=== design 1 ===
design_1/port_nets.png
(2 px per micron)
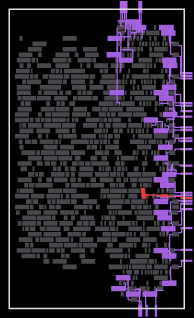

`config.mk`:
```
export PLATFORM = sky130hd
export DESIGN_NAME = trng_ro_word_flat
export DESIGN_NICKNAME = d
export VERILOG_FILES = /design/src/rtl/trng_pkg.sv /design/src/rtl/trng_ro_word_if.sv /design/src/rtl/trng_health_rct.sv /design/src/rtl/trng_ro_cell.sv /design/src/rtl/trng_ro_word.sv /design/src/flat_wrapper.sv
export SDC_FILE = /design/constraint.sdc
export NUM_CORES = 1
export LEC_CHECK = 0
export CAP_MARGIN = 20
export CORE_ASPECT_RATIO = 1.75
export CORE_MARGIN = 2
export CORE_UTILIZATION = 50
export DETAILED_ROUTE_END_ITERATION = 10
export PLACE_DENSITY = 0.71
export SLEW_MARGIN = 20
export SYNTH_ARGS = -nofsm -noshare
export SYNTH_HDL_FRONTEND = slang
export SYNTH_HIERARCHICAL = 1
export SYNTH_SLANG_ARGS = --single-unit
```
`constraint.sdc`:
```
create_clock -name clk -period 1.9 [get_ports clk]
set_input_delay 0.285 -clock clk [delete_from_list [all_inputs] [get_ports clk]]
set_output_delay 0.285 -clock clk [all_outputs]
set_load 0.02 [all_outputs]
```
`src/rtl/trng_pkg.sv`:
```
// trng_pkg: width helpers and parameter-legality check shared by the TRNG entropy blocks
package trng_pkg;
  function automatic int div_w(int div);
    return div > 1 ? $clog2(div) : 1;
  endfunction
  function automatic int cnt_w(int n);
    return $clog2(n + 1);
  endfunction
  function automatic bit params_ok(int n_inv, int w, int div, int cutoff);
    return (n_inv % 2 == 1) && w >= 2 && div >= 1 && cutoff >= 2;
  endfunction
endpackage

```
`src/rtl/trng_ro_word_if.sv`:
```
// trng_ro_word_if: valid/ready word port of the TRNG
interface trng_ro_word_if #(parameter int W = 32);
  logic [W-1:0] data;
  logic valid;
  logic rdy;
  modport master(output data, valid, input rdy);
  modport slave(input data, valid, output rdy);
endinterface

```
`src/rtl/trng_health_rct.sv`:
```
// trng_health_rct: sticky repetition-count health test over strobed samples
module trng_health_rct import trng_pkg::*; #(parameter int RCT_CUTOFF = 16) (
  input  logic clk,
  input  logic rst,
  input  logic strobe_i,
  input  logic sample_i,
  input  logic clear_i,
  output logic fail_o
);
  localparam int CW = cnt_w(RCT_CUTOFF);
  logic [CW-1:0] cnt_q, cnt_d;
  logic prev_q, prev_d, fail_q, fail_d;
  // a zero count means no history, so the next sample always starts a run of 1
  always_comb begin
    cnt_d = clear_i ? '0 : !strobe_i ? cnt_q :
            (cnt_q == '0 || sample_i != prev_q) ? CW'(1) :
            cnt_q + CW'(cnt_q != CW'(RCT_CUTOFF));
    prev_d = clear_i ? 1'b0 : strobe_i ? sample_i : prev_q;
    fail_d = fail_q || cnt_d == CW'(RCT_CUTOFF);
  end
  always_ff @(posedge clk) begin
    if (rst) begin
      cnt_q <= '0;
      prev_q <= 1'b0;
      fail_q <= 1'b0;
    end else begin
      cnt_q <= cnt_d;
      prev_q <= prev_d;
      fail_q <= fail_d;
    end
  end
  assign fail_o = fail_q;
endmodule

```
`src/rtl/trng_ro_cell.sv`:
```
// trng_ro_cell: N_INV-stage ring cell tapped at its last stage; the model advances once per clk
// so the netlist carries no combinational loop, IDX staggers the starting phase of each ring.
module trng_ro_cell #(parameter int N_INV = 3, IDX = 0) (
  input  logic clk,
  input  logic rst,
  output logic ro_o
);
  logic [N_INV-1:0] ring_q;
  always_ff @(posedge clk)
    ring_q <= rst ? N_INV'(IDX) : N_INV'({ring_q, ~ring_q[N_INV-1]});
  assign ro_o = ring_q[N_INV-1];
endmodule

```
`src/rtl/trng_ro_word.sv`:
```
// trng_ro_word: ring-oscillator TRNG packing sampled bits into W-bit valid/ready words.
// Define TRNG_VN_DEBIAS_EN to insert a von Neumann debiaser between sampler and collector.
module trng_ro_word import trng_pkg::*; #(
  parameter int N_INV = 3,
  parameter int N_RO = 32,
  parameter int W = 32,
  parameter int SAMPLE_DIV = 1,
  parameter int RCT_CUTOFF = 16
) (
  input  logic clk,
  input  logic rst,
  input  logic en_i,
  input  logic tst_en_i,
  input  logic tst_bit_i,
  output logic fail_o,
  trng_ro_word_if.master bus
);
  localparam int DW = div_w(SAMPLE_DIV);
  localparam int NW = cnt_w(W);
  if (!params_ok(N_INV, W, SAMPLE_DIV, RCT_CUTOFF)) begin : g_bad_params
    $error("trng_ro_word: illegal parameter set");
  end
  logic [N_RO-1:0] ro;
  for (genvar i = 0; i < N_RO; i++) begin : g_ro
    trng_ro_cell #(.N_INV(N_INV), .IDX(i)) u_ro (.clk(clk), .rst(rst), .ro_o(ro[i]));
  end
  logic src, s1_q, s2_q, strobe, emit, bit_e, fail, vld, full, xfer, valid_q, valid_d;
  logic [DW-1:0] div_q, div_d;
  logic [NW-1:0] cnt_q, cnt_d;
  logic [W-1:0] sr_q, sr_d, data_q, data_d;
  assign src = tst_en_i ? tst_bit_i : ^ro;
  assign strobe = en_i && div_q == DW'(SAMPLE_DIV - 1);
  assign div_d = (!en_i || strobe) ? '0 : div_q + DW'(1);
`ifdef TRNG_VN_DEBIAS_EN
  logic have_q, a_q;
  assign emit = strobe && have_q && a_q != s2_q;
  assign bit_e = a_q;
  always_ff @(posedge clk) begin
    have_q <= !rst && en_i && (have_q ^ strobe);
    a_q <= (rst || !en_i) ? 1'b0 : (strobe && !have_q) ? s2_q : a_q;
  end
`else
  assign emit = strobe;
  assign bit_e = s2_q;
`endif
  trng_health_rct #(.RCT_CUTOFF(RCT_CUTOFF)) u_rct (
    .clk(clk), .rst(rst), .strobe_i(strobe), .sample_i(s2_q), .clear_i(!en_i), .fail_o(fail)
  );
  assign vld = valid_q && !fail;
  assign full = cnt_q == NW'(W);
  assign xfer = full && (!vld || bus.rdy) && !fail;
  // a bit arriving on the transfer cycle starts the next word, keeping full throughput
  always_comb begin
    cnt_d = (fail || !en_i) ? '0 : xfer ? NW'(emit) : full ? cnt_q : cnt_q + NW'(emit);
    sr_d = (fail || !en_i) ? '0 : xfer ? W'(emit & bit_e) :
           (full || !emit) ? sr_q : {sr_q[W-2:0], bit_e};
    data_d = fail ? '0 : xfer ? sr_q : data_q;
    valid_d = !fail && (xfer || (valid_q && !bus.rdy));
  end
  always_ff @(posedge clk) begin
    if (rst) begin
      s1_q <= 1'b0;
      s2_q <= 1'b0;
      div_q <= '0;
      cnt_q <= '0;
      sr_q <= '0;
      data_q <= '0;
      valid_q <= 1'b0;
    end else begin
      s1_q <= src;
      s2_q <= s1_q;
      div_q <= div_d;
      cnt_q <= cnt_d;
      sr_q <= sr_d;
      data_q <= data_d;
      valid_q <= valid_d;
    end
  end
  assign bus.data = data_q;
  assign bus.valid = vld;
  assign fail_o = fail;
endmodule

```
`src/flat_wrapper.sv`:
```
// flat-port wrapper written by rule: the top's interface ports become plain ports
module trng_ro_word_flat import trng_pkg::*;
#(
  parameter int N_INV = 3,
  parameter int N_RO = 32,
  parameter int W = 32,
  parameter int SAMPLE_DIV = 1,
  parameter int RCT_CUTOFF = 16
)
  (clk, rst, en_i, tst_en_i, tst_bit_i, fail_o, bus_data, bus_valid, bus_rdy);
  trng_ro_word_if #(.W(W)) bus_i ();
  input  logic clk;
  input  logic rst;
  input  logic en_i;
  input  logic tst_en_i;
  input  logic tst_bit_i;
  output logic fail_o;
  output wire logic [$bits(bus_i.data)-1:0] bus_data;
  output wire logic [$bits(bus_i.valid)-1:0] bus_valid;
  input wire logic [$bits(bus_i.rdy)-1:0] bus_rdy;
  assign bus_data = bus_i.data;
  assign bus_valid = bus_i.valid;
  assign bus_i.rdy = bus_rdy;
  trng_ro_word #(.N_INV(N_INV), .N_RO(N_RO), .W(W), .SAMPLE_DIV(SAMPLE_DIV), .RCT_CUTOFF(RCT_CUTOFF)) u_core (.clk(clk), .rst(rst), .en_i(en_i), .tst_en_i(tst_en_i), .tst_bit_i(tst_bit_i), .fail_o(fail_o), .bus(bus_i));
endmodule
```
=== design 2 ===
--- src/rtl/slave_serial_rx.sv ---
// slave_serial_rx: bit-serial address/data receiver with burst sequencing for a bus slave.
// Optional data parity checking is enabled by defining SLAVE_RX_PARITY_EN.
`default_nettype none

module slave_serial_rx #(
    parameter int DATA_WIDTH  = 8,
    parameter int ADDR_WIDTH  = 12,
    parameter int BURST_WIDTH = 13
) (
    input  logic                   clk,
    input  logic                   reset,
    input  logic                   rx_data,
    input  logic                   rx_addr,
    input  logic                   master_valid,
    input  logic                   read_en,
    input  logic                   write_en,
    input  logic [BURST_WIDTH-1:0] burst,
    input  logic                   mem_ready,
    output logic [DATA_WIDTH-1:0]  data_out,
    output logic [ADDR_WIDTH-1:0]  addr_out,
    output logic                   wr_valid,
    output logic                   read_enable,
    output logic                   slave_ready,
    output logic                   rx_done,
    output logic                   rx_abort,
    output logic                   parity_err
);

    typedef enum logic [2:0] {
        S_IDLE   = 3'd0,
        S_ADDR   = 3'd1,
        S_DATA   = 3'd2,
        S_WR_REQ = 3'd3,
        S_GAP    = 3'd4,
        S_RD_REQ = 3'd5,
        S_DONE   = 3'd6
    } state_t;

    localparam int CNT_W = $clog2(ADDR_WIDTH + DATA_WIDTH + 1);
    localparam logic [CNT_W-1:0] ADDR_LAST = CNT_W'(ADDR_WIDTH - 1);
    localparam logic [CNT_W-1:0] WORD_LAST = CNT_W'(DATA_WIDTH - 1);
`ifdef SLAVE_RX_PARITY_EN
    localparam logic [CNT_W-1:0] PAR_BIT   = CNT_W'(DATA_WIDTH);
`endif

    state_t                  state;
    logic [CNT_W-1:0]        bit_cnt;
    logic [ADDR_WIDTH-2:0]   addr_sh;
    logic [DATA_WIDTH-2:0]   data_sh;
    logic [ADDR_WIDTH-1:0]   addr_cur;
    logic [BURST_WIDTH-1:0]  remaining;
    logic                    is_read;

    // Shift registers hold all but the final bit; the final bit is merged on the fly.
    logic                    start;
    logic [BURST_WIDTH-1:0]  burst_len;
    logic [ADDR_WIDTH-1:0]   addr_full;
    logic [DATA_WIDTH-1:0]   data_full;
    logic [ADDR_WIDTH-1:0]   addr_inc;
    logic                    last_word;

    assign start     = master_valid & (write_en ^ read_en);
    assign burst_len = (burst == '0) ? BURST_WIDTH'(1) : burst;
    assign addr_full = {addr_sh, rx_addr};
    assign data_full = {data_sh, rx_data};
    assign addr_inc  = addr_cur + ADDR_WIDTH'(1);
    assign last_word = (remaining == BURST_WIDTH'(1));

`ifndef SLAVE_RX_PARITY_EN
    assign parity_err = 1'b0;
`endif

    always_ff @(posedge clk or negedge reset) begin
        if (!reset) begin
            state       <= S_IDLE;
            bit_cnt     <= '0;
            addr_sh     <= '0;
            data_sh     <= '0;
            addr_cur    <= '0;
            remaining   <= '0;
            is_read     <= 1'b0;
            data_out    <= '0;
            addr_out    <= '0;
            wr_valid    <= 1'b0;
            read_enable <= 1'b0;
            slave_ready <= 1'b1;
            rx_done     <= 1'b0;
            rx_abort    <= 1'b0;
`ifdef SLAVE_RX_PARITY_EN
            parity_err  <= 1'b0;
`endif
        end else begin
            rx_done  <= 1'b0;
            rx_abort <= 1'b0;
            if (state != S_IDLE && state != S_DONE && !master_valid) begin
                state       <= S_IDLE;
                rx_abort    <= 1'b1;
                wr_valid    <= 1'b0;
                read_enable <= 1'b0;
                slave_ready <= 1'b1;
                bit_cnt     <= '0;
            end else begin
                case (state)
                    S_IDLE: begin
                        if (start) begin
                            is_read     <= read_en;
                            remaining   <= burst_len;
                            bit_cnt     <= '0;
                            slave_ready <= 1'b0;
                            state       <= S_ADDR;
`ifdef SLAVE_RX_PARITY_EN
                            parity_err  <= 1'b0;
`endif
                        end
                    end
                    S_ADDR: begin
                        addr_sh <= (ADDR_WIDTH-1)'({addr_sh, rx_addr});
                        if (bit_cnt == ADDR_LAST) begin
                            bit_cnt  <= '0;
                            addr_cur <= addr_full;
                            if (is_read) begin
                                addr_out    <= addr_full;
                                read_enable <= 1'b1;
                                state       <= S_RD_REQ;
                            end else begin
                                state <= S_DATA;
                            end
                        end else begin
                            bit_cnt <= bit_cnt + CNT_W'(1);
                        end
                    end
                    S_DATA: begin
                        data_sh <= (DATA_WIDTH-1)'({data_sh, rx_data});
`ifdef SLAVE_RX_PARITY_EN
                        // Word lands in data_out one cycle early so the parity bit can be checked against it.
                        if (bit_cnt == WORD_LAST)
                            data_out <= data_full;
                        if (bit_cnt == PAR_BIT) begin
                            if (^{data_out, rx_data})
                                parity_err <= 1'b1;
                            bit_cnt  <= '0;
                            addr_out <= addr_cur;
                            wr_valid <= 1'b1;
                            state    <= S_WR_REQ;
                        end else begin
                            bit_cnt <= bit_cnt + CNT_W'(1);
                        end
`else
                        if (bit_cnt == WORD_LAST) begin
                            data_out <= data_full;
                            bit_cnt  <= '0;
                            addr_out <= addr_cur;
                            wr_valid <= 1'b1;
                            state    <= S_WR_REQ;
                        end else begin
                            bit_cnt <= bit_cnt + CNT_W'(1);
                        end
`endif
                    end
                    S_WR_REQ: begin
                        if (mem_ready) begin
                            wr_valid  <= 1'b0;
                            remaining <= remaining - BURST_WIDTH'(1);
                            if (last_word) begin
                                rx_done <= 1'b1;
                                state   <= S_DONE;
                            end else begin
                                state <= S_GAP;
                            end
                        end
                    end
                    S_GAP: begin
                        addr_cur <= addr_inc;
                        state    <= S_DATA;
                    end
                    S_RD_REQ: begin
                        if (mem_ready) begin
                            remaining <= remaining - BURST_WIDTH'(1);
                            addr_cur  <= addr_inc;
                            addr_out  <= addr_inc;
                            if (last_word) begin
                                read_enable <= 1'b0;
                                rx_done     <= 1'b1;
                                state       <= S_DONE;
                            end
                        end
                    end
                    S_DONE: begin
                        slave_ready <= 1'b1;
                        state       <= S_IDLE;
                    end
                    default: begin
                        slave_ready <= 1'b1;
                        state       <= S_IDLE;
                    end
                endcase
            end
        end
    end

endmodule

`default_nettype wire

--- config.mk ---
export PLATFORM = sky130hd
export DESIGN_NAME = slave_serial_rx
export DESIGN_NICKNAME = d
export VERILOG_FILES = /design/src/rtl/slave_serial_rx.sv
export SDC_FILE = /design/constraint.sdc
export NUM_CORES = 1
export LEC_CHECK = 0
export CAP_MARGIN = 20
export CELL_PAD_IN_SITES_DETAIL_PLACEMENT = 0
export CELL_PAD_IN_SITES_GLOBAL_PLACEMENT = 1
export CORE_MARGIN = 2
export CORE_UTILIZATION = 47
export DETAILED_ROUTE_END_ITERATION = 7
export PLACE_DENSITY = 0.84
export REMOVE_ABC_BUFFERS = 1
export SYNTH_ARGS = -nofsm -noshare
export SYNTH_HDL_FRONTEND = slang
export SYNTH_SLANG_ARGS = --single-unit
--- constraint.sdc ---
create_clock -name clk -period 3.75 [get_ports clk]
set_input_delay 0.75 -clock clk [delete_from_list [all_inputs] [get_ports clk]]
set_output_delay 0.75 -clock clk [all_outputs]
set_load 0.01 [all_outputs]
design_2/cell_classes.png
(4 px per micron)
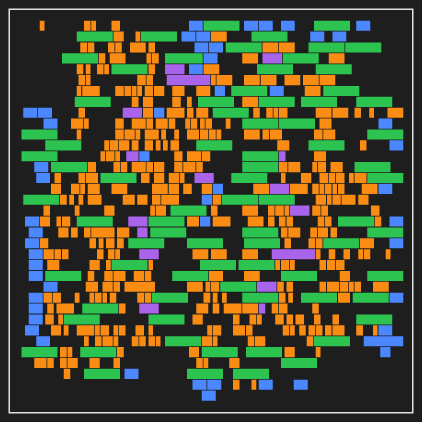
[all other logic] orange | cells: 354 | share of their area: 46%
[flops] green | cells: 77 | share of their area: 39%
[other buffers and delay cells] blue | cells: 52 | share of their area: 11%
[clock drivers and dummy loads] purple | cells: 16 | share of their area: 4.5%
floorplan core area: 9150 sq um
final design instance area without fill: 5090 sq um
sequential share of cell area: 37.9%

==> notes.md, design 2 <==
run results: status=complete, no violations, area fraction in xor and xnor cells=1.00%, cell chain of the critical path=clkdlybuf4s50_1 > nor4bb_1 > buf_4 > nand2_1 > mux2_2, kind of cell adding the most delay to the critical path=buffers and inverters, total number of yosys warnings=0, Critical R2R Launch=state[2]$_DFFE_PN0P_, Final ANT Viol Nets=0, max-capacitance violation count=0, Worst-Margin Slew=around 1 ns, combinational group share of total power=between 30% and 40%, post-CTS setup buffer count=0, CTS tree=done, Largest cells by area=sky130_fd_sc_hd__dfrtp_1 (43%), sky130_fd_sc_hd__mux2_2 (7.7%), sky130_fd_sc_hd__o21ai_0 (5.4%), sky130_fd_sc_hd__a21oi_1 (4.0%), sky130_fd_sc_hd__nand2_1 (3.3%), area of the synthesized netlist per yosys stat=4380 sq um, number of DRC violations after detailed-routing iteration 0=around 210, routed vias/inst=~6.0, critical setup path kind=in -> reg, portion of synthesized cell area occupied by the leading cell type=a little over two fifths, number of antenna violations at the first check in global routing=0, level count of the clock H-tree=3, most popular library cell in the synthesized design by count=sky130_fd_sc_hd__dfrtp_1, reported combinational group power=~1.3 mW, worst rel slew slack=roughly a third, largest net degree at the start of global routing=between 70 and 80, Internal Dissipation=roughly 2.2 mW, HPWL after DPL=6.76 mm, crit path launch=master_valid, CTS resizes=0, GRT Resource Usage Total=21.0%, Port Buffer Count=approximately 45, share of the clock period used by the worst path after layout=67.7%, site row count=35, AND-OR/OR-AND Cells, Area Fraction=a little over a fifth, dominant register cell in the synthesized netlist=sky130_fd_sc_hd__dfrtp_1, number of nets in the layout=roughly 520, Floorplan Utilization=47.8%, clock transition at the registers of the reported paths=approximately 0.08 ns, capture point of the worst path=data_out[6]$_DFFE_PN0P_, met1 Use GR=30.0%
## design 2: layout make-up
type	instances	area, sq um	share of cell area, %
Clock buffer	10	138	2.71
Clock inverter	6	86.3	1.70
Inverter	10	37.5	0.738
Multi-Input combinational cell	344	2240	44.0
Sequential cell	77	1930	37.9
Tap cell	111	139	2.73
Timing Repair Buffer	52	520	10.2
## design 2: per-stage QoR
step                area, sq um  utilization [%]
floorplan                  4200                -
global placement           4840             52.8
detailed placement         4840             52.8
CTS                        5060             55.3
global route               5090             55.6
finish                     5090             55.6
design_1/cell_classes.png
(3 px per micron)
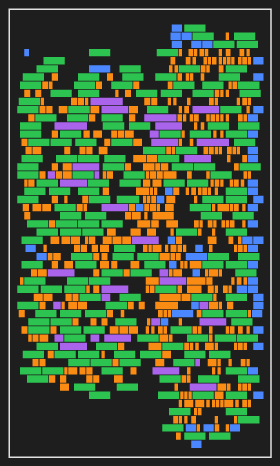
[flops] green | cells: 177 | share of their area: 51%
[clock drivers and dummy loads] purple | cells: 32 | share of their area: 9.1%
[all other logic] orange | cells: 398 | share of their area: 33%
[other buffers and delay cells] blue | cells: 51 | share of their area: 7.4%
floorplan core area: 11,600 sq um
sequential share of cell area: 49.8%

About design_1/port_nets.png:
[bus_rdy] red | bits: 1 | direction: input | edge: east | end cells: 2 | wire: 26.8 microns
[bus_data] purple | bits: 32 | direction: output | edge: 22 east, 6 north, 4 south | end cells: 32 | wire: 602 microns
I/O pins: 40
Port Buffer Count: 39

==> notes.md, design 1 <==
run results: met1 Use GR=~17%, area fraction in xor and xnor cells=5.85%, Final Setup Violations=0, kind of cell adding the most delay to the critical path=simple AND/OR/NAND/NOR gates, data arrival time of the critical path=between 2 and 2.5 ns, Net Switching=1.72 mW, fill count=roughly 940, wire length of the first global-routing pass=17.1 mm, remaining global-route overflow=0, portion of synthesized cell area occupied by the leading cell type=approximately three fifths, peak supply drop=0.721 mV, Mapped Avg Cell Area=approximately 10 sq um, area share of and/or/nand/nor cells after synthesis=a little under a quarter, end of the worst register-to-register path=u_core/u_rct/fail_o$_SDFF_PP0_, Critical R2R Launch=u_core/u_rct/cnt_q[3]$_SDFF_PP0_, routed wl met2=between 5 and 6 mm, largest fanout on the critical path=4, status=complete, no violations, GRT Resource Usage Total=16.5%, Critical Path RT=around 2.2 ns, largest non-sequential cell family by area=simple AND/OR/NAND/NOR gates, chip area=approximately 13,000 sq um, CTS tree=done, HPWL after DPL=6.29 mm, proportion of power drawn by the clock network=45.7%, number of buffers added by the clock tree synthesis step=17, area leader, netlist=sky130_fd_sc_hd__dfxtp_1, portion of total power attributed to sequential cells=just under 50%, clk ins delay skew pair=0.42 ns, largest net degree at the start of global routing=~110, routed vias/inst=4.95
-- design 1: power by group through the flow --
stage               Combinational (mW)  Sequential, mW  Clock (mW)
global placement                 0.442            3.98           0
detailed placement               0.454            3.98           0
floorplan                        0.356            3.97           0
CTS                              0.460            3.90        3.74
finish                           0.452            3.90        3.66
global route                     0.499            3.91        3.88
-- design 1: metrics by stage --
stage / cell area (sq um) / utilization [%] / setup TNS [ns]
finish: 7130 / 61.2 / 0
global route: 7130 / 61.2 / -0.0611
CTS: 7110 / 61.0 / 0
detailed placement: 6470 / 55.6 / -0.108
global placement: 6470 / 55.6 / 0
floorplan: 5990 / - / 0

==> notes/layouts.md <==
Pictures saved along the way, in no particular order.

Cell area per tile.
picture 1
(4 px per micron) The die is cut into 10 by 10 equal tiles; dark blue is low, red is high, 0 to 100% covered.
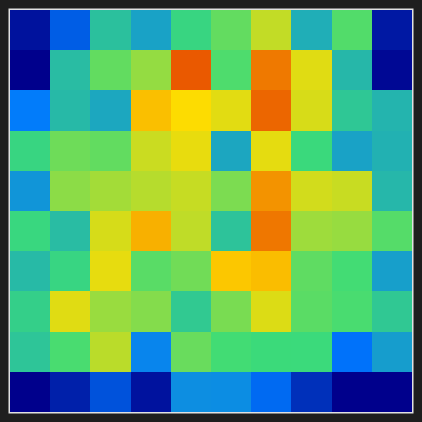
picture 2
(3 px per micron) The die is cut into 9 by 15 equal tiles; dark blue is low, red is high, 0 to 100% covered.
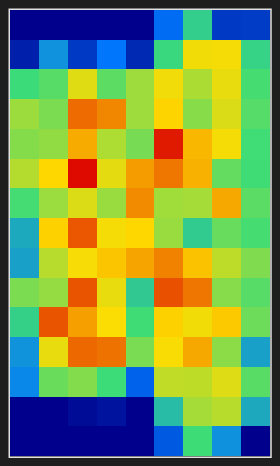
Picture 1 is design 2.
Picture 2 is design 1.
- largest die: picture 2

Key to picture 2:
nearly empty tiles: 10%
mean over tiles: 54%
densest ninth of the die: centre
emptiest ninth of the die: south-west


=== design 3 ===
design_3/final_placement.png
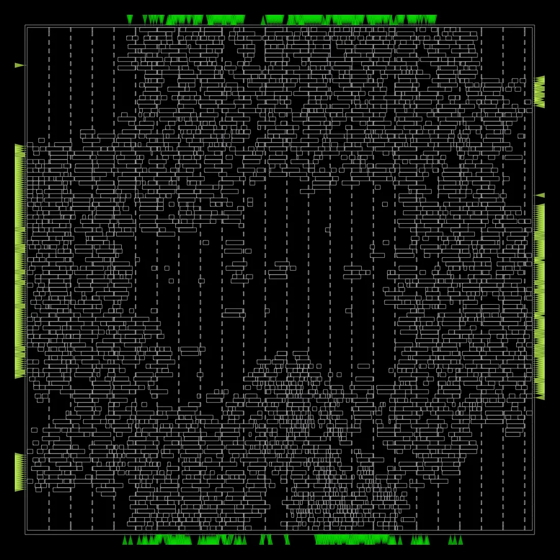

--- config.mk ---
export PLATFORM = sky130hd
export DESIGN_NAME = nx_mesh_aggregator
export DESIGN_NICKNAME = d
export VERILOG_FILES = /design/src/rtl/NXConstants.sv /design/src/rtl/nx_fifo.sv /design/src/rtl/nx_mesh_aggregator.sv
export SDC_FILE = /design/constraint.sdc
export NUM_CORES = 1
export LEC_CHECK = 0
export CAP_MARGIN = 20
export CORE_MARGIN = 1
export CORE_UTILIZATION = 34
export CTS_CLUSTER_DIAMETER = 120
export DETAILED_ROUTE_END_ITERATION = 8
export GPL_ROUTABILITY_DRIVEN = 1
export SYNTH_ARGS = -nofsm -noshare
export SYNTH_HDL_FRONTEND = slang
export SYNTH_SLANG_ARGS = --single-unit
--- constraint.sdc ---
create_clock -name i_clk -period 4.2 [get_ports i_clk]
set_clock_uncertainty 0.05 [all_clocks]
set_input_delay 0.42 -clock i_clk [delete_from_list [all_inputs] [get_ports i_clk]]
set_output_delay 0.42 -clock i_clk [all_outputs]
set_load 0.05 [all_outputs]
--- src/rtl/NXConstants.sv ---
// Mesh-wide constants and the node message type shared by mesh blocks.
package NXConstants;

    localparam int unsigned MESSAGE_WIDTH = 64;
    localparam int unsigned COMMAND_W     = 8;
    localparam int unsigned PAYLOAD_W     = MESSAGE_WIDTH - COMMAND_W;

    typedef struct packed {
        logic [COMMAND_W-1:0] command;
        logic [PAYLOAD_W-1:0] payload;
    } node_message_t;

endpackage

--- src/rtl/nx_fifo.sv ---
// Small synchronous FIFO; pointers carry an extra wrap bit to tell full from empty.
module nx_fifo #(
    parameter int unsigned WIDTH = 8,
    parameter int unsigned DEPTH = 2
) (
    input  logic             i_clk,
    input  logic             i_rst,
    input  logic             i_push,
    input  logic [WIDTH-1:0] i_data,
    input  logic             i_pop,
    output logic [WIDTH-1:0] o_data_c,
    output logic             o_full_c,
    output logic             o_empty_c
);

    localparam int unsigned AW = (DEPTH > 1) ? $clog2(DEPTH) : 1;

    logic [WIDTH-1:0] r_mem [DEPTH];
    logic [AW:0]      r_wr_ptr;
    logic [AW:0]      r_rd_ptr;
    logic             w_push;
    logic             w_pop;

    assign o_empty_c = (r_wr_ptr == r_rd_ptr);
    assign o_full_c  = (r_wr_ptr[AW] != r_rd_ptr[AW]) &&
                       (r_wr_ptr[AW-1:0] == r_rd_ptr[AW-1:0]);
    assign o_data_c  = r_mem[r_rd_ptr[AW-1:0]];
    assign w_push    = i_push && !o_full_c;
    assign w_pop     = i_pop && !o_empty_c;

    // Storage write; contents need no reset since pointers gate visibility
    always_ff @(posedge i_clk) begin
        if (w_push) begin
            r_mem[r_wr_ptr[AW-1:0]] <= i_data;
        end
    end

    // Read/write pointer advance
    always_ff @(posedge i_clk) begin
        if (i_rst) begin
            r_wr_ptr <= '0;
            r_rd_ptr <= '0;
        end else begin
            if (w_push) begin
                r_wr_ptr <= r_wr_ptr + (AW+1)'(1);
            end
            if (w_pop) begin
                r_rd_ptr <= r_rd_ptr + (AW+1)'(1);
            end
        end
    end

endmodule

--- src/rtl/nx_mesh_aggregator.sv ---
// Merges the south-edge column streams of the mesh into one host-bound stream.
module nx_mesh_aggregator
    import NXConstants::*;
#(
    parameter int unsigned COLUMNS    = 6,
    parameter int unsigned FIFO_DEPTH = 2,
    parameter int unsigned COUNT_W    = 32
) (
    input  logic                                  i_clk,
    input  logic                                  i_rst,
    input  logic [COLUMNS-1:0][MESSAGE_WIDTH-1:0] i_inbound_data,
    input  logic [COLUMNS-1:0]                    i_inbound_valid,
    output logic [COLUMNS-1:0]                    o_inbound_ready,
    output logic [MESSAGE_WIDTH-1:0]              o_outbound_data,
    output logic                                  o_outbound_valid,
    input  logic                                  i_outbound_ready,
    output logic                                  o_idle,
    input  logic                                  i_count_clear,
    output logic [COUNT_W-1:0]                    o_msg_count
);

    localparam int unsigned IDX_W = (COLUMNS > 1) ? $clog2(COLUMNS) : 1;
    localparam logic [IDX_W-1:0] LAST_RST = IDX_W'(COLUMNS - 1);

    node_message_t      w_head [COLUMNS];
    logic [COLUMNS-1:0] w_full;
    logic [COLUMNS-1:0] w_empty;
    logic [COLUMNS-1:0] w_pop;
    logic [IDX_W-1:0]   w_grant;
    logic               w_any;
    logic               w_load;
    logic               w_handshake;

    node_message_t      r_out_data;
    logic               r_out_valid;
    logic [IDX_W-1:0]   r_last;
    logic [COUNT_W-1:0] r_count;

    for (genvar c = 0; c < COLUMNS; c++) begin : g_col
        nx_fifo #(
            .WIDTH (MESSAGE_WIDTH),
            .DEPTH (FIFO_DEPTH)
        ) u_fifo (
            .i_clk     (i_clk),
            .i_rst     (i_rst),
            .i_push    (i_inbound_valid[c]),
            .i_data    (i_inbound_data[c]),
            .i_pop     (w_pop[c]),
            .o_data_c  (w_head[c]),
            .o_full_c  (w_full[c]),
            .o_empty_c (w_empty[c])
        );
        assign w_pop[c] = w_load && (w_grant == IDX_W'(c));
    end

    // Round-robin pick: lowest non-empty column above last, else lowest overall
    always_comb begin
        w_grant = r_last;
        w_any   = 1'b0;
        for (int c = COLUMNS - 1; c >= 0; c--) begin
            if (!w_empty[c]) begin
                w_any   = 1'b1;
                w_grant = IDX_W'(c);
            end
        end
        for (int c = COLUMNS - 1; c >= 0; c--) begin
            if (!w_empty[c] && (IDX_W'(c) > r_last)) begin
                w_grant = IDX_W'(c);
            end
        end
    end

    assign w_handshake = r_out_valid && i_outbound_ready;
    assign w_load      = w_any && (!r_out_valid || i_outbound_ready);

    // Output register and arbitration pointer; both move only on a load
    always_ff @(posedge i_clk) begin
        if (i_rst) begin
            r_out_valid <= 1'b0;
            r_out_data  <= '0;
            r_last      <= LAST_RST;
        end else if (w_load) begin
            r_out_valid <= 1'b1;
            r_out_data  <= w_head[w_grant];
            r_last      <= w_grant;
        end else if (w_handshake) begin
            r_out_valid <= 1'b0;
        end
    end

    // Saturating forwarded-message counter; a clear still counts a coincident handshake
    always_ff @(posedge i_clk) begin
        if (i_rst) begin
            r_count <= '0;
        end else if (i_count_clear) begin
            r_count <= COUNT_W'(w_handshake);
        end else if (w_handshake && (r_count != '1)) begin
            r_count <= r_count + COUNT_W'(1);
        end
    end

    assign o_inbound_ready  = ~w_full;
    assign o_outbound_data  = r_out_data;
    assign o_outbound_valid = r_out_valid;
    assign o_msg_count      = r_count;
    assign o_idle           = (&w_empty) && !r_out_valid && !(|i_inbound_valid);

endmodule
=== design 4 ===
### config.mk
export PLATFORM = sky130hd
export DESIGN_NAME = prog_loader
export DESIGN_NICKNAME = d
export VERILOG_FILES = /design/src/rtl/prog_loader_pkg.sv /design/src/rtl/prog_loader_xsum.sv /design/src/rtl/prog_loader.sv
export SDC_FILE = /design/constraint.sdc
export NUM_CORES = 1
export LEC_CHECK = 0
export CAP_MARGIN = 20
export CORE_MARGIN = 5
export CORE_UTILIZATION = 47
export DETAILED_ROUTE_END_ITERATION = 7
export PLACE_DENSITY = 0.75
export SLEW_MARGIN = 20
export SYNTH_ARGS = -nofsm -noshare
export SYNTH_HDL_FRONTEND = slang
export SYNTH_SLANG_ARGS = --single-unit
### constraint.sdc
create_clock -name clk -period 2.5 [get_ports clk]
set_input_delay 0.25 -clock clk [delete_from_list [all_inputs] [get_ports clk]]
set_output_delay 0.25 -clock clk [all_outputs]
set_load 0.02 [all_outputs]
### src/rtl/prog_loader_pkg.sv
// prog_loader_pkg
//   Shared definitions for the program loader, the CPU and program memory:
//   program memory geometry and the loader FSM state encoding.
package prog_loader_pkg;

  localparam int PMEM_ADDR_W = 6;
  localparam int PMEM_DEPTH  = 64;
  localparam int INST_W      = 16;

  typedef enum logic [2:0] {
    ST_IDLE = 3'd0,
    ST_LEN  = 3'd1,
    ST_HI   = 3'd2,
    ST_LO   = 3'd3,
    ST_CHK  = 3'd4,
    ST_DONE = 3'd5,
    ST_ERR  = 3'd6
  } state_t;

  // States in which start is honoured.
  function automatic logic is_restartable(state_t s);
    return (s == ST_IDLE) || (s == ST_DONE) || (s == ST_ERR);
  endfunction

endpackage

### src/rtl/prog_loader_xsum.sv
// prog_loader_xsum
//   8-bit running XOR of the accepted stream bytes.
//   Ports:
//     clk     in  clock
//     i_clr   in  clear the accumulator (takes priority over i_en)
//     i_en    in  fold i_data into the accumulator
//     i_data  in  byte to fold in
//     o_sum   out current accumulator value
//   The accumulator is pure data: it is cleared by i_clr at the start of
//   every load, so it needs no reset of its own.
module prog_loader_xsum (
  input  logic       clk,
  input  logic       i_clr,
  input  logic       i_en,
  input  logic [7:0] i_data,
  output logic [7:0] o_sum
);

  logic [7:0] r_sum;

  always_ff @(posedge clk) begin
    if (i_clr) begin
      r_sum <= 8'h00;
    end else if (i_en) begin
      r_sum <= r_sum ^ i_data;
    end
  end

  assign o_sum = r_sum;

endmodule

### src/rtl/prog_loader.sv
// prog_loader
//   Fills the CPU program memory from a length-prefixed byte stream.
//   Stream: N (word count, 0..DEPTH), then N {hi, lo} byte pairs, then a
//   checksum byte when PROG_LOADER_CHECKSUM_EN is defined (running XOR of
//   all preceding bytes of the load, N included).
//   Configuration macro: PROG_LOADER_CHECKSUM_EN (checksum byte/check).
//   Ports:
//     clk       in   clock, rising edge
//     reset     in   synchronous, active-high
//     start     in   begin a load (honoured in IDLE, DONE, ERR)
//     in_valid  in   byte source has in_data valid
//     in_data   in   stream byte
//     in_ready  out  loader accepts a byte this cycle
//     wr_en     out  program memory write strobe, one cycle per word
//     wr_addr   out  program memory write address
//     wr_data   out  instruction word {hi, lo}
//     cpu_hold  out  holds the CPU in reset while loading / on error
//     done      out  image loaded, CPU released
//     err       out  bad length or checksum, CPU stays held
module prog_loader
  import prog_loader_pkg::*;
#(
  parameter int ADDR_W = PMEM_ADDR_W,
  parameter int DEPTH  = PMEM_DEPTH
) (
  input  logic              clk,
  input  logic              reset,
  input  logic              start,
  input  logic              in_valid,
  input  logic [7:0]        in_data,
  output logic              in_ready,
  output logic              wr_en,
  output logic [ADDR_W-1:0] wr_addr,
  output logic [INST_W-1:0] wr_data,
  output logic              cpu_hold,
  output logic              done,
  output logic              err
);

  localparam logic [7:0]      DEPTH_B = 8'(DEPTH);
  localparam logic [ADDR_W:0] CNT_ONE = (ADDR_W+1)'(1);

  state_t              r_state;
  logic                r_in_ready;
  logic                r_wr_en;
  logic [ADDR_W-1:0]   r_wr_addr;
  logic [INST_W-1:0]   r_wr_data;
  logic                r_cpu_hold;
  logic                r_done;
  logic                r_err;
  logic [ADDR_W-1:0]   r_ptr;
  logic [ADDR_W:0]     r_cnt;
  logic [7:0]          r_hi;

  logic                w_accept;
  logic                w_start;

  // in_ready is registered, so a byte offered together with start is not
  // taken: in_ready is still 0 in the cycle start is seen.
  assign w_accept = in_valid && r_in_ready;
  assign w_start  = start && is_restartable(r_state);

`ifdef PROG_LOADER_CHECKSUM_EN
  logic [7:0] w_xsum;

  prog_loader_xsum u_xsum (
    .clk    (clk),
    .i_clr  (w_start),
    .i_en   (w_accept && (r_state != ST_CHK)),
    .i_data (in_data),
    .o_sum  (w_xsum)
  );
`endif

  always_ff @(posedge clk) begin
    if (reset) begin
      r_state    <= ST_IDLE;
      r_in_ready <= 1'b0;
      r_wr_en    <= 1'b0;
      r_wr_addr  <= '0;
      r_wr_data  <= '0;
      r_cpu_hold <= 1'b0;
      r_done     <= 1'b0;
      r_err      <= 1'b0;
      r_ptr      <= '0;
      r_cnt      <= '0;
    end else begin
      r_wr_en <= 1'b0;
      if (w_start) begin
        r_state    <= ST_LEN;
        r_in_ready <= 1'b1;
        r_cpu_hold <= 1'b1;
        r_done     <= 1'b0;
        r_err      <= 1'b0;
      end else begin
        case (r_state)
          ST_LEN: begin
            if (w_accept) begin
              if (in_data > DEPTH_B) begin
                r_state    <= ST_ERR;
                r_in_ready <= 1'b0;
                r_err      <= 1'b1;
              end else if (in_data == 8'h00) begin
`ifdef PROG_LOADER_CHECKSUM_EN
                r_state    <= ST_CHK;
`else
                r_state    <= ST_DONE;
                r_in_ready <= 1'b0;
`endif
              end else begin
                r_state <= ST_HI;
                r_cnt   <= in_data[ADDR_W:0];
                r_ptr   <= '0;
              end
            end
          end
          ST_HI: begin
            if (w_accept) begin
              r_hi    <= in_data;
              r_state <= ST_LO;
            end
          end
          ST_LO: begin
            if (w_accept) begin
              r_wr_en   <= 1'b1;
              r_wr_addr <= r_ptr;
              r_wr_data <= {r_hi, in_data};
              // ptr may step past the top address after the final word of a
              // full image; it is never used again before being reloaded.
              r_ptr     <= r_ptr + 1'b1;
              r_cnt     <= r_cnt - 1'b1;
              if (r_cnt == CNT_ONE) begin
`ifdef PROG_LOADER_CHECKSUM_EN
                r_state    <= ST_CHK;
`else
                r_state    <= ST_DONE;
                r_in_ready <= 1'b0;
`endif
              end else begin
                r_state <= ST_HI;
              end
            end
          end
          ST_CHK: begin
`ifdef PROG_LOADER_CHECKSUM_EN
            if (w_accept) begin
              r_in_ready <= 1'b0;
              if (in_data == w_xsum) begin
                r_state <= ST_DONE;
              end else begin
                r_state <= ST_ERR;
                r_err   <= 1'b1;
              end
            end
`else
            r_state    <= ST_IDLE;
            r_in_ready <= 1'b0;
`endif
          end
          ST_DONE: begin
            // Release one cycle after entering DONE, so the CPU leaves reset
            // only after the final word write has landed in memory.
            r_done     <= 1'b1;
            r_cpu_hold <= 1'b0;
          end
          ST_ERR: begin
            r_err <= 1'b1;
          end
          default: begin
            r_in_ready <= 1'b0;
          end
        endcase
      end
    end
  end

  assign in_ready = r_in_ready;
  assign wr_en    = r_wr_en;
  assign wr_addr  = r_wr_addr;
  assign wr_data  = r_wr_data;
  assign cpu_hold = r_cpu_hold;
  assign done     = r_done;
  assign err      = r_err;

endmodule


## Gallery

Met1 routing.
panel A
(6 px per micron) Supply wires on this layer in grey.
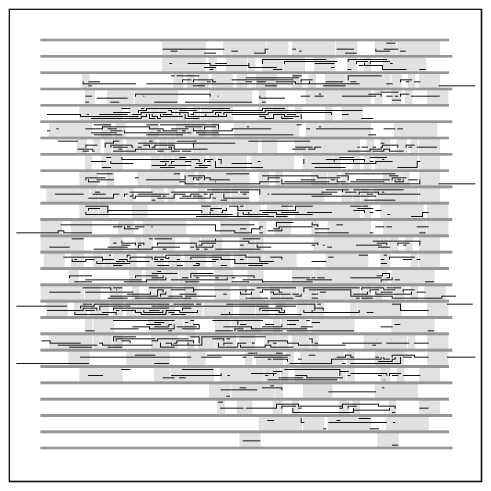
panel B
(1.5 px per micron) Supply wires on this layer in grey.
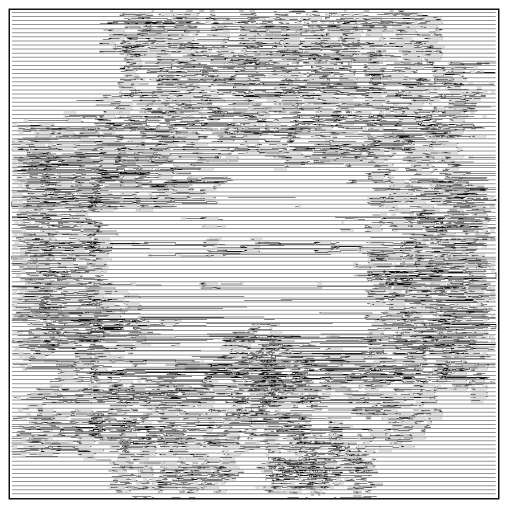
- largest die: panel B
| from | picture |
|---|---|
| design 4 | panel A |
| design 3 | panel B |

design_4/final_placement.png
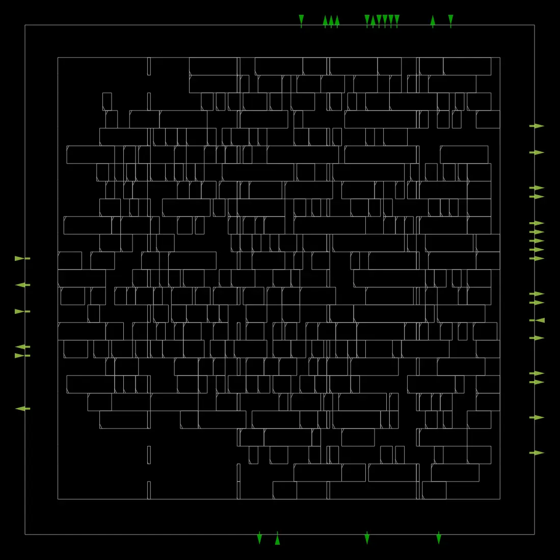
site row count: 25
sequential share of cell area: 39.1%
# Taps: 54
fill count: 428
count of placed standard cells in the final layout, fillers left out: 364

design_4/density.png
(4 px per micron) The die is cut into 8 by 8 equal tiles; dark blue is low, red is high, 0 to 100% covered.
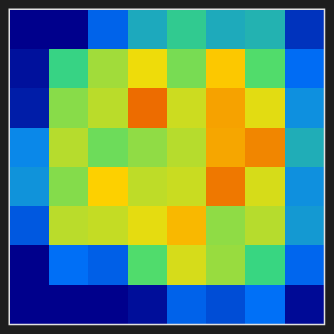
densest ninth of the die: centre
fullest tile: 88%
emptiest ninth of the die: south-west
final core utilization: 60.8%
Floorplan Utilization: 47.6%
floorplan core area: 4630 sq um

==> notes.md, design 4 <==
run results: routed vias/inst=roughly 5.4, top logic cell by instance count in the layout=sky130_fd_sc_hd__nand2_1, status=complete, no violations, wire length of the first global-routing pass=roughly 8 mm, power attributed to the clock group=0.568 mW, largest net degree at the start of global routing=38, flip-flops with a built-in enable=8, slowest cell delay on critical path=0.51 ns, HPWL after DPL=3.54 mm, Worst-Margin Slew=around 0.68 ns, worst hold path cell count=2, vias in the first global route=between 1,500 and 2,000, Final ANT Viol Nets=0, largest fanout on the critical path=11, Final Setup Violations=0, number of buffers added by the clock tree synthesis step=5, proportion of power drawn by the clock network=between 30 and 40%, Unique masters post-synth=about 45, Critical R2R Launch=r_state[2]$_SDFFE_PP0P_, number of buffers inserted by hold repair at cts=0, area fraction in xor and xnor cells=approximately 2.0%, CTS Sinks=51, total number of yosys warnings=0, gpl congestion=just over 0.8, Power Dens Cells=approximately 540 nW/um^2, chip area=6150 sq um, Fin Setup TNS=0 ns, layout overhead on the synthesized area=27.7%, reported combinational group power=around 0.11 mW, area of the synthesized netlist per yosys stat=between 2000 and 2500 sq um, worst slack at placement=0.0832 ns, count of state elements after synthesis=51, number of cell instances after yosys synthesis=264, reported leakage power=0.967 nW, peak supply drop=approximately 0.27 mV, number of warnings the tools reported=27, Net Switching=about 0.34 mW, area taken by multi-input logic gates=~1000 sq um, proportion of total power due to net switching=between 20 and 25%, worst reg2reg path depth=6
-- design 4: worst max-delay path, delay by kind of cell --
kind / cells / cell delay (ns)
simple gates: 2 / 0.85
compound gates: 2 / 0.41
mux: 1 / 0.30
buf+inv: 1 / 0.51
-- design 4: per-layer routing --
metal | track usage (%) | vias to the layer above | part of all wire (%)
li1 | - | 1010 | -
met5 | 0 | - | 0
met3 | 3.33 | 5 | 4.3
met2 | 26.0 | 47 | 45
met1 | 22.4 | 889 | 49
met4 | 4.72 | 0 | 1.2
design_3/cell_classes.png
(1 px per micron)
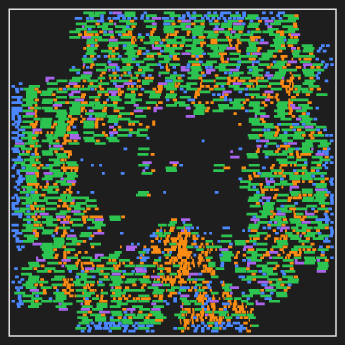
[flops] green | cells: 898 | share of their area: 59%
[all other logic] orange | cells: 1,089 | share of their area: 21%
[other buffers and delay cells] blue | cells: 551 | share of their area: 12%
[clock drivers and dummy loads] purple | cells: 181 | share of their area: 7.4%

design_3/density.png
(1 px per micron) The die is cut into 33 by 33 equal tiles; dark blue is low, red is high, 0 to 100% covered.
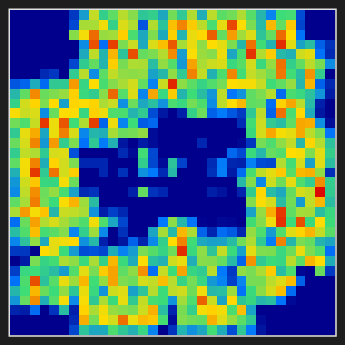
nearly empty tiles: 20%
tiles over 75% full: 11%
fullest tile: 99%
emptiest ninth of the die: centre
floorplan core area: 103,000 sq um
final core utilization: 43.9%
Floorplan Utilization: 34.3%

About design_3/final_placement.png:
number of flip-flops and latches: 898
count of placed standard cells in the final layout, fillers left out: 4,111
site row count: 118

==> notes.md, design 3 <==
run results: status=complete, no violations, share of cells above drive strength 1=between 20% and 30%, adder share=less than 1%, hold crit path type=in -> reg, GRT Resource Usage Total=around a fifth, number of search-and-repair iterations in the first detailed-routing pass=5, area fraction in xor and xnor cells=about 1.7%, Mapped Avg Cell Area=16.8 sq um, top logic cell by instance count in the layout=sky130_fd_sc_hd__edfxtp_1, setup slack on the worst flop-to-flop path=0.87 ns, total number of yosys warnings=0, worst path buffer plus inverter count=1, clock transition at the registers of the reported paths=approximately 0.070 ns, cell at the root of the clock tree=sky130_fd_sc_hd__clkbuf_16, fill count=9,102, slowest cell delay on critical path=0.83 ns, Post-Syn Area=between 30,000 and 40,000 sq um, Post-Syn Instances=roughly 2,100, portion of total power attributed to sequential cells=roughly two fifths, highest-utilization routing layer at the global route stage=met2, vias in the first global route=around 22,000, Power Dens Cells=664 nW/um^2, CTS Sinks=between 800 and 900, met2 global-route usage=about 34%, area share of and/or/nand/nor cells after synthesis=3.80%, largest net degree at the start of global routing=slightly below 70, number of cell instances after yosys synthesis=roughly 2,100, Antenna Diode Count=12, number of buffers inserted by hold repair at cts=0, largest non-sequential cell family by area=multiplexers, area of the synthesized netlist per yosys stat=around 36,000 sq um, number of logic inverters in the finished layout=5, multiplexer area fraction after synthesis=11.7%, Crit-path slowest cell=sky130_fd_sc_hd__clkdlybuf4s50_1, Port Buffer Count=around 500, final max-slew violation count=0
[design 3: power groups by stage]
stage / Combinational [mW] / Sequential [mW] / Clock [mW]
5_1_grt: 10.1 / 12.2 / 9.06
2_1_floorplan: 5.90 / 12.3 / 0
4_1_cts: 9.53 / 12.1 / 8.76
3_5_place_dp: 9.51 / 12.3 / 0
6_report: 9.47 / 12.1 / 8.58
3_3_place_gp: 9.37 / 12.3 / 0

=== design 5 ===
design_5/port_nets.png
(1.5 px per micron)
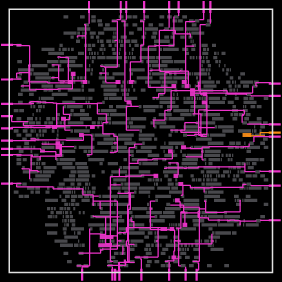

`src/rtl/pc_seq_pkg.sv`:
```
// Shared types for the program-counter sequencer: FSM states, next-PC
// select codes and the priority decode that maps control inputs onto them.
package pc_seq_pkg;

    typedef enum logic {
        S_RUN  = 1'b0,
        S_HALT = 1'b1
    } state_t;

    typedef enum logic [2:0] {
        SEL_SEQ  = 3'd0,
        SEL_BR   = 3'd1,
        SEL_JMP  = 3'd2,
        SEL_CALL = 3'd3,
        SEL_RET  = 3'd4,
        SEL_TAIL = 3'd5
    } sel_t;

    // Next-PC priority: tail call, return, call, jump, branch, sequential.
    function automatic sel_t next_sel(input logic call, input logic ret,
                                      input logic jmp, input logic br_taken);
        sel_t s;
        if (call && ret)   s = SEL_TAIL;
        else if (ret)      s = SEL_RET;
        else if (call)     s = SEL_CALL;
        else if (jmp)      s = SEL_JMP;
        else if (br_taken) s = SEL_BR;
        else               s = SEL_SEQ;
        return s;
    endfunction

endpackage

```
`src/rtl/pc_sequencer_if.sv`:
```
// Control-unit <-> PC sequencer bundle. The control unit (master) drives the
// redirect/stall controls; the sequencer (slave) returns PC and stack status.
interface pc_sequencer_if #(parameter int N = 32);
    logic         stall;
    logic         halt;
    logic         resume;
    logic         br_taken;
    logic [N-1:0] br_off;
    logic         jmp;
    logic         call;
    logic         ret;
    logic [N-1:0] jmp_tgt;
    logic [N-1:0] pc;
    logic [N-1:0] pc_seq;
    logic         halted;
    logic         ras_empty;
    logic         ras_full;
    logic         ras_err;

    modport master (
        output stall, halt, resume, br_taken, br_off, jmp, call, ret, jmp_tgt,
        input  pc, pc_seq, halted, ras_empty, ras_full, ras_err
    );

    modport slave (
        input  stall, halt, resume, br_taken, br_off, jmp, call, ret, jmp_tgt,
        output pc, pc_seq, halted, ras_empty, ras_full, ras_err
    );
endinterface

```
`src/rtl/pc_ras.sv`:
```
// Circular return-address stack. A push while full overwrites the oldest
// entry (the write pointer has wrapped onto it) and keeps the count saturated.
// A replace on an empty stack acts as a push so a tail call with nothing to
// replace still records its return address. ovf/unf flag the offending
// operation in the same cycle it is requested.
module pc_ras #(
    parameter int N         = 32,
    parameter int RAS_DEPTH = 4
) (
    input  logic         clk,
    input  logic         rst,
    input  logic         push,
    input  logic         pop,
    input  logic         replace,
    input  logic [N-1:0] wdata,
    output logic [N-1:0] top,
    output logic         empty,
    output logic         full,
    output logic         ovf,
    output logic         unf
);
    localparam int PW = $clog2(RAS_DEPTH);

    logic [RAS_DEPTH-1:0][N-1:0] mem;
    logic [PW-1:0]               sp;      // next write slot
    logic [PW:0]                 cnt;
    logic [PW-1:0]               top_idx;
    logic                        do_push;
    logic                        do_repl;
    logic                        do_pop;

    assign top_idx = sp - 1'b1;
    assign top     = mem[top_idx];
    assign empty   = (cnt == '0);
    assign full    = (cnt == (PW+1)'(RAS_DEPTH));

    assign do_push = push | (replace & empty);
    assign do_repl = replace & ~empty;
    assign do_pop  = pop & ~empty;

    assign ovf = push & full;
    assign unf = pop & empty;

    // Pointer and occupancy; count saturates at RAS_DEPTH on overflow.
    always_ff @(posedge clk or posedge rst) begin
        if (rst) begin
            sp  <= '0;
            cnt <= '0;
        end else if (do_push) begin
            sp <= sp + 1'b1;
            if (!full) cnt <= cnt + 1'b1;
        end else if (do_pop) begin
            sp  <= sp - 1'b1;
            cnt <= cnt - 1'b1;
        end
    end

    // Entry storage; contents are meaningless after reset so no reset here.
    always_ff @(posedge clk) begin
        if (do_push)      mem[sp]      <= wdata;
        else if (do_repl) mem[top_idx] <= wdata;
    end

endmodule

```
`src/rtl/pc_sequencer.sv`:
```
// Program-counter unit: PC register, next-PC select (seq/branch/jump/call/
// ret/tail call), return-address stack and a RUN/HALT FSM. A control input
// is sampled on an edge and the resulting PC is visible one clock later.
module pc_sequencer
    import pc_seq_pkg::*;
#(
    parameter int           N         = 32,
    parameter int           STEP      = 4,
    parameter logic [N-1:0] RESET_VEC = '0,
    parameter int           RAS_DEPTH = 4
) (
    input  logic          clk,
    input  logic          rst,
    pc_sequencer_if.slave bus
);
    state_t       state;
    logic         halted_r;
    logic         err_r;
    logic [N-1:0] pc_r;
    logic [N-1:0] pc_inc;
    logic [N-1:0] pc_next;
    logic [N-1:0] ras_top;
    logic         ras_empty;
    logic         ras_full;
    logic         ras_ovf;
    logic         ras_unf;
    logic         active;
    sel_t         sel;

    assign pc_inc = pc_r + N'(STEP);

    // Control is honoured only in RUN with no stall and no halt request.
    assign active = (state == S_RUN) && !bus.halt && !bus.stall;
    assign sel    = next_sel(bus.call, bus.ret, bus.jmp, bus.br_taken);

    // Next-PC mux; a return from an empty stack falls through sequentially.
    always_comb begin
        pc_next = pc_inc;
        case (sel)
            SEL_BR:                     pc_next = pc_r + bus.br_off;
            SEL_JMP, SEL_CALL, SEL_TAIL: pc_next = bus.jmp_tgt;
            SEL_RET:                    pc_next = ras_empty ? pc_inc : ras_top;
            default:                    pc_next = pc_inc;
        endcase
    end

    pc_ras #(
        .N         (N),
        .RAS_DEPTH (RAS_DEPTH)
    ) u_ras (
        .clk     (clk),
        .rst     (rst),
        .push    (active && sel == SEL_CALL),
        .pop     (active && sel == SEL_RET),
        .replace (active && sel == SEL_TAIL),
        .wdata   (pc_inc),
        .top     (ras_top),
        .empty   (ras_empty),
        .full    (ras_full),
        .ovf     (ras_ovf),
        .unf     (ras_unf)
    );

    // RUN/HALT FSM with registered halted flag; halt outranks resume.
    always_ff @(posedge clk or posedge rst) begin
        if (rst) begin
            state    <= S_RUN;
            halted_r <= 1'b0;
        end else begin
            case (state)
                S_RUN: if (bus.halt) begin
                    state    <= S_HALT;
                    halted_r <= 1'b1;
                end
                S_HALT: if (!bus.halt && bus.resume) begin
                    state    <= S_RUN;
                    halted_r <= 1'b0;
                end
                default: begin
                    state    <= S_RUN;
                    halted_r <= 1'b0;
                end
            endcase
        end
    end

    // PC register advances only when control is accepted.
    always_ff @(posedge clk or posedge rst) begin
        if (rst)         pc_r <= RESET_VEC;
        else if (active) pc_r <= pc_next;
    end

    // Sticky stack error, cleared only by reset.
    always_ff @(posedge clk or posedge rst) begin
        if (rst)                      err_r <= 1'b0;
        else if (ras_ovf || ras_unf)  err_r <= 1'b1;
    end

    assign bus.pc        = pc_r;
    assign bus.pc_seq    = pc_inc;
    assign bus.halted    = halted_r;
    assign bus.ras_empty = ras_empty;
    assign bus.ras_full  = ras_full;
    assign bus.ras_err   = err_r;

endmodule
```
`src/flat_wrapper.sv`:
```
// flat-port wrapper written by rule: the top's interface ports become plain ports
module pc_sequencer_flat import pc_seq_pkg::*;
#(
    parameter int           N         = 32,
    parameter int           STEP      = 4,
    parameter logic [N-1:0] RESET_VEC = '0,
    parameter int           RAS_DEPTH = 4
)
  (clk, rst, bus_stall, bus_halt, bus_resume, bus_br_taken, bus_br_off, bus_jmp, bus_call, bus_ret, bus_jmp_tgt, bus_pc, bus_pc_seq, bus_halted, bus_ras_empty, bus_ras_full, bus_ras_err);
  pc_sequencer_if #(.N(N)) bus_i ();
  input  logic clk;
  input  logic rst;
  input wire logic [$bits(bus_i.stall)-1:0] bus_stall;
  input wire logic [$bits(bus_i.halt)-1:0] bus_halt;
  input wire logic [$bits(bus_i.resume)-1:0] bus_resume;
  input wire logic [$bits(bus_i.br_taken)-1:0] bus_br_taken;
  input wire logic [$bits(bus_i.br_off)-1:0] bus_br_off;
  input wire logic [$bits(bus_i.jmp)-1:0] bus_jmp;
  input wire logic [$bits(bus_i.call)-1:0] bus_call;
  input wire logic [$bits(bus_i.ret)-1:0] bus_ret;
  input wire logic [$bits(bus_i.jmp_tgt)-1:0] bus_jmp_tgt;
  output wire logic [$bits(bus_i.pc)-1:0] bus_pc;
  output wire logic [$bits(bus_i.pc_seq)-1:0] bus_pc_seq;
  output wire logic [$bits(bus_i.halted)-1:0] bus_halted;
  output wire logic [$bits(bus_i.ras_empty)-1:0] bus_ras_empty;
  output wire logic [$bits(bus_i.ras_full)-1:0] bus_ras_full;
  output wire logic [$bits(bus_i.ras_err)-1:0] bus_ras_err;
  assign bus_i.stall = bus_stall;
  assign bus_i.halt = bus_halt;
  assign bus_i.resume = bus_resume;
  assign bus_i.br_taken = bus_br_taken;
  assign bus_i.br_off = bus_br_off;
  assign bus_i.jmp = bus_jmp;
  assign bus_i.call = bus_call;
  assign bus_i.ret = bus_ret;
  assign bus_i.jmp_tgt = bus_jmp_tgt;
  assign bus_pc = bus_i.pc;
  assign bus_pc_seq = bus_i.pc_seq;
  assign bus_halted = bus_i.halted;
  assign bus_ras_empty = bus_i.ras_empty;
  assign bus_ras_full = bus_i.ras_full;
  assign bus_ras_err = bus_i.ras_err;
  pc_sequencer #(.N(N), .STEP(STEP), .RESET_VEC(RESET_VEC), .RAS_DEPTH(RAS_DEPTH)) u_core (.clk(clk), .rst(rst), .bus(bus_i));
endmodule
```
`config.mk`:
```
export PLATFORM = sky130hd
export DESIGN_NAME = pc_sequencer_flat
export DESIGN_NICKNAME = d
export VERILOG_FILES = /design/src/rtl/pc_seq_pkg.sv /design/src/rtl/pc_sequencer_if.sv /design/src/rtl/pc_ras.sv /design/src/rtl/pc_sequencer.sv /design/src/flat_wrapper.sv
export SDC_FILE = /design/constraint.sdc
export NUM_CORES = 1
export LEC_CHECK = 0
export CORE_MARGIN = 2
export CORE_UTILIZATION = 35
export DETAILED_ROUTE_END_ITERATION = 6
export PLACE_DENSITY = 0.52
export SETUP_SLACK_MARGIN = 0.15
export SYNTH_ARGS = -nofsm -noshare
export SYNTH_HDL_FRONTEND = slang
export SYNTH_HIERARCHICAL = 1
export SYNTH_SLANG_ARGS = --single-unit
```
`constraint.sdc`:
```
create_clock -name clk -period 5.9 [get_ports clk]
set_input_delay 0.885 -clock clk [delete_from_list [all_inputs] [get_ports clk]]
set_output_delay 0.885 -clock clk [all_outputs]
set_load 0.02 [all_outputs]
```
=== design 6 ===
### src/rtl/gcd_sequencer.sv
`timescale 1ns/1ps
// Issues FIFO-buffered operand pairs to a gcd core via start/done, one trial at a time, and
// returns each result with its operands on a valid/ready port; a watchdog abandons silent trials.
module gcd_sequencer #(
   parameter int DEPTH   = 4,
   parameter int GAP     = 2,
   parameter int TIMEOUT = 1024,
   parameter int CW      = 16
) (
   input  logic          clk,
   input  logic          reset_n,
   input  logic          in_valid,
   output logic          in_ready,
   input  logic [31:0]   in_a,
   input  logic [31:0]   in_b,
   output logic          gcd_start,
   output logic [31:0]   gcd_a,
   output logic [31:0]   gcd_b,
   input  logic          gcd_done,
   input  logic [31:0]   gcd_result,
   output logic          out_valid,
   input  logic          out_ready,
   output logic [31:0]   out_a,
   output logic [31:0]   out_b,
   output logic [31:0]   out_result,
   output logic          out_timeout,
   output logic          busy,
   output logic [CW-1:0] trial_count
);
   localparam int AW = $clog2(DEPTH);
   localparam int WW = $clog2(TIMEOUT) + 1;
   localparam int GW = (GAP > 1) ? $clog2(GAP) : 1;
   localparam logic [AW:0]   FULL_CNT = (AW+1)'(DEPTH);
   localparam logic [WW-1:0] WD_LAST  = WW'(TIMEOUT - 1);
   localparam logic [WW-1:0] WD_MAX   = '1;
   localparam logic [GW-1:0] GAP_LAST = GW'((GAP > 0) ? GAP - 1 : 0);

   typedef enum logic [2:0] {S_IDLE, S_START, S_WAIT, S_OUT, S_GAP} state_t;

   state_t        state_q, state_d;
   logic [63:0]   mem_q [DEPTH];
   logic [63:0]   mem_d [DEPTH];
   logic [AW-1:0] wr_ptr_q, wr_ptr_d, rd_ptr_q, rd_ptr_d;
   logic [AW:0]   cnt_q, cnt_d;
   logic [31:0]   gcd_a_q, gcd_a_d, gcd_b_q, gcd_b_d;
   logic [31:0]   out_a_q, out_a_d, out_b_q, out_b_d, out_result_q, out_result_d;
   logic          out_timeout_q, out_timeout_d;
   logic [WW-1:0] wd_q, wd_d, wd_inc;
   logic [GW-1:0] gap_q, gap_d;
   logic [CW-1:0] tc_q, tc_d;
   logic          push, pop, fifo_empty;

   assign fifo_empty  = (cnt_q == '0);
   assign in_ready    = (cnt_q != FULL_CNT);
   assign gcd_start   = (state_q == S_START);
   assign out_valid   = (state_q == S_OUT);
   assign busy        = (state_q != S_IDLE) || !fifo_empty;
   assign gcd_a       = gcd_a_q;
   assign gcd_b       = gcd_b_q;
   assign out_a       = out_a_q;
   assign out_b       = out_b_q;
   assign out_result  = out_result_q;
   assign out_timeout = out_timeout_q;
   assign trial_count = tc_q;
   // Saturating so a stuck comparison can never wrap back into a live count.
   assign wd_inc      = (wd_q == WD_MAX) ? wd_q : wd_q + WW'(1);

   always_comb begin
      push          = in_valid && in_ready;
      pop           = 1'b0;
      mem_d         = mem_q;
      wr_ptr_d      = wr_ptr_q;
      rd_ptr_d      = rd_ptr_q;
      cnt_d         = cnt_q;
      state_d       = state_q;
      gcd_a_d       = gcd_a_q;
      gcd_b_d       = gcd_b_q;
      out_a_d       = out_a_q;
      out_b_d       = out_b_q;
      out_result_d  = out_result_q;
      out_timeout_d = out_timeout_q;
      wd_d          = wd_q;
      gap_d         = gap_q;
      tc_d          = tc_q;

      if (push) begin
         mem_d[wr_ptr_q] = {in_a, in_b};
         wr_ptr_d        = wr_ptr_q + AW'(1);
      end

      case (state_q)
         S_IDLE: begin
            if (!fifo_empty) begin
               pop                = 1'b1;
               {gcd_a_d, gcd_b_d} = mem_q[rd_ptr_q];
               state_d            = S_START;
            end
         end
         S_START: begin
            wd_d    = '0;
            state_d = S_WAIT;
         end
         S_WAIT: begin
            wd_d = wd_inc;
            if (gcd_done) begin
               out_result_d  = gcd_result;
               out_timeout_d = 1'b0;
               out_a_d       = gcd_a_q;
               out_b_d       = gcd_b_q;
               state_d       = S_OUT;
            end else if (wd_inc >= WD_LAST) begin
               out_result_d  = '0;
               out_timeout_d = 1'b1;
               out_a_d       = gcd_a_q;
               out_b_d       = gcd_b_q;
               state_d       = S_OUT;
            end
         end
         S_OUT: begin
            if (out_ready) begin
               tc_d    = tc_q + CW'(1);
               gap_d   = '0;
               state_d = (GAP == 0) ? S_IDLE : S_GAP;
            end
         end
         S_GAP: begin
            if (gap_q == GAP_LAST) state_d = S_IDLE;
            else gap_d = gap_q + GW'(1);
         end
         default: state_d = S_IDLE;
      endcase

      if (pop) rd_ptr_d = rd_ptr_q + AW'(1);
      if (push && !pop) cnt_d = cnt_q + (AW+1)'(1);
      else if (pop && !push) cnt_d = cnt_q - (AW+1)'(1);
   end

   always_ff @(posedge clk or negedge reset_n) begin
      if (!reset_n) begin
         state_q       <= S_IDLE;
         for (int i = 0; i < DEPTH; i++) mem_q[i] <= '0;
         wr_ptr_q      <= '0;
         rd_ptr_q      <= '0;
         cnt_q         <= '0;
         gcd_a_q       <= '0;
         gcd_b_q       <= '0;
         out_a_q       <= '0;
         out_b_q       <= '0;
         out_result_q  <= '0;
         out_timeout_q <= 1'b0;
         wd_q          <= '0;
         gap_q         <= '0;
         tc_q          <= '0;
      end else begin
         state_q       <= state_d;
         mem_q         <= mem_d;
         wr_ptr_q      <= wr_ptr_d;
         rd_ptr_q      <= rd_ptr_d;
         cnt_q         <= cnt_d;
         gcd_a_q       <= gcd_a_d;
         gcd_b_q       <= gcd_b_d;
         out_a_q       <= out_a_d;
         out_b_q       <= out_b_d;
         out_result_q  <= out_result_d;
         out_timeout_q <= out_timeout_d;
         wd_q          <= wd_d;
         gap_q         <= gap_d;
         tc_q          <= tc_d;
      end
   end
endmodule

### config.mk
export PLATFORM = sky130hd
export DESIGN_NAME = gcd_sequencer
export DESIGN_NICKNAME = d
export VERILOG_FILES = /design/src/rtl/gcd_sequencer.sv
export SDC_FILE = /design/constraint.sdc
export NUM_CORES = 1
export LEC_CHECK = 0
export CAP_MARGIN = 20
export CORE_AREA = 2 2 228 230
export DETAILED_ROUTE_END_ITERATION = 10
export DIE_AREA = 0 0 230 232
export SETUP_SLACK_MARGIN = 0.05
export SKIP_CTS_REPAIR_TIMING = 1
export SLEW_MARGIN = 0
export SYNTH_ARGS = -nofsm -noshare
export SYNTH_HDL_FRONTEND = slang
export SYNTH_SLANG_ARGS = --single-unit
### constraint.sdc
create_clock -name clk -period 6 [get_ports clk]
set_clock_uncertainty 0.2 [all_clocks]
set_input_delay 1.5 -clock clk [delete_from_list [all_inputs] [get_ports clk]]
set_output_delay 1.5 -clock clk [all_outputs]
set_load 0.03 [all_outputs]
=== design 7 ===
===== src/rtl/data_port_a_lsu.sv =====
// data_port_a_lsu
//   Load/store unit owning port A of the dual-port data RAM. In-order word loads and stores
//   arrive over a valid/ready handshake. The unit drives the RAM port A address, data and
//   write enable combinationally from the request, tracks each accepted request through a
//   READ_LATENCY-deep tag pipeline, and queues exactly one response per request in a small
//   FIFO. Acceptance is credit based, so neither the FIFO nor a returning RAM word is dropped.
//
// Ports
//   clk_50M      in   clock, rising edge
//   reset        in   synchronous, active high
//   req_valid    in   request present
//   req_ready    out  request can be accepted this cycle
//   req_write    in   1 = store, 0 = load
//   req_addr     in   word address
//   req_wdata    in   store data
//   resp_valid   out  response present
//   resp_ready   in   consumer takes the response
//   resp_rdata   out  load data (0 for stores and errors)
//   resp_err     out  request address was out of range
//   resp_write   out  echo of req_write
//   mem_address  out  RAM address_a
//   mem_write    out  RAM data_a
//   mem_wren     out  RAM wren_a
//   mem_read     in   RAM q_a
module data_port_a_lsu #(
  parameter int unsigned ADDR_WIDTH   = 18,
  parameter int unsigned DATA_WIDTH   = 18,
  parameter int unsigned MEM_WORDS    = 1024,
  parameter int unsigned READ_LATENCY = 2,
  parameter int unsigned FIFO_DEPTH   = 4
) (
  input  logic                  clk_50M,
  input  logic                  reset,
  input  logic                  req_valid,
  output logic                  req_ready,
  input  logic                  req_write,
  input  logic [ADDR_WIDTH-1:0] req_addr,
  input  logic [DATA_WIDTH-1:0] req_wdata,
  output logic                  resp_valid,
  input  logic                  resp_ready,
  output logic [DATA_WIDTH-1:0] resp_rdata,
  output logic                  resp_err,
  output logic                  resp_write,
  output logic [ADDR_WIDTH-1:0] mem_address,
  output logic [DATA_WIDTH-1:0] mem_write,
  output logic                  mem_wren,
  input  logic [DATA_WIDTH-1:0] mem_read
);

  localparam int unsigned PTR_W = $clog2(FIFO_DEPTH);
  localparam int unsigned CNT_W = $clog2(FIFO_DEPTH + READ_LATENCY + 1) + 1;

  logic                    w_in_range;
  logic                    w_accept;
  logic                    w_push;
  logic                    w_pop;
  logic [DATA_WIDTH-1:0]   w_push_rdata;
  logic [CNT_W-1:0]        w_inflight;
  logic [CNT_W-1:0]        w_used;

  logic [READ_LATENCY-1:0] r_pipe_valid;
  logic [READ_LATENCY-1:0] r_pipe_write;
  logic [READ_LATENCY-1:0] r_pipe_err;

  logic [PTR_W-1:0]        r_wr_ptr;
  logic [PTR_W-1:0]        r_rd_ptr;
  logic [PTR_W:0]          r_count;
  logic [DATA_WIDTH-1:0]   r_fifo_rdata [FIFO_DEPTH];
  logic                    r_fifo_write [FIFO_DEPTH];
  logic                    r_fifo_err   [FIFO_DEPTH];

  // Compare one bit wider so MEM_WORDS == 2**ADDR_WIDTH still works.
  assign w_in_range = ({1'b0, req_addr} < (ADDR_WIDTH + 1)'(MEM_WORDS));

  // Credits come from registered state only: a pop in this cycle frees a slot next cycle.
  always_comb begin
    w_inflight = '0;
    for (int i = 0; i < READ_LATENCY; i++) begin
      w_inflight = w_inflight + CNT_W'(r_pipe_valid[i]);
    end
  end

  assign w_used    = w_inflight + CNT_W'(r_count);
  assign req_ready = !reset && (w_used < CNT_W'(FIFO_DEPTH));
  assign w_accept  = req_valid && req_ready;

  assign mem_address = req_addr;
  assign mem_write   = req_wdata;
  assign mem_wren    = w_accept && req_write && w_in_range;

  // The last pipeline stage lines up with the RAM word for that request.
  assign w_push       = r_pipe_valid[READ_LATENCY-1];
  assign w_push_rdata = (!r_pipe_write[READ_LATENCY-1] && !r_pipe_err[READ_LATENCY-1]) ?
                        mem_read : '0;

  assign resp_valid = (r_count != '0);
  assign w_pop      = resp_valid && resp_ready;

  // Gate the head so stale storage never shows after reset or when empty.
  assign resp_rdata = resp_valid ? r_fifo_rdata[r_rd_ptr] : '0;
  assign resp_write = resp_valid && r_fifo_write[r_rd_ptr];
  assign resp_err   = resp_valid && r_fifo_err[r_rd_ptr];

  always_ff @(posedge clk_50M) begin
    if (reset) begin
      r_pipe_valid <= '0;
    end else begin
      r_pipe_valid[0] <= w_accept;
      for (int i = 1; i < READ_LATENCY; i++) begin
        r_pipe_valid[i] <= r_pipe_valid[i-1];
      end
    end
  end

  // Tag payload is only meaningful alongside its valid bit, so it needs no reset.
  always_ff @(posedge clk_50M) begin
    r_pipe_write[0] <= req_write;
    r_pipe_err[0]   <= !w_in_range;
    for (int i = 1; i < READ_LATENCY; i++) begin
      r_pipe_write[i] <= r_pipe_write[i-1];
      r_pipe_err[i]   <= r_pipe_err[i-1];
    end
  end

  always_ff @(posedge clk_50M) begin
    if (reset) begin
      r_wr_ptr <= '0;
      r_rd_ptr <= '0;
      r_count  <= '0;
    end else begin
      if (w_push) begin
        r_wr_ptr <= r_wr_ptr + 1'b1;
      end
      if (w_pop) begin
        r_rd_ptr <= r_rd_ptr + 1'b1;
      end
      if (w_push && !w_pop) begin
        r_count <= r_count + 1'b1;
      end else if (!w_push && w_pop) begin
        r_count <= r_count - 1'b1;
      end
    end
  end

  always_ff @(posedge clk_50M) begin
    if (w_push) begin
      r_fifo_rdata[r_wr_ptr] <= w_push_rdata;
      r_fifo_write[r_wr_ptr] <= r_pipe_write[READ_LATENCY-1];
      r_fifo_err[r_wr_ptr]   <= r_pipe_err[READ_LATENCY-1];
    end
  end

endmodule


===== config.mk =====
export PLATFORM = sky130hd
export DESIGN_NAME = data_port_a_lsu
export DESIGN_NICKNAME = d
export VERILOG_FILES = /design/src/rtl/data_port_a_lsu.sv
export SDC_FILE = /design/constraint.sdc
export NUM_CORES = 1
export LEC_CHECK = 0
export CORE_AREA = 2 2 97 99
export DETAILED_ROUTE_END_ITERATION = 7
export DIE_AREA = 0 0 99 101
export PLACE_DENSITY = 0.77
export SYNTH_ARGS = -nofsm -noshare
export SYNTH_HDL_FRONTEND = slang
export SYNTH_SLANG_ARGS = --single-unit

===== constraint.sdc =====
create_clock -name clk_50M -period 2.31 [get_ports clk_50M]
set_input_delay 0.3465 -clock clk_50M [delete_from_list [all_inputs] [get_ports clk_50M]]
set_output_delay 0.3465 -clock clk_50M [all_outputs]
set_load 0.03 [all_outputs]

design_7/density.png
(4 px per micron) The die is cut into 10 by 10 equal tiles; dark blue is low, red is high, 0 to 100% covered.
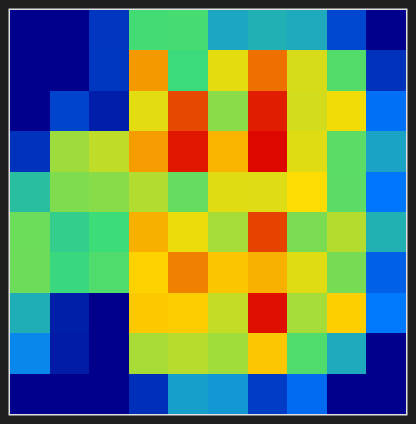
tiles over 75% full: 19%
mean over tiles: 47%
densest ninth of the die: centre
fullest tile: 99%

design_7/final_placement.png
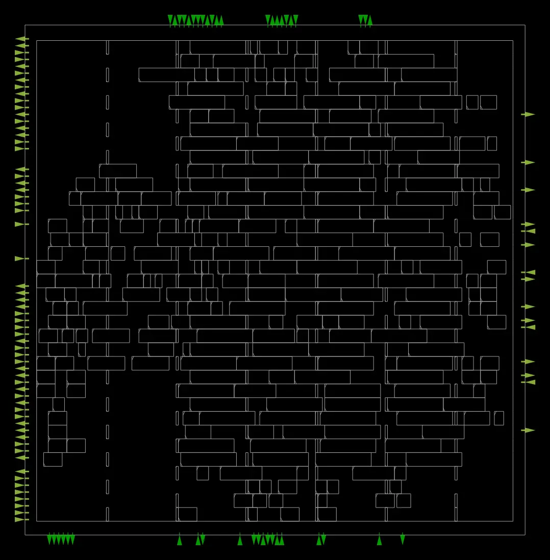
sequential share of cell area: 55.9%
# Taps: 111

==> notes.md, design 7 <==
run results: Power Dens Cells=about 1100 nW/um^2, worst hold path cell count=0, area of the synthesized netlist per yosys stat=just over 4000 sq um, combinational group share of total power=a little under 40%, number of search-and-repair iterations in the first detailed-routing pass=4, fill count=around 740, Final Setup Violations=0, max FFs per register=72, post-detailed-placement cell area=about 4600 sq um, largest non-sequential cell family by area=multiplexers, Peak Freq=between 400 and 500 MHz, area leader, netlist=sky130_fd_sc_hd__edfxtp_1, kind of end point of the critical path=output port, Mapped Avg Cell Area=16.8 sq um, number of hold violations in the final report=0, AND-OR/OR-AND Cells, Area Fraction=about 1.3%, CTS resizes=roughly 47, dominant register cell in the synthesized netlist=sky130_fd_sc_hd__edfxtp_1, highest-utilization routing layer at the global route stage=met2, critical setup path kind=reg -> out, multiplexer area fraction after synthesis=11.5%, largest net degree at the start of global routing=24, cell chain of the critical path=buf_12 > mux4_2 > nor2b_1 > dlygate4sd2_1, Critical Path RT=between 1.5 and 2 ns, data arrival time of the critical path=1.89 ns, status=complete, no violations, flip-flops with a built-in enable=~80, routed vias/inst=~5.1
==> design 7: kinds of logic (layout without fill, tap and decap cells) <==
group,Yosys count,count (layout)
AOI/OAI and AO/OA,7,7
xor gates and xnor gates,4,4
adders and majority gates,7,7
buffers and inverters,48,90
DFF,95,95
muxes,22,22
and+or+nand+nor,60,60
==> design 7: final cells by class <==
class	count	area [sq um]	area share [%]
inverter	4	15.0	0.310
timing repair buffer	70	717	14.8
clock inverter	7	85.1	1.76
sequential	95	2710	55.9
clock buffer	9	124	2.56
tap	111	139	2.87
multi-input combinational	100	1050	21.8
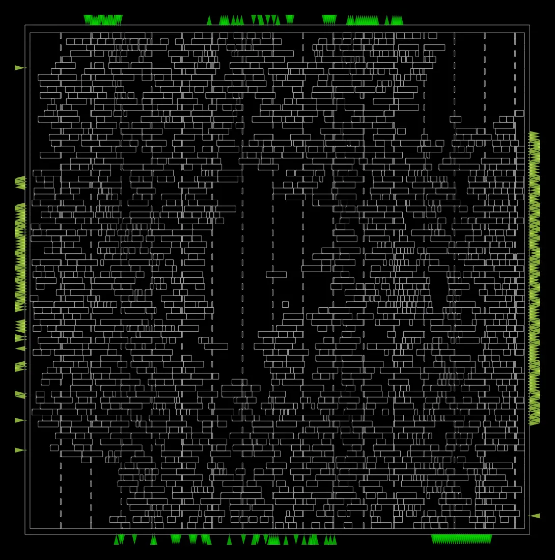
design_6/final_placement.png
floorplan core area: 50,900 sq um
site row count: 83
sequential share of cell area: 44.9%
count of placed standard cells in the final layout, fillers left out: 2,465
final core utilization: 49.9%

design_6/met1.png
(2 px per micron) Supply wires on this layer in grey.
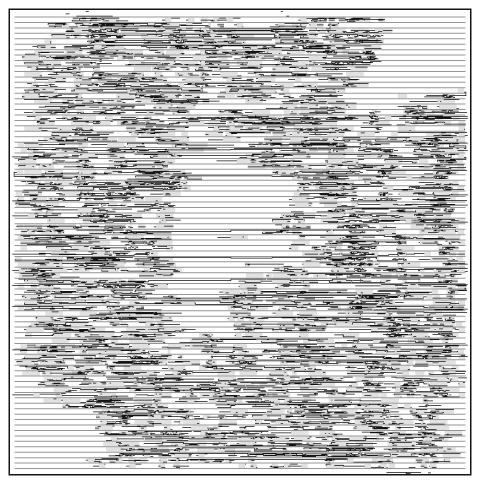
longest straight run: 69.0 microns
main direction: horizontal
share of all routed wire: 44%
nets with wire on the layer: 1,683
wire length on this layer: 23.6 mm
final wirelength: 53.3 mm
vias after detailed routing: 13,300

==> notes.md, design 6 <==
run results: area of the synthesized netlist per yosys stat=slightly above 20,000 sq um, kind of cell adding the most delay to the critical path=buffers and inverters, chip area=between 50,000 and 60,000 sq um, GRT Resource Usage Total=between 20% and 30%, status=complete, no violations, gpl congestion=0.744, DR WL met3=3.72 mm, number of DRC violations after detailed-routing iteration 0=between 600 and 700, critical setup path kind=reg -> out, clock period minus worst slack=~4.5 ns, final design instance area without fill=between 20,000 and 30,000 sq um, combinational group share of total power=a little over two fifths, remaining global-route overflow=0, proportion of total power due to net switching=36.2%, final max-slew violation count=0, count of state elements after synthesis=~460, most instantiated logic cells after routing=sky130_fd_sc_hd__dfrtp_1 (453), sky130_fd_sc_hd__mux2_2 (324), sky130_fd_sc_hd__clkdlybuf4s50_1 (279), number of search-and-repair iterations in the first detailed-routing pass=5, dominant register cell in the synthesized netlist=sky130_fd_sc_hd__dfrtp_1, number of nets in the layout=between 1,500 and 2,000, number of warnings the tools reported=35, post-detailed-placement cell area=23,700 sq um, slowest cell delay on critical path=about 0.85 ns, area share of and/or/nand/nor cells after synthesis=6.98%, capture point of the worst path=gcd_start, cell at the root of the clock tree=sky130_fd_sc_hd__clkbuf_16, number of placed instances with taps included=approximately 2,400
design 6: layout make-up:
type	count	area share (%)
Timing Repair Buffer	303	11.9
Inverter	7	0.104
Clock buffer	79	6.00
Sequential cell	455	44.9
Tap cell	680	3.35
Antenna cell	2	0.0197
Clock inverter	16	0.572
Multi-Input combinational cell	923	33.2
design 6: state kept, by name, summed over array words and instances, names as in the netlist:
register	flops
out_timeout	1
gcd_b	32
gap_q	1
out_b	32
mem_q	256
trial_count	16
wr_ptr_q	2
rd_ptr_q	2
out_result	32
wd_q	11
state_q	3
gcd_a	32
cnt_q	3
out_a	32
design_5/met1.png
(3 px per micron) Supply wires on this layer in grey.
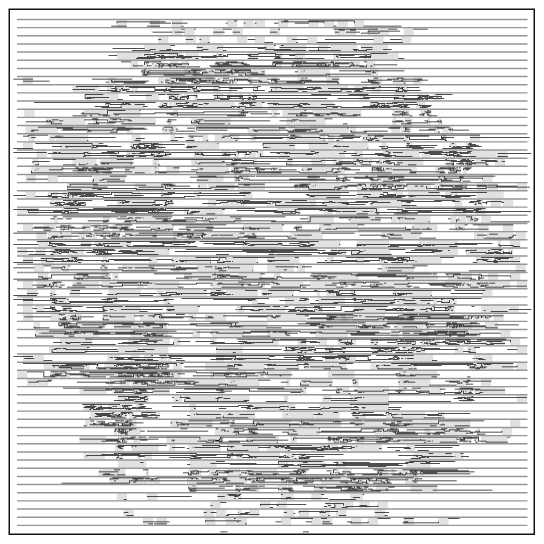
main direction: horizontal
nets with wire on the layer: 1,034
share of all routed wire: 46%
met1 Use GR: 30.3%
final wirelength: 32.8 mm
vias after detailed routing: 7,803

design_5/final_placement.png
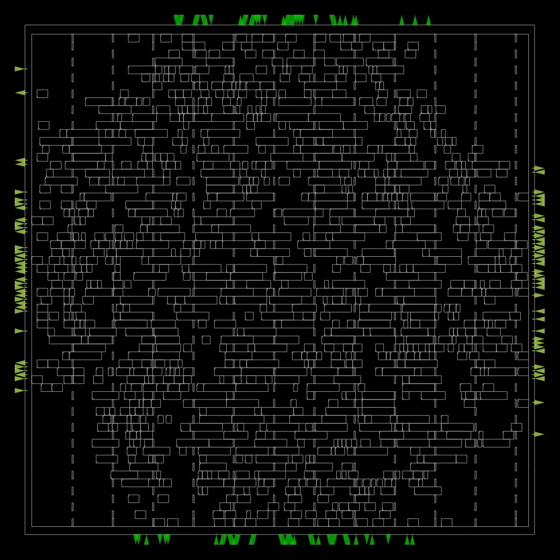
final core utilization: 43.7%
site row count: 62
# Taps: 384
sequential share of cell area: 38.7%
count of placed standard cells in the final layout, fillers left out: 1,412

About design_5/port_nets.png:
[bus_stall] orange | bits: 1 | direction: input | edge: east | end cells: 2 | wire: 22.2 microns
[bus_pc_seq] magenta | bits: 32 | direction: output | edge: 9 west, 8 south, 8 north, 7 east | end cells: 32 | wire: 3,060 microns

==> notes.md, design 5 <==
run results: worst reg2reg path depth=7, reported combinational group power=2.92 mW, portion of total power attributed to sequential cells=between 20% and 30%, status=complete, no violations, Critical Path RT=around 5.0 ns, AND-OR/OR-AND Cells, Area Fraction=~14%, worst rel slew slack=23.6%, post-CTS setup buffer count=0, peak supply drop=roughly 0.23 mV, floorplan core area=around 29,000 sq um, CTS resizes=0, Fin Setup TNS=0 ns, Post-Syn Area=between 10,000 and 15,000 sq um, Crit-path slowest cell=sky130_fd_sc_hd__clkdlybuf4s50_1, gpl congestion=between 0.8 and 0.9, area of the synthesized netlist per yosys stat=10,200 sq um, launch point of the worst hold path=u_core/bus.ras_err$_DFFE_PP0P_, power attributed to the clock group=~1.1 mW, area leader, netlist=sky130_fd_sc_hd__edfxtp_1, kind of end point of the critical path=output port, sequential standard cell area=around 4800 sq um, Hold Slack=0.496 ns, max FFs per register=~130, clk ins delay skew pair=between 0.4 and 0.5 ns, Power Total=5.67 mW, number of nets in the layout=between 1,000 and 1,500, Power Dens Cells=around 450 nW/um^2, final max-slew violation count=0, I/O pins=141, top logic cell by instance count in the layout=sky130_fd_sc_hd__clkdlybuf4s50_1, wire length of the first global-routing pass=48.7 mm, number of hold violations in the final report=0, worst hold path cell count=1
-- design 5: routing by layer --
layer | routed length [microns] | vias to the layer above | GRT usage, %
met5 | 0 | - | 0
met4 | 150 | 0 | 3.02
met3 | 1880 | 8 | 3.70
met2 | 15600 | 278 | 35.4
met1 | 15100 | 3925 | 30.3
li1 | - | 3592 | -
-- design 5: area by class of cell --
cell class | instances | area share, %
sequential | 168 | 38.7
clock buffer | 21 | 3.67
timing repair buffer | 156 | 12.3
clock inverter | 11 | 0.729
multi-input combinational | 649 | 40.0
tap | 384 | 3.83
inverter | 23 | 0.729

=== design 8 ===
$ cat src/rtl/dfu_pkg.sv
// Shared defaults and state encodings for the DFU ping-pong write controller.
package dfu_pkg;

   localparam int DEF_AXI_DATA_WIDTH   = 256;
   localparam int DEF_ES               = 8;
   localparam int DEF_NO_OF_SRAM_BANKS = 32;
   localparam int DEF_SRAM_ADDR        = 10;
   localparam int DEF_TILE_CNT_W       = 16;

   typedef enum logic [1:0] {
      ST_IDLE = 2'd0,
      ST_FILL = 2'd1,
      ST_WAIT = 2'd2
   } fsm_state_e;

   typedef enum logic {
      BANK_EMPTY = 1'b0,
      BANK_FULL  = 1'b1
   } bank_state_e;

endpackage

$ cat src/rtl/dfu_bank_state.sv
// Per-bank occupancy: set FULL when a tile completes, cleared by the consumer's release.
module dfu_bank_state
   import dfu_pkg::*;
(
   input  logic clk,
   input  logic rst,
   input  logic set_full,
   input  logic rel,
   output logic full
);

   bank_state_e st;

   // set_full and rel never coincide on one bank; set wins defensively
   always_ff @(posedge clk or negedge rst) begin
      if (!rst)          st <= BANK_EMPTY;
      else if (set_full) st <= BANK_FULL;
      else if (rel)      st <= BANK_EMPTY;
   end

   assign full = (st == BANK_FULL);

endmodule

$ cat src/rtl/dfu_pingpong_wr_ctrl.sv
// Packs AXI read beats into tiles and writes them alternately into SRAM bank A / bank B,
// stalling the stream while the target bank still holds an unreleased tile.
module dfu_pingpong_wr_ctrl
   import dfu_pkg::*;
#(
   parameter int AXI_DATA_WIDTH   = DEF_AXI_DATA_WIDTH,
   parameter int Es               = DEF_ES,
   parameter int no_of_sram_banks = DEF_NO_OF_SRAM_BANKS,
   parameter int sram_addr        = DEF_SRAM_ADDR,
   parameter int TILE_CNT_W       = DEF_TILE_CNT_W
)(
   input  logic                      clk,
   input  logic                      rst,
   input  logic                      cfg_start,
   input  logic [sram_addr:0]        cfg_tile_beats,
   input  logic [TILE_CNT_W-1:0]     cfg_num_tiles,
   input  logic                      ar2dfu_data_vld,
   input  logic [AXI_DATA_WIDTH-1:0] ar2dfu_data_in,
   output logic                      dfu2ar_data_rdy,
   input  logic                      ip2dfu_a_release,
   input  logic                      ip2dfu_b_release,
   output logic [AXI_DATA_WIDTH-1:0] wr_data,
   output logic                      wr_a_en,
   output logic                      wr_b_en,
   output logic [sram_addr-1:0]      wr_a_addr,
   output logic [sram_addr-1:0]      wr_b_addr,
   output logic                      bank_a_full,
   output logic                      bank_b_full,
   output logic                      dfu_busy,
   output logic                      dfu_done
);

   fsm_state_e              state;
   logic                    wr_sel;      // 0 = bank A, 1 = bank B
   logic [sram_addr:0]      tile_beats;
   logic [sram_addr:0]      beat_cnt;
   logic [TILE_CNT_W-1:0]   num_tiles;
   logic [TILE_CNT_W-1:0]   tile_cnt;
   logic [1:0]              full;
   logic [1:0]              rel;
   logic [1:0]              rel_eff;
   logic [1:0]              set_full;
   logic                    accept;
   logic                    last_beat;
   logic                    last_tile;
   logic                    other_free;
   logic                    sel_free;
   logic                    cfg_ok;

   assign dfu2ar_data_rdy = (state == ST_FILL);
   assign accept          = ar2dfu_data_vld && dfu2ar_data_rdy;
   assign last_beat       = accept && (beat_cnt == tile_beats - 1'b1);
   assign last_tile       = (tile_cnt == num_tiles - 1'b1);
   assign rel             = {ip2dfu_b_release, ip2dfu_a_release};
   assign cfg_ok          = (cfg_tile_beats != '0) && (cfg_num_tiles != '0);

   // a release landing on the other bank together with our last beat avoids a WAIT bubble
   assign other_free = !full[~wr_sel] || rel[~wr_sel];
   assign sel_free   = !full[wr_sel]  || rel[wr_sel];

   for (genvar b = 0; b < 2; b++) begin : g_bank
      assign set_full[b] = last_beat && (wr_sel == 1'(b));
      assign rel_eff[b]  = rel[b] && !(dfu2ar_data_rdy && (wr_sel == 1'(b)));

      dfu_bank_state u_bank (
         .clk      (clk),
         .rst      (rst),
         .set_full (set_full[b]),
         .rel      (rel_eff[b]),
         .full     (full[b])
      );
   end

   assign bank_a_full = full[0];
   assign bank_b_full = full[1];

   for (genvar l = 0; l < no_of_sram_banks; l++) begin : g_lane
      always_ff @(posedge clk or negedge rst) begin
         if (!rst)        wr_data[l*Es +: Es] <= '0;
         else if (accept) wr_data[l*Es +: Es] <= ar2dfu_data_in[l*Es +: Es];
      end
   end

   always_ff @(posedge clk or negedge rst) begin
      if (!rst) begin
         state      <= ST_IDLE;
         wr_sel     <= 1'b0;
         tile_beats <= '0;
         num_tiles  <= '0;
         beat_cnt   <= '0;
         tile_cnt   <= '0;
         wr_a_en    <= 1'b0;
         wr_b_en    <= 1'b0;
         wr_a_addr  <= '0;
         wr_b_addr  <= '0;
         dfu_busy   <= 1'b0;
         dfu_done   <= 1'b0;
      end else begin
         wr_a_en  <= 1'b0;
         wr_b_en  <= 1'b0;
         dfu_done <= 1'b0;

         if (accept) begin
            if (wr_sel) begin
               wr_b_en   <= 1'b1;
               wr_b_addr <= beat_cnt[sram_addr-1:0];
            end else begin
               wr_a_en   <= 1'b1;
               wr_a_addr <= beat_cnt[sram_addr-1:0];
            end
         end

         case (state)
            ST_IDLE: begin
               if (cfg_start && cfg_ok) begin
                  tile_beats <= cfg_tile_beats;
                  num_tiles  <= cfg_num_tiles;
                  beat_cnt   <= '0;
                  tile_cnt   <= '0;
                  dfu_busy   <= 1'b1;
                  state      <= full[wr_sel] ? ST_WAIT : ST_FILL;
               end
            end
            ST_FILL: begin
               if (accept) begin
                  if (last_beat) begin
                     beat_cnt <= '0;
                     wr_sel   <= ~wr_sel;
                     tile_cnt <= tile_cnt + 1'b1;
                     if (last_tile) begin
                        state    <= ST_IDLE;
                        dfu_busy <= 1'b0;
                        dfu_done <= 1'b1;
                     end else if (!other_free) begin
                        state <= ST_WAIT;
                     end
                  end else begin
                     beat_cnt <= beat_cnt + 1'b1;
                  end
               end
            end
            ST_WAIT: begin
               if (sel_free) state <= ST_FILL;
            end
            default: state <= ST_IDLE;
         endcase
      end
   end

endmodule

$ cat config.mk
export PLATFORM = sky130hd
export DESIGN_NAME = dfu_pingpong_wr_ctrl
export DESIGN_NICKNAME = d
export VERILOG_FILES = /design/src/rtl/dfu_pkg.sv /design/src/rtl/dfu_bank_state.sv /design/src/rtl/dfu_pingpong_wr_ctrl.sv
export SDC_FILE = /design/constraint.sdc
export NUM_CORES = 1
export LEC_CHECK = 0
export CORE_AREA = 2 2 222 224
export CTS_CLUSTER_SIZE = 25
export DETAILED_ROUTE_END_ITERATION = 8
export DIE_AREA = 0 0 224 226
export SETUP_SLACK_MARGIN = 0.15
export SYNTH_ARGS = -nofsm -noshare
export SYNTH_HDL_FRONTEND = slang
export SYNTH_SLANG_ARGS = --single-unit
$ cat constraint.sdc
create_clock -name clk -period 7.3 [get_ports clk]
set_input_delay 1.46 -clock clk [delete_from_list [all_inputs] [get_ports clk]]
set_output_delay 1.46 -clock clk [all_outputs]
set_load 0.05 [all_outputs]
=== design 9 ===
File: config.mk
export PLATFORM = sky130hd
export DESIGN_NAME = int_to_rec_fn_pipe_flat
export DESIGN_NICKNAME = d
export VERILOG_FILES = /design/src/rtl/int_to_rec_fn_pipe_if.sv /design/src/rtl/int_to_rec_fn_pipe.sv /design/src/flat_wrapper.sv
export SDC_FILE = /design/constraint.sdc
export NUM_CORES = 1
export LEC_CHECK = 0
export CAP_MARGIN = 15
export CORE_MARGIN = 2
export CORE_UTILIZATION = 45
export CTS_CLUSTER_DIAMETER = 120
export DETAILED_ROUTE_END_ITERATION = 8
export PLACE_DENSITY = 0.74
export SYNTH_ARGS = -nofsm -noshare
export SYNTH_HDL_FRONTEND = slang
export SYNTH_SLANG_ARGS = --single-unit
File: constraint.sdc
create_clock -name clock -period 3.7 [get_ports clock]
set_input_delay 0.74 -clock clock [delete_from_list [all_inputs] [get_ports clock]]
set_output_delay 0.74 -clock clock [all_outputs]
set_load 0.02 [all_outputs]
File: src/rtl/int_to_rec_fn_pipe_if.sv
// Handshake bundle for int_to_rec_fn_pipe.
//   master : producer of operations / consumer of results (drives io_in_*, io_out_ready)
//   slave  : the converter (drives io_in_ready, io_out_*)
// Input side : io_in_valid/io_in_ready, io_in_signed, io_in_data, io_in_rm, io_in_tag
// Output side: io_out_valid/io_out_ready, io_out_data (recoded float), io_out_flags, io_out_tag
interface int_to_rec_fn_pipe_if #(
    parameter int INT_WIDTH = 64,
    parameter int EXP_WIDTH = 8,
    parameter int SIG_WIDTH = 24,
    parameter int TAG_WIDTH = 5
);
    logic                           io_in_valid;
    logic                           io_in_ready;
    logic                           io_in_signed;
    logic [INT_WIDTH-1:0]           io_in_data;
    logic [2:0]                     io_in_rm;
    logic [TAG_WIDTH-1:0]           io_in_tag;
    logic                           io_out_valid;
    logic                           io_out_ready;
    logic [EXP_WIDTH+SIG_WIDTH:0]   io_out_data;
    logic [4:0]                     io_out_flags;
    logic [TAG_WIDTH-1:0]           io_out_tag;

    modport master (
        output io_in_valid, io_in_signed, io_in_data, io_in_rm, io_in_tag, io_out_ready,
        input  io_in_ready, io_out_valid, io_out_data, io_out_flags, io_out_tag
    );

    modport slave (
        input  io_in_valid, io_in_signed, io_in_data, io_in_rm, io_in_tag, io_out_ready,
        output io_in_ready, io_out_valid, io_out_data, io_out_flags, io_out_tag
    );
endinterface

File: src/rtl/int_to_rec_fn_pipe.sv
// Three-stage pipelined integer to recoded floating-point converter.
//   S1: sign, magnitude and position of the leading one
//   S2: normalising left shift (leading one moved to the MSB)
//   S3: rounding, overflow handling and recoded packing; outputs come straight from S3 flops
// Ports:
//   clock : rising-edge clock
//   reset : synchronous, active-high; clears only the stage valid bits
//   io    : slave side of int_to_rec_fn_pipe_if (valid/ready in and out, operand,
//           rounding mode, tag, recoded result {sign, exp, fract}, flags
//           {invalid, infinite, overflow, underflow, inexact})
module int_to_rec_fn_pipe #(
    parameter int INT_WIDTH = 64,
    parameter int EXP_WIDTH = 8,
    parameter int SIG_WIDTH = 24,
    parameter int TAG_WIDTH = 5
) (
    input  logic              clock,
    input  logic              reset,
    int_to_rec_fn_pipe_if.slave io
);

    localparam int KW    = $clog2(INT_WIDTH);
    // Extended width guarantees a guard bit and at least one sticky bit exist
    // even when the integer is narrower than the significand.
    localparam int EXT_W = (INT_WIDTH > SIG_WIDTH + 1) ? INT_WIDTH : SIG_WIDTH + 2;
    localparam int OUT_W = EXP_WIDTH + SIG_WIDTH + 1;

    localparam logic [KW-1:0]      TOP_IDX     = KW'(INT_WIDTH - 1);
    localparam logic [31:0]        MAX_UNB     = (32'd1 << (EXP_WIDTH - 1)) - 32'd1;
    localparam logic [EXP_WIDTH:0] EXP_BASE    = {1'b1, {EXP_WIDTH{1'b0}}};
    localparam logic [EXP_WIDTH:0] EXP_MAX_FIN = EXP_BASE + (EXP_WIDTH + 1)'(MAX_UNB);
    localparam logic [EXP_WIDTH:0] EXP_INF     = {3'b110, {(EXP_WIDTH - 2){1'b0}}};

    localparam logic [2:0] RM_RNE = 3'd0;
    localparam logic [2:0] RM_RTZ = 3'd1;
    localparam logic [2:0] RM_RDN = 3'd2;
    localparam logic [2:0] RM_RUP = 3'd3;
    localparam logic [2:0] RM_RMM = 3'd4;
    localparam logic [2:0] RM_ODD = 3'd6;

    // ---------------- pipeline control ----------------
    logic s1_valid_q, s1_valid_d;
    logic s2_valid_q, s2_valid_d;
    logic s3_valid_q, s3_valid_d;
    logic s1_adv, s2_adv, s3_adv;

    assign s3_adv = ~s3_valid_q | io.io_out_ready;
    assign s2_adv = ~s2_valid_q | s3_adv;
    assign s1_adv = ~s1_valid_q | s2_adv;

    always_comb begin
        s1_valid_d = s1_adv ? io.io_in_valid : s1_valid_q;
        s2_valid_d = s2_adv ? s1_valid_q     : s2_valid_q;
        s3_valid_d = s3_adv ? s2_valid_q     : s3_valid_q;
    end

    always_ff @(posedge clock) begin
        if (reset) begin
            s1_valid_q <= 1'b0;
            s2_valid_q <= 1'b0;
            s3_valid_q <= 1'b0;
        end else begin
            s1_valid_q <= s1_valid_d;
            s2_valid_q <= s2_valid_d;
            s3_valid_q <= s3_valid_d;
        end
    end

    // ---------------- S1: sign / magnitude / leading one ----------------
    logic                 in_sign;
    logic [INT_WIDTH-1:0] in_mag;
    logic [KW-1:0]        in_msb;

    logic                 s1_sign_q, s1_sign_d;
    logic [INT_WIDTH-1:0] s1_mag_q,  s1_mag_d;
    logic [KW-1:0]        s1_msb_q,  s1_msb_d;
    logic [2:0]           s1_rm_q,   s1_rm_d;
    logic [TAG_WIDTH-1:0] s1_tag_q,  s1_tag_d;

    always_comb begin
        in_sign = io.io_in_signed & io.io_in_data[INT_WIDTH-1];
        // Negation wraps, so the most-negative value yields 2^(INT_WIDTH-1) as unsigned.
        in_mag  = in_sign ? -io.io_in_data : io.io_in_data;
        in_msb  = '0;
        for (int i = 0; i < INT_WIDTH; i++) begin
            if (in_mag[i]) in_msb = KW'(i);
        end
    end

    always_comb begin
        s1_sign_d = s1_sign_q;
        s1_mag_d  = s1_mag_q;
        s1_msb_d  = s1_msb_q;
        s1_rm_d   = s1_rm_q;
        s1_tag_d  = s1_tag_q;
        if (s1_adv) begin
            s1_sign_d = in_sign;
            s1_mag_d  = in_mag;
            s1_msb_d  = in_msb;
            s1_rm_d   = io.io_in_rm;
            s1_tag_d  = io.io_in_tag;
        end
    end

    // ---------------- S2: normalise ----------------
    logic                 s2_sign_q, s2_sign_d;
    logic [INT_WIDTH-1:0] s2_norm_q, s2_norm_d;
    logic [KW-1:0]        s2_msb_q,  s2_msb_d;
    logic [2:0]           s2_rm_q,   s2_rm_d;
    logic [TAG_WIDTH-1:0] s2_tag_q,  s2_tag_d;

    always_comb begin
        s2_sign_d = s2_sign_q;
        s2_norm_d = s2_norm_q;
        s2_msb_d  = s2_msb_q;
        s2_rm_d   = s2_rm_q;
        s2_tag_d  = s2_tag_q;
        if (s2_adv) begin
            s2_sign_d = s1_sign_q;
            s2_norm_d = s1_mag_q << (TOP_IDX - s1_msb_q);
            s2_msb_d  = s1_msb_q;
            s2_rm_d   = s1_rm_q;
            s2_tag_d  = s1_tag_q;
        end
    end

    // ---------------- S3: round and pack ----------------
    logic [EXT_W-1:0]     ext;
    logic [SIG_WIDTH-1:0] kept;
    logic                 guard, sticky, inexact, nonzero;
    logic [2:0]           rm_eff;
    logic                 rnd_up, carry, ovf, to_zero;
    logic [SIG_WIDTH-2:0] fract_rnd, fract_r;
    logic [31:0]          exp_unb;
    logic [EXP_WIDTH:0]   exp_r;
    logic                 sign_r;

    logic [OUT_W-1:0]     out_data_q,  out_data_d;
    logic [4:0]           out_flags_q, out_flags_d;
    logic [TAG_WIDTH-1:0] out_tag_q,   out_tag_d;

    always_comb begin
        ext = '0;
        ext[EXT_W-1 -: INT_WIDTH] = s2_norm_q;
        kept    = ext[EXT_W-1 -: SIG_WIDTH];
        guard   = ext[EXT_W-1-SIG_WIDTH];
        sticky  = |ext[EXT_W-2-SIG_WIDTH:0];
        inexact = guard | sticky;
        // A normalised nonzero value always has its MSB set.
        nonzero = s2_norm_q[INT_WIDTH-1];

        rm_eff = (s2_rm_q == 3'd5 || s2_rm_q == 3'd7) ? RM_RNE : s2_rm_q;
        rnd_up = 1'b0;
        case (rm_eff)
            RM_RNE:  rnd_up = guard & (sticky | kept[0]);
            RM_RDN:  rnd_up = inexact & s2_sign_q;
            RM_RUP:  rnd_up = inexact & ~s2_sign_q;
            RM_RMM:  rnd_up = guard;
            default: rnd_up = 1'b0;
        endcase

        // Carry out only when every kept bit is one; the fraction then wraps to zero,
        // which is exactly the renormalised significand.
        carry     = rnd_up & (&kept);
        fract_rnd = kept[SIG_WIDTH-2:0] + (SIG_WIDTH - 1)'(rnd_up);
        if (rm_eff == RM_ODD) fract_rnd[0] = fract_rnd[0] | inexact;

        exp_unb = 32'(s2_msb_q) + 32'(carry);
        ovf     = nonzero & (exp_unb > MAX_UNB);
        to_zero = (rm_eff == RM_RTZ) | ((rm_eff == RM_RDN) & ~s2_sign_q) |
                  ((rm_eff == RM_RUP) & s2_sign_q);

        sign_r  = s2_sign_q & nonzero;
        exp_r   = EXP_BASE + (EXP_WIDTH + 1)'(exp_unb);
        fract_r = fract_rnd;
        if (ovf) begin
            exp_r   = to_zero ? EXP_MAX_FIN : EXP_INF;
            fract_r = to_zero ? '1 : '0;
        end
        if (!nonzero) begin
            exp_r   = '0;
            fract_r = '0;
        end

        out_data_d  = out_data_q;
        out_flags_d = out_flags_q;
        out_tag_d   = out_tag_q;
        if (s3_adv) begin
            out_data_d  = {sign_r, exp_r, fract_r};
            out_flags_d = {2'b00, ovf, 1'b0, inexact | ovf};
            out_tag_d   = s2_tag_q;
        end
    end

    // Data path flops carry no reset; they are qualified by the valid bits.
    always_ff @(posedge clock) begin
        s1_sign_q   <= s1_sign_d;
        s1_mag_q    <= s1_mag_d;
        s1_msb_q    <= s1_msb_d;
        s1_rm_q     <= s1_rm_d;
        s1_tag_q    <= s1_tag_d;
        s2_sign_q   <= s2_sign_d;
        s2_norm_q   <= s2_norm_d;
        s2_msb_q    <= s2_msb_d;
        s2_rm_q     <= s2_rm_d;
        s2_tag_q    <= s2_tag_d;
        out_data_q  <= out_data_d;
        out_flags_q <= out_flags_d;
        out_tag_q   <= out_tag_d;
    end

    assign io.io_in_ready  = s1_adv;
    assign io.io_out_valid = s3_valid_q;
    assign io.io_out_data  = out_data_q;
    assign io.io_out_flags = out_flags_q;
    assign io.io_out_tag   = out_tag_q;

endmodule

File: src/flat_wrapper.sv
// flat-port wrapper written by rule: the top's interface ports become plain ports
module int_to_rec_fn_pipe_flat 
#(
    parameter int INT_WIDTH = 64,
    parameter int EXP_WIDTH = 8,
    parameter int SIG_WIDTH = 24,
    parameter int TAG_WIDTH = 5
)
  (clock, reset, io_io_in_valid, io_io_in_signed, io_io_in_data, io_io_in_rm, io_io_in_tag, io_io_out_ready, io_io_in_ready, io_io_out_valid, io_io_out_data, io_io_out_flags, io_io_out_tag);
  int_to_rec_fn_pipe_if #(.INT_WIDTH(INT_WIDTH), .EXP_WIDTH(EXP_WIDTH), .SIG_WIDTH(SIG_WIDTH), .TAG_WIDTH(TAG_WIDTH)) io_i ();
  input  logic clock;
  input  logic reset;
  input wire logic [$bits(io_i.io_in_valid)-1:0] io_io_in_valid;
  input wire logic [$bits(io_i.io_in_signed)-1:0] io_io_in_signed;
  input wire logic [$bits(io_i.io_in_data)-1:0] io_io_in_data;
  input wire logic [$bits(io_i.io_in_rm)-1:0] io_io_in_rm;
  input wire logic [$bits(io_i.io_in_tag)-1:0] io_io_in_tag;
  input wire logic [$bits(io_i.io_out_ready)-1:0] io_io_out_ready;
  output wire logic [$bits(io_i.io_in_ready)-1:0] io_io_in_ready;
  output wire logic [$bits(io_i.io_out_valid)-1:0] io_io_out_valid;
  output wire logic [$bits(io_i.io_out_data)-1:0] io_io_out_data;
  output wire logic [$bits(io_i.io_out_flags)-1:0] io_io_out_flags;
  output wire logic [$bits(io_i.io_out_tag)-1:0] io_io_out_tag;
  assign io_i.io_in_valid = io_io_in_valid;
  assign io_i.io_in_signed = io_io_in_signed;
  assign io_i.io_in_data = io_io_in_data;
  assign io_i.io_in_rm = io_io_in_rm;
  assign io_i.io_in_tag = io_io_in_tag;
  assign io_i.io_out_ready = io_io_out_ready;
  assign io_io_in_ready = io_i.io_in_ready;
  assign io_io_out_valid = io_i.io_out_valid;
  assign io_io_out_data = io_i.io_out_data;
  assign io_io_out_flags = io_i.io_out_flags;
  assign io_io_out_tag = io_i.io_out_tag;
  int_to_rec_fn_pipe #(.INT_WIDTH(INT_WIDTH), .EXP_WIDTH(EXP_WIDTH), .SIG_WIDTH(SIG_WIDTH), .TAG_WIDTH(TAG_WIDTH)) u_core (.clock(clock), .reset(reset), .io(io_i));
endmodule
=== design 10 ===
==> src/rtl/ctrl_lut_prog.sv <==
// ============================================================================
// ctrl_lut_prog : programmable control-word lookup table with sweep clear
// Revision      : 1.0
// ============================================================================
`default_nettype none

module ctrl_lut_prog #(
    parameter int ADDR_W = 6,
    parameter int DATA_W = 4
) (
    input  logic              clk,
    input  logic              rst_n,
    input  logic              clr_req,
    input  logic              prog_valid,
    input  logic [ADDR_W-1:0] prog_addr,
    input  logic [DATA_W-1:0] prog_data,
    output logic              prog_ready,
    input  logic              lk_valid,
    input  logic [ADDR_W-1:0] lk_addr,
    output logic              lk_ready,
    output logic              lk_out_valid,
    output logic [DATA_W-1:0] lk_data,
    output logic              busy
);

    localparam int DEPTH = 2 ** ADDR_W;
    localparam logic [ADDR_W-1:0] SWEEP_LAST = '1;

    typedef enum logic [0:0] {
        ST_INIT  = 1'b0,
        ST_READY = 1'b1
    } state_t;

    state_t            state_q, state_d;
    logic [ADDR_W-1:0] sweep_q, sweep_d;
    logic [DATA_W-1:0] lk_data_q, lk_data_d;
    logic              lk_out_valid_q, lk_out_valid_d;
    logic [DATA_W-1:0] table_q [DEPTH];

    logic              accept;
    logic              prog_fire;
    logic              lk_fire;
    logic              wr_en;
    logic [ADDR_W-1:0] wr_addr;
    logic [DATA_W-1:0] wr_data;

    assign accept     = (state_q == ST_READY) && !clr_req;
    assign prog_ready = accept;
    assign lk_ready   = accept;
    assign busy       = (state_q == ST_INIT);
    assign prog_fire  = prog_valid && accept;
    assign lk_fire    = lk_valid && accept;

    assign lk_data      = lk_data_q;
    assign lk_out_valid = lk_out_valid_q;

    always_comb begin
        state_d        = state_q;
        sweep_d        = sweep_q;
        lk_data_d      = lk_data_q;
        lk_out_valid_d = 1'b0;
        wr_en          = 1'b0;
        wr_addr        = prog_addr;
        wr_data        = prog_data;

        if (state_q == ST_INIT) begin
            // One entry zeroed per cycle; clr_req is ignored while sweeping.
            wr_en   = 1'b1;
            wr_addr = sweep_q;
            wr_data = '0;
            if (sweep_q == SWEEP_LAST) begin
                state_d = ST_READY;
                sweep_d = '0;
            end else begin
                sweep_d = sweep_q + 1'b1;
            end
        end else if (clr_req) begin
            state_d = ST_INIT;
            sweep_d = '0;
        end else begin
            wr_en          = prog_fire;
            lk_out_valid_d = lk_fire;
            if (lk_fire) begin
                // Write-first: a same-cycle write to the looked-up entry wins.
                if (prog_fire && (prog_addr == lk_addr)) begin
                    lk_data_d = prog_data;
                end else begin
                    lk_data_d = table_q[lk_addr];
                end
            end
        end
    end

    always_ff @(posedge clk or negedge rst_n) begin
        if (!rst_n) begin
            state_q        <= ST_INIT;
            sweep_q        <= '0;
            lk_data_q      <= '0;
            lk_out_valid_q <= 1'b0;
        end else begin
            state_q        <= state_d;
            sweep_q        <= sweep_d;
            lk_data_q      <= lk_data_d;
            lk_out_valid_q <= lk_out_valid_d;
        end
    end

    // Storage has no reset; the INIT sweep zeroes it after reset release.
    always_ff @(posedge clk) begin
        if (wr_en) begin
            table_q[wr_addr] <= wr_data;
        end
    end

endmodule

`default_nettype wire

==> config.mk <==
export PLATFORM = sky130hd
export DESIGN_NAME = ctrl_lut_prog
export DESIGN_NICKNAME = d
export VERILOG_FILES = /design/src/rtl/ctrl_lut_prog.sv
export SDC_FILE = /design/constraint.sdc
export NUM_CORES = 1
export LEC_CHECK = 0
export CAP_MARGIN = 40
export CORE_MARGIN = 5
export CORE_UTILIZATION = 34
export CTS_CLUSTER_DIAMETER = 40
export DETAILED_ROUTE_END_ITERATION = 12
export GPL_TIMING_DRIVEN = 0
export MAX_ROUTING_LAYER = met4
export PLACE_DENSITY_LB_ADDON = 0.25
export SETUP_SLACK_MARGIN = 0.2
export SLEW_MARGIN = 15
export SYNTH_ARGS = -nofsm -noshare
export SYNTH_HDL_FRONTEND = slang
export SYNTH_SLANG_ARGS = --single-unit
==> constraint.sdc <==
create_clock -name clk -period 2.35 [get_ports clk]
set_input_delay 0.235 -clock clk [delete_from_list [all_inputs] [get_ports clk]]
set_output_delay 0.235 -clock clk [all_outputs]
set_load 0.02 [all_outputs]
design_10/density.png
(2 px per micron) The die is cut into 19 by 19 equal tiles; dark blue is low, red is high, 0 to 100% covered.
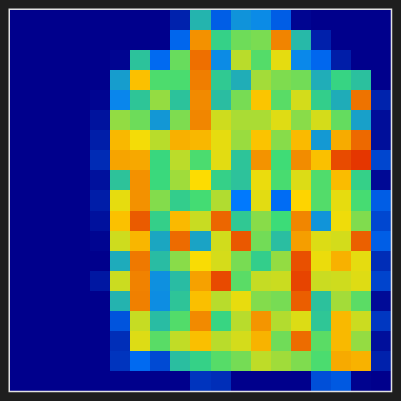
densest ninth of the die: centre
nearly empty tiles: 32%
mean over tiles: 37%
Floorplan Utilization: 34.2%
final core utilization: 43.3%
floorplan core area: 32,300 sq um

design_10/cell_classes.png
(2 px per micron)
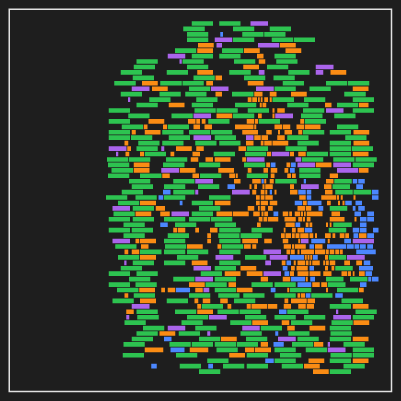
[clock drivers and dummy loads] purple | cells: 58 | share of their area: 8.5%
[other buffers and delay cells] blue | cells: 76 | share of their area: 5.9%
[all other logic] orange | cells: 311 | share of their area: 26%
[flops] green | cells: 268 | share of their area: 60%

==> notes.md, design 10 <==
run results: clock period minus worst slack=roughly 2.2 ns, vias in the first global route=around 6,300, capture point of the worst path=lk_data[3]$_DFFE_PN0P_, # Taps=roughly 440, critical setup path kind=reg -> reg, area share of and/or/nand/nor cells after synthesis=between 6 and 7%, area leader, netlist=sky130_fd_sc_hd__edfxtp_1, reported combinational group power=approximately 2.3 mW, largest fanout on the critical path=6, DR WL met3=1.64 mm, Critical R2R Launch=state_q$_DFF_PN0_, data arrival time of the critical path=2.58 ns, number of logic inverters in the finished layout=7, number of DRC violations after detailed-routing iteration 0=around 580, status=complete, no violations, DRC violations left=0, Post-Syn Instances=~600, area taken by multi-input logic gates=approximately 3500 sq um, Power Sequential=between 5 and 6 mW, proportion of cell area occupied by multi-input gates=~25%
design 10: cell usage after synthesis (7+ instances only):
library cell and number:
sky130_fd_sc_hd__o21ai_0 8, sky130_fd_sc_hd__nand3_1 8, sky130_fd_sc_hd__nor2_1 77, sky130_fd_sc_hd__dfrtp_1 12, sky130_fd_sc_hd__mux2i_1 26, sky130_fd_sc_hd__nand2_1 44
sky130_fd_sc_hd__mux4_2 62, sky130_fd_sc_hd__o22ai_1 7, sky130_fd_sc_hd__buf_2 14, sky130_fd_sc_hd__edfxtp_1 256, sky130_fd_sc_hd__buf_4 7
design_8/density.png
(1.5 px per micron) The die is cut into 22 by 23 equal tiles; dark blue is low, red is high, 0 to 100% covered.
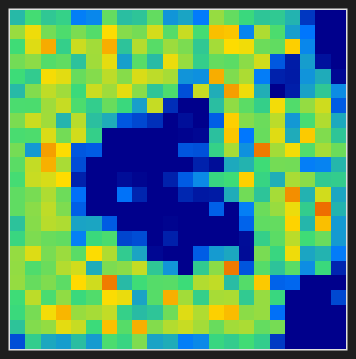
mean over tiles: 42%
tiles over 75% full: 5.7%
emptiest ninth of the die: centre
nearly empty tiles: 17%
final core utilization: 45.4%
floorplan core area: 48,300 sq um

==> notes.md, design 8 <==
run results: status=complete, no violations, reported leakage power=10.4 nW, number of flip-flops and latches=roughly 340, peak supply drop=about 0.15 mV, count of placed standard cells in the final layout, fillers left out=2,797, largest registers=wr_data x256, num_tiles x16, tile_cnt x16, remaining global-route overflow=0, Post-Syn Area=roughly 14,000 sq um, end of the worst register-to-register path=tile_cnt[15]$_DFFE_PN0P_, clkbuf count=about 60, capture point of the worst path=tile_cnt[15]$_DFFE_PN0P_, number of nets in the layout=around 2,400, post-layout worst setup margin=3.35 ns, AND-OR/OR-AND Cells, Area Fraction=a little under 4%, met2 global-route usage=roughly a third, fill count=between 4,000 and 5,000, proportion of cell area occupied by multi-input gates=24.5%, met3 usage=~7.4%, cell class ranked first by area=flip-flops and latches, Final Setup Violations=0, Power Total=slightly below 7 mW, buffer count excluding the clock tree in the final layout=roughly 580, Critical R2R Launch=state[1]$_DFFE_PN0P_, total number of yosys warnings=0, cell at the root of the clock tree=sky130_fd_sc_hd__clkbuf_16, Crit-path slowest cell=sky130_fd_sc_hd__and2_4, worst hold path cell count=2, routed vias/inst=~4.6
design 8: tightest hold or removal path: stages, from the launching register on:
cell	delay [ns]
sky130_fd_sc_hd__dfrtp_1	0.34
sky130_fd_sc_hd__nand2_1	0.05
sky130_fd_sc_hd__nand2_1	0.05
design 8: power groups by stage:
stage                     logic [mW]  clock network (mW)  registers (mW)
after floorplan                0.751                   0            3.18
after global placement          2.38                   0            2.47
after detailed placement        2.40                   0            2.48
after CTS                       2.41                2.14            2.46
after global routing            2.55                2.21            2.50
final                           2.39                2.08            2.46
design_9/cell_classes.png
(2 px per micron)
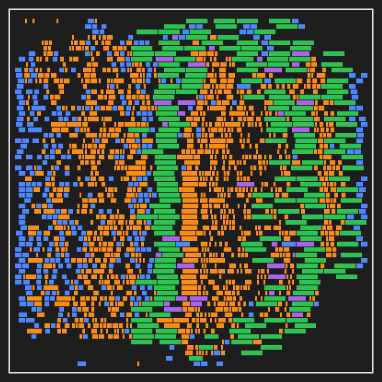
[clock drivers and dummy loads] purple | cells: 32 | share of their area: 3.3%
[all other logic] orange | cells: 1,154 | share of their area: 45%
[flops] green | cells: 199 | share of their area: 34%
[other buffers and delay cells] blue | cells: 379 | share of their area: 18%

==> notes.md, design 9 <==
run results: end of the worst register-to-register path=u_core.io.io_out_data[22]$_SDFFCE_PN0P_, share of cells above drive strength 1=roughly 24%, most popular library cell in the synthesized design by count=sky130_fd_sc_hd__edfxtp_1, status=complete, no violations, Post-Syn Area=approximately 14,000 sq um, slowest cell delay on critical path=between 0.6 and 0.7 ns, number of buffers added by the clock tree synthesis step=17, vias in the first global route=about 12,000, routed wl met2=18.2 mm, wire length of the first global-routing pass=60.6 mm, flip-flops with a built-in enable=between 150 and 200, worst path buffer plus inverter count=2, cell class ranked first by area=combinational gates, floorplan core area=between 30,000 and 40,000 sq um, CTS resizes=3, Worst-Margin Slew=0.915 ns, number of cell instances after yosys synthesis=1,449, Antenna Diode Count=0, site row count=about 64, # Taps=between 300 and 400, largest power group=sequential cells, area share of and/or/nand/nor cells after synthesis=about 22%, CTS Sinks=about 200, clock transition at the registers of the reported paths=about 0.080 ns, count of placed standard cells in the final layout, fillers left out=2,160, post-detailed-placement cell area=~17,000 sq um, Net Switching=between 2 and 2.5 mW, launch point of the worst hold path=u_core.s2_tag_q[1]$_DFFE_PP_, GRT Resource Usage Total=approximately 23%, met2 global-route usage=38.8%, remaining global-route overflow=0, gpl congestion=0.947, largest net degree at the start of global routing=82, met1 Use GR=between 30% and 40%, buffer count excluding the clock tree in the final layout=379, Critical Path RT=between 3 and 4 ns, highest-utilization routing layer at the global route stage=met2, final max-slew violation count=0
[design 9: flip-flops by register name, summed over array words and instances, names as in the netlist]
name / count
u_core.s2_msb_q: 6
u_core.ext: 64
u_core.io.io_out_data: 32
u_core.io.io_out_tag: 5
u_core.io.io_out_flags: 1
u_core.s2_sign_q: 1
u_core.s1_tag_q: 5
u_core.s1_msb_q: 6
u_core.s1_valid_q: 1
u_core.s1_mag_q: 64
u_core.s2_valid_q: 1
u_core.s2_rm_q: 3
u_core.s2_tag_q: 5
u_core.s1_rm_q: 3
u_core.s1_sign_q: 1
u_core.io.io_out_valid: 1

## Gallery

Met1 routing.
(2 px per micron) Supply wires on this layer in grey.
image #1
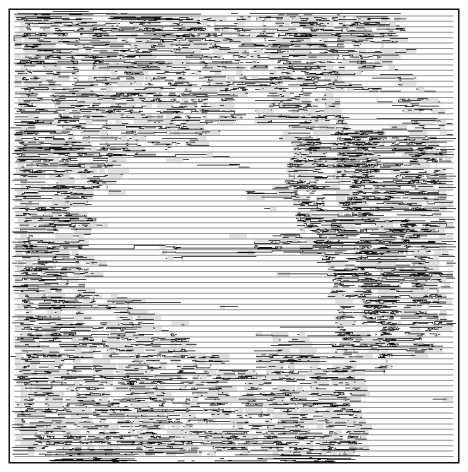
image #2
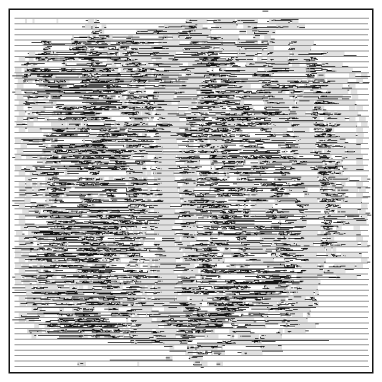
image #3
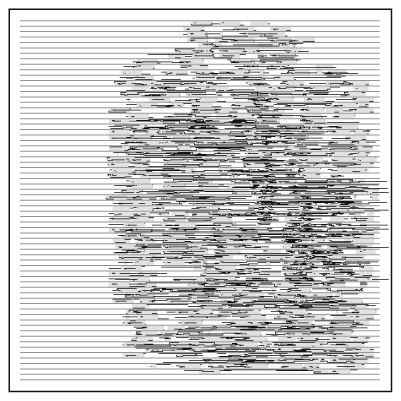
For design 8, see image #1.
For design 9, see image #2.
For design 10, see image #3.


=== design 11 ===
design_11/final_placement.png
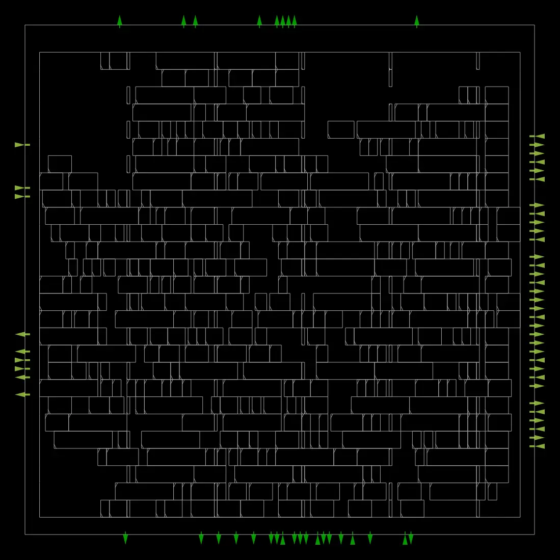

File: src/rtl/ann_coef_fetcher.sv
// Streams one coefficient or image block from the shared SRAM read port into the
// layer buffer, one word per READ/WRITE pair, then pulses image_weights_loaded.
module ann_coef_fetcher #(
  parameter int IMAGE_SIZE   = 64,
  parameter int FIRST_LAYER  = 16,
  parameter int SECOND_LAYER = 8,
  parameter int THIRD_LAYER  = 10,
  parameter int BASE_ADDR    = 0,
  parameter int ADDR_W       = 16,
  parameter int DATA_W       = 16,
  parameter int IDX_W        = 11
) (
  input  logic              clk,
  input  logic              rst,
  input  logic              request_coef,
  input  logic [1:0]        coef_select,
  output logic              mem_rd,
  output logic [ADDR_W-1:0] mem_addr,
  input  logic [DATA_W-1:0] mem_rdata,
  input  logic              mem_ready,
  output logic              wr_en,
  output logic [IDX_W-1:0]  wr_index,
  output logic [DATA_W-1:0] wr_data,
  output logic              busy,
  output logic              image_weights_loaded,
  output logic              req_err
);

  localparam int LEN_W = IDX_W + 1;
  localparam int SUM_W = (ADDR_W > IDX_W) ? ADDR_W : IDX_W;

  localparam int L0_WORDS = IMAGE_SIZE * FIRST_LAYER;
  localparam int L1_WORDS = FIRST_LAYER * SECOND_LAYER;
  localparam int L2_WORDS = SECOND_LAYER * THIRD_LAYER;

  // Blocks are laid out image, L0, L1, L2 contiguously from BASE_ADDR
  localparam logic [ADDR_W-1:0] IMG_BASE = ADDR_W'(BASE_ADDR);
  localparam logic [ADDR_W-1:0] L0_BASE  = ADDR_W'(BASE_ADDR + IMAGE_SIZE);
  localparam logic [ADDR_W-1:0] L1_BASE  = ADDR_W'(BASE_ADDR + IMAGE_SIZE + L0_WORDS);
  localparam logic [ADDR_W-1:0] L2_BASE  = ADDR_W'(BASE_ADDR + IMAGE_SIZE + L0_WORDS + L1_WORDS);

  localparam logic [LEN_W-1:0] IMG_LEN = LEN_W'(IMAGE_SIZE);
  localparam logic [LEN_W-1:0] L0_LEN  = LEN_W'(L0_WORDS);
  localparam logic [LEN_W-1:0] L1_LEN  = LEN_W'(L1_WORDS);
  localparam logic [LEN_W-1:0] L2_LEN  = LEN_W'(L2_WORDS);

  localparam logic [1:0] S_IDLE  = 2'd0;
  localparam logic [1:0] S_READ  = 2'd1;
  localparam logic [1:0] S_WRITE = 2'd2;
  localparam logic [1:0] S_DONE  = 2'd3;

  logic [1:0]        state;
  logic [ADDR_W-1:0] base;
  logic [LEN_W-1:0]  len;
  logic [IDX_W-1:0]  idx;

  logic [ADDR_W-1:0] sel_base;
  logic [LEN_W-1:0]  sel_len;
  logic [SUM_W-1:0]  addr_sum;
  logic [ADDR_W-1:0] next_addr;
  logic              idx_last;

  always_comb begin
    sel_base = IMG_BASE;
    sel_len  = IMG_LEN;
    case (coef_select)
      2'b00: begin sel_base = L0_BASE;  sel_len = L0_LEN;  end
      2'b01: begin sel_base = L1_BASE;  sel_len = L1_LEN;  end
      2'b10: begin sel_base = L2_BASE;  sel_len = L2_LEN;  end
      default: begin sel_base = IMG_BASE; sel_len = IMG_LEN; end
    endcase
  end

  // Address of the word following idx; wraps silently at ADDR_W
  assign addr_sum  = SUM_W'(base) + SUM_W'(idx) + SUM_W'(1);
  assign next_addr = addr_sum[ADDR_W-1:0];
  assign idx_last  = ({1'b0, idx} == (len - LEN_W'(1)));

  always_ff @(posedge clk or posedge rst) begin
    if (rst) begin
      state                <= S_IDLE;
      base                 <= '0;
      len                  <= '0;
      idx                  <= '0;
      mem_rd               <= 1'b0;
      mem_addr             <= '0;
      wr_en                <= 1'b0;
      wr_index             <= '0;
      wr_data              <= '0;
      busy                 <= 1'b0;
      image_weights_loaded <= 1'b0;
      req_err              <= 1'b0;
    end else begin
      wr_en                <= 1'b0;
      image_weights_loaded <= 1'b0;
      // DONE still counts as busy for request rejection
      req_err              <= request_coef && (state != S_IDLE);
      case (state)
        S_IDLE: begin
          if (request_coef) begin
            base     <= sel_base;
            len      <= sel_len;
            idx      <= '0;
            mem_addr <= sel_base;
            mem_rd   <= 1'b1;
            busy     <= 1'b1;
            state    <= S_READ;
          end
        end
        S_READ: begin
          if (mem_ready) begin
            mem_rd   <= 1'b0;
            wr_en    <= 1'b1;
            wr_index <= idx;
            wr_data  <= mem_rdata;
            state    <= S_WRITE;
          end
        end
        S_WRITE: begin
          if (idx_last) begin
            busy                 <= 1'b0;
            image_weights_loaded <= 1'b1;
            state                <= S_DONE;
          end else begin
            idx      <= idx + IDX_W'(1);
            mem_addr <= next_addr;
            mem_rd   <= 1'b1;
            state    <= S_READ;
          end
        end
        S_DONE: begin
          state <= S_IDLE;
        end
        default: begin
          state <= S_IDLE;
        end
      endcase
    end
  end

endmodule

File: config.mk
export PLATFORM = sky130hd
export DESIGN_NAME = ann_coef_fetcher
export DESIGN_NICKNAME = d
export VERILOG_FILES = /design/src/rtl/ann_coef_fetcher.sv
export SDC_FILE = /design/constraint.sdc
export NUM_CORES = 1
export LEC_CHECK = 0
export CORE_MARGIN = 2
export CORE_UTILIZATION = 48
export DETAILED_ROUTE_END_ITERATION = 8
export GPL_TIMING_DRIVEN = 0
export PLACE_DENSITY = 0.86
export SYNTH_ARGS = -nofsm -noshare
export SYNTH_HDL_FRONTEND = slang
export SYNTH_SLANG_ARGS = --single-unit
File: constraint.sdc
create_clock -name clk -period 6.5 [get_ports clk]
set_input_delay 0.975 -clock clk [delete_from_list [all_inputs] [get_ports clk]]
set_output_delay 0.975 -clock clk [all_outputs]
set_load 0.05 [all_outputs]
=== design 12 ===
<file path="config.mk">
export PLATFORM = sky130hd
export DESIGN_NAME = uart_tx_serializer
export DESIGN_NICKNAME = d
export VERILOG_FILES = /design/src/rtl/uart_tx_serializer.sv
export SDC_FILE = /design/constraint.sdc
export NUM_CORES = 1
export LEC_CHECK = 0
export CAP_MARGIN = 15
export CORE_MARGIN = 8
export CORE_UTILIZATION = 50
export DETAILED_ROUTE_END_ITERATION = 8
export GPL_TIMING_DRIVEN = 0
export PLACE_DENSITY_LB_ADDON = 0.25
export SYNTH_ARGS = -nofsm -noshare
export SYNTH_HDL_FRONTEND = slang
export SYNTH_SLANG_ARGS = --single-unit
</file>
<file path="constraint.sdc">
create_clock -name clk_125 -period 5.7 [get_ports clk_125]
set_input_delay 0.855 -clock clk_125 [delete_from_list [all_inputs] [get_ports clk_125]]
set_output_delay 0.855 -clock clk_125 [all_outputs]
set_load 0.005 [all_outputs]
</file>
<file path="src/rtl/uart_tx_serializer.sv">
// uart_tx_serializer: pops 32-bit words from a TX FIFO and sends them as four UART frames, byte 0 first
module uart_tx_serializer #(
  parameter int DIV_W     = 16,
  parameter int RESET_DIV = 1085
) (
  input  logic             clk_125,
  input  logic             rst_125,
  input  logic             uart_mon_tx_en,
  input  logic [DIV_W-1:0] baud_div,
  input  logic [1:0]       parity_mode,
  input  logic             stop_bits,
  output logic             uart_tx_fifo_rden,
  input  logic [31:0]      uart_tx_fifo_data,
  input  logic             uart_tx_fifo_empty,
  output logic             uart_txd,
  output logic             tx_busy,
  output logic             tx_word_done
);
  typedef enum logic [2:0] {IDLE, FETCH, LOAD, START, DATA, PARITY, STOP} state_t;
  state_t            state, nxt;
  logic [DIV_W-1:0]  bit_cnt, div_q, eff_div;
  logic [2:0]        bit_idx;
  logic [1:0]        byte_idx, par_q;
  logic              stop_idx, stop_q;
  logic [31:0]       shreg;
  logic              bit_last, par_en, stop_done, last_byte, txd_nxt;
  assign eff_div           = (baud_div < DIV_W'(2)) ? DIV_W'(2) : baud_div;
  assign bit_last          = bit_cnt == div_q - DIV_W'(1);
  assign par_en            = ^par_q;
  assign stop_done         = bit_last && (stop_idx == stop_q);
  assign last_byte         = byte_idx == 2'd3;
  assign tx_busy           = state != IDLE;
  assign uart_tx_fifo_rden = state == FETCH && !rst_125;
  assign txd_nxt = state == START  ? 1'b0 :
                   state == DATA   ? shreg[bit_idx] :
                   state == PARITY ? (par_q == 2'b10 ? ^shreg[7:0] : ~^shreg[7:0]) :
                   1'b1;
  // state register, bit timing counters, shift register and registered serial output
  always_ff @(posedge clk_125)
    if (rst_125) begin
      state        <= IDLE;
      uart_txd     <= 1'b1;
      tx_word_done <= 1'b0;
      bit_cnt      <= '0;
      bit_idx      <= '0;
      byte_idx     <= '0;
      stop_idx     <= 1'b0;
      shreg        <= '0;
      div_q        <= DIV_W'(RESET_DIV);
      par_q        <= '0;
      stop_q       <= 1'b0;
    end else begin
      state        <= nxt;
      uart_txd     <= txd_nxt;
      tx_word_done <= state == STOP && stop_done && last_byte;
      bit_cnt      <= (state inside {START, DATA, PARITY, STOP}) && !bit_last ? bit_cnt + DIV_W'(1) : '0;
      bit_idx      <= state != DATA ? 3'd0 : bit_idx + 3'(bit_last);
      stop_idx     <= state == STOP && (bit_last ? !stop_done : stop_idx);
      if (state == LOAD) begin
        shreg    <= uart_tx_fifo_data;
        div_q    <= eff_div;
        par_q    <= parity_mode;
        stop_q   <= stop_bits;
        byte_idx <= '0;
      end else if (state == STOP && stop_done && !last_byte) begin
        shreg    <= shreg >> 8;
        byte_idx <= byte_idx + 2'd1;
      end
    end
  // next-state logic; a word's bytes run back to back, IDLE is only revisited between words
  always_comb begin
    nxt = state;
    case (state)
      IDLE:    nxt = uart_mon_tx_en && !uart_tx_fifo_empty ? FETCH : IDLE;
      FETCH:   nxt = LOAD;
      LOAD:    nxt = START;
      START:   nxt = bit_last ? DATA : START;
      DATA:    nxt = bit_last && bit_idx == 3'd7 ? (par_en ? PARITY : STOP) : DATA;
      PARITY:  nxt = bit_last ? STOP : PARITY;
      STOP:    nxt = stop_done ? (last_byte ? IDLE : START) : STOP;
      default: nxt = IDLE;
    endcase
  end
endmodule

</file>
=== design 13 ===
### config.mk
export PLATFORM = sky130hd
export DESIGN_NAME = ram_bist
export DESIGN_NICKNAME = d
export VERILOG_FILES = /design/src/rtl/ram_bist.sv
export SDC_FILE = /design/constraint.sdc
export NUM_CORES = 1
export LEC_CHECK = 0
export ABC_AREA = 1
export CORE_MARGIN = 1
export CORE_UTILIZATION = 49
export DETAILED_ROUTE_END_ITERATION = 6
export HOLD_SLACK_MARGIN = 0.15
export PLACE_DENSITY = 0.87
export SLEW_MARGIN = 10
export SYNTH_ARGS = -nofsm -noshare
export SYNTH_HDL_FRONTEND = slang
export SYNTH_SLANG_ARGS = --single-unit
### constraint.sdc
create_clock -name clk -period 1.5 [get_ports clk]
set_input_delay 0.15 -clock clk [delete_from_list [all_inputs] [get_ports clk]]
set_output_delay 0.15 -clock clk [all_outputs]
set_load 0.1 [all_outputs]
### src/rtl/ram_bist.sv
// ram_bist: single-pass March-style memory BIST.
// The RAM is filled with pattern XOR address, read back in ascending order,
// and each read word is checked against the same expected value one cycle
// later, when the RAM's registered output becomes valid. All outputs are
// registered and computed from next-state values.
module ram_bist #(
    parameter int ADDR_WIDTH = 4,
    parameter int DATA_WIDTH = 8
) (
    input  logic                  clk,
    input  logic                  rst_n,
    input  logic                  start,
    input  logic [DATA_WIDTH-1:0] pattern,
    output logic                  mem_we,
    output logic [ADDR_WIDTH-1:0] mem_addr,
    output logic [DATA_WIDTH-1:0] mem_din,
    input  logic [DATA_WIDTH-1:0] mem_dout,
    output logic                  busy,
    output logic                  done,
    output logic                  pass,
    output logic [ADDR_WIDTH-1:0] fail_addr,
    output logic [ADDR_WIDTH:0]   err_count
);

    // Number of address bits that reach the data word when forming exp(a).
    localparam int XW = (ADDR_WIDTH < DATA_WIDTH) ? ADDR_WIDTH : DATA_WIDTH;

    typedef enum logic [2:0] {
        S_IDLE  = 3'd0,
        S_WRITE = 3'd1,
        S_READ  = 3'd2,
        S_DRAIN = 3'd3,
        S_DONE  = 3'd4
    } state_t;

    state_t                state_q, state_d;
    logic [DATA_WIDTH-1:0] pat_q, pat_d;
    logic                  mem_we_q, mem_we_d;
    logic [ADDR_WIDTH-1:0] mem_addr_q, mem_addr_d;
    logic [DATA_WIDTH-1:0] mem_din_q, mem_din_d;
    logic                  busy_q, busy_d;
    logic                  done_q, done_d;
    logic                  pass_q, pass_d;
    logic [ADDR_WIDTH-1:0] fail_addr_q, fail_addr_d;
    logic [ADDR_WIDTH:0]   err_count_q, err_count_d;
    // Compare pipeline: the read address issued last cycle, and whether one was issued.
    logic                  cmp_valid_q, cmp_valid_d;
    logic [ADDR_WIDTH-1:0] cmp_addr_q, cmp_addr_d;
    logic                  mismatch;
    logic                  addr_last;

    // Expected RAM content: seed XOR address (zero-extended or truncated).
    function automatic logic [DATA_WIDTH-1:0] exp_word(
        input logic [DATA_WIDTH-1:0] p,
        input logic [ADDR_WIDTH-1:0] a
    );
        logic [DATA_WIDTH-1:0] ax;
        ax = '0;
        for (int i = 0; i < XW; i++) begin
            ax[i] = a[i];
        end
        return p ^ ax;
    endfunction

    assign addr_last = &mem_addr_q;
    assign mismatch  = cmp_valid_q && (mem_dout != exp_word(pat_q, cmp_addr_q));

    // Next-state, next-output and result bookkeeping.
    always_comb begin
        state_d     = state_q;
        pat_d       = pat_q;
        mem_we_d    = 1'b0;
        mem_addr_d  = '0;
        mem_din_d   = '0;
        busy_d      = 1'b0;
        done_d      = 1'b0;
        pass_d      = pass_q;
        fail_addr_d = fail_addr_q;
        err_count_d = err_count_q;
        cmp_valid_d = 1'b0;
        cmp_addr_d  = mem_addr_q;

        // Result update for the word read back in the previous cycle.
        if (mismatch) begin
            err_count_d = err_count_q + 1'b1;
            if (err_count_q == '0) begin
                fail_addr_d = cmp_addr_q;
            end
        end

        case (state_q)
            S_IDLE: begin
                if (start) begin
                    state_d     = S_WRITE;
                    pat_d       = pattern;
                    err_count_d = '0;
                    fail_addr_d = '0;
                    pass_d      = 1'b0;
                    busy_d      = 1'b1;
                    mem_we_d    = 1'b1;
                    mem_addr_d  = '0;
                    mem_din_d   = exp_word(pattern, '0);
                end
            end
            S_WRITE: begin
                busy_d = 1'b1;
                if (addr_last) begin
                    // Wrap straight into the read sweep at address 0.
                    state_d    = S_READ;
                    mem_addr_d = '0;
                end else begin
                    mem_we_d   = 1'b1;
                    mem_addr_d = mem_addr_q + 1'b1;
                    mem_din_d  = exp_word(pat_q, mem_addr_q + 1'b1);
                end
            end
            S_READ: begin
                busy_d      = 1'b1;
                cmp_valid_d = 1'b1;
                if (addr_last) begin
                    state_d    = S_DRAIN;
                    mem_addr_d = '0;
                end else begin
                    mem_addr_d = mem_addr_q + 1'b1;
                end
            end
            S_DRAIN: begin
                // Last read word is compared here; the verdict includes it.
                state_d = S_DONE;
                done_d  = 1'b1;
                pass_d  = (err_count_d == '0);
            end
            S_DONE: begin
                state_d = S_IDLE;
            end
            default: begin
                state_d = S_IDLE;
            end
        endcase
    end

    // State and registered outputs; reset forces IDLE immediately.
    always_ff @(posedge clk or negedge rst_n) begin
        if (!rst_n) begin
            state_q     <= S_IDLE;
            pat_q       <= '0;
            mem_we_q    <= 1'b0;
            mem_addr_q  <= '0;
            mem_din_q   <= '0;
            busy_q      <= 1'b0;
            done_q      <= 1'b0;
            pass_q      <= 1'b0;
            fail_addr_q <= '0;
            err_count_q <= '0;
            cmp_valid_q <= 1'b0;
            cmp_addr_q  <= '0;
        end else begin
            state_q     <= state_d;
            pat_q       <= pat_d;
            mem_we_q    <= mem_we_d;
            mem_addr_q  <= mem_addr_d;
            mem_din_q   <= mem_din_d;
            busy_q      <= busy_d;
            done_q      <= done_d;
            pass_q      <= pass_d;
            fail_addr_q <= fail_addr_d;
            err_count_q <= err_count_d;
            cmp_valid_q <= cmp_valid_d;
            cmp_addr_q  <= cmp_addr_d;
        end
    end

    assign mem_we    = mem_we_q;
    assign mem_addr  = mem_addr_q;
    assign mem_din   = mem_din_q;
    assign busy      = busy_q;
    assign done      = done_q;
    assign pass      = pass_q;
    assign fail_addr = fail_addr_q;
    assign err_count = err_count_q;

endmodule

design_11/port_nets.png
(3 px per micron)
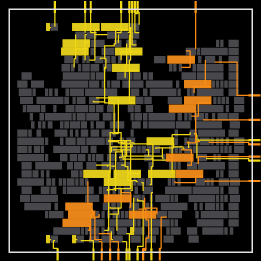
[wr_index] orange | bits: 11 | direction: output | edge: 5 south, 5 east, 1 north | end cells: 11 | wire: 282 microns
[mem_addr] yellow | bits: 16 | direction: output | edge: 8 north, 6 south, 2 east | end cells: 16 | wire: 643 microns

About design_11/final_placement.png:
# Taps: 72
final core utilization: 67.7%

==> notes.md, design 11 <==
run results: status=complete, no violations, clock transition at the registers of the reported paths=roughly 0.060 ns, layout overhead on the synthesized area=34.5%, kind of cell adding the most delay to the critical path=buffers and inverters, WL/cell=around 14 microns, top logic cell by instance count in the layout=sky130_fd_sc_hd__nand2_1, routed vias/inst=5.16, area share of and/or/nand/nor cells after synthesis=between 20% and 30%, area leader, netlist=sky130_fd_sc_hd__dfrtp_1, GRT Resource Usage Total=21.3%, site row count=27, fraction of registers with async set/reset=100%, Post-Syn Instances=303, vias after detailed routing=2,367, fill count=424, crit path launch=idx[0]$_DFFE_PP0P_, Critical R2R Launch=len[4]$_DFFE_PP0P_, clock period minus worst slack=roughly 2.8 ns, number of logic inverters in the finished layout=10, capture point of the worst path=mem_addr[0], worst path buffer plus inverter count=2, area taken by multi-input logic gates=approximately 1200 sq um, Final Setup Violations=0, vias in the first global route=2,376, Setup Skew=0.00915 ns, slowest cell delay on critical path=0.79 ns, setup repair after global routing missed its margin=false, DR WL met3=between 300 and 400 microns, floorplan core area=5570 sq um, proportion of cell area spent on the clock network=5.17%, clk ins delay skew pair=about 0.33 ns, Final ANT Viol Nets=0, count of state elements after synthesis=roughly 57, gpl congestion=~0.89, number of nets in the layout=414, Peak Freq=363 MHz, area fraction in xor and xnor cells=under 10%
-- design 11: sequential cells by signal (all words and copies together), names as in the netlist --
signal,cells
req_err,1
busy,1
state,2
len,4
wr_index,11
idx,11
wr_en,1
base,2
mem_addr,6
mem_rd,1
image_weights_loaded,1
wr_data,16
-- design 11: tightest hold or removal path, stage by stage, from the launching register on --
cell and delay (ns):
sky130_fd_sc_hd__dfrtp_1 0.33, sky130_fd_sc_hd__nand2_1 0.05, sky130_fd_sc_hd__nand2_1 0.06
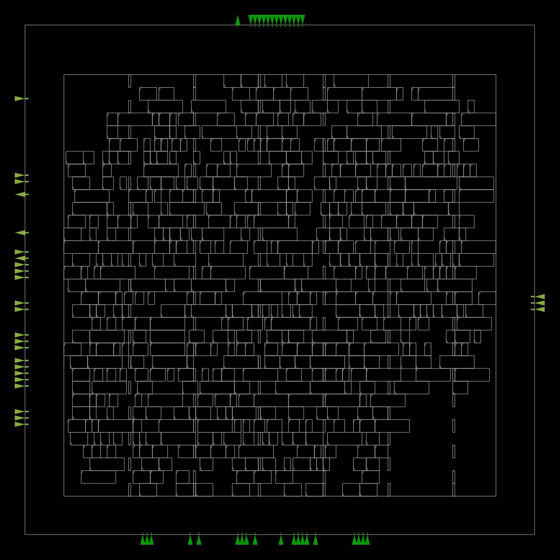
design_12/final_placement.png
floorplan core area: 8260 sq um
sequential share of cell area: 30.2%
final core utilization: 62.6%
number of flip-flops and latches: 78

==> notes.md, design 12 <==
run results: number of DRC violations after detailed-routing iteration 0=approximately 230, WL/cell=about 17 microns, status=complete, no violations, highest-utilization routing layer at the global route stage=met2, chip area=11,800 sq um, vias in the first global route=around 4,100, Largest cells by area=sky130_fd_sc_hd__dfxtp_1 (37%), sky130_fd_sc_hd__xnor2_1 (5.3%), sky130_fd_sc_hd__nor2_1 (4.1%), sky130_fd_sc_hd__nand3b_1 (4.0%), sky130_fd_sc_hd__xor2_1 (3.9%), count of placed standard cells in the final layout, fillers left out=a little under 700, site row count=33, area of the synthesized netlist per yosys stat=4280 sq um, number of hold violations in the final report=0, adder share=between 1.5 and 2%, top cells by count, synth=sky130_fd_sc_hd__dfxtp_1 (78), sky130_fd_sc_hd__nor2_1 (47), sky130_fd_sc_hd__nand2_1 (41), multiplexer area fraction after synthesis=2.25%, Hold Slack=0.465 ns, kind of end point of the critical path=register, largest net degree at the start of global routing=14, gpl congestion=about 0.85, setup repair after global routing missed its margin=false, routed wl met2=5.59 mm, largest fanout on the critical path=10
## design 12: state kept, by name, indices dropped and copies added (netlist names), 2 cells and up
register,flops
div_q,16
shreg,32
byte_idx,2
par_q,2
bit_idx,3
state,3
bit_cnt,16
## design 12: final cells by class
type	instances	area, sq um
fill	726	3090
multi-input combinational	369	2450
sequential	78	1560
timing repair buffer	57	571
buffer	39	165
tap	105	131
clock buffer	9	124
inverter	28	105
clock inverter	6	63.8
## design 12: cells by family after synthesis
group	Yosys count
mux	7
simple gates	235
xor+xnor	45
fa+ha+maj	6
compound gates	76
buf+inv	67
flops	78
design_13/density.png
(6 px per micron) The die is cut into 6 by 6 equal tiles; dark blue is low, red is high, 0 to 100% covered.
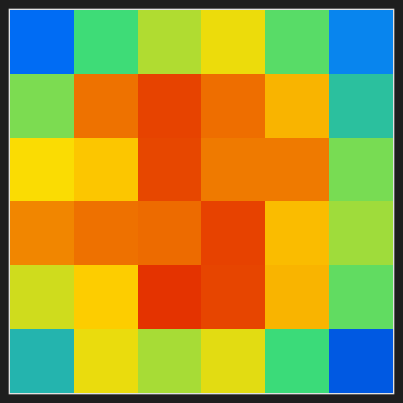
tiles over 75% full: 47%
densest ninth of the die: centre
fullest tile: 94%
mean over tiles: 69%
floorplan core area: 3660 sq um
final core utilization: 78.6%
Floorplan Utilization: 51.2%

design_13/port_nets.png
(4 px per micron)
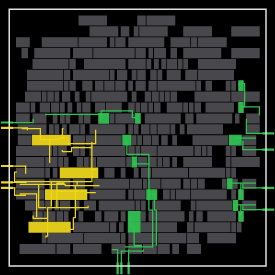
[mem_addr] yellow | bits: 4 | direction: output | edge: west | end cells: 4 | wire: 191 microns
[mem_dout] green | bits: 8 | direction: input | edge: 4 east, 3 south, 1 west | end cells: 15 | wire: 186 microns
I/O pins: 44
Port Buffer Count: 43

==> notes.md, design 13 <==
run results: status=finished, violations left, violated checks=setup timing, number of placed instances with taps included=315, WL/cell=around 14 microns, hold crit path type=in -> async, vias after detailed routing=between 1,500 and 2,000, final max-slew violation count=0, Worst-Margin Slew=approximately 0.45 ns, number of hold violations in the final report=0, Unique masters post-synth=21, crit path launch=cmp_addr_q[3]$_DFF_PN0_, Mapped Avg Cell Area=~8.6 sq um, number of antenna violations at the first check in global routing=0, largest fanout on the critical path=7, wire length of the first global-routing pass=about 7.6 mm, Fin Setup TNS=-0.256 ns, Final Setup Violations=6, # Taps=approximately 48, vias in the first global route=about 1,700, capture point of the worst path=pass$_DFFE_PN0P_, Final ANT Viol Nets=0, largest net degree at the start of global routing=21, post-CTS setup buffer count=2, post-layout worst setup margin=-0.0738 ns, #MultiIn Comb=about 140, area of the synthesized netlist per yosys stat=roughly 1900 sq um, slowest cell delay on critical path=between 0.4 and 0.5 ns, most instantiated logic cells after routing=sky130_fd_sc_hd__nand2_1 (51), sky130_fd_sc_hd__inv_1 (32), sky130_fd_sc_hd__dfrtp_1 (32)
-- design 13: routing by layer --
| layer | global-route usage [%] | vias to the layer above |
|---|---|---|
| met5 | 0 | - |
| li1 | - | 793 |
| met1 | 29.2 | 799 |
| met4 | 10.5 | 0 |
| met2 | 43.8 | 47 |
| met3 | 6.43 | 12 |
-- design 13: metrics by stage --
| step | area [sq um] |
|---|---|
| 2_1_floorplan | 1910 |
| 3_3_place_gp | 2710 |
| 3_5_place_dp | 2710 |
| 4_1_cts | 2830 |
| 5_1_grt | 2880 |
| 6_report | 2880 |

=== design 14 ===
design_14/met1.png
(4 px per micron) Supply wires on this layer in grey.
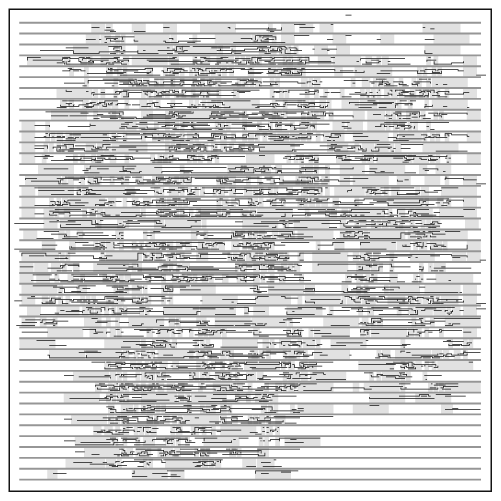

[src/rtl/bcd_game_timer.sv]
// bcd_game_timer: multi-digit BCD up/down game timer with tick prescaler and
// a multiplexed active-low seven-segment scan driver.
`default_nettype none

module bcd_game_timer #(
  parameter int DIGITS   = 4,
  parameter int TICK_DIV = 100_000_000,
  parameter int SCAN_DIV = 200_000
) (
  input  logic                  clk,
  input  logic                  rst,
  input  logic                  start,
  input  logic                  pause,
  input  logic                  mode,
  input  logic                  load,
  input  logic [4*DIGITS-1:0]   load_val,
  output logic [4*DIGITS-1:0]   value,
  output logic                  running,
  output logic                  over,
  output logic [DIGITS-1:0]     sel,
  output logic [7:0]            seg
);

  localparam int VW = 4 * DIGITS;
  localparam int PW = $clog2(TICK_DIV);
  localparam int SW = $clog2(SCAN_DIV);
  localparam int IW = (DIGITS > 1) ? $clog2(DIGITS) : 1;

  typedef enum logic [1:0] {IDLE, RUN, PAUSE, DONE} state_t;

  state_t          state, state_n;
  logic [VW-1:0]   target, target_n, value_n, stepped, init_val;
  logic            mode_q, mode_n;
  logic [PW-1:0]   presc, presc_n;
  logic [SW-1:0]   scan_cnt;
  logic [IW-1:0]   scan_idx, idx_n;
  logic            scan_wrap;
  logic [3:0]      digit;

  function automatic logic [VW-1:0] clamp_bcd(input logic [VW-1:0] v);
    logic [VW-1:0] r;
    r = v;
    for (int i = 0; i < DIGITS; i++)
      if (v[4*i +: 4] > 4'd9) r[4*i +: 4] = 4'd9;
    return r;
  endfunction

  // Ripple a +1/-1 through the digits; carry/borrow stops at the first digit
  // that does not wrap.
  function automatic logic [VW-1:0] bcd_step(input logic [VW-1:0] v, input logic down);
    logic [VW-1:0] r;
    logic          c;
    logic [3:0]    d;
    r = v;
    c = 1'b1;
    for (int i = 0; i < DIGITS; i++) begin
      d = v[4*i +: 4];
      if (c) begin
        if (!down) begin
          if (d == 4'd9) d = 4'd0;
          else begin d = d + 4'd1; c = 1'b0; end
        end else begin
          if (d == 4'd0) d = 4'd9;
          else begin d = d - 4'd1; c = 1'b0; end
        end
      end
      r[4*i +: 4] = d;
    end
    return r;
  endfunction

  function automatic logic [6:0] seg_decode(input logic [3:0] d);
    case (d)
      4'd0: seg_decode = 7'h40;
      4'd1: seg_decode = 7'h79;
      4'd2: seg_decode = 7'h24;
      4'd3: seg_decode = 7'h30;
      4'd4: seg_decode = 7'h19;
      4'd5: seg_decode = 7'h12;
      4'd6: seg_decode = 7'h02;
      4'd7: seg_decode = 7'h78;
      4'd8: seg_decode = 7'h00;
      4'd9: seg_decode = 7'h10;
      default: seg_decode = 7'h7F;
    endcase
  endfunction

  assign stepped  = bcd_step(value, mode_q);
  assign init_val = mode ? target : '0;

  always_comb begin
    state_n  = state;
    value_n  = value;
    target_n = target;
    mode_n   = mode_q;
    presc_n  = presc;
    case (state)
      IDLE, DONE: begin
        if (load) begin
          target_n = clamp_bcd(load_val);
          value_n  = mode ? clamp_bcd(load_val) : '0;
          state_n  = IDLE;
        end else if (start) begin
          mode_n  = mode;
          value_n = init_val;
          presc_n = '0;
          // Start value equals the terminal value in both modes exactly when target is zero.
          state_n = (target == '0) ? DONE : RUN;
        end
      end
      RUN: begin
        if (pause) begin
          state_n = PAUSE;
        end else if (presc == PW'(TICK_DIV - 1)) begin
          presc_n = '0;
          value_n = stepped;
          if (stepped == (mode_q ? '0 : target)) state_n = DONE;
        end else begin
          presc_n = presc + PW'(1);
        end
      end
      PAUSE: begin
        if (start && !pause) state_n = RUN;
      end
      default: state_n = IDLE;
    endcase
  end

  always_ff @(posedge clk or negedge rst) begin
    if (!rst) begin
      state   <= IDLE;
      value   <= '0;
      target  <= '0;
      mode_q  <= 1'b0;
      presc   <= '0;
      running <= 1'b0;
      over    <= 1'b0;
    end else begin
      state   <= state_n;
      value   <= value_n;
      target  <= target_n;
      mode_q  <= mode_n;
      presc   <= presc_n;
      running <= (state_n == RUN);
      over    <= (state_n == DONE);
    end
  end

  assign scan_wrap = (scan_cnt == SW'(SCAN_DIV - 1));

  always_comb begin
    idx_n = scan_idx;
    if (scan_wrap)
      idx_n = (scan_idx == IW'(DIGITS - 1)) ? '0 : scan_idx + IW'(1);
  end

  always_comb begin
    digit = 4'd0;
    for (int i = 0; i < DIGITS; i++)
      if (idx_n == IW'(i)) digit = value[4*i +: 4];
  end

  // dp follows the state every cycle so the pause indication is not delayed by the scan.
  always_ff @(posedge clk or negedge rst) begin
    if (!rst) begin
      scan_cnt <= '0;
      scan_idx <= '0;
      sel      <= ~DIGITS'(1);
      seg      <= 8'hC0;
    end else begin
      scan_cnt <= scan_wrap ? '0 : scan_cnt + SW'(1);
      scan_idx <= idx_n;
      seg[7]   <= (state_n != PAUSE);
      if (scan_wrap) begin
        sel      <= ~(DIGITS'(1) << idx_n);
        seg[6:0] <= seg_decode(digit);
      end
    end
  end

endmodule

`default_nettype wire

[config.mk]
export PLATFORM = sky130hd
export DESIGN_NAME = bcd_game_timer
export DESIGN_NICKNAME = d
export VERILOG_FILES = /design/src/rtl/bcd_game_timer.sv
export SDC_FILE = /design/constraint.sdc
export NUM_CORES = 1
export LEC_CHECK = 0
export ABC_AREA = 1
export CAP_MARGIN = 0
export CORE_MARGIN = 2
export CORE_UTILIZATION = 50
export CTS_CLUSTER_SIZE = 14
export DETAILED_ROUTE_END_ITERATION = 6
export GPL_TIMING_DRIVEN = 0
export PLACE_DENSITY_LB_ADDON = 0.3
export SKIP_CTS_REPAIR_TIMING = 1
export SYNTH_ARGS = -nofsm -noshare
export SYNTH_HDL_FRONTEND = slang
export SYNTH_SLANG_ARGS = --single-unit
[constraint.sdc]
create_clock -name clk -period 3.61 [get_ports clk]
set_clock_uncertainty 0.05 [all_clocks]
set_input_delay 0.722 -clock clk [delete_from_list [all_inputs] [get_ports clk]]
set_output_delay 0.722 -clock clk [all_outputs]
set_load 0.01 [all_outputs]
=== design 15 ===
`src/rtl/boxhead_gfx_pkg.sv`:
```
// rtl/boxhead_gfx_pkg.sv - shared layer, index and latency definitions for the sprite pipeline
package boxhead_gfx_pkg;

    typedef enum logic [1:0] {
        ATTACK = 2'd0,
        PLAYER = 2'd1,
        ENEMY  = 2'd2,
        BKG    = 2'd3
    } layer_e;

    typedef enum logic {
        S_IDLE  = 1'b0,
        S_ISSUE = 1'b1
    } slot_state_e;

    localparam int NUM_LAYERS      = 4;
    localparam int TRANSPARENT_IDX = 0;
    localparam int FETCH_LAT       = 1;
    localparam int PAL_LAT         = 1;
    localparam int PIPE_LAT        = 8;

endpackage

```
`src/rtl/layer_prio_resolve.sv`:
```
// rtl/layer_prio_resolve.sv - per-pixel winner tracking, fed by the slot tag one cycle after issue
module layer_prio_resolve
    import boxhead_gfx_pkg::*;
#(
    parameter int IDX_W = 5
) (
    input  logic             clk_i,
    input  logic             rst_i,
    input  logic             tag_valid_i,
    input  logic [1:0]       tag_slot_i,
    input  logic             tag_issued_i,
    input  logic [IDX_W-1:0] rdata_i,
    output logic             found_o,
    output logic             done_o,
    output logic [IDX_W-1:0] win_idx_d_o,
    output logic [1:0]       win_layer_d_o
);

    logic             found_q, found_d, found_prev, hit, is_bkg;
    logic [IDX_W-1:0] win_idx_q, win_idx_d;
    logic [1:0]       win_layer_q, win_layer_d;

    // Slot 0 starts a fresh pixel, so the previous pixel's found flag is ignored there.
    always_comb begin
        is_bkg      = (tag_slot_i == 2'(BKG));
        found_prev  = (tag_slot_i == 2'(ATTACK)) ? 1'b0 : found_q;
        hit         = tag_valid_i && tag_issued_i && !found_prev &&
                      ((rdata_i != IDX_W'(TRANSPARENT_IDX)) || is_bkg);
        found_d     = found_q;
        win_idx_d   = win_idx_q;
        win_layer_d = win_layer_q;
        if (tag_valid_i) begin
            found_d = found_prev || hit;
            if (hit) begin
                win_idx_d   = rdata_i;
                win_layer_d = tag_slot_i;
            end else if (is_bkg && !found_prev) begin
                win_idx_d   = '0;
                win_layer_d = 2'(BKG);
                found_d     = 1'b1;
            end
        end
        found_o       = found_d;
        done_o        = tag_valid_i && is_bkg;
        win_idx_d_o   = win_idx_d;
        win_layer_d_o = win_layer_d;
    end

    always_ff @(posedge clk_i or posedge rst_i) begin
        if (rst_i) begin
            found_q     <= 1'b0;
            win_idx_q   <= '0;
            win_layer_q <= 2'd0;
        end else begin
            found_q     <= found_d;
            win_idx_q   <= win_idx_d;
            win_layer_q <= win_layer_d;
        end
    end

endmodule

```
`src/rtl/layer_fetch_sched.sv`:
```
// rtl/layer_fetch_sched.sv - four-slot shared index fetch, priority resolve and palette compositing
module layer_fetch_sched
    import boxhead_gfx_pkg::*;
#(
    parameter int ADDR_W  = 16,
    parameter int IDX_W   = 5,
    parameter int COLOR_W = 24
) (
    input  logic                       clk_i,
    input  logic                       rst_i,
    input  logic                       pixel_sync_i,
    input  logic [NUM_LAYERS-1:0]      layer_req_i,
    input  logic [NUM_LAYERS*ADDR_W-1:0] layer_addr_i,
    output logic                       mem_en_o,
    output logic [ADDR_W-1:0]          mem_addr_o,
    input  logic [IDX_W-1:0]           mem_rdata_i,
    output logic [IDX_W-1:0]           pal_addr_o,
    input  logic [COLOR_W-1:0]         pal_rdata_i,
    output logic [COLOR_W-1:0]         rgb_o,
    output logic                       rgb_valid_o,
    output logic [1:0]                 win_layer_o,
    output logic                       sync_err_o
);

    slot_state_e                   state_q;
    logic [1:0]                    slot_q, next_slot;
    logic [NUM_LAYERS-1:0]         req_q;
    logic [NUM_LAYERS*ADDR_W-1:0]  addr_q;
    logic [ADDR_W-1:0]             mem_addr_q;
    logic                          tag_valid_q, tag_issued_q;
    logic [1:0]                    tag_slot_q;
    logic [IDX_W-1:0]              pal_addr_q;
    logic                          pv1_q, pv2_q;
    logic [1:0]                    pl1_q, pl2_q;
    logic [COLOR_W-1:0]            rgb_q;
    logic                          rgb_valid_q;
    logic [1:0]                    win_layer_q;
    logic                          sync_err_q;

    logic                          accept, en_base, found, done;
    logic [IDX_W-1:0]              win_idx_d;
    logic [1:0]                    win_layer_d;

    layer_prio_resolve #(.IDX_W(IDX_W)) u_resolve (
        .clk_i         (clk_i),
        .rst_i         (rst_i),
        .tag_valid_i   (tag_valid_q),
        .tag_slot_i    (tag_slot_q),
        .tag_issued_i  (tag_issued_q),
        .rdata_i       (mem_rdata_i),
        .found_o       (found),
        .done_o        (done),
        .win_idx_d_o   (win_idx_d),
        .win_layer_d_o (win_layer_d)
    );

    // The enable must see the previous slot's read data in the same cycle, so it
    // is the only output qualified combinationally; slot 0 never sees the old pixel.
    always_comb begin
        accept    = pixel_sync_i && ((state_q == S_IDLE) || (slot_q == 2'(BKG)));
        next_slot = slot_q + 2'd1;
        en_base   = (state_q == S_ISSUE) && ((slot_q == 2'(BKG)) || req_q[slot_q]);
        mem_en_o  = en_base && !((slot_q != 2'(ATTACK)) && found);
    end

    always_ff @(posedge clk_i or posedge rst_i) begin
        if (rst_i) begin
            state_q      <= S_IDLE;
            slot_q       <= 2'd0;
            req_q        <= '0;
            addr_q       <= '0;
            mem_addr_q   <= '0;
            tag_valid_q  <= 1'b0;
            tag_slot_q   <= 2'd0;
            tag_issued_q <= 1'b0;
            pal_addr_q   <= '0;
            pv1_q        <= 1'b0;
            pv2_q        <= 1'b0;
            pl1_q        <= 2'd0;
            pl2_q        <= 2'd0;
            rgb_q        <= '0;
            rgb_valid_q  <= 1'b0;
            win_layer_q  <= 2'd0;
            sync_err_q   <= 1'b0;
        end else begin
            tag_valid_q  <= (state_q == S_ISSUE);
            tag_slot_q   <= slot_q;
            tag_issued_q <= mem_en_o;
            if (pixel_sync_i && !accept) begin
                sync_err_q <= 1'b1;
            end
            if (accept) begin
                state_q    <= S_ISSUE;
                slot_q     <= 2'd0;
                req_q      <= layer_req_i;
                addr_q     <= layer_addr_i;
                mem_addr_q <= layer_addr_i[ADDR_W-1:0];
            end else if (state_q == S_ISSUE) begin
                if (slot_q == 2'(BKG)) begin
                    state_q <= S_IDLE;
                end else begin
                    slot_q     <= next_slot;
                    mem_addr_q <= addr_q[next_slot*ADDR_W +: ADDR_W];
                end
            end
            pv1_q <= done;
            if (done) begin
                pal_addr_q <= win_idx_d;
                pl1_q      <= win_layer_d;
            end
            pv2_q       <= pv1_q;
            pl2_q       <= pl1_q;
            rgb_valid_q <= pv2_q;
            if (pv2_q) begin
                rgb_q       <= pal_rdata_i;
                win_layer_q <= pl2_q;
            end
        end
    end

    assign mem_addr_o  = mem_addr_q;
    assign pal_addr_o  = pal_addr_q;
    assign rgb_o       = rgb_q;
    assign rgb_valid_o = rgb_valid_q;
    assign win_layer_o = win_layer_q;
    assign sync_err_o  = sync_err_q;

endmodule

```
`config.mk`:
```
export PLATFORM = sky130hd
export DESIGN_NAME = layer_fetch_sched
export DESIGN_NICKNAME = d
export VERILOG_FILES = /design/src/rtl/boxhead_gfx_pkg.sv /design/src/rtl/layer_prio_resolve.sv /design/src/rtl/layer_fetch_sched.sv
export SDC_FILE = /design/constraint.sdc
export NUM_CORES = 1
export LEC_CHECK = 0
export ABC_AREA = 1
export CAP_MARGIN = 0
export CORE_ASPECT_RATIO = 0.75
export CORE_MARGIN = 1
export CORE_UTILIZATION = 53
export CTS_CLUSTER_SIZE = 40
export DETAILED_ROUTE_END_ITERATION = 12
export GPL_TIMING_DRIVEN = 0
export PLACE_DENSITY = 0.92
export SYNTH_ARGS = -nofsm -noshare
export SYNTH_HDL_FRONTEND = slang
export SYNTH_SLANG_ARGS = --single-unit
```
`constraint.sdc`:
```
create_clock -name clk_i -period 12.95 [get_ports clk_i]
set_input_delay 2.59 -clock clk_i [delete_from_list [all_inputs] [get_ports clk_i]]
set_output_delay 2.59 -clock clk_i [all_outputs]
set_load 0.01 [all_outputs]
```
=== design 16 ===
### src/rtl/mem_bridge_pkg.sv
// Shared constants and types for the memory-stage bridge: exception codes,
// access-size encodings, address regions and the device FSM states.
package mem_bridge_pkg;

    localparam logic [4:0] EXC_NONE = 5'd0;
    localparam logic [4:0] EXC_ADEL = 5'd4;
    localparam logic [4:0] EXC_ADES = 5'd5;
    localparam logic [4:0] EXC_DBE  = 5'd7;

    localparam logic [1:0] SIZE_BYTE = 2'b00;
    localparam logic [1:0] SIZE_HALF = 2'b01;
    localparam logic [1:0] SIZE_WORD = 2'b10;

    typedef enum logic [1:0] {
        REG_NONE,
        REG_DM,
        REG_DEV
    } region_t;

    typedef enum logic [1:0] {
        ST_IDLE,
        ST_WAIT,
        ST_DONE
    } state_t;

endpackage

### src/rtl/mem_bridge_decode.sv
// Combinational M-stage decode: region lookup, AdEL/AdES detection,
// byte-enable generation and store-data replication.
module mem_bridge_decode
    import mem_bridge_pkg::*;
#(
    parameter int          NUM_DEV    = 2,
    parameter logic [31:0] DEV_BASE   = 32'h7f00,
    parameter logic [31:0] DEV_STRIDE = 32'h10,
    parameter logic [31:0] DEV_SPAN   = 32'd12,
    parameter logic [31:0] DM_LIMIT   = 32'h3000
) (
    input  logic               i_load,
    input  logic               i_store,
    input  logic [1:0]         i_size,
    input  logic [31:0]        i_addr,
    input  logic [31:0]        i_wdata,
    input  logic [4:0]         i_exc_in,
    output logic               o_is_dm,
    output logic               o_is_dev,
    output logic [NUM_DEV-1:0] o_dev_hit,
    output logic [4:0]         o_exc,
    output logic [3:0]         o_byteen,
    output logic [31:0]        o_wdata
);

    logic [NUM_DEV-1:0] w_hit;
    logic [31:0]        w_lo;
    logic               w_ro;
    logic               w_mis;
    logic [4:0]         w_code;
    region_t            w_region;

    // Lowest-numbered window wins if windows were ever configured to overlap.
    always_comb begin
        w_hit = '0;
        w_lo  = '0;
        w_ro  = 1'b0;
        for (int i = 0; i < NUM_DEV; i++) begin
            w_lo = DEV_BASE + 32'(i) * DEV_STRIDE;
            if (w_hit == '0 && i_addr >= w_lo && i_addr < w_lo + DEV_SPAN) begin
                w_hit[i] = 1'b1;
                w_ro     = (i_addr - w_lo) >= 32'd8;
            end
        end
    end

    always_comb begin
        w_region = REG_NONE;
        if (i_addr < DM_LIMIT)
            w_region = REG_DM;
        else if (|w_hit)
            w_region = REG_DEV;
    end

    assign o_is_dm   = (w_region == REG_DM);
    assign o_is_dev  = (w_region == REG_DEV);
    assign o_dev_hit = o_is_dev ? w_hit : '0;

    assign w_code = i_store ? EXC_ADES : EXC_ADEL;
    assign w_mis  = (i_size == SIZE_HALF && i_addr[0]) ||
                    (i_size == SIZE_WORD && i_addr[1:0] != 2'b00);

    always_comb begin
        o_exc = EXC_NONE;
        if (i_exc_in != EXC_NONE)
            o_exc = i_exc_in;
        else if (i_load || i_store) begin
            if (w_mis)
                o_exc = w_code;
            else if (w_region == REG_NONE)
                o_exc = w_code;
            else if (o_is_dev && i_size != SIZE_WORD)
                o_exc = w_code;
            else if (o_is_dev && i_store && w_ro)
                o_exc = w_code;
        end
    end

    always_comb begin
        case (i_size)
            SIZE_BYTE: begin
                o_byteen = 4'b0001 << i_addr[1:0];
                o_wdata  = {4{i_wdata[7:0]}};
            end
            SIZE_HALF: begin
                o_byteen = i_addr[1] ? 4'b1100 : 4'b0011;
                o_wdata  = {2{i_wdata[15:0]}};
            end
            default: begin
                o_byteen = 4'b1111;
                o_wdata  = i_wdata;
            end
        endcase
    end

endmodule

### src/rtl/mem_bridge_mc.sv
// Multi-cycle memory-stage bridge: combinational DM path plus a stalling
// valid/ready device FSM. MEM_BRIDGE_TIMEOUT_EN adds a DBE timeout in WAIT.
module mem_bridge_mc
    import mem_bridge_pkg::*;
#(
    parameter int          NUM_DEV    = 2,
    parameter logic [31:0] DEV_BASE   = 32'h7f00,
    parameter logic [31:0] DEV_STRIDE = 32'h10,
    parameter logic [31:0] DEV_SPAN   = 32'd12,
    parameter logic [31:0] DM_LIMIT   = 32'h3000,
    parameter int          TIMEOUT    = 15
) (
    input  logic                  i_clk,
    input  logic                  i_reset,
    input  logic                  i_m_load,
    input  logic                  i_m_store,
    input  logic [1:0]            i_m_size,
    input  logic [31:0]           i_m_addr,
    input  logic [31:0]           i_m_wdata,
    input  logic [4:0]            i_m_exc_in,
    input  logic                  i_flush,
    output logic [31:0]           o_dm_addr,
    output logic [3:0]            o_dm_byteen,
    output logic [31:0]           o_dm_wdata,
    input  logic [31:0]           i_dm_rdata,
    output logic [31:0]           o_dev_addr,
    output logic [31:0]           o_dev_wdata,
    output logic                  o_dev_we,
    output logic [NUM_DEV-1:0]    o_dev_valid,
    input  logic [NUM_DEV-1:0]    i_dev_ready,
    input  logic [32*NUM_DEV-1:0] i_dev_rdata,
    output logic                  o_stall,
    output logic [31:0]           o_rdata_raw,
    output logic [4:0]            o_exc_out
);

    logic               w_is_dm;
    logic               w_is_dev;
    logic [NUM_DEV-1:0] w_dev_hit;
    logic [4:0]         w_exc;
    logic [3:0]         w_byteen;
    logic [31:0]        w_wdata;
    logic               w_ok;
    logic               w_start;
    logic               w_ready;
    logic [31:0]        w_dev_rd;

    state_t             r_state;
    logic [NUM_DEV-1:0] r_dev_valid;
    logic [31:0]        r_dev_addr;
    logic [31:0]        r_dev_wdata;
    logic               r_dev_we;
    logic [31:0]        r_rd_q;
`ifdef MEM_BRIDGE_TIMEOUT_EN
    localparam int CNT_W = $clog2(TIMEOUT + 1);
    logic [CNT_W-1:0]   r_cnt;
    logic               r_dbe;
`endif

    mem_bridge_decode #(
        .NUM_DEV    (NUM_DEV),
        .DEV_BASE   (DEV_BASE),
        .DEV_STRIDE (DEV_STRIDE),
        .DEV_SPAN   (DEV_SPAN),
        .DM_LIMIT   (DM_LIMIT)
    ) u_decode (
        .i_load    (i_m_load),
        .i_store   (i_m_store),
        .i_size    (i_m_size),
        .i_addr    (i_m_addr),
        .i_wdata   (i_m_wdata),
        .i_exc_in  (i_m_exc_in),
        .o_is_dm   (w_is_dm),
        .o_is_dev  (w_is_dev),
        .o_dev_hit (w_dev_hit),
        .o_exc     (w_exc),
        .o_byteen  (w_byteen),
        .o_wdata   (w_wdata)
    );

    assign w_ok    = (i_m_load || i_m_store) && (w_exc == EXC_NONE) && !i_flush;
    assign w_start = (r_state == ST_IDLE) && w_ok && w_is_dev;

    assign o_dm_addr   = i_m_addr;
    assign o_dm_wdata  = w_wdata;
    assign o_dm_byteen = (i_m_store && w_ok && w_is_dm) ? w_byteen : 4'b0000;

    // r_dev_valid is one-hot while waiting, so it doubles as the ready/data select.
    assign w_ready = |(i_dev_ready & r_dev_valid);
    always_comb begin
        w_dev_rd = '0;
        for (int i = 0; i < NUM_DEV; i++)
            if (r_dev_valid[i])
                w_dev_rd = w_dev_rd | i_dev_rdata[32*i +: 32];
    end

    assign o_dev_valid = r_dev_valid;
    assign o_dev_addr  = r_dev_addr;
    assign o_dev_wdata = r_dev_wdata;
    assign o_dev_we    = r_dev_we;
    assign o_stall     = w_start || (r_state == ST_WAIT);

    always_comb begin
        o_rdata_raw = '0;
        o_exc_out   = EXC_NONE;
        case (r_state)
            ST_IDLE: begin
                o_exc_out = w_exc;
                if (i_m_load && w_exc == EXC_NONE && w_is_dm)
                    o_rdata_raw = i_dm_rdata;
            end
            ST_DONE: begin
                o_rdata_raw = r_rd_q;
`ifdef MEM_BRIDGE_TIMEOUT_EN
                if (r_dbe)
                    o_exc_out = EXC_DBE;
`endif
            end
            default: ;
        endcase
    end

    always_ff @(posedge i_clk) begin
        if (i_reset) begin
            r_state     <= ST_IDLE;
            r_dev_valid <= '0;
            r_dev_addr  <= '0;
            r_dev_wdata <= '0;
            r_dev_we    <= 1'b0;
            r_rd_q      <= '0;
`ifdef MEM_BRIDGE_TIMEOUT_EN
            r_cnt       <= '0;
            r_dbe       <= 1'b0;
`endif
        end else begin
            case (r_state)
                ST_IDLE: begin
                    if (w_start) begin
                        r_dev_valid <= w_dev_hit;
                        r_dev_addr  <= i_m_addr;
                        r_dev_wdata <= w_wdata;
                        r_dev_we    <= i_m_store;
                        r_state     <= ST_WAIT;
                    end
                end
                // Flush is deliberately not looked at here: a started bus cycle finishes.
                ST_WAIT: begin
                    if (w_ready) begin
                        r_rd_q      <= w_dev_rd;
                        r_dev_valid <= '0;
                        r_dev_we    <= 1'b0;
                        r_state     <= ST_DONE;
`ifdef MEM_BRIDGE_TIMEOUT_EN
                        r_cnt       <= '0;
                    end else if (r_cnt == CNT_W'(TIMEOUT - 1)) begin
                        r_rd_q      <= '0;
                        r_dev_valid <= '0;
                        r_dev_we    <= 1'b0;
                        r_dbe       <= 1'b1;
                        r_cnt       <= '0;
                        r_state     <= ST_DONE;
                    end else begin
                        r_cnt       <= r_cnt + 1'b1;
`endif
                    end
                end
                ST_DONE: begin
`ifdef MEM_BRIDGE_TIMEOUT_EN
                    r_dbe   <= 1'b0;
`endif
                    r_state <= ST_IDLE;
                end
                default: r_state <= ST_IDLE;
            endcase
        end
    end

endmodule

### config.mk
export PLATFORM = sky130hd
export DESIGN_NAME = mem_bridge_mc
export DESIGN_NICKNAME = d
export VERILOG_FILES = /design/src/rtl/mem_bridge_pkg.sv /design/src/rtl/mem_bridge_decode.sv /design/src/rtl/mem_bridge_mc.sv
export SDC_FILE = /design/constraint.sdc
export NUM_CORES = 1
export LEC_CHECK = 0
export ABC_AREA = 1
export CORE_ASPECT_RATIO = 0.5
export CORE_MARGIN = 5
export CORE_UTILIZATION = 40
export DETAILED_ROUTE_END_ITERATION = 8
export GPL_TIMING_DRIVEN = 1
export PLACE_DENSITY = 0.93
export SYNTH_ARGS = -nofsm -noshare
export SYNTH_HDL_FRONTEND = slang
export SYNTH_HIERARCHICAL = 1
export SYNTH_SLANG_ARGS = --single-unit
### constraint.sdc
create_clock -name i_clk -period 8.7 [get_ports i_clk]
set_input_delay 1.74 -clock i_clk [delete_from_list [all_inputs] [get_ports i_clk]]
set_output_delay 1.74 -clock i_clk [all_outputs]
set_load 0.02 [all_outputs]
=== design 17 ===
**src/rtl/pz_stream_downsizer.sv**
```systemverilog
// pz_stream_downsizer: wide-to-narrow stream width converter.
// Splits each wide beat into OUT_WIDTH slices, lowest slice first, and
// emits only slices that carry at least one enabled byte.
//
// Ports:
//   i_clk, i_rst        clock, synchronous active-high reset
//   i_valid / o_ready   wide beat handshake (i_data, i_byte_enable, i_last)
//   o_valid / i_ready   narrow beat handshake (o_data, o_byte_enable, o_last)
//
// A held beat retires on the accept of its final non-empty slice, and a
// new wide beat may load on that same edge, so back-to-back packets flow
// at one narrow beat per cycle. A wide beat with no enabled bytes is
// dropped unless it closes a packet; then it becomes one narrow beat with
// zero byte enables so that the packet boundary still reaches the sink.

module pz_stream_downsizer #(
    parameter int OUT_WIDTH = 32,
    parameter int RATIO     = 4
) (
    input  logic                          i_clk,
    input  logic                          i_rst,
    input  logic                          i_valid,
    output logic                          o_ready,
    input  logic [OUT_WIDTH*RATIO-1:0]    i_data,
    input  logic [OUT_WIDTH*RATIO/8-1:0]  i_byte_enable,
    input  logic                          i_last,
    output logic                          o_valid,
    input  logic                          i_ready,
    output logic [OUT_WIDTH-1:0]          o_data,
    output logic [OUT_WIDTH/8-1:0]        o_byte_enable,
    output logic                          o_last
);

    localparam int IN_WIDTH = OUT_WIDTH * RATIO;
    localparam int OBW      = OUT_WIDTH / 8;
    localparam int IBW      = IN_WIDTH / 8;
    localparam int IDX_W    = (RATIO > 1) ? $clog2(RATIO) : 1;

    logic [IN_WIDTH-1:0] hold_data;
    logic [IBW-1:0]      hold_be;
    logic                hold_last;
    logic                buf_valid;
    logic [IDX_W-1:0]    idx;

    logic [RATIO-1:0]    hold_ne;
    logic [RATIO-1:0]    in_ne;
    logic [IDX_W-1:0]    in_first;
    logic [IDX_W-1:0]    idx_next;
    logic                has_next;
    logic                final_slice;
    logic                in_empty;
    logic                wide_acc;
    logic                narrow_acc;
    logic                load;

    // Per-slice "any byte enabled" flags for the held and incoming beats.
    always_comb begin
        hold_ne = '0;
        in_ne   = '0;
        for (int k = 0; k < RATIO; k++) begin
            hold_ne[k] = |hold_be[k*OBW +: OBW];
            in_ne[k]   = |i_byte_enable[k*OBW +: OBW];
        end
    end

    // Lowest non-empty slice of the incoming beat; 0 when it is empty.
    always_comb begin
        in_first = '0;
        for (int k = RATIO - 1; k >= 0; k--) begin
            if (in_ne[k]) begin
                in_first = IDX_W'(k);
            end
        end
    end

    // Lowest non-empty held slice strictly above the current index.
    always_comb begin
        idx_next = idx;
        has_next = 1'b0;
        for (int k = RATIO - 1; k >= 0; k--) begin
            if (hold_ne[k] && (k > int'(idx))) begin
                idx_next = IDX_W'(k);
                has_next = 1'b1;
            end
        end
    end

    // An empty-last beat has nothing above idx 0, so it is final too.
    assign final_slice = !has_next;
    assign in_empty    = ~|in_ne;

    assign o_ready    = !i_rst && (!buf_valid || (i_ready && final_slice));
    assign wide_acc   = i_valid && o_ready;
    assign narrow_acc = buf_valid && i_ready;

    // Empty beats that do not close a packet are swallowed here.
    assign load = wide_acc && (!in_empty || i_last);

    always_ff @(posedge i_clk) begin
        if (i_rst) begin
            hold_data <= '0;
            hold_be   <= '0;
            hold_last <= 1'b0;
            buf_valid <= 1'b0;
            idx       <= '0;
        end else if (load) begin
            hold_data <= i_data;
            hold_be   <= i_byte_enable;
            hold_last <= i_last;
            buf_valid <= 1'b1;
            idx       <= in_first;
        end else if (narrow_acc) begin
            if (final_slice) begin
                buf_valid <= 1'b0;
            end else begin
                idx <= idx_next;
            end
        end
    end

    // Output slice mux; disabled bytes pass the held data through unchanged.
    always_comb begin
        o_data        = '0;
        o_byte_enable = '0;
        for (int k = 0; k < RATIO; k++) begin
            if (idx == IDX_W'(k)) begin
                o_data        = hold_data[k*OUT_WIDTH +: OUT_WIDTH];
                o_byte_enable = hold_be[k*OBW +: OBW];
            end
        end
    end

    assign o_valid = buf_valid;
    assign o_last  = hold_last && final_slice;

endmodule
```
**config.mk**
```make
export PLATFORM = sky130hd
export DESIGN_NAME = pz_stream_downsizer
export DESIGN_NICKNAME = d
export VERILOG_FILES = /design/src/rtl/pz_stream_downsizer.sv
export SDC_FILE = /design/constraint.sdc
export NUM_CORES = 1
export LEC_CHECK = 0
export ABC_AREA = 1
export CAP_MARGIN = 10
export CORE_MARGIN = 2
export CORE_UTILIZATION = 25
export CTS_CLUSTER_DIAMETER = 150
export DETAILED_ROUTE_END_ITERATION = 8
export PLACE_DENSITY_LB_ADDON = 0.05
export SYNTH_ARGS = -nofsm -noshare
export SYNTH_HDL_FRONTEND = slang
export SYNTH_SLANG_ARGS = --single-unit
```
**constraint.sdc**
```tcl
create_clock -name i_clk -period 1.9 [get_ports i_clk]
set_input_delay 0.19 -clock i_clk [delete_from_list [all_inputs] [get_ports i_clk]]
set_output_delay 0.19 -clock i_clk [all_outputs]
set_load 0.02 [all_outputs]
```
design_17/final_placement.png
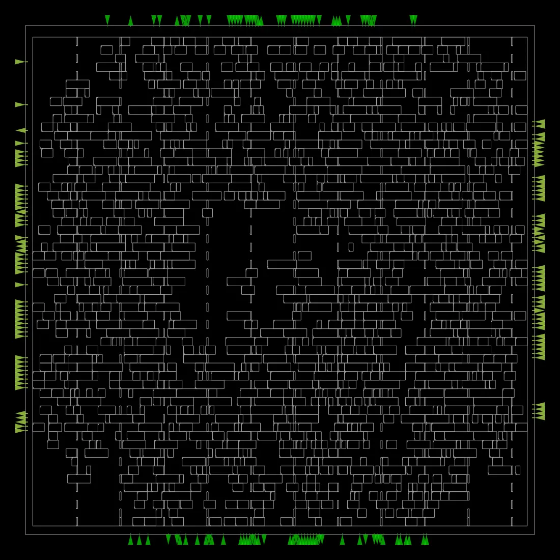
sequential share of cell area: 24.4%
count of placed standard cells in the final layout, fillers left out: 1,440
site row count: 57

==> notes.md, design 17 <==
run results: fraction of registers with async set/reset=0%, violated checks=setup timing, Post-Syn Instances=817, Port Buffer Count=187, area share of and/or/nand/nor cells after synthesis=roughly 18%, buffering overhead=around a third, crit path launch=idx[0]$_SDFFE_PP0P_, area taken by multi-input logic gates=between 3000 and 4000 sq um, Net Switching=about 2.8 mW, proportion of cell area spent on the clock network=5.00%, sequential standard cell area=2970 sq um, vertical die dimension=around 160 microns, Largest cells by area=sky130_fd_sc_hd__dfxtp_1 (48%), sky130_fd_sc_hd__nand2_1 (8.4%), sky130_fd_sc_hd__o21ai_0 (7.7%), sky130_fd_sc_hd__a21oi_1 (6.9%), sky130_fd_sc_hd__inv_1 (5.8%), Floorplan Nets=966, worst slack at placement=-0.190 ns, Final Setup Violations=about 160, max FFs per register=128, number of search-and-repair iterations in the first detailed-routing pass=4, Critical R2R Launch=idx[1]$_SDFFE_PP0P_, CTS Sinks=around 150, CTS resizes=between 200 and 300, status=finished, violations left, post-layout worst setup margin=-0.182 ns, I/O pins=188, buffer count excluding the clock tree in the final layout=roughly 330
[design 17: logic make-up after synthesis]
group                  after synthesis
buffers and inverters              156
flip-flops                         148
AND-OR/OR-AND                      253
AND/OR/NAND/NOR                    260
[design 17: power groups by stage]
stage | Combinational, mW | Clock, mW | Sequential, mW
2_1_floorplan | 0.784 | 0 | 3.49
3_3_place_gp | 1.66 | 0 | 3.50
3_5_place_dp | 1.66 | 0 | 3.50
4_1_cts | 1.84 | 3.66 | 3.44
5_1_grt | 2.76 | 3.79 | 3.48
6_report | 2.59 | 3.58 | 3.46
design_15/final_placement.png
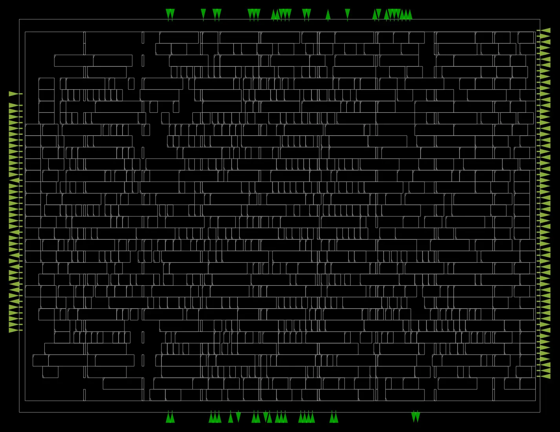
number of flip-flops and latches: 138
sequential share of cell area: 42.5%
site row count: 32
# Taps: 136
count of placed standard cells in the final layout, fillers left out: 946

==> notes.md, design 15 <==
run results: status=complete, no violations, area of the synthesized netlist per yosys stat=between 5000 and 6000 sq um, CTS Sinks=138, Setup crit start kind=input pin, routed vias/inst=roughly 5.4, AND-OR/OR-AND Cells, Area Fraction=8.69%, area share of and/or/nand/nor cells after synthesis=21.6%, worst hold path cell count=0, area leader, netlist=sky130_fd_sc_hd__dfrtp_1, Floorplan Utilization=55.5%, sequential standard cell area=about 3500 sq um, worst reg2reg path depth=8, total number of yosys warnings=0, worst slack at placement=5.94 ns, Power Dens Cells=~270 nW/um^2, number of DRC violations after detailed-routing iteration 0=485, met1 Use GR=between 30 and 40%, DRC violations left=0
## design 15: critical path: stages
cell and delay [ns]:
sky130_fd_sc_hd__clkdlybuf4s50_1 0.45, sky130_fd_sc_hd__inv_1 0.07, sky130_fd_sc_hd__nand2_1 0.04, sky130_fd_sc_hd__nor2_1 0.12
sky130_fd_sc_hd__nand2_2 0.13, sky130_fd_sc_hd__nand2_2 0.17, sky130_fd_sc_hd__nand2_1 0.09, sky130_fd_sc_hd__nand3b_1 0.09
sky130_fd_sc_hd__nand2_1 0.06, sky130_fd_sc_hd__inv_1 0.07, sky130_fd_sc_hd__clkdlybuf4s50_1 0.56
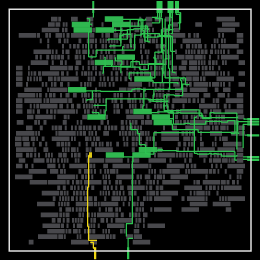
design_14/port_nets.png
(2 px per micron)
[value] green | bits: 16 | direction: output | edge: 9 north, 6 east, 1 south | end cells: 16 | wire: 1,250 microns
[mode] yellow | bits: 1 | direction: input | edge: south | end cells: 1 | wire: 54.1 microns

design_14/cell_classes.png
(3 px per micron)
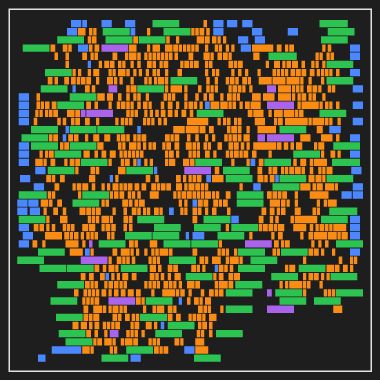
[clock drivers and dummy loads] purple | cells: 16 | share of their area: 3.6%
[all other logic] orange | cells: 872 | share of their area: 56%
[other buffers and delay cells] blue | cells: 77 | share of their area: 8.7%
[flops] green | cells: 96 | share of their area: 32%

About design_14/met1.png:
main direction: horizontal
wire length on this layer: 8,130 microns
share of all routed wire: 49%

==> notes.md, design 14 <==
run results: status=complete, no violations, proportion of power drawn by the clock network=roughly 17%, CTS Buffer Depth=2, largest power group=combinational cells, final max-slew violation count=0, CTS Sinks=around 96, crit path launch=scan_cnt[0]$_DFF_PN0_, Power Total=roughly 5.2 mW, kind of end point of the critical path=register, area of the synthesized netlist per yosys stat=approximately 6700 sq um, I/O pins=approximately 52, Final ANT Viol Nets=0, worst slack at placement=approximately 0.62 ns, number of placed instances with taps included=between 1,000 and 1,500, vias after detailed routing=6,567, #MultiIn Comb=roughly 720, hold crit path type=in -> async, worst reg2reg path depth=19, clock period minus worst slack=between 2 and 3 ns, dominant register cell in the synthesized netlist=sky130_fd_sc_hd__dfrtp_1
[design 14: cells by family (layout without fill, tap and decap cells)]
kind of cell | count (synthesis) | after routing | share of synthesized area [%]
AND-OR/OR-AND | 163 | 163 | 13.9
XOR/XNOR | 6 | 6 | 0.779
adder cells (fa/ha/maj) | 10 | 10 | 1.86
buffers and inverters | 176 | 243 | 10.3
flip-flops | 96 | 96 | 35.7
AND/OR/NAND/NOR | 543 | 543 | 37.5
[design 14: worst max-delay path, delay by kind of cell (launching register included)]
kind,cells,cell delay (ns)
compound gates,3,0.46
simple gates,11,1.36
flops,1,0.37
buf+inv,3,0.21
fa+ha+maj,2,0.36
design_16/cell_classes.png
(2 px per micron)
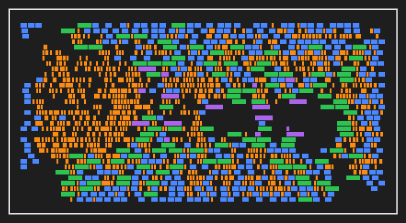
[all other logic] orange | cells: 890 | share of their area: 41%
[clock drivers and dummy loads] purple | cells: 16 | share of their area: 2.9%
[flops] green | cells: 101 | share of their area: 20%
[other buffers and delay cells] blue | cells: 352 | share of their area: 35%

design_16/final_placement.png
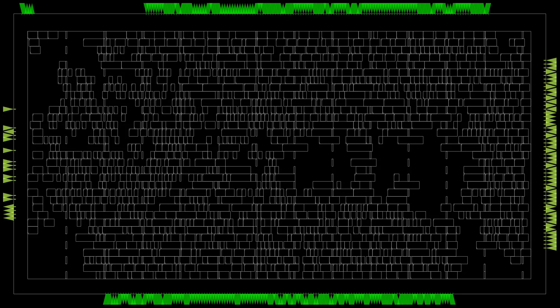
final core utilization: 62.3%
fill count: 1,502
# Taps: 227
count of placed standard cells in the final layout, fillers left out: 1,586

==> notes.md, design 16 <==
run results: number of antenna violations at the first check in global routing=0, buffer count excluding the clock tree in the final layout=roughly 350, dominant register cell in the synthesized netlist=sky130_fd_sc_hd__dfxtp_1, proportion of total power due to net switching=between 20% and 30%, Floorplan Utilization=between 40% and 50%, flip-flops with a built-in enable=0, count of state elements after synthesis=101, Net Switching=around 0.31 mW, cell class ranked first by area=combinational gates, Unique masters post-synth=33, largest non-sequential cell family by area=simple AND/OR/NAND/NOR gates, number of nets in the layout=~1,500, status=complete, no violations, DR WL met3=~1.8 mm, adder share=less than 1%, data arrival time of the critical path=between 6 and 7 ns
design 16: metrics by stage:
step                setup WS, ns  instance area (sq um)  power [mW]  instances  hold slack [ns]
floorplan                   2.79                   6710       0.575       1086            0.445
finish                     0.911                  10200        1.11       1586            0.467
detailed placement          1.01                   9920       0.716       1570            0.457
global placement            1.05                   9920       0.714       1570            0.452
global route               0.543                  10200        1.15       1586            0.487
CTS                         1.00                  10200        1.11       1586            0.469
design 16: state kept, by name, indices dropped and copies added, names as in the netlist:
name         flops
o_dev_wdata     32
o_dev_we         1
o_dev_valid      2
o_dev_addr      32
r_rd_q          32
r_state          2

==> layout pictures side by side <==
Cell area per tile.
shot_01.png
(3 px per micron) The die is cut into 12 by 9 equal tiles; dark blue is low, red is high, 0 to 100% covered.
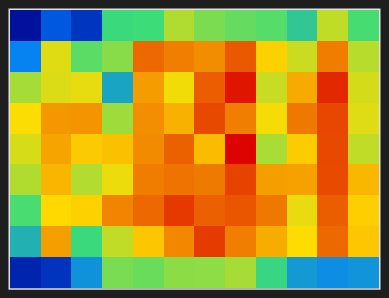
shot_02.png
(2 px per micron) The die is cut into 16 by 16 equal tiles; dark blue is low, red is high, 0 to 100% covered.
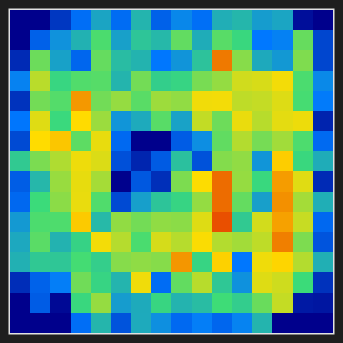
shot_03.png
(2 px per micron) The die is cut into 19 by 10 equal tiles; dark blue is low, red is high, 0 to 100% covered.
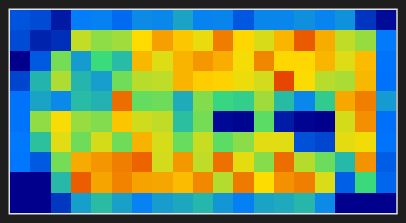
shot_04.png
(3 px per micron) The die is cut into 12 by 12 equal tiles; dark blue is low, red is high, 0 to 100% covered.
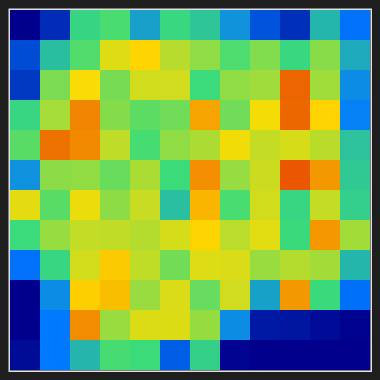
Of these, lowest utilization: shot_02.png
Of these, largest die: shot_02.png
shot_04.png is design 14.
shot_01.png is design 15.
shot_03.png is design 16.
shot_02.png is design 17.


=== design 18 ===
design_18/final_placement.png
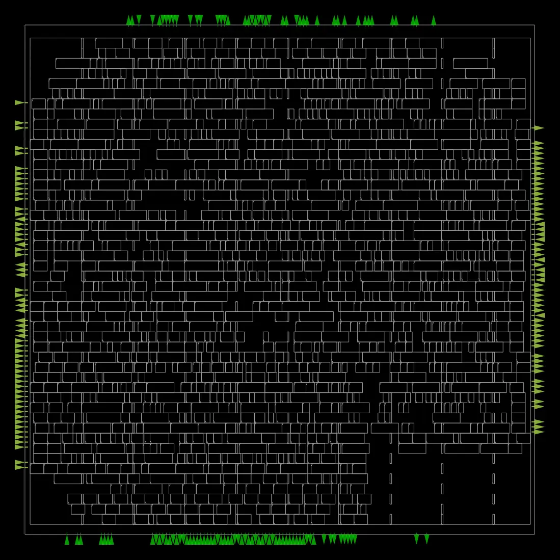

<file path="config.mk">
export PLATFORM = sky130hd
export DESIGN_NAME = mem_arbiter
export DESIGN_NICKNAME = d
export VERILOG_FILES = /design/src/rtl/mem_arbiter_pkg.sv /design/src/rtl/mem_arbiter.sv
export SDC_FILE = /design/constraint.sdc
export NUM_CORES = 1
export LEC_CHECK = 0
export CORE_UTILIZATION = 50
export CTS_CLUSTER_SIZE = 40
export DETAILED_ROUTE_END_ITERATION = 8
export PLACE_DENSITY = 0.81
export SLEW_MARGIN = 20
export SYNTH_ARGS = -nofsm -noshare
export SYNTH_HDL_FRONTEND = slang
export SYNTH_SLANG_ARGS = --single-unit
</file>
<file path="constraint.sdc">
create_clock -name clk -period 3.3 [get_ports clk]
set_input_delay 0.66 -clock clk [delete_from_list [all_inputs] [get_ports clk]]
set_output_delay 0.66 -clock clk [all_outputs]
set_load 0.05 [all_outputs]
</file>
<file path="src/rtl/mem_arbiter_pkg.sv">
// Shared encodings for the byte-wide RAM port arbiter: FSM states, access
// sizes, requester IDs and the IO region marker.
package mem_arbiter_pkg;

    typedef enum logic [1:0] {
        ST_IDLE    = 2'd0,
        ST_READ    = 2'd1,
        ST_WRITE   = 2'd2,
        ST_IO_WAIT = 2'd3
    } state_e;

    typedef enum logic {
        GNT_IF = 1'b0,
        GNT_LS = 1'b1
    } gnt_e;

    localparam logic [1:0] SZ_B = 2'd0;
    localparam logic [1:0] SZ_H = 2'd1;
    localparam logic [1:0] SZ_W = 2'd2;

    localparam logic [1:0] IO_ADDR_HI = 2'b11;

    function automatic logic [2:0] size_bytes(input logic [1:0] sz);
        case (sz)
            SZ_B:    return 3'd1;
            SZ_H:    return 3'd2;
            default: return 3'd4;
        endcase
    endfunction

endpackage

</file>
<file path="src/rtl/mem_arbiter.sv">
// Shares one byte-wide RAM port between instruction fetch and the load/store
// buffer; serialises 1/2/4-byte requests and assembles reads little-endian.
module mem_arbiter
    import mem_arbiter_pkg::*;
(
    input  logic        clk,
    input  logic        rst,
    input  logic        rdy,
    input  logic        clear,
    input  logic        if_req,
    input  logic [31:0] if_addr,
    output logic        if_ok,
    output logic [31:0] if_data,
    input  logic        ls_req,
    input  logic        ls_we,
    input  logic [1:0]  ls_size,
    input  logic [31:0] ls_addr,
    input  logic [31:0] ls_wdata,
    output logic        ls_ok,
    output logic [31:0] ls_rdata,
    input  logic [7:0]  mem_din,
    output logic [7:0]  mem_dout,
    output logic [31:0] mem_a,
    output logic        mem_wr,
    input  logic        io_buffer_full
);

    state_e      state_q, state_d;
    gnt_e        gnt_q, gnt_d;
    gnt_e        last_q, last_d;
    logic [2:0]  cnt_q, cnt_d;
    logic [2:0]  nbytes_q, nbytes_d;
    logic        we_q, we_d;
    logic [31:0] addr_q, addr_d;
    logic [31:0] wdata_q, wdata_d;
    logic [31:0] rbuf_q, rbuf_d;
    logic [31:0] mem_a_q, mem_a_d;
    logic [7:0]  mem_dout_q, mem_dout_d;
    logic        mem_wr_q, mem_wr_d;
    logic        if_ok_q, if_ok_d;
    logic        ls_ok_q, ls_ok_d;
    logic [31:0] if_data_q, if_data_d;
    logic [31:0] ls_rdata_q, ls_rdata_d;

    logic eff_if, eff_ls, pick_ls, is_io;

    // A requester still sees its own ok this cycle, so its held req is stale.
    assign eff_if = if_req & ~if_ok_q;
    assign eff_ls = ls_req & ~ls_ok_q;
    assign is_io  = (addr_q[17:16] == IO_ADDR_HI);

    always_comb begin
        state_d    = state_q;
        gnt_d      = gnt_q;
        last_d     = last_q;
        cnt_d      = cnt_q;
        nbytes_d   = nbytes_q;
        we_d       = we_q;
        addr_d     = addr_q;
        wdata_d    = wdata_q;
        rbuf_d     = rbuf_q;
        mem_a_d    = 32'd0;
        mem_dout_d = mem_dout_q;
        mem_wr_d   = 1'b0;
        if_ok_d    = 1'b0;
        ls_ok_d    = 1'b0;
        if_data_d  = if_data_q;
        ls_rdata_d = ls_rdata_q;
        pick_ls    = eff_ls && (!eff_if || last_q == GNT_IF);

        case (state_q)
            ST_IDLE: begin
                if (!clear && (eff_if || eff_ls)) begin
                    cnt_d  = 3'd0;
                    rbuf_d = 32'd0;
                    if (pick_ls) begin
                        gnt_d    = GNT_LS;
                        addr_d   = ls_addr;
                        nbytes_d = size_bytes(ls_size);
                        we_d     = ls_we;
                        wdata_d  = ls_wdata;
                        state_d  = ls_we ? ST_WRITE : ST_READ;
                    end else begin
                        gnt_d    = GNT_IF;
                        addr_d   = if_addr;
                        nbytes_d = size_bytes(SZ_W);
                        we_d     = 1'b0;
                        wdata_d  = 32'd0;
                        state_d  = ST_READ;
                    end
                    last_d = gnt_d;
                end
            end
            ST_READ: begin
                if (clear) begin
                    state_d = ST_IDLE;
                end else begin
                    if (cnt_q < nbytes_q)
                        mem_a_d = addr_q + {29'd0, cnt_q};
                    // RAM data lags its address by one cycle.
                    if (cnt_q != 3'd0 && cnt_q <= nbytes_q)
                        rbuf_d[{cnt_q[1:0] - 2'd1, 3'b000} +: 8] = mem_din;
                    if (cnt_q == nbytes_q + 3'd1) begin
                        state_d = ST_IDLE;
                        if (gnt_q == GNT_IF) begin
                            if_ok_d   = 1'b1;
                            if_data_d = rbuf_q;
                        end else begin
                            ls_ok_d    = 1'b1;
                            ls_rdata_d = rbuf_q;
                        end
                    end else begin
                        cnt_d = cnt_q + 3'd1;
                    end
                end
            end
            // Stores are already committed, so clear never interrupts them.
            ST_WRITE, ST_IO_WAIT: begin
                if (cnt_q >= nbytes_q) begin
                    ls_ok_d = 1'b1;
                    state_d = ST_IDLE;
                end else if (is_io && io_buffer_full) begin
                    state_d = ST_IO_WAIT;
                end else begin
                    mem_a_d    = addr_q + {29'd0, cnt_q};
                    mem_dout_d = wdata_q[{cnt_q[1:0], 3'b000} +: 8];
                    mem_wr_d   = 1'b1;
                    cnt_d      = cnt_q + 3'd1;
                    state_d    = ST_WRITE;
                end
            end
            default: state_d = ST_IDLE;
        endcase
    end

    always_ff @(posedge clk) begin
        if (rst) begin
            state_q    <= ST_IDLE;
            gnt_q      <= GNT_IF;
            last_q     <= GNT_IF;
            cnt_q      <= 3'd0;
            nbytes_q   <= 3'd0;
            we_q       <= 1'b0;
            addr_q     <= 32'd0;
            wdata_q    <= 32'd0;
            rbuf_q     <= 32'd0;
            mem_a_q    <= 32'd0;
            mem_dout_q <= 8'd0;
            mem_wr_q   <= 1'b0;
            if_ok_q    <= 1'b0;
            ls_ok_q    <= 1'b0;
            if_data_q  <= 32'd0;
            ls_rdata_q <= 32'd0;
        end else if (rdy) begin
            state_q    <= state_d;
            gnt_q      <= gnt_d;
            last_q     <= last_d;
            cnt_q      <= cnt_d;
            nbytes_q   <= nbytes_d;
            we_q       <= we_d;
            addr_q     <= addr_d;
            wdata_q    <= wdata_d;
            rbuf_q     <= rbuf_d;
            mem_a_q    <= mem_a_d;
            mem_dout_q <= mem_dout_d;
            mem_wr_q   <= mem_wr_d;
            if_ok_q    <= if_ok_d;
            ls_ok_q    <= ls_ok_d;
            if_data_q  <= if_data_d;
            ls_rdata_q <= ls_rdata_d;
        end
    end

    // Pulses are masked while frozen so a stall never duplicates a write or an ok.
    assign mem_wr   = mem_wr_q & rdy;
    assign if_ok    = if_ok_q & rdy;
    assign ls_ok    = ls_ok_q & rdy;
    assign mem_a    = mem_a_q;
    assign mem_dout = mem_dout_q;
    assign if_data  = if_data_q;
    assign ls_rdata = ls_rdata_q;

endmodule

</file>
=== design 19 ===
## src/rtl/uart_transmitter.sv

```systemverilog
// uart_transmitter: 8E1 serial transmitter with a 16x oversampled baud divider
// for a 50 MHz clock. One byte per write strobe; frame = start, 8 data LSB first,
// even parity, stop.
module uart_transmitter (
    input  logic       clk,
    input  logic       reset,
    input  logic [7:0] Tx_DATA,
    input  logic [2:0] baud_select,
    input  logic       Tx_WR,
    input  logic       Tx_EN,
    output logic       TxD,
    output logic       Tx_BUSY
);

    localparam int unsigned DIV_W  = 14;
    localparam int unsigned TICK_W = 4;
    localparam int unsigned IDX_W  = 3;
    localparam int unsigned DATA_W = 8;

    typedef enum logic [2:0] {
        ST_IDLE,
        ST_START,
        ST_DATA,
        ST_PARITY,
        ST_STOP
    } state_e;

    // Terminal count (N-1) of the 16x divider for each rate select.
    function automatic logic [DIV_W-1:0] div_limit(input logic [2:0] sel);
        logic [DIV_W-1:0] lim;
        case (sel)
            3'd0:    lim = DIV_W'(10416);
            3'd1:    lim = DIV_W'(2603);
            3'd2:    lim = DIV_W'(650);
            3'd3:    lim = DIV_W'(325);
            3'd4:    lim = DIV_W'(162);
            3'd5:    lim = DIV_W'(80);
            3'd6:    lim = DIV_W'(53);
            default: lim = DIV_W'(26);
        endcase
        return lim;
    endfunction

    state_e              state_q, state_d;
    logic [DIV_W-1:0]    div_q, div_d;
    logic [DIV_W-1:0]    limit_q, limit_d;
    logic [TICK_W-1:0]   tick_cnt_q, tick_cnt_d;
    logic [IDX_W-1:0]    bit_idx_q, bit_idx_d;
    logic [DATA_W-1:0]   data_q, data_d;
    logic                txd_q, txd_d;
    logic                busy_q, busy_d;

    logic tick_c;
    logic bit_done_c;
    logic accept_c;

    assign tick_c     = (div_q == limit_q);
    assign bit_done_c = tick_c && (tick_cnt_q == TICK_W'(15));
    assign accept_c   = (state_q == ST_IDLE) && Tx_EN && Tx_WR;

    assign TxD     = txd_q;
    assign Tx_BUSY = busy_q;

    // Baud divider: restarts on accept, held at 0 while disabled; the rate
    // select is only picked up when the count returns to 0.
    always_comb begin
        div_d   = div_q + DIV_W'(1);
        limit_d = limit_q;
        if (!Tx_EN || accept_c || tick_c) begin
            div_d   = '0;
            limit_d = div_limit(baud_select);
        end
    end

    // Frame sequencer and registered line/busy outputs.
    always_comb begin
        state_d    = state_q;
        tick_cnt_d = tick_cnt_q;
        bit_idx_d  = bit_idx_q;
        data_d     = data_q;
        txd_d      = 1'b1;
        busy_d     = 1'b0;

        if (state_q != ST_IDLE && tick_c) begin
            tick_cnt_d = tick_cnt_q + TICK_W'(1);
        end

        case (state_q)
            ST_IDLE: begin
                tick_cnt_d = '0;
                if (accept_c) begin
                    data_d    = Tx_DATA;
                    bit_idx_d = '0;
                    state_d   = ST_START;
                end
            end
            ST_START: begin
                if (bit_done_c) begin
                    bit_idx_d = '0;
                    state_d   = ST_DATA;
                end
            end
            ST_DATA: begin
                if (bit_done_c) begin
                    if (bit_idx_q == IDX_W'(7)) begin
                        state_d = ST_PARITY;
                    end else begin
                        bit_idx_d = bit_idx_q + IDX_W'(1);
                    end
                end
            end
            ST_PARITY: begin
                if (bit_done_c) begin
                    state_d = ST_STOP;
                end
            end
            ST_STOP: begin
                if (bit_done_c) begin
                    state_d = ST_IDLE;
                end
            end
            default: begin
                state_d = ST_IDLE;
            end
        endcase

        // Disable aborts any frame on the next edge.
        if (!Tx_EN) begin
            state_d    = ST_IDLE;
            tick_cnt_d = '0;
            bit_idx_d  = '0;
        end

        case (state_d)
            ST_START: begin
                txd_d  = 1'b0;
                busy_d = 1'b1;
            end
            ST_DATA: begin
                txd_d  = data_d[bit_idx_d];
                busy_d = 1'b1;
            end
            ST_PARITY: begin
                txd_d  = ^data_d;
                busy_d = 1'b1;
            end
            ST_STOP: begin
                txd_d  = 1'b1;
                busy_d = 1'b1;
            end
            default: begin
                txd_d  = 1'b1;
                busy_d = 1'b0;
            end
        endcase
    end

    // State and datapath registers.
    always_ff @(posedge clk or negedge reset) begin
        if (!reset) begin
            state_q    <= ST_IDLE;
            div_q      <= '0;
            limit_q    <= '0;
            tick_cnt_q <= '0;
            bit_idx_q  <= '0;
            data_q     <= '0;
            txd_q      <= 1'b1;
            busy_q     <= 1'b0;
        end else begin
            state_q    <= state_d;
            div_q      <= div_d;
            limit_q    <= limit_d;
            tick_cnt_q <= tick_cnt_d;
            bit_idx_q  <= bit_idx_d;
            data_q     <= data_d;
            txd_q      <= txd_d;
            busy_q     <= busy_d;
        end
    end

endmodule

```

## config.mk

```make
export PLATFORM = sky130hd
export DESIGN_NAME = uart_transmitter
export DESIGN_NICKNAME = d
export VERILOG_FILES = /design/src/rtl/uart_transmitter.sv
export SDC_FILE = /design/constraint.sdc
export NUM_CORES = 1
export LEC_CHECK = 0
export ABC_AREA = 1
export CORE_MARGIN = 5
export CORE_UTILIZATION = 45
export DETAILED_ROUTE_END_ITERATION = 12
export MAX_ROUTING_LAYER = met4
export SYNTH_ARGS = -nofsm -noshare
export SYNTH_HDL_FRONTEND = slang
export SYNTH_SLANG_ARGS = --single-unit
```

## constraint.sdc

```tcl
create_clock -name clk -period 3.5 [get_ports clk]
set_clock_uncertainty 0.2 [all_clocks]
set_input_delay 0.525 -clock clk [delete_from_list [all_inputs] [get_ports clk]]
set_output_delay 0.525 -clock clk [all_outputs]
set_load 0.02 [all_outputs]
```

=== design 20 ===
<file path="src/rtl/serial_subtractor.sv">
// Bit-serial subtractor: computes a - b - bin one bit per clock through a single
// full-adder cell (b inverted, carry-in = ~bin), with valid/ready on both sides.
module serial_subtractor #(
  parameter int WIDTH = 8
) (
  input  logic             clk,
  input  logic             rst,
  input  logic             in_valid,
  output logic             in_ready,
  input  logic [WIDTH-1:0] a,
  input  logic [WIDTH-1:0] b,
  input  logic             bin,
  output logic             out_valid,
  input  logic             out_ready,
  output logic [WIDTH-1:0] diff,
  output logic             bout,
  output logic             ovf
);

  localparam int CNT_W = $clog2(WIDTH);

  typedef enum logic [1:0] {
    S_IDLE,
    S_SHIFT,
    S_DONE
  } state_t;

  state_t           r_state;
  state_t           w_next;
  logic [WIDTH-1:0] r_a_sh;
  logic [WIDTH-1:0] r_b_sh;
  logic [WIDTH-1:0] r_res;
  logic [CNT_W-1:0] r_cnt;
  logic             r_carry;
  logic             r_a_msb;
  logic             r_b_msb;
  logic             r_bout;
  logic             r_ovf;
  logic             r_in_ready;
  logic             r_out_valid;

  logic             w_accept;
  logic             w_release;
  logic             w_last;
  logic             w_nb;
  logic             w_sum;
  logic             w_cout;

  assign w_accept  = (r_state == S_IDLE) && in_valid;
  assign w_release = (r_state == S_DONE) && out_ready;
  assign w_last    = (r_cnt == CNT_W'(WIDTH - 1));

  // Full-adder cell with the subtrahend bit inverted.
  assign w_nb   = ~r_b_sh[0];
  assign w_sum  = r_a_sh[0] ^ w_nb ^ r_carry;
  assign w_cout = (r_a_sh[0] & w_nb) | (r_a_sh[0] & r_carry) | (w_nb & r_carry);

  // NOTE: every always_comb output gets a default first, so no path can infer a latch.
  always_comb begin
    w_next = r_state;
    case (r_state)
      S_IDLE:  if (w_accept)  w_next = S_SHIFT;
      S_SHIFT: if (w_last)    w_next = S_DONE;
      S_DONE:  if (w_release) w_next = S_IDLE;
      default: w_next = S_IDLE;
    endcase
  end

  // NOTE: sequential state uses non-blocking assignments so all flops update together.
  always_ff @(posedge clk or negedge rst) begin
    if (!rst) begin
      r_state     <= S_IDLE;
      r_in_ready  <= 1'b1;
      r_out_valid <= 1'b0;
    end else begin
      r_state     <= w_next;
      r_in_ready  <= (w_next == S_IDLE);
      r_out_valid <= (w_next == S_DONE);
    end
  end

  always_ff @(posedge clk or negedge rst) begin
    if (!rst) begin
      r_a_sh  <= '0;
      r_b_sh  <= '0;
      r_res   <= '0;
      r_cnt   <= '0;
      r_carry <= 1'b0;
      r_a_msb <= 1'b0;
      r_b_msb <= 1'b0;
      r_bout  <= 1'b0;
      r_ovf   <= 1'b0;
    end else if (w_accept) begin
      r_a_sh  <= a;
      r_b_sh  <= b;
      r_res   <= '0;
      r_cnt   <= '0;
      r_carry <= ~bin;
      r_a_msb <= a[WIDTH-1];
      r_b_msb <= b[WIDTH-1];
      r_bout  <= 1'b0;
      r_ovf   <= 1'b0;
    end else if (r_state == S_SHIFT) begin
      r_a_sh  <= r_a_sh >> 1;
      r_b_sh  <= r_b_sh >> 1;
      r_res   <= {w_sum, r_res[WIDTH-1:1]};
      r_carry <= w_cout;
      if (w_last) begin
        // Final bit: w_sum is the result MSB, w_cout the inverted borrow.
        r_bout <= ~w_cout;
        r_ovf  <= (r_a_msb != r_b_msb) && (w_sum != r_a_msb);
      end else begin
        r_cnt <= r_cnt + CNT_W'(1);
      end
    end
  end

  assign in_ready  = r_in_ready;
  assign out_valid = r_out_valid;
  assign diff      = r_res;
  assign bout      = r_bout;
  assign ovf       = r_ovf;

endmodule

</file>
<file path="config.mk">
export PLATFORM = sky130hd
export DESIGN_NAME = serial_subtractor
export DESIGN_NICKNAME = d
export VERILOG_FILES = /design/src/rtl/serial_subtractor.sv
export SDC_FILE = /design/constraint.sdc
export NUM_CORES = 1
export LEC_CHECK = 0
export CORE_UTILIZATION = 50
export CTS_BUF_LIST = sky130_fd_sc_hd__clkbuf_4
export DETAILED_ROUTE_END_ITERATION = 10
export PLACE_DENSITY = 0.9
export RECOVER_POWER = 25
export REMOVE_ABC_BUFFERS = 1
export SYNTH_ARGS = -nofsm -noshare
export SYNTH_HDL_FRONTEND = slang
export SYNTH_SLANG_ARGS = --single-unit
</file>
<file path="constraint.sdc">
create_clock -name clk -period 3.35 [get_ports clk]
set_input_delay 0.5025 -clock clk [delete_from_list [all_inputs] [get_ports clk]]
set_output_delay 0.5025 -clock clk [all_outputs]
set_load 0.01 [all_outputs]
</file>
=== design 21 ===
<file path="src/rtl/instr_fetch_pkg.sv">
// Shared definitions for the instruction fetch stage: word/opcode widths,
// the FSM state encoding and the opcode constants used by the control unit.
package instr_fetch_pkg;

  localparam int WORD_W = 16;
  localparam int OPC_W  = 4;

  // Opcode whose immediate is the following memory word.
  localparam logic [OPC_W-1:0] OPC_LONG = 4'hF;
  // Opcode whose immediate is the zero-extended low 12 bits of IR.
  localparam logic [OPC_W-1:0] OPC_JUMP = 4'hE;

  typedef enum logic [1:0] {
    IDLE  = 2'd0,
    FETCH = 2'd1,
    EXT   = 2'd2,
    DONE  = 2'd3
  } fetchState_e;

  // Opcode field of an instruction word.
  function automatic logic [OPC_W-1:0] opcodeOf(input logic [WORD_W-1:0] word);
    return word[WORD_W-1 -: OPC_W];
  endfunction

endpackage

</file>
<file path="src/rtl/instr_fetch_if.sv">
// Instruction memory bus between the fetch stage (master) and the
// instruction memory (slave). Read data is valid in the cycle mem_ready is high.
interface instr_fetch_if;
  import instr_fetch_pkg::*;

  logic [WORD_W-1:0] mem_addr;
  logic              mem_rd;
  logic [WORD_W-1:0] mem_rdata;
  logic              mem_ready;

  modport master (
    output mem_addr,
    output mem_rd,
    input  mem_rdata,
    input  mem_ready
  );

  modport slave (
    input  mem_addr,
    input  mem_rd,
    output mem_rdata,
    output mem_ready
  );

endinterface

</file>
<file path="src/rtl/instr_fetch_imm_gen.sv">
// Immediate decode for single-word instructions. Jumps take a zero-extended
// 12-bit target; everything else sign-extends the low byte. The long-immediate
// opcode is resolved by the fetch FSM from the extension word, not here.
module instr_fetch_imm_gen
  import instr_fetch_pkg::*;
(
  input  logic [WORD_W-1:0] instr,
  output logic [WORD_W-1:0] imm
);

  // Select the immediate form from the opcode field.
  always_comb begin
    imm = {WORD_W{1'b0}};
    if (opcodeOf(instr) == OPC_JUMP) begin
      imm = {4'b0000, instr[11:0]};
    end else begin
      imm = {{8{instr[7]}}, instr[7:0]};
    end
  end

endmodule

</file>
<file path="src/rtl/instr_fetch.sv">
// Instruction fetch stage. Reads the word at PC, latches IR and the decoded
// immediate, and strobes pc_advance for every accepted memory word so pcs
// steps PC; a long-immediate instruction therefore sees the advanced PC in EXT.
module instr_fetch
  import instr_fetch_pkg::*;
(
  input  logic              clk,
  input  logic              reset,
  input  logic              fetch_start,
  input  logic              flush,
  input  logic [WORD_W-1:0] PC,
  instr_fetch_if.master     mem,
  output logic              pc_advance,
  output logic [WORD_W-1:0] IR,
  output logic [OPC_W-1:0]  opcode,
  output logic [WORD_W-1:0] ImR,
  output logic              ir_valid,
  output logic              busy
);

  fetchState_e       state_r;
  fetchState_e       nextState_s;
  logic [WORD_W-1:0] instr_r;
  logic [WORD_W-1:0] imm_r;
  logic              irValid_r;
  logic [WORD_W-1:0] immShort_s;
  logic              loadIr_s;
  logic              loadImmShort_s;
  logic              loadImmExt_s;
  logic              memRd_s;

  instr_fetch_imm_gen uImmGen (
    .instr (mem.mem_rdata),
    .imm   (immShort_s)
  );

  // Memory access is active only while fetching the opcode or extension word.
  always_comb begin
    memRd_s = 1'b0;
    if ((state_r == FETCH) || (state_r == EXT)) begin
      memRd_s = 1'b1;
    end else begin
      memRd_s = 1'b0;
    end
  end

  // A word is consumed only when it is accepted and not being discarded;
  // reset also suppresses the strobe so pcs never steps during reset.
  assign pc_advance   = memRd_s & mem.mem_ready & ~flush & ~reset;
  assign mem.mem_rd   = memRd_s;
  assign mem.mem_addr = memRd_s ? PC : {WORD_W{1'b0}};
  assign busy         = memRd_s;

  assign IR       = instr_r;
  assign opcode   = opcodeOf(instr_r);
  assign ImR      = imm_r;
  assign ir_valid = irValid_r;

  // Next-state and load-enable decode; flush overrides every other request.
  always_comb begin
    nextState_s    = state_r;
    loadIr_s       = 1'b0;
    loadImmShort_s = 1'b0;
    loadImmExt_s   = 1'b0;
    case (state_r)
      IDLE: begin
        if (flush) begin
          nextState_s = IDLE;
        end else if (fetch_start) begin
          nextState_s = FETCH;
        end else begin
          nextState_s = IDLE;
        end
      end
      FETCH: begin
        if (flush) begin
          nextState_s = IDLE;
        end else if (mem.mem_ready) begin
          loadIr_s = 1'b1;
          if (opcodeOf(mem.mem_rdata) == OPC_LONG) begin
            nextState_s = EXT;
          end else begin
            loadImmShort_s = 1'b1;
            nextState_s    = DONE;
          end
        end else begin
          nextState_s = FETCH;
        end
      end
      EXT: begin
        if (flush) begin
          nextState_s = IDLE;
        end else if (mem.mem_ready) begin
          loadImmExt_s = 1'b1;
          nextState_s  = DONE;
        end else begin
          nextState_s = EXT;
        end
      end
      DONE: begin
        if (flush) begin
          nextState_s = IDLE;
        end else if (fetch_start) begin
          nextState_s = FETCH;
        end else begin
          nextState_s = DONE;
        end
      end
      default: begin
        nextState_s = IDLE;
      end
    endcase
  end

  // State, instruction and immediate registers; IR/ImR persist across flush.
  always_ff @(posedge clk) begin
    if (reset) begin
      state_r   <= IDLE;
      instr_r   <= {WORD_W{1'b0}};
      imm_r     <= {WORD_W{1'b0}};
      irValid_r <= 1'b0;
    end else begin
      state_r <= nextState_s;
      if (loadIr_s) begin
        instr_r <= mem.mem_rdata;
      end
      if (loadImmShort_s) begin
        imm_r <= immShort_s;
      end else if (loadImmExt_s) begin
        imm_r <= mem.mem_rdata;
      end
      irValid_r <= (nextState_s == DONE);
    end
  end

endmodule

</file>
<file path="src/flat_wrapper.sv">
// flat-port wrapper written by rule: the top's interface ports become plain ports
module instr_fetch_flat import instr_fetch_pkg::*;
  (clk, reset, fetch_start, flush, PC, pc_advance, IR, opcode, ImR, ir_valid, busy, mem_mem_addr, mem_mem_rd, mem_mem_rdata, mem_mem_ready);
  instr_fetch_if mem_i ();
  input  logic clk;
  input  logic reset;
  input  logic fetch_start;
  input  logic flush;
  input  logic [WORD_W-1:0] PC;
  output logic pc_advance;
  output logic [WORD_W-1:0] IR;
  output logic [OPC_W-1:0] opcode;
  output logic [WORD_W-1:0] ImR;
  output logic ir_valid;
  output logic busy;
  output wire logic [$bits(mem_i.mem_addr)-1:0] mem_mem_addr;
  output wire logic [$bits(mem_i.mem_rd)-1:0] mem_mem_rd;
  input wire logic [$bits(mem_i.mem_rdata)-1:0] mem_mem_rdata;
  input wire logic [$bits(mem_i.mem_ready)-1:0] mem_mem_ready;
  assign mem_mem_addr = mem_i.mem_addr;
  assign mem_mem_rd = mem_i.mem_rd;
  assign mem_i.mem_rdata = mem_mem_rdata;
  assign mem_i.mem_ready = mem_mem_ready;
  instr_fetch u_core (.clk(clk), .reset(reset), .fetch_start(fetch_start), .flush(flush), .PC(PC), .mem(mem_i), .pc_advance(pc_advance), .IR(IR), .opcode(opcode), .ImR(ImR), .ir_valid(ir_valid), .busy(busy));
endmodule
</file>
<file path="config.mk">
export PLATFORM = sky130hd
export DESIGN_NAME = instr_fetch_flat
export DESIGN_NICKNAME = d
export VERILOG_FILES = /design/src/rtl/instr_fetch_pkg.sv /design/src/rtl/instr_fetch_if.sv /design/src/rtl/instr_fetch_imm_gen.sv /design/src/rtl/instr_fetch.sv /design/src/flat_wrapper.sv
export SDC_FILE = /design/constraint.sdc
export NUM_CORES = 1
export LEC_CHECK = 0
export CORE_ASPECT_RATIO = 0.75
export CORE_UTILIZATION = 40
export DETAILED_ROUTE_END_ITERATION = 6
export PLACE_DENSITY = 0.85
export SETUP_SLACK_MARGIN = 0.15
export SLEW_MARGIN = 20
export SYNTH_ARGS = -nofsm -noshare
export SYNTH_HDL_FRONTEND = slang
export SYNTH_SLANG_ARGS = --single-unit
</file>
<file path="constraint.sdc">
create_clock -name clk -period 4.3 [get_ports clk]
set_clock_uncertainty 0.1 [all_clocks]
set_input_delay 0.645 -clock clk [delete_from_list [all_inputs] [get_ports clk]]
set_output_delay 0.645 -clock clk [all_outputs]
set_load 0.1 [all_outputs]
</file>
design_21/cell_classes.png
(4 px per micron)
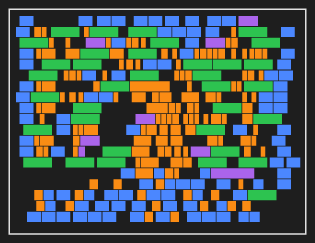
[flops] green | cells: 35 | share of their area: 28%
[clock drivers and dummy loads] purple | cells: 8 | share of their area: 4.7%
[other buffers and delay cells] blue | cells: 93 | share of their area: 36%
[all other logic] orange | cells: 134 | share of their area: 31%
sequential share of cell area: 27.5%
final design instance area without fill: 2550 sq um
floorplan core area: 3680 sq um

design_21/final_placement.png
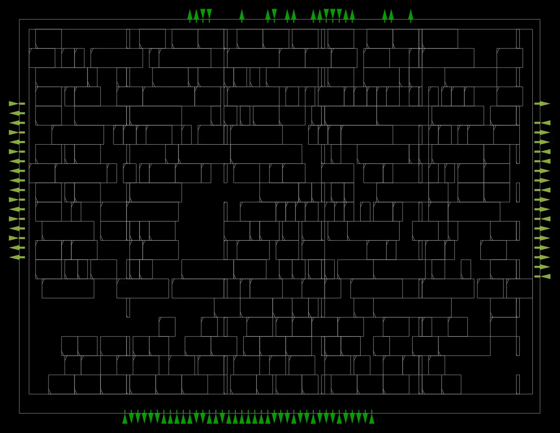
fill count: 302
count of placed standard cells in the final layout, fillers left out: 322
final core utilization: 69.2%
# Taps: 52

==> notes.md, design 21 <==
run results: number of flip-flops and latches=35, number of DRC violations after detailed-routing iteration 0=48, wire length of the first global-routing pass=6.38 mm, number of search-and-repair iterations in the first detailed-routing pass=4, post-layout worst setup margin=about 1 ns, number of cell instances after yosys synthesis=between 150 and 200, number of warnings the tools reported=29, area leader, netlist=sky130_fd_sc_hd__dfxtp_1, number of nets in the layout=just over 300, proportion of power drawn by the clock network=a little under two fifths, level count of the clock H-tree=2, largest non-sequential cell family by area=simple AND/OR/NAND/NOR gates, data arrival time of the critical path=~2.6 ns, capture point of the worst path=mem_mem_addr[2], status=complete, no violations, most instantiated logic cells after routing=sky130_fd_sc_hd__clkdlybuf4s50_1 (82), sky130_fd_sc_hd__nand2_1 (42), sky130_fd_sc_hd__dfxtp_1 (35), area share of and/or/nand/nor cells after synthesis=between 20% and 30%, flip-flops with a built-in enable=0
-- design 21: per-layer routing --
metal | part of all wire [%] | vias to the layer above | global-route usage, %
met5 | 0 | - | 0
met4 | 0.91 | 0 | 7.42
met3 | 8.0 | 5 | 7.25
met2 | 46 | 51 | 32.5
met1 | 45 | 687 | 25.4
li1 | - | 776 | -
-- design 21: flip-flops by register name, summed over array words and instances (netlist names) --
signal	flops
u_core.state_r	2
u_core.ImR	16
u_core.ir_valid	1
u_core.IR	16
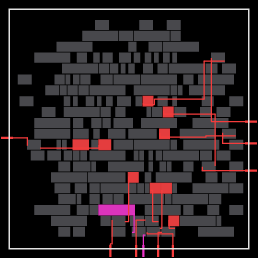
design_20/port_nets.png
(4 px per micron)
[b] red | bits: 8 | direction: input | edge: 4 south, 3 east, 1 west | end cells: 9 | wire: 211 microns
[out_valid] magenta | bits: 1 | direction: output | edge: south | end cells: 1 | wire: 8.60 microns

==> notes.md, design 20 <==
run results: number of DRC violations after detailed-routing iteration 0=53, Worst-Margin Slew=approximately 1.9 ns, Peak Freq=approximately 430 MHz, Worst Hold Endpoint=r_a_sh[2]$_DFFE_PN0P_, CTS Sinks=36, level count of the clock H-tree=2, number of flip-flops and latches=36, number of hold violations in the final report=0, largest net degree at the start of global routing=37, area leader, netlist=sky130_fd_sc_hd__dfrtp_1, post-CTS setup buffer count=0, kind of cell adding the most delay to the critical path=buffers and inverters, violated checks=capacitance limit, slew limit, status=finished, violations left, Largest cells by area=sky130_fd_sc_hd__dfrtp_1 (53%), sky130_fd_sc_hd__a22oi_1 (8.6%), sky130_fd_sc_hd__a22o_1 (7.4%), sky130_fd_sc_hd__o21ai_0 (3.6%), sky130_fd_sc_hd__nand2_1 (3.0%), max-capacitance violation count=1, final max-slew violation count=37
-- design 20: synthesized netlist by cell type (all sizes together) --
library cell	count
a21o	2
a21oi	2
a22o	14
a22oi	20
a2bb2oi	1
and3b	1
buf	10
clkbuf	1
dfrtp	35
dfstp	1
fa	1
ha	2
inv	2
mux2	3
nand2	13
nand2b	1
nor2	4
nor2b	7
nor3b	3
o21ai	19
o21bai	1
-- design 20: per-layer routing --
metal,global-route usage (%),part of all wire (%),vias up
li1,-,-,583
met1,27.2,44,614
met2,33.4,50,34
met3,7.86,4.3,10
met4,9.63,2.0,0
met5,0,0,-
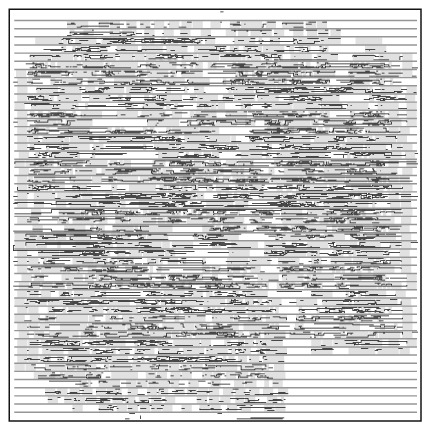
design_18/met1.png
(3 px per micron) Supply wires on this layer in grey.
wire length on this layer: 10,100 microns
main direction: horizontal
share of all routed wire: 42%
longest straight run: 32.2 microns
nets with wire on the layer: 1,216
met1 Use GR: 32.6%
final wirelength: 23.9 mm

design_18/cell_classes.png
(3 px per micron)
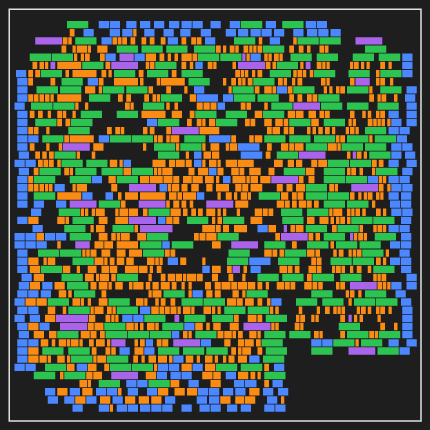
[all other logic] orange | cells: 766 | share of their area: 38%
[flops] green | cells: 212 | share of their area: 36%
[other buffers and delay cells] blue | cells: 237 | share of their area: 20%
[clock drivers and dummy loads] purple | cells: 38 | share of their area: 6.2%

Notes on design_18/final_placement.png above:
floorplan core area: 17,500 sq um
fill count: 1,398
sequential share of cell area: 34.9%
final core utilization: 69.4%
site row count: 48

==> notes.md, design 18 <==
run results: Setup crit start kind=register, number of flip-flops and latches=roughly 210, hold crit path type=reg -> reg, adder share=1.87%, clkbuf count=32, CTS Sinks=around 210, proportion of total power due to net switching=between 20% and 30%, number of nets in the layout=1,366, most popular library cell in the synthesized design by count=sky130_fd_sc_hd__dfxtp_1, Setup Skew=between 0.015 and 0.02 ns, number of warnings the tools reported=33, Crit-path slowest cell=sky130_fd_sc_hd__nand3_1, proportion of cell area spent on the clock network=6.02%, capture point of the worst path=mem_a[17]$_SDFFE_PP0P_, status=complete, no violations, post-detailed-placement cell area=11,400 sq um, Internal Dissipation=4.37 mW, met3 usage=under 10%, cell class ranked first by area=combinational gates, total number of yosys warnings=0, clock period minus worst slack=3.02 ns, area share of and/or/nand/nor cells after synthesis=20.6%, reported leakage power=4.27 nW, number of DRC violations after detailed-routing iteration 0=about 570, crit path launch=cnt_q[0]$_SDFFE_PP0P_, CTS Buffer Depth=3, Floorplan Utilization=~52%, gpl congestion=just under 0.9, WL/cell=16.2 microns, CTS tree=done, Unique masters post-synth=56, detailed-route wire length on metal 1=10.1 mm, sequential standard cell area=between 4000 and 5000 sq um, count of state elements after synthesis=approximately 210, Final Setup Violations=0, routed wl met2=between 10 and 15 mm, Hold Slack=0.447 ns
## design 18: cell usage in the layout, fill, tap and decap left out, drive strengths merged, types with 12 or more instances in the layout
cell type / instances
ha: 12
or4: 24
a21oi: 134
nand2: 200
o21ai: 50
buf: 21
nor2: 62
dfxtp: 212
clkbuf: 32
mux2i: 41
nand4: 20
a211oi: 35
nand3: 46
xor2: 27
clkdlybuf4s50: 216
## design 18: critical path: cells and delay by family (launching register included)
kind | cells | cell delay, ns
buffers and inverters | 1 | 0.23
adders and majority gates | 1 | 0.39
DFF | 1 | 0.53
and+or+nand+nor | 2 | 0.75
AOI/OAI and AO/OA | 3 | 1.02
design_19/cell_classes.png
(4 px per micron)
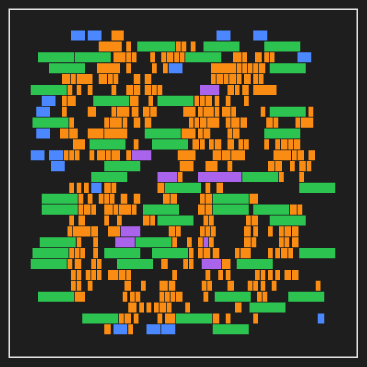
[clock drivers and dummy loads] purple | cells: 8 | share of their area: 4.0%
[other buffers and delay cells] blue | cells: 17 | share of their area: 5.6%
[all other logic] orange | cells: 301 | share of their area: 51%
[flops] green | cells: 46 | share of their area: 40%

design_19/density.png
(4 px per micron) The die is cut into 9 by 9 equal tiles; dark blue is low, red is high, 0 to 100% covered.
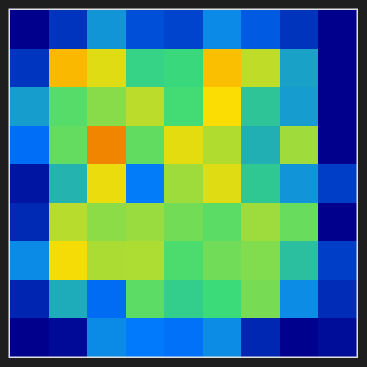
mean over tiles: 39%
fullest tile: 85%
densest ninth of the die: centre
nearly empty tiles: 9.9%
tiles over 75% full: 3.7%

==> notes.md, design 19 <==
run results: end of the worst register-to-register path=limit_q[13]$_DFFE_PN0N_, DR WL met3=~110 microns, met1 Use GR=23.2%, floorplan core area=roughly 5800 sq um, slowest cell delay on critical path=0.37 ns, number of hold violations in the final report=0, largest power group=sequential cells, WL/cell=~11 microns, Setup crit start kind=register, number of nets in the layout=roughly 390, area fraction in xor and xnor cells=under 10%, # Taps=75, crit path launch=div_q[10]$_DFF_PN0_, kind of end point of the critical path=register, AND-OR/OR-AND Cells, Area Fraction=8.90%, sequential element share of the synthesized area=around 44%, portion of total power attributed to sequential cells=a little under half, cell chain of the critical path=inv_1 > nand2_1 > nor2_1 > nand3_1 > nor2_1 > nand2_1 > nand2_1 > nor2_1 > inv_1 > nand3_1 > o21ai_0, HPWL after DPL=approximately 3.8 mm, site row count=28, adder share=between 1 and 1.5%, status=complete, no violations, vertical die dimension=86.6 microns, worst rel slew slack=a little under a third, post-layout worst setup margin=around 1.1 ns, CTS Buffer Depth=2, multiplexer area fraction after synthesis=0.379%, Antenna Diode Count=0, number of logic inverters in the finished layout=between 50 and 60, Floorplan Utilization=between 40% and 50%, fill count=between 500 and 600, Peak Freq=a little over 400 MHz, Unique masters post-synth=36, CTS Sinks=46
==> design 19: through the flow <==
step                cell area (sq um)  std cells  utilization (%)
floorplan                        2640        351                -
global placement                 2880        439             49.4
detailed placement               2880        439             49.4
CTS                              2990        447             51.4
global route                     2990        447             51.4
finish                           2990        447             51.4
==> design 19: state kept, by name (all words and copies together) (netlist names) <==
name / flops
state_q: 3
div_q: 14
TxD: 1
Tx_BUSY: 1
data_q: 8
tick_cnt_q: 4
limit_q: 12
bit_idx_q: 3


## Gallery

Met1 routing.
(a)
(6 px per micron) Supply wires on this layer in grey.
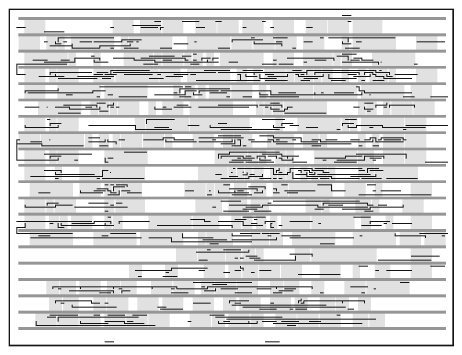
(b)
(4 px per micron) Supply wires on this layer in grey.
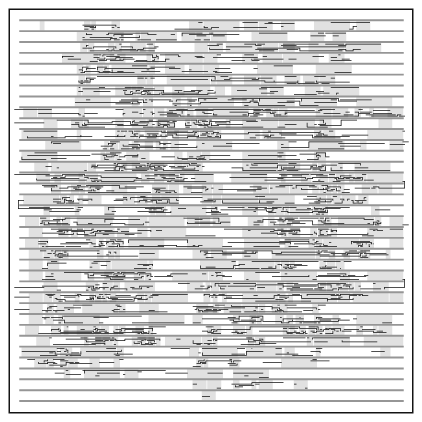
(c)
(8 px per micron) Supply wires on this layer in grey.
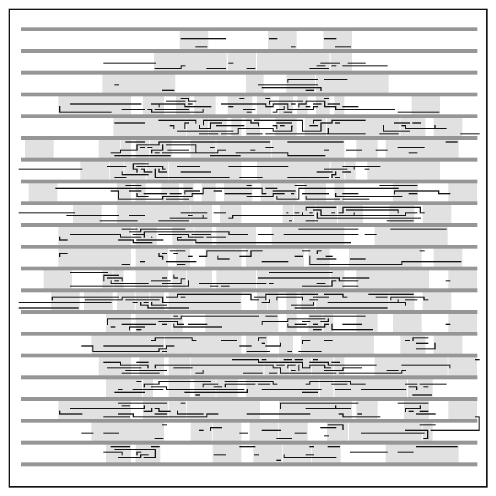
(d)
(8 px per micron) Supply wires on this layer in grey.
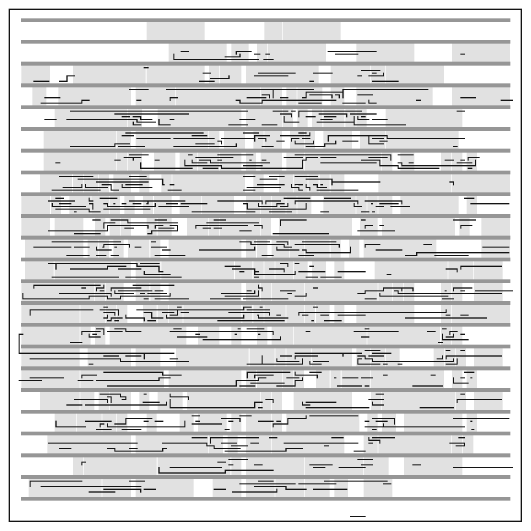
(e)
(4 px per micron) Supply wires on this layer in grey.
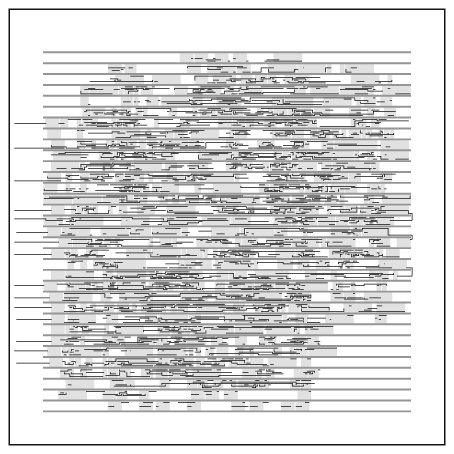
(f)
(3 px per micron) Supply wires on this layer in grey.
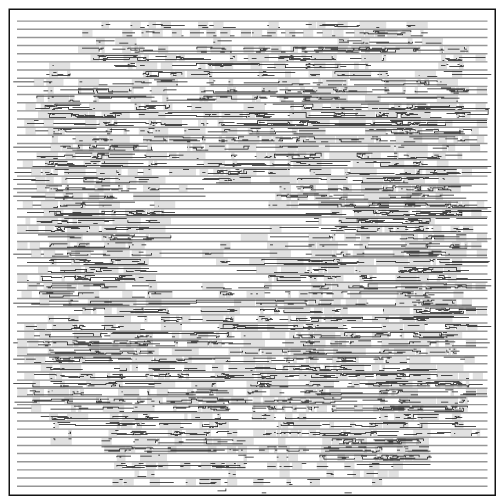
Of these, largest die: (f)
Of these, smallest die: (c)
design 12: (e)
design 17: (f)
design 21: (a)
design 2: (b)
design 13: (d)
design 20: (c)

Key to (c):
share of all routed wire: 44%
longest straight run: 19.3 microns
wire length on this layer: 1,480 microns
main direction: horizontal


## Gallery

Met1 routing.
Plate I
(6 px per micron) Supply wires on this layer in grey.
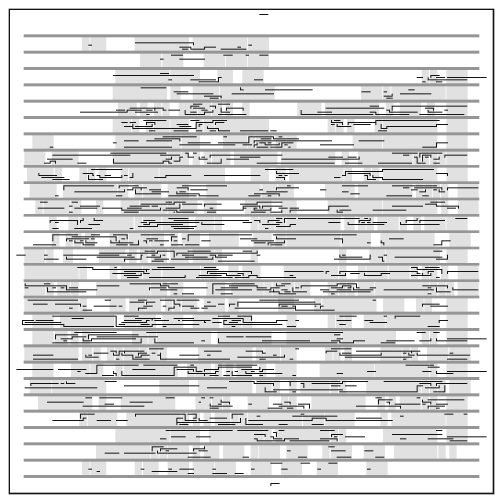
Plate II
(6 px per micron) Supply wires on this layer in grey.
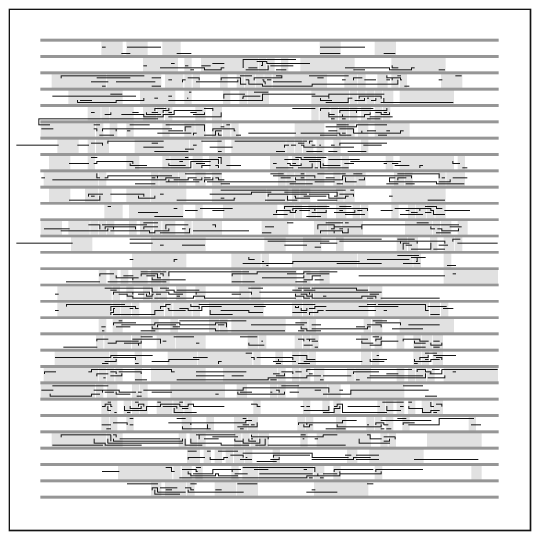
Plate III
(4 px per micron) Supply wires on this layer in grey.
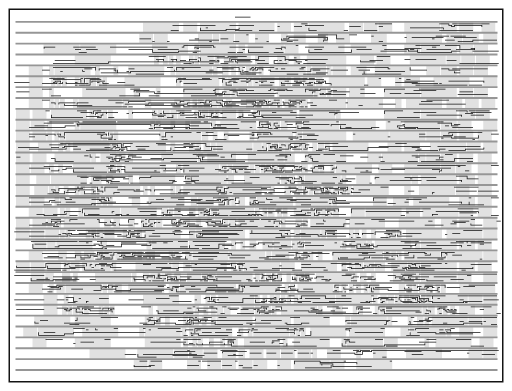
Plate IV
(4 px per micron) Supply wires on this layer in grey.
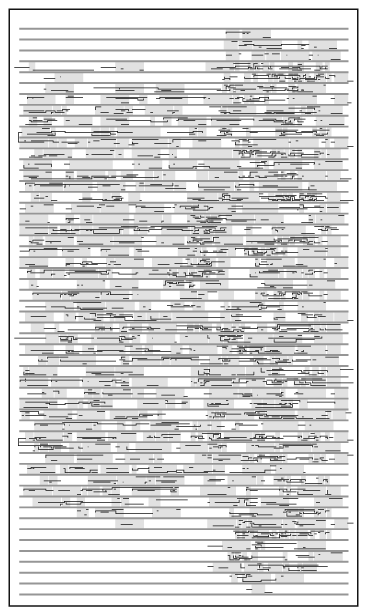
Plate V
(4 px per micron) Supply wires on this layer in grey.
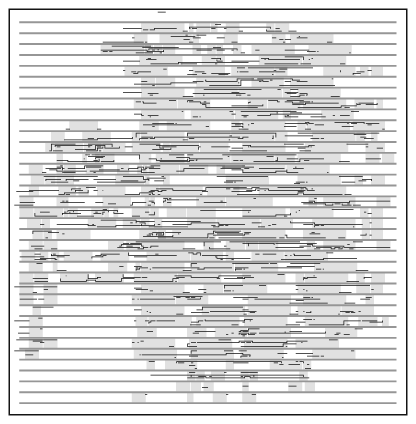
Plate VI
(3 px per micron) Supply wires on this layer in grey.
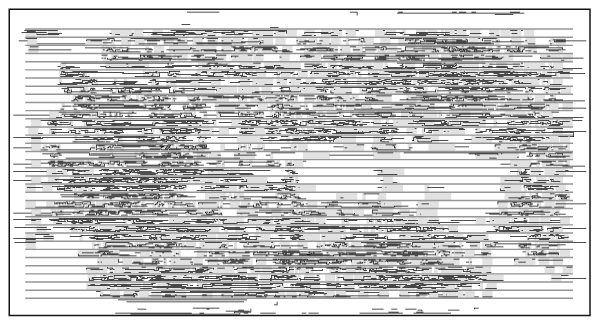
| from | picture |
|---|---|
| design 19 | Plate II |
| design 11 | Plate I |
| design 7 | Plate V |
| design 15 | Plate III |
| design 16 | Plate VI |
| design 1 | Plate IV |

Key to Plate II:
main direction: horizontal
share of all routed wire: 53%
wire length on this layer: 2,740 microns
nets with wire on the layer: 360

Power is estimated from default activity; no workload was simulated.
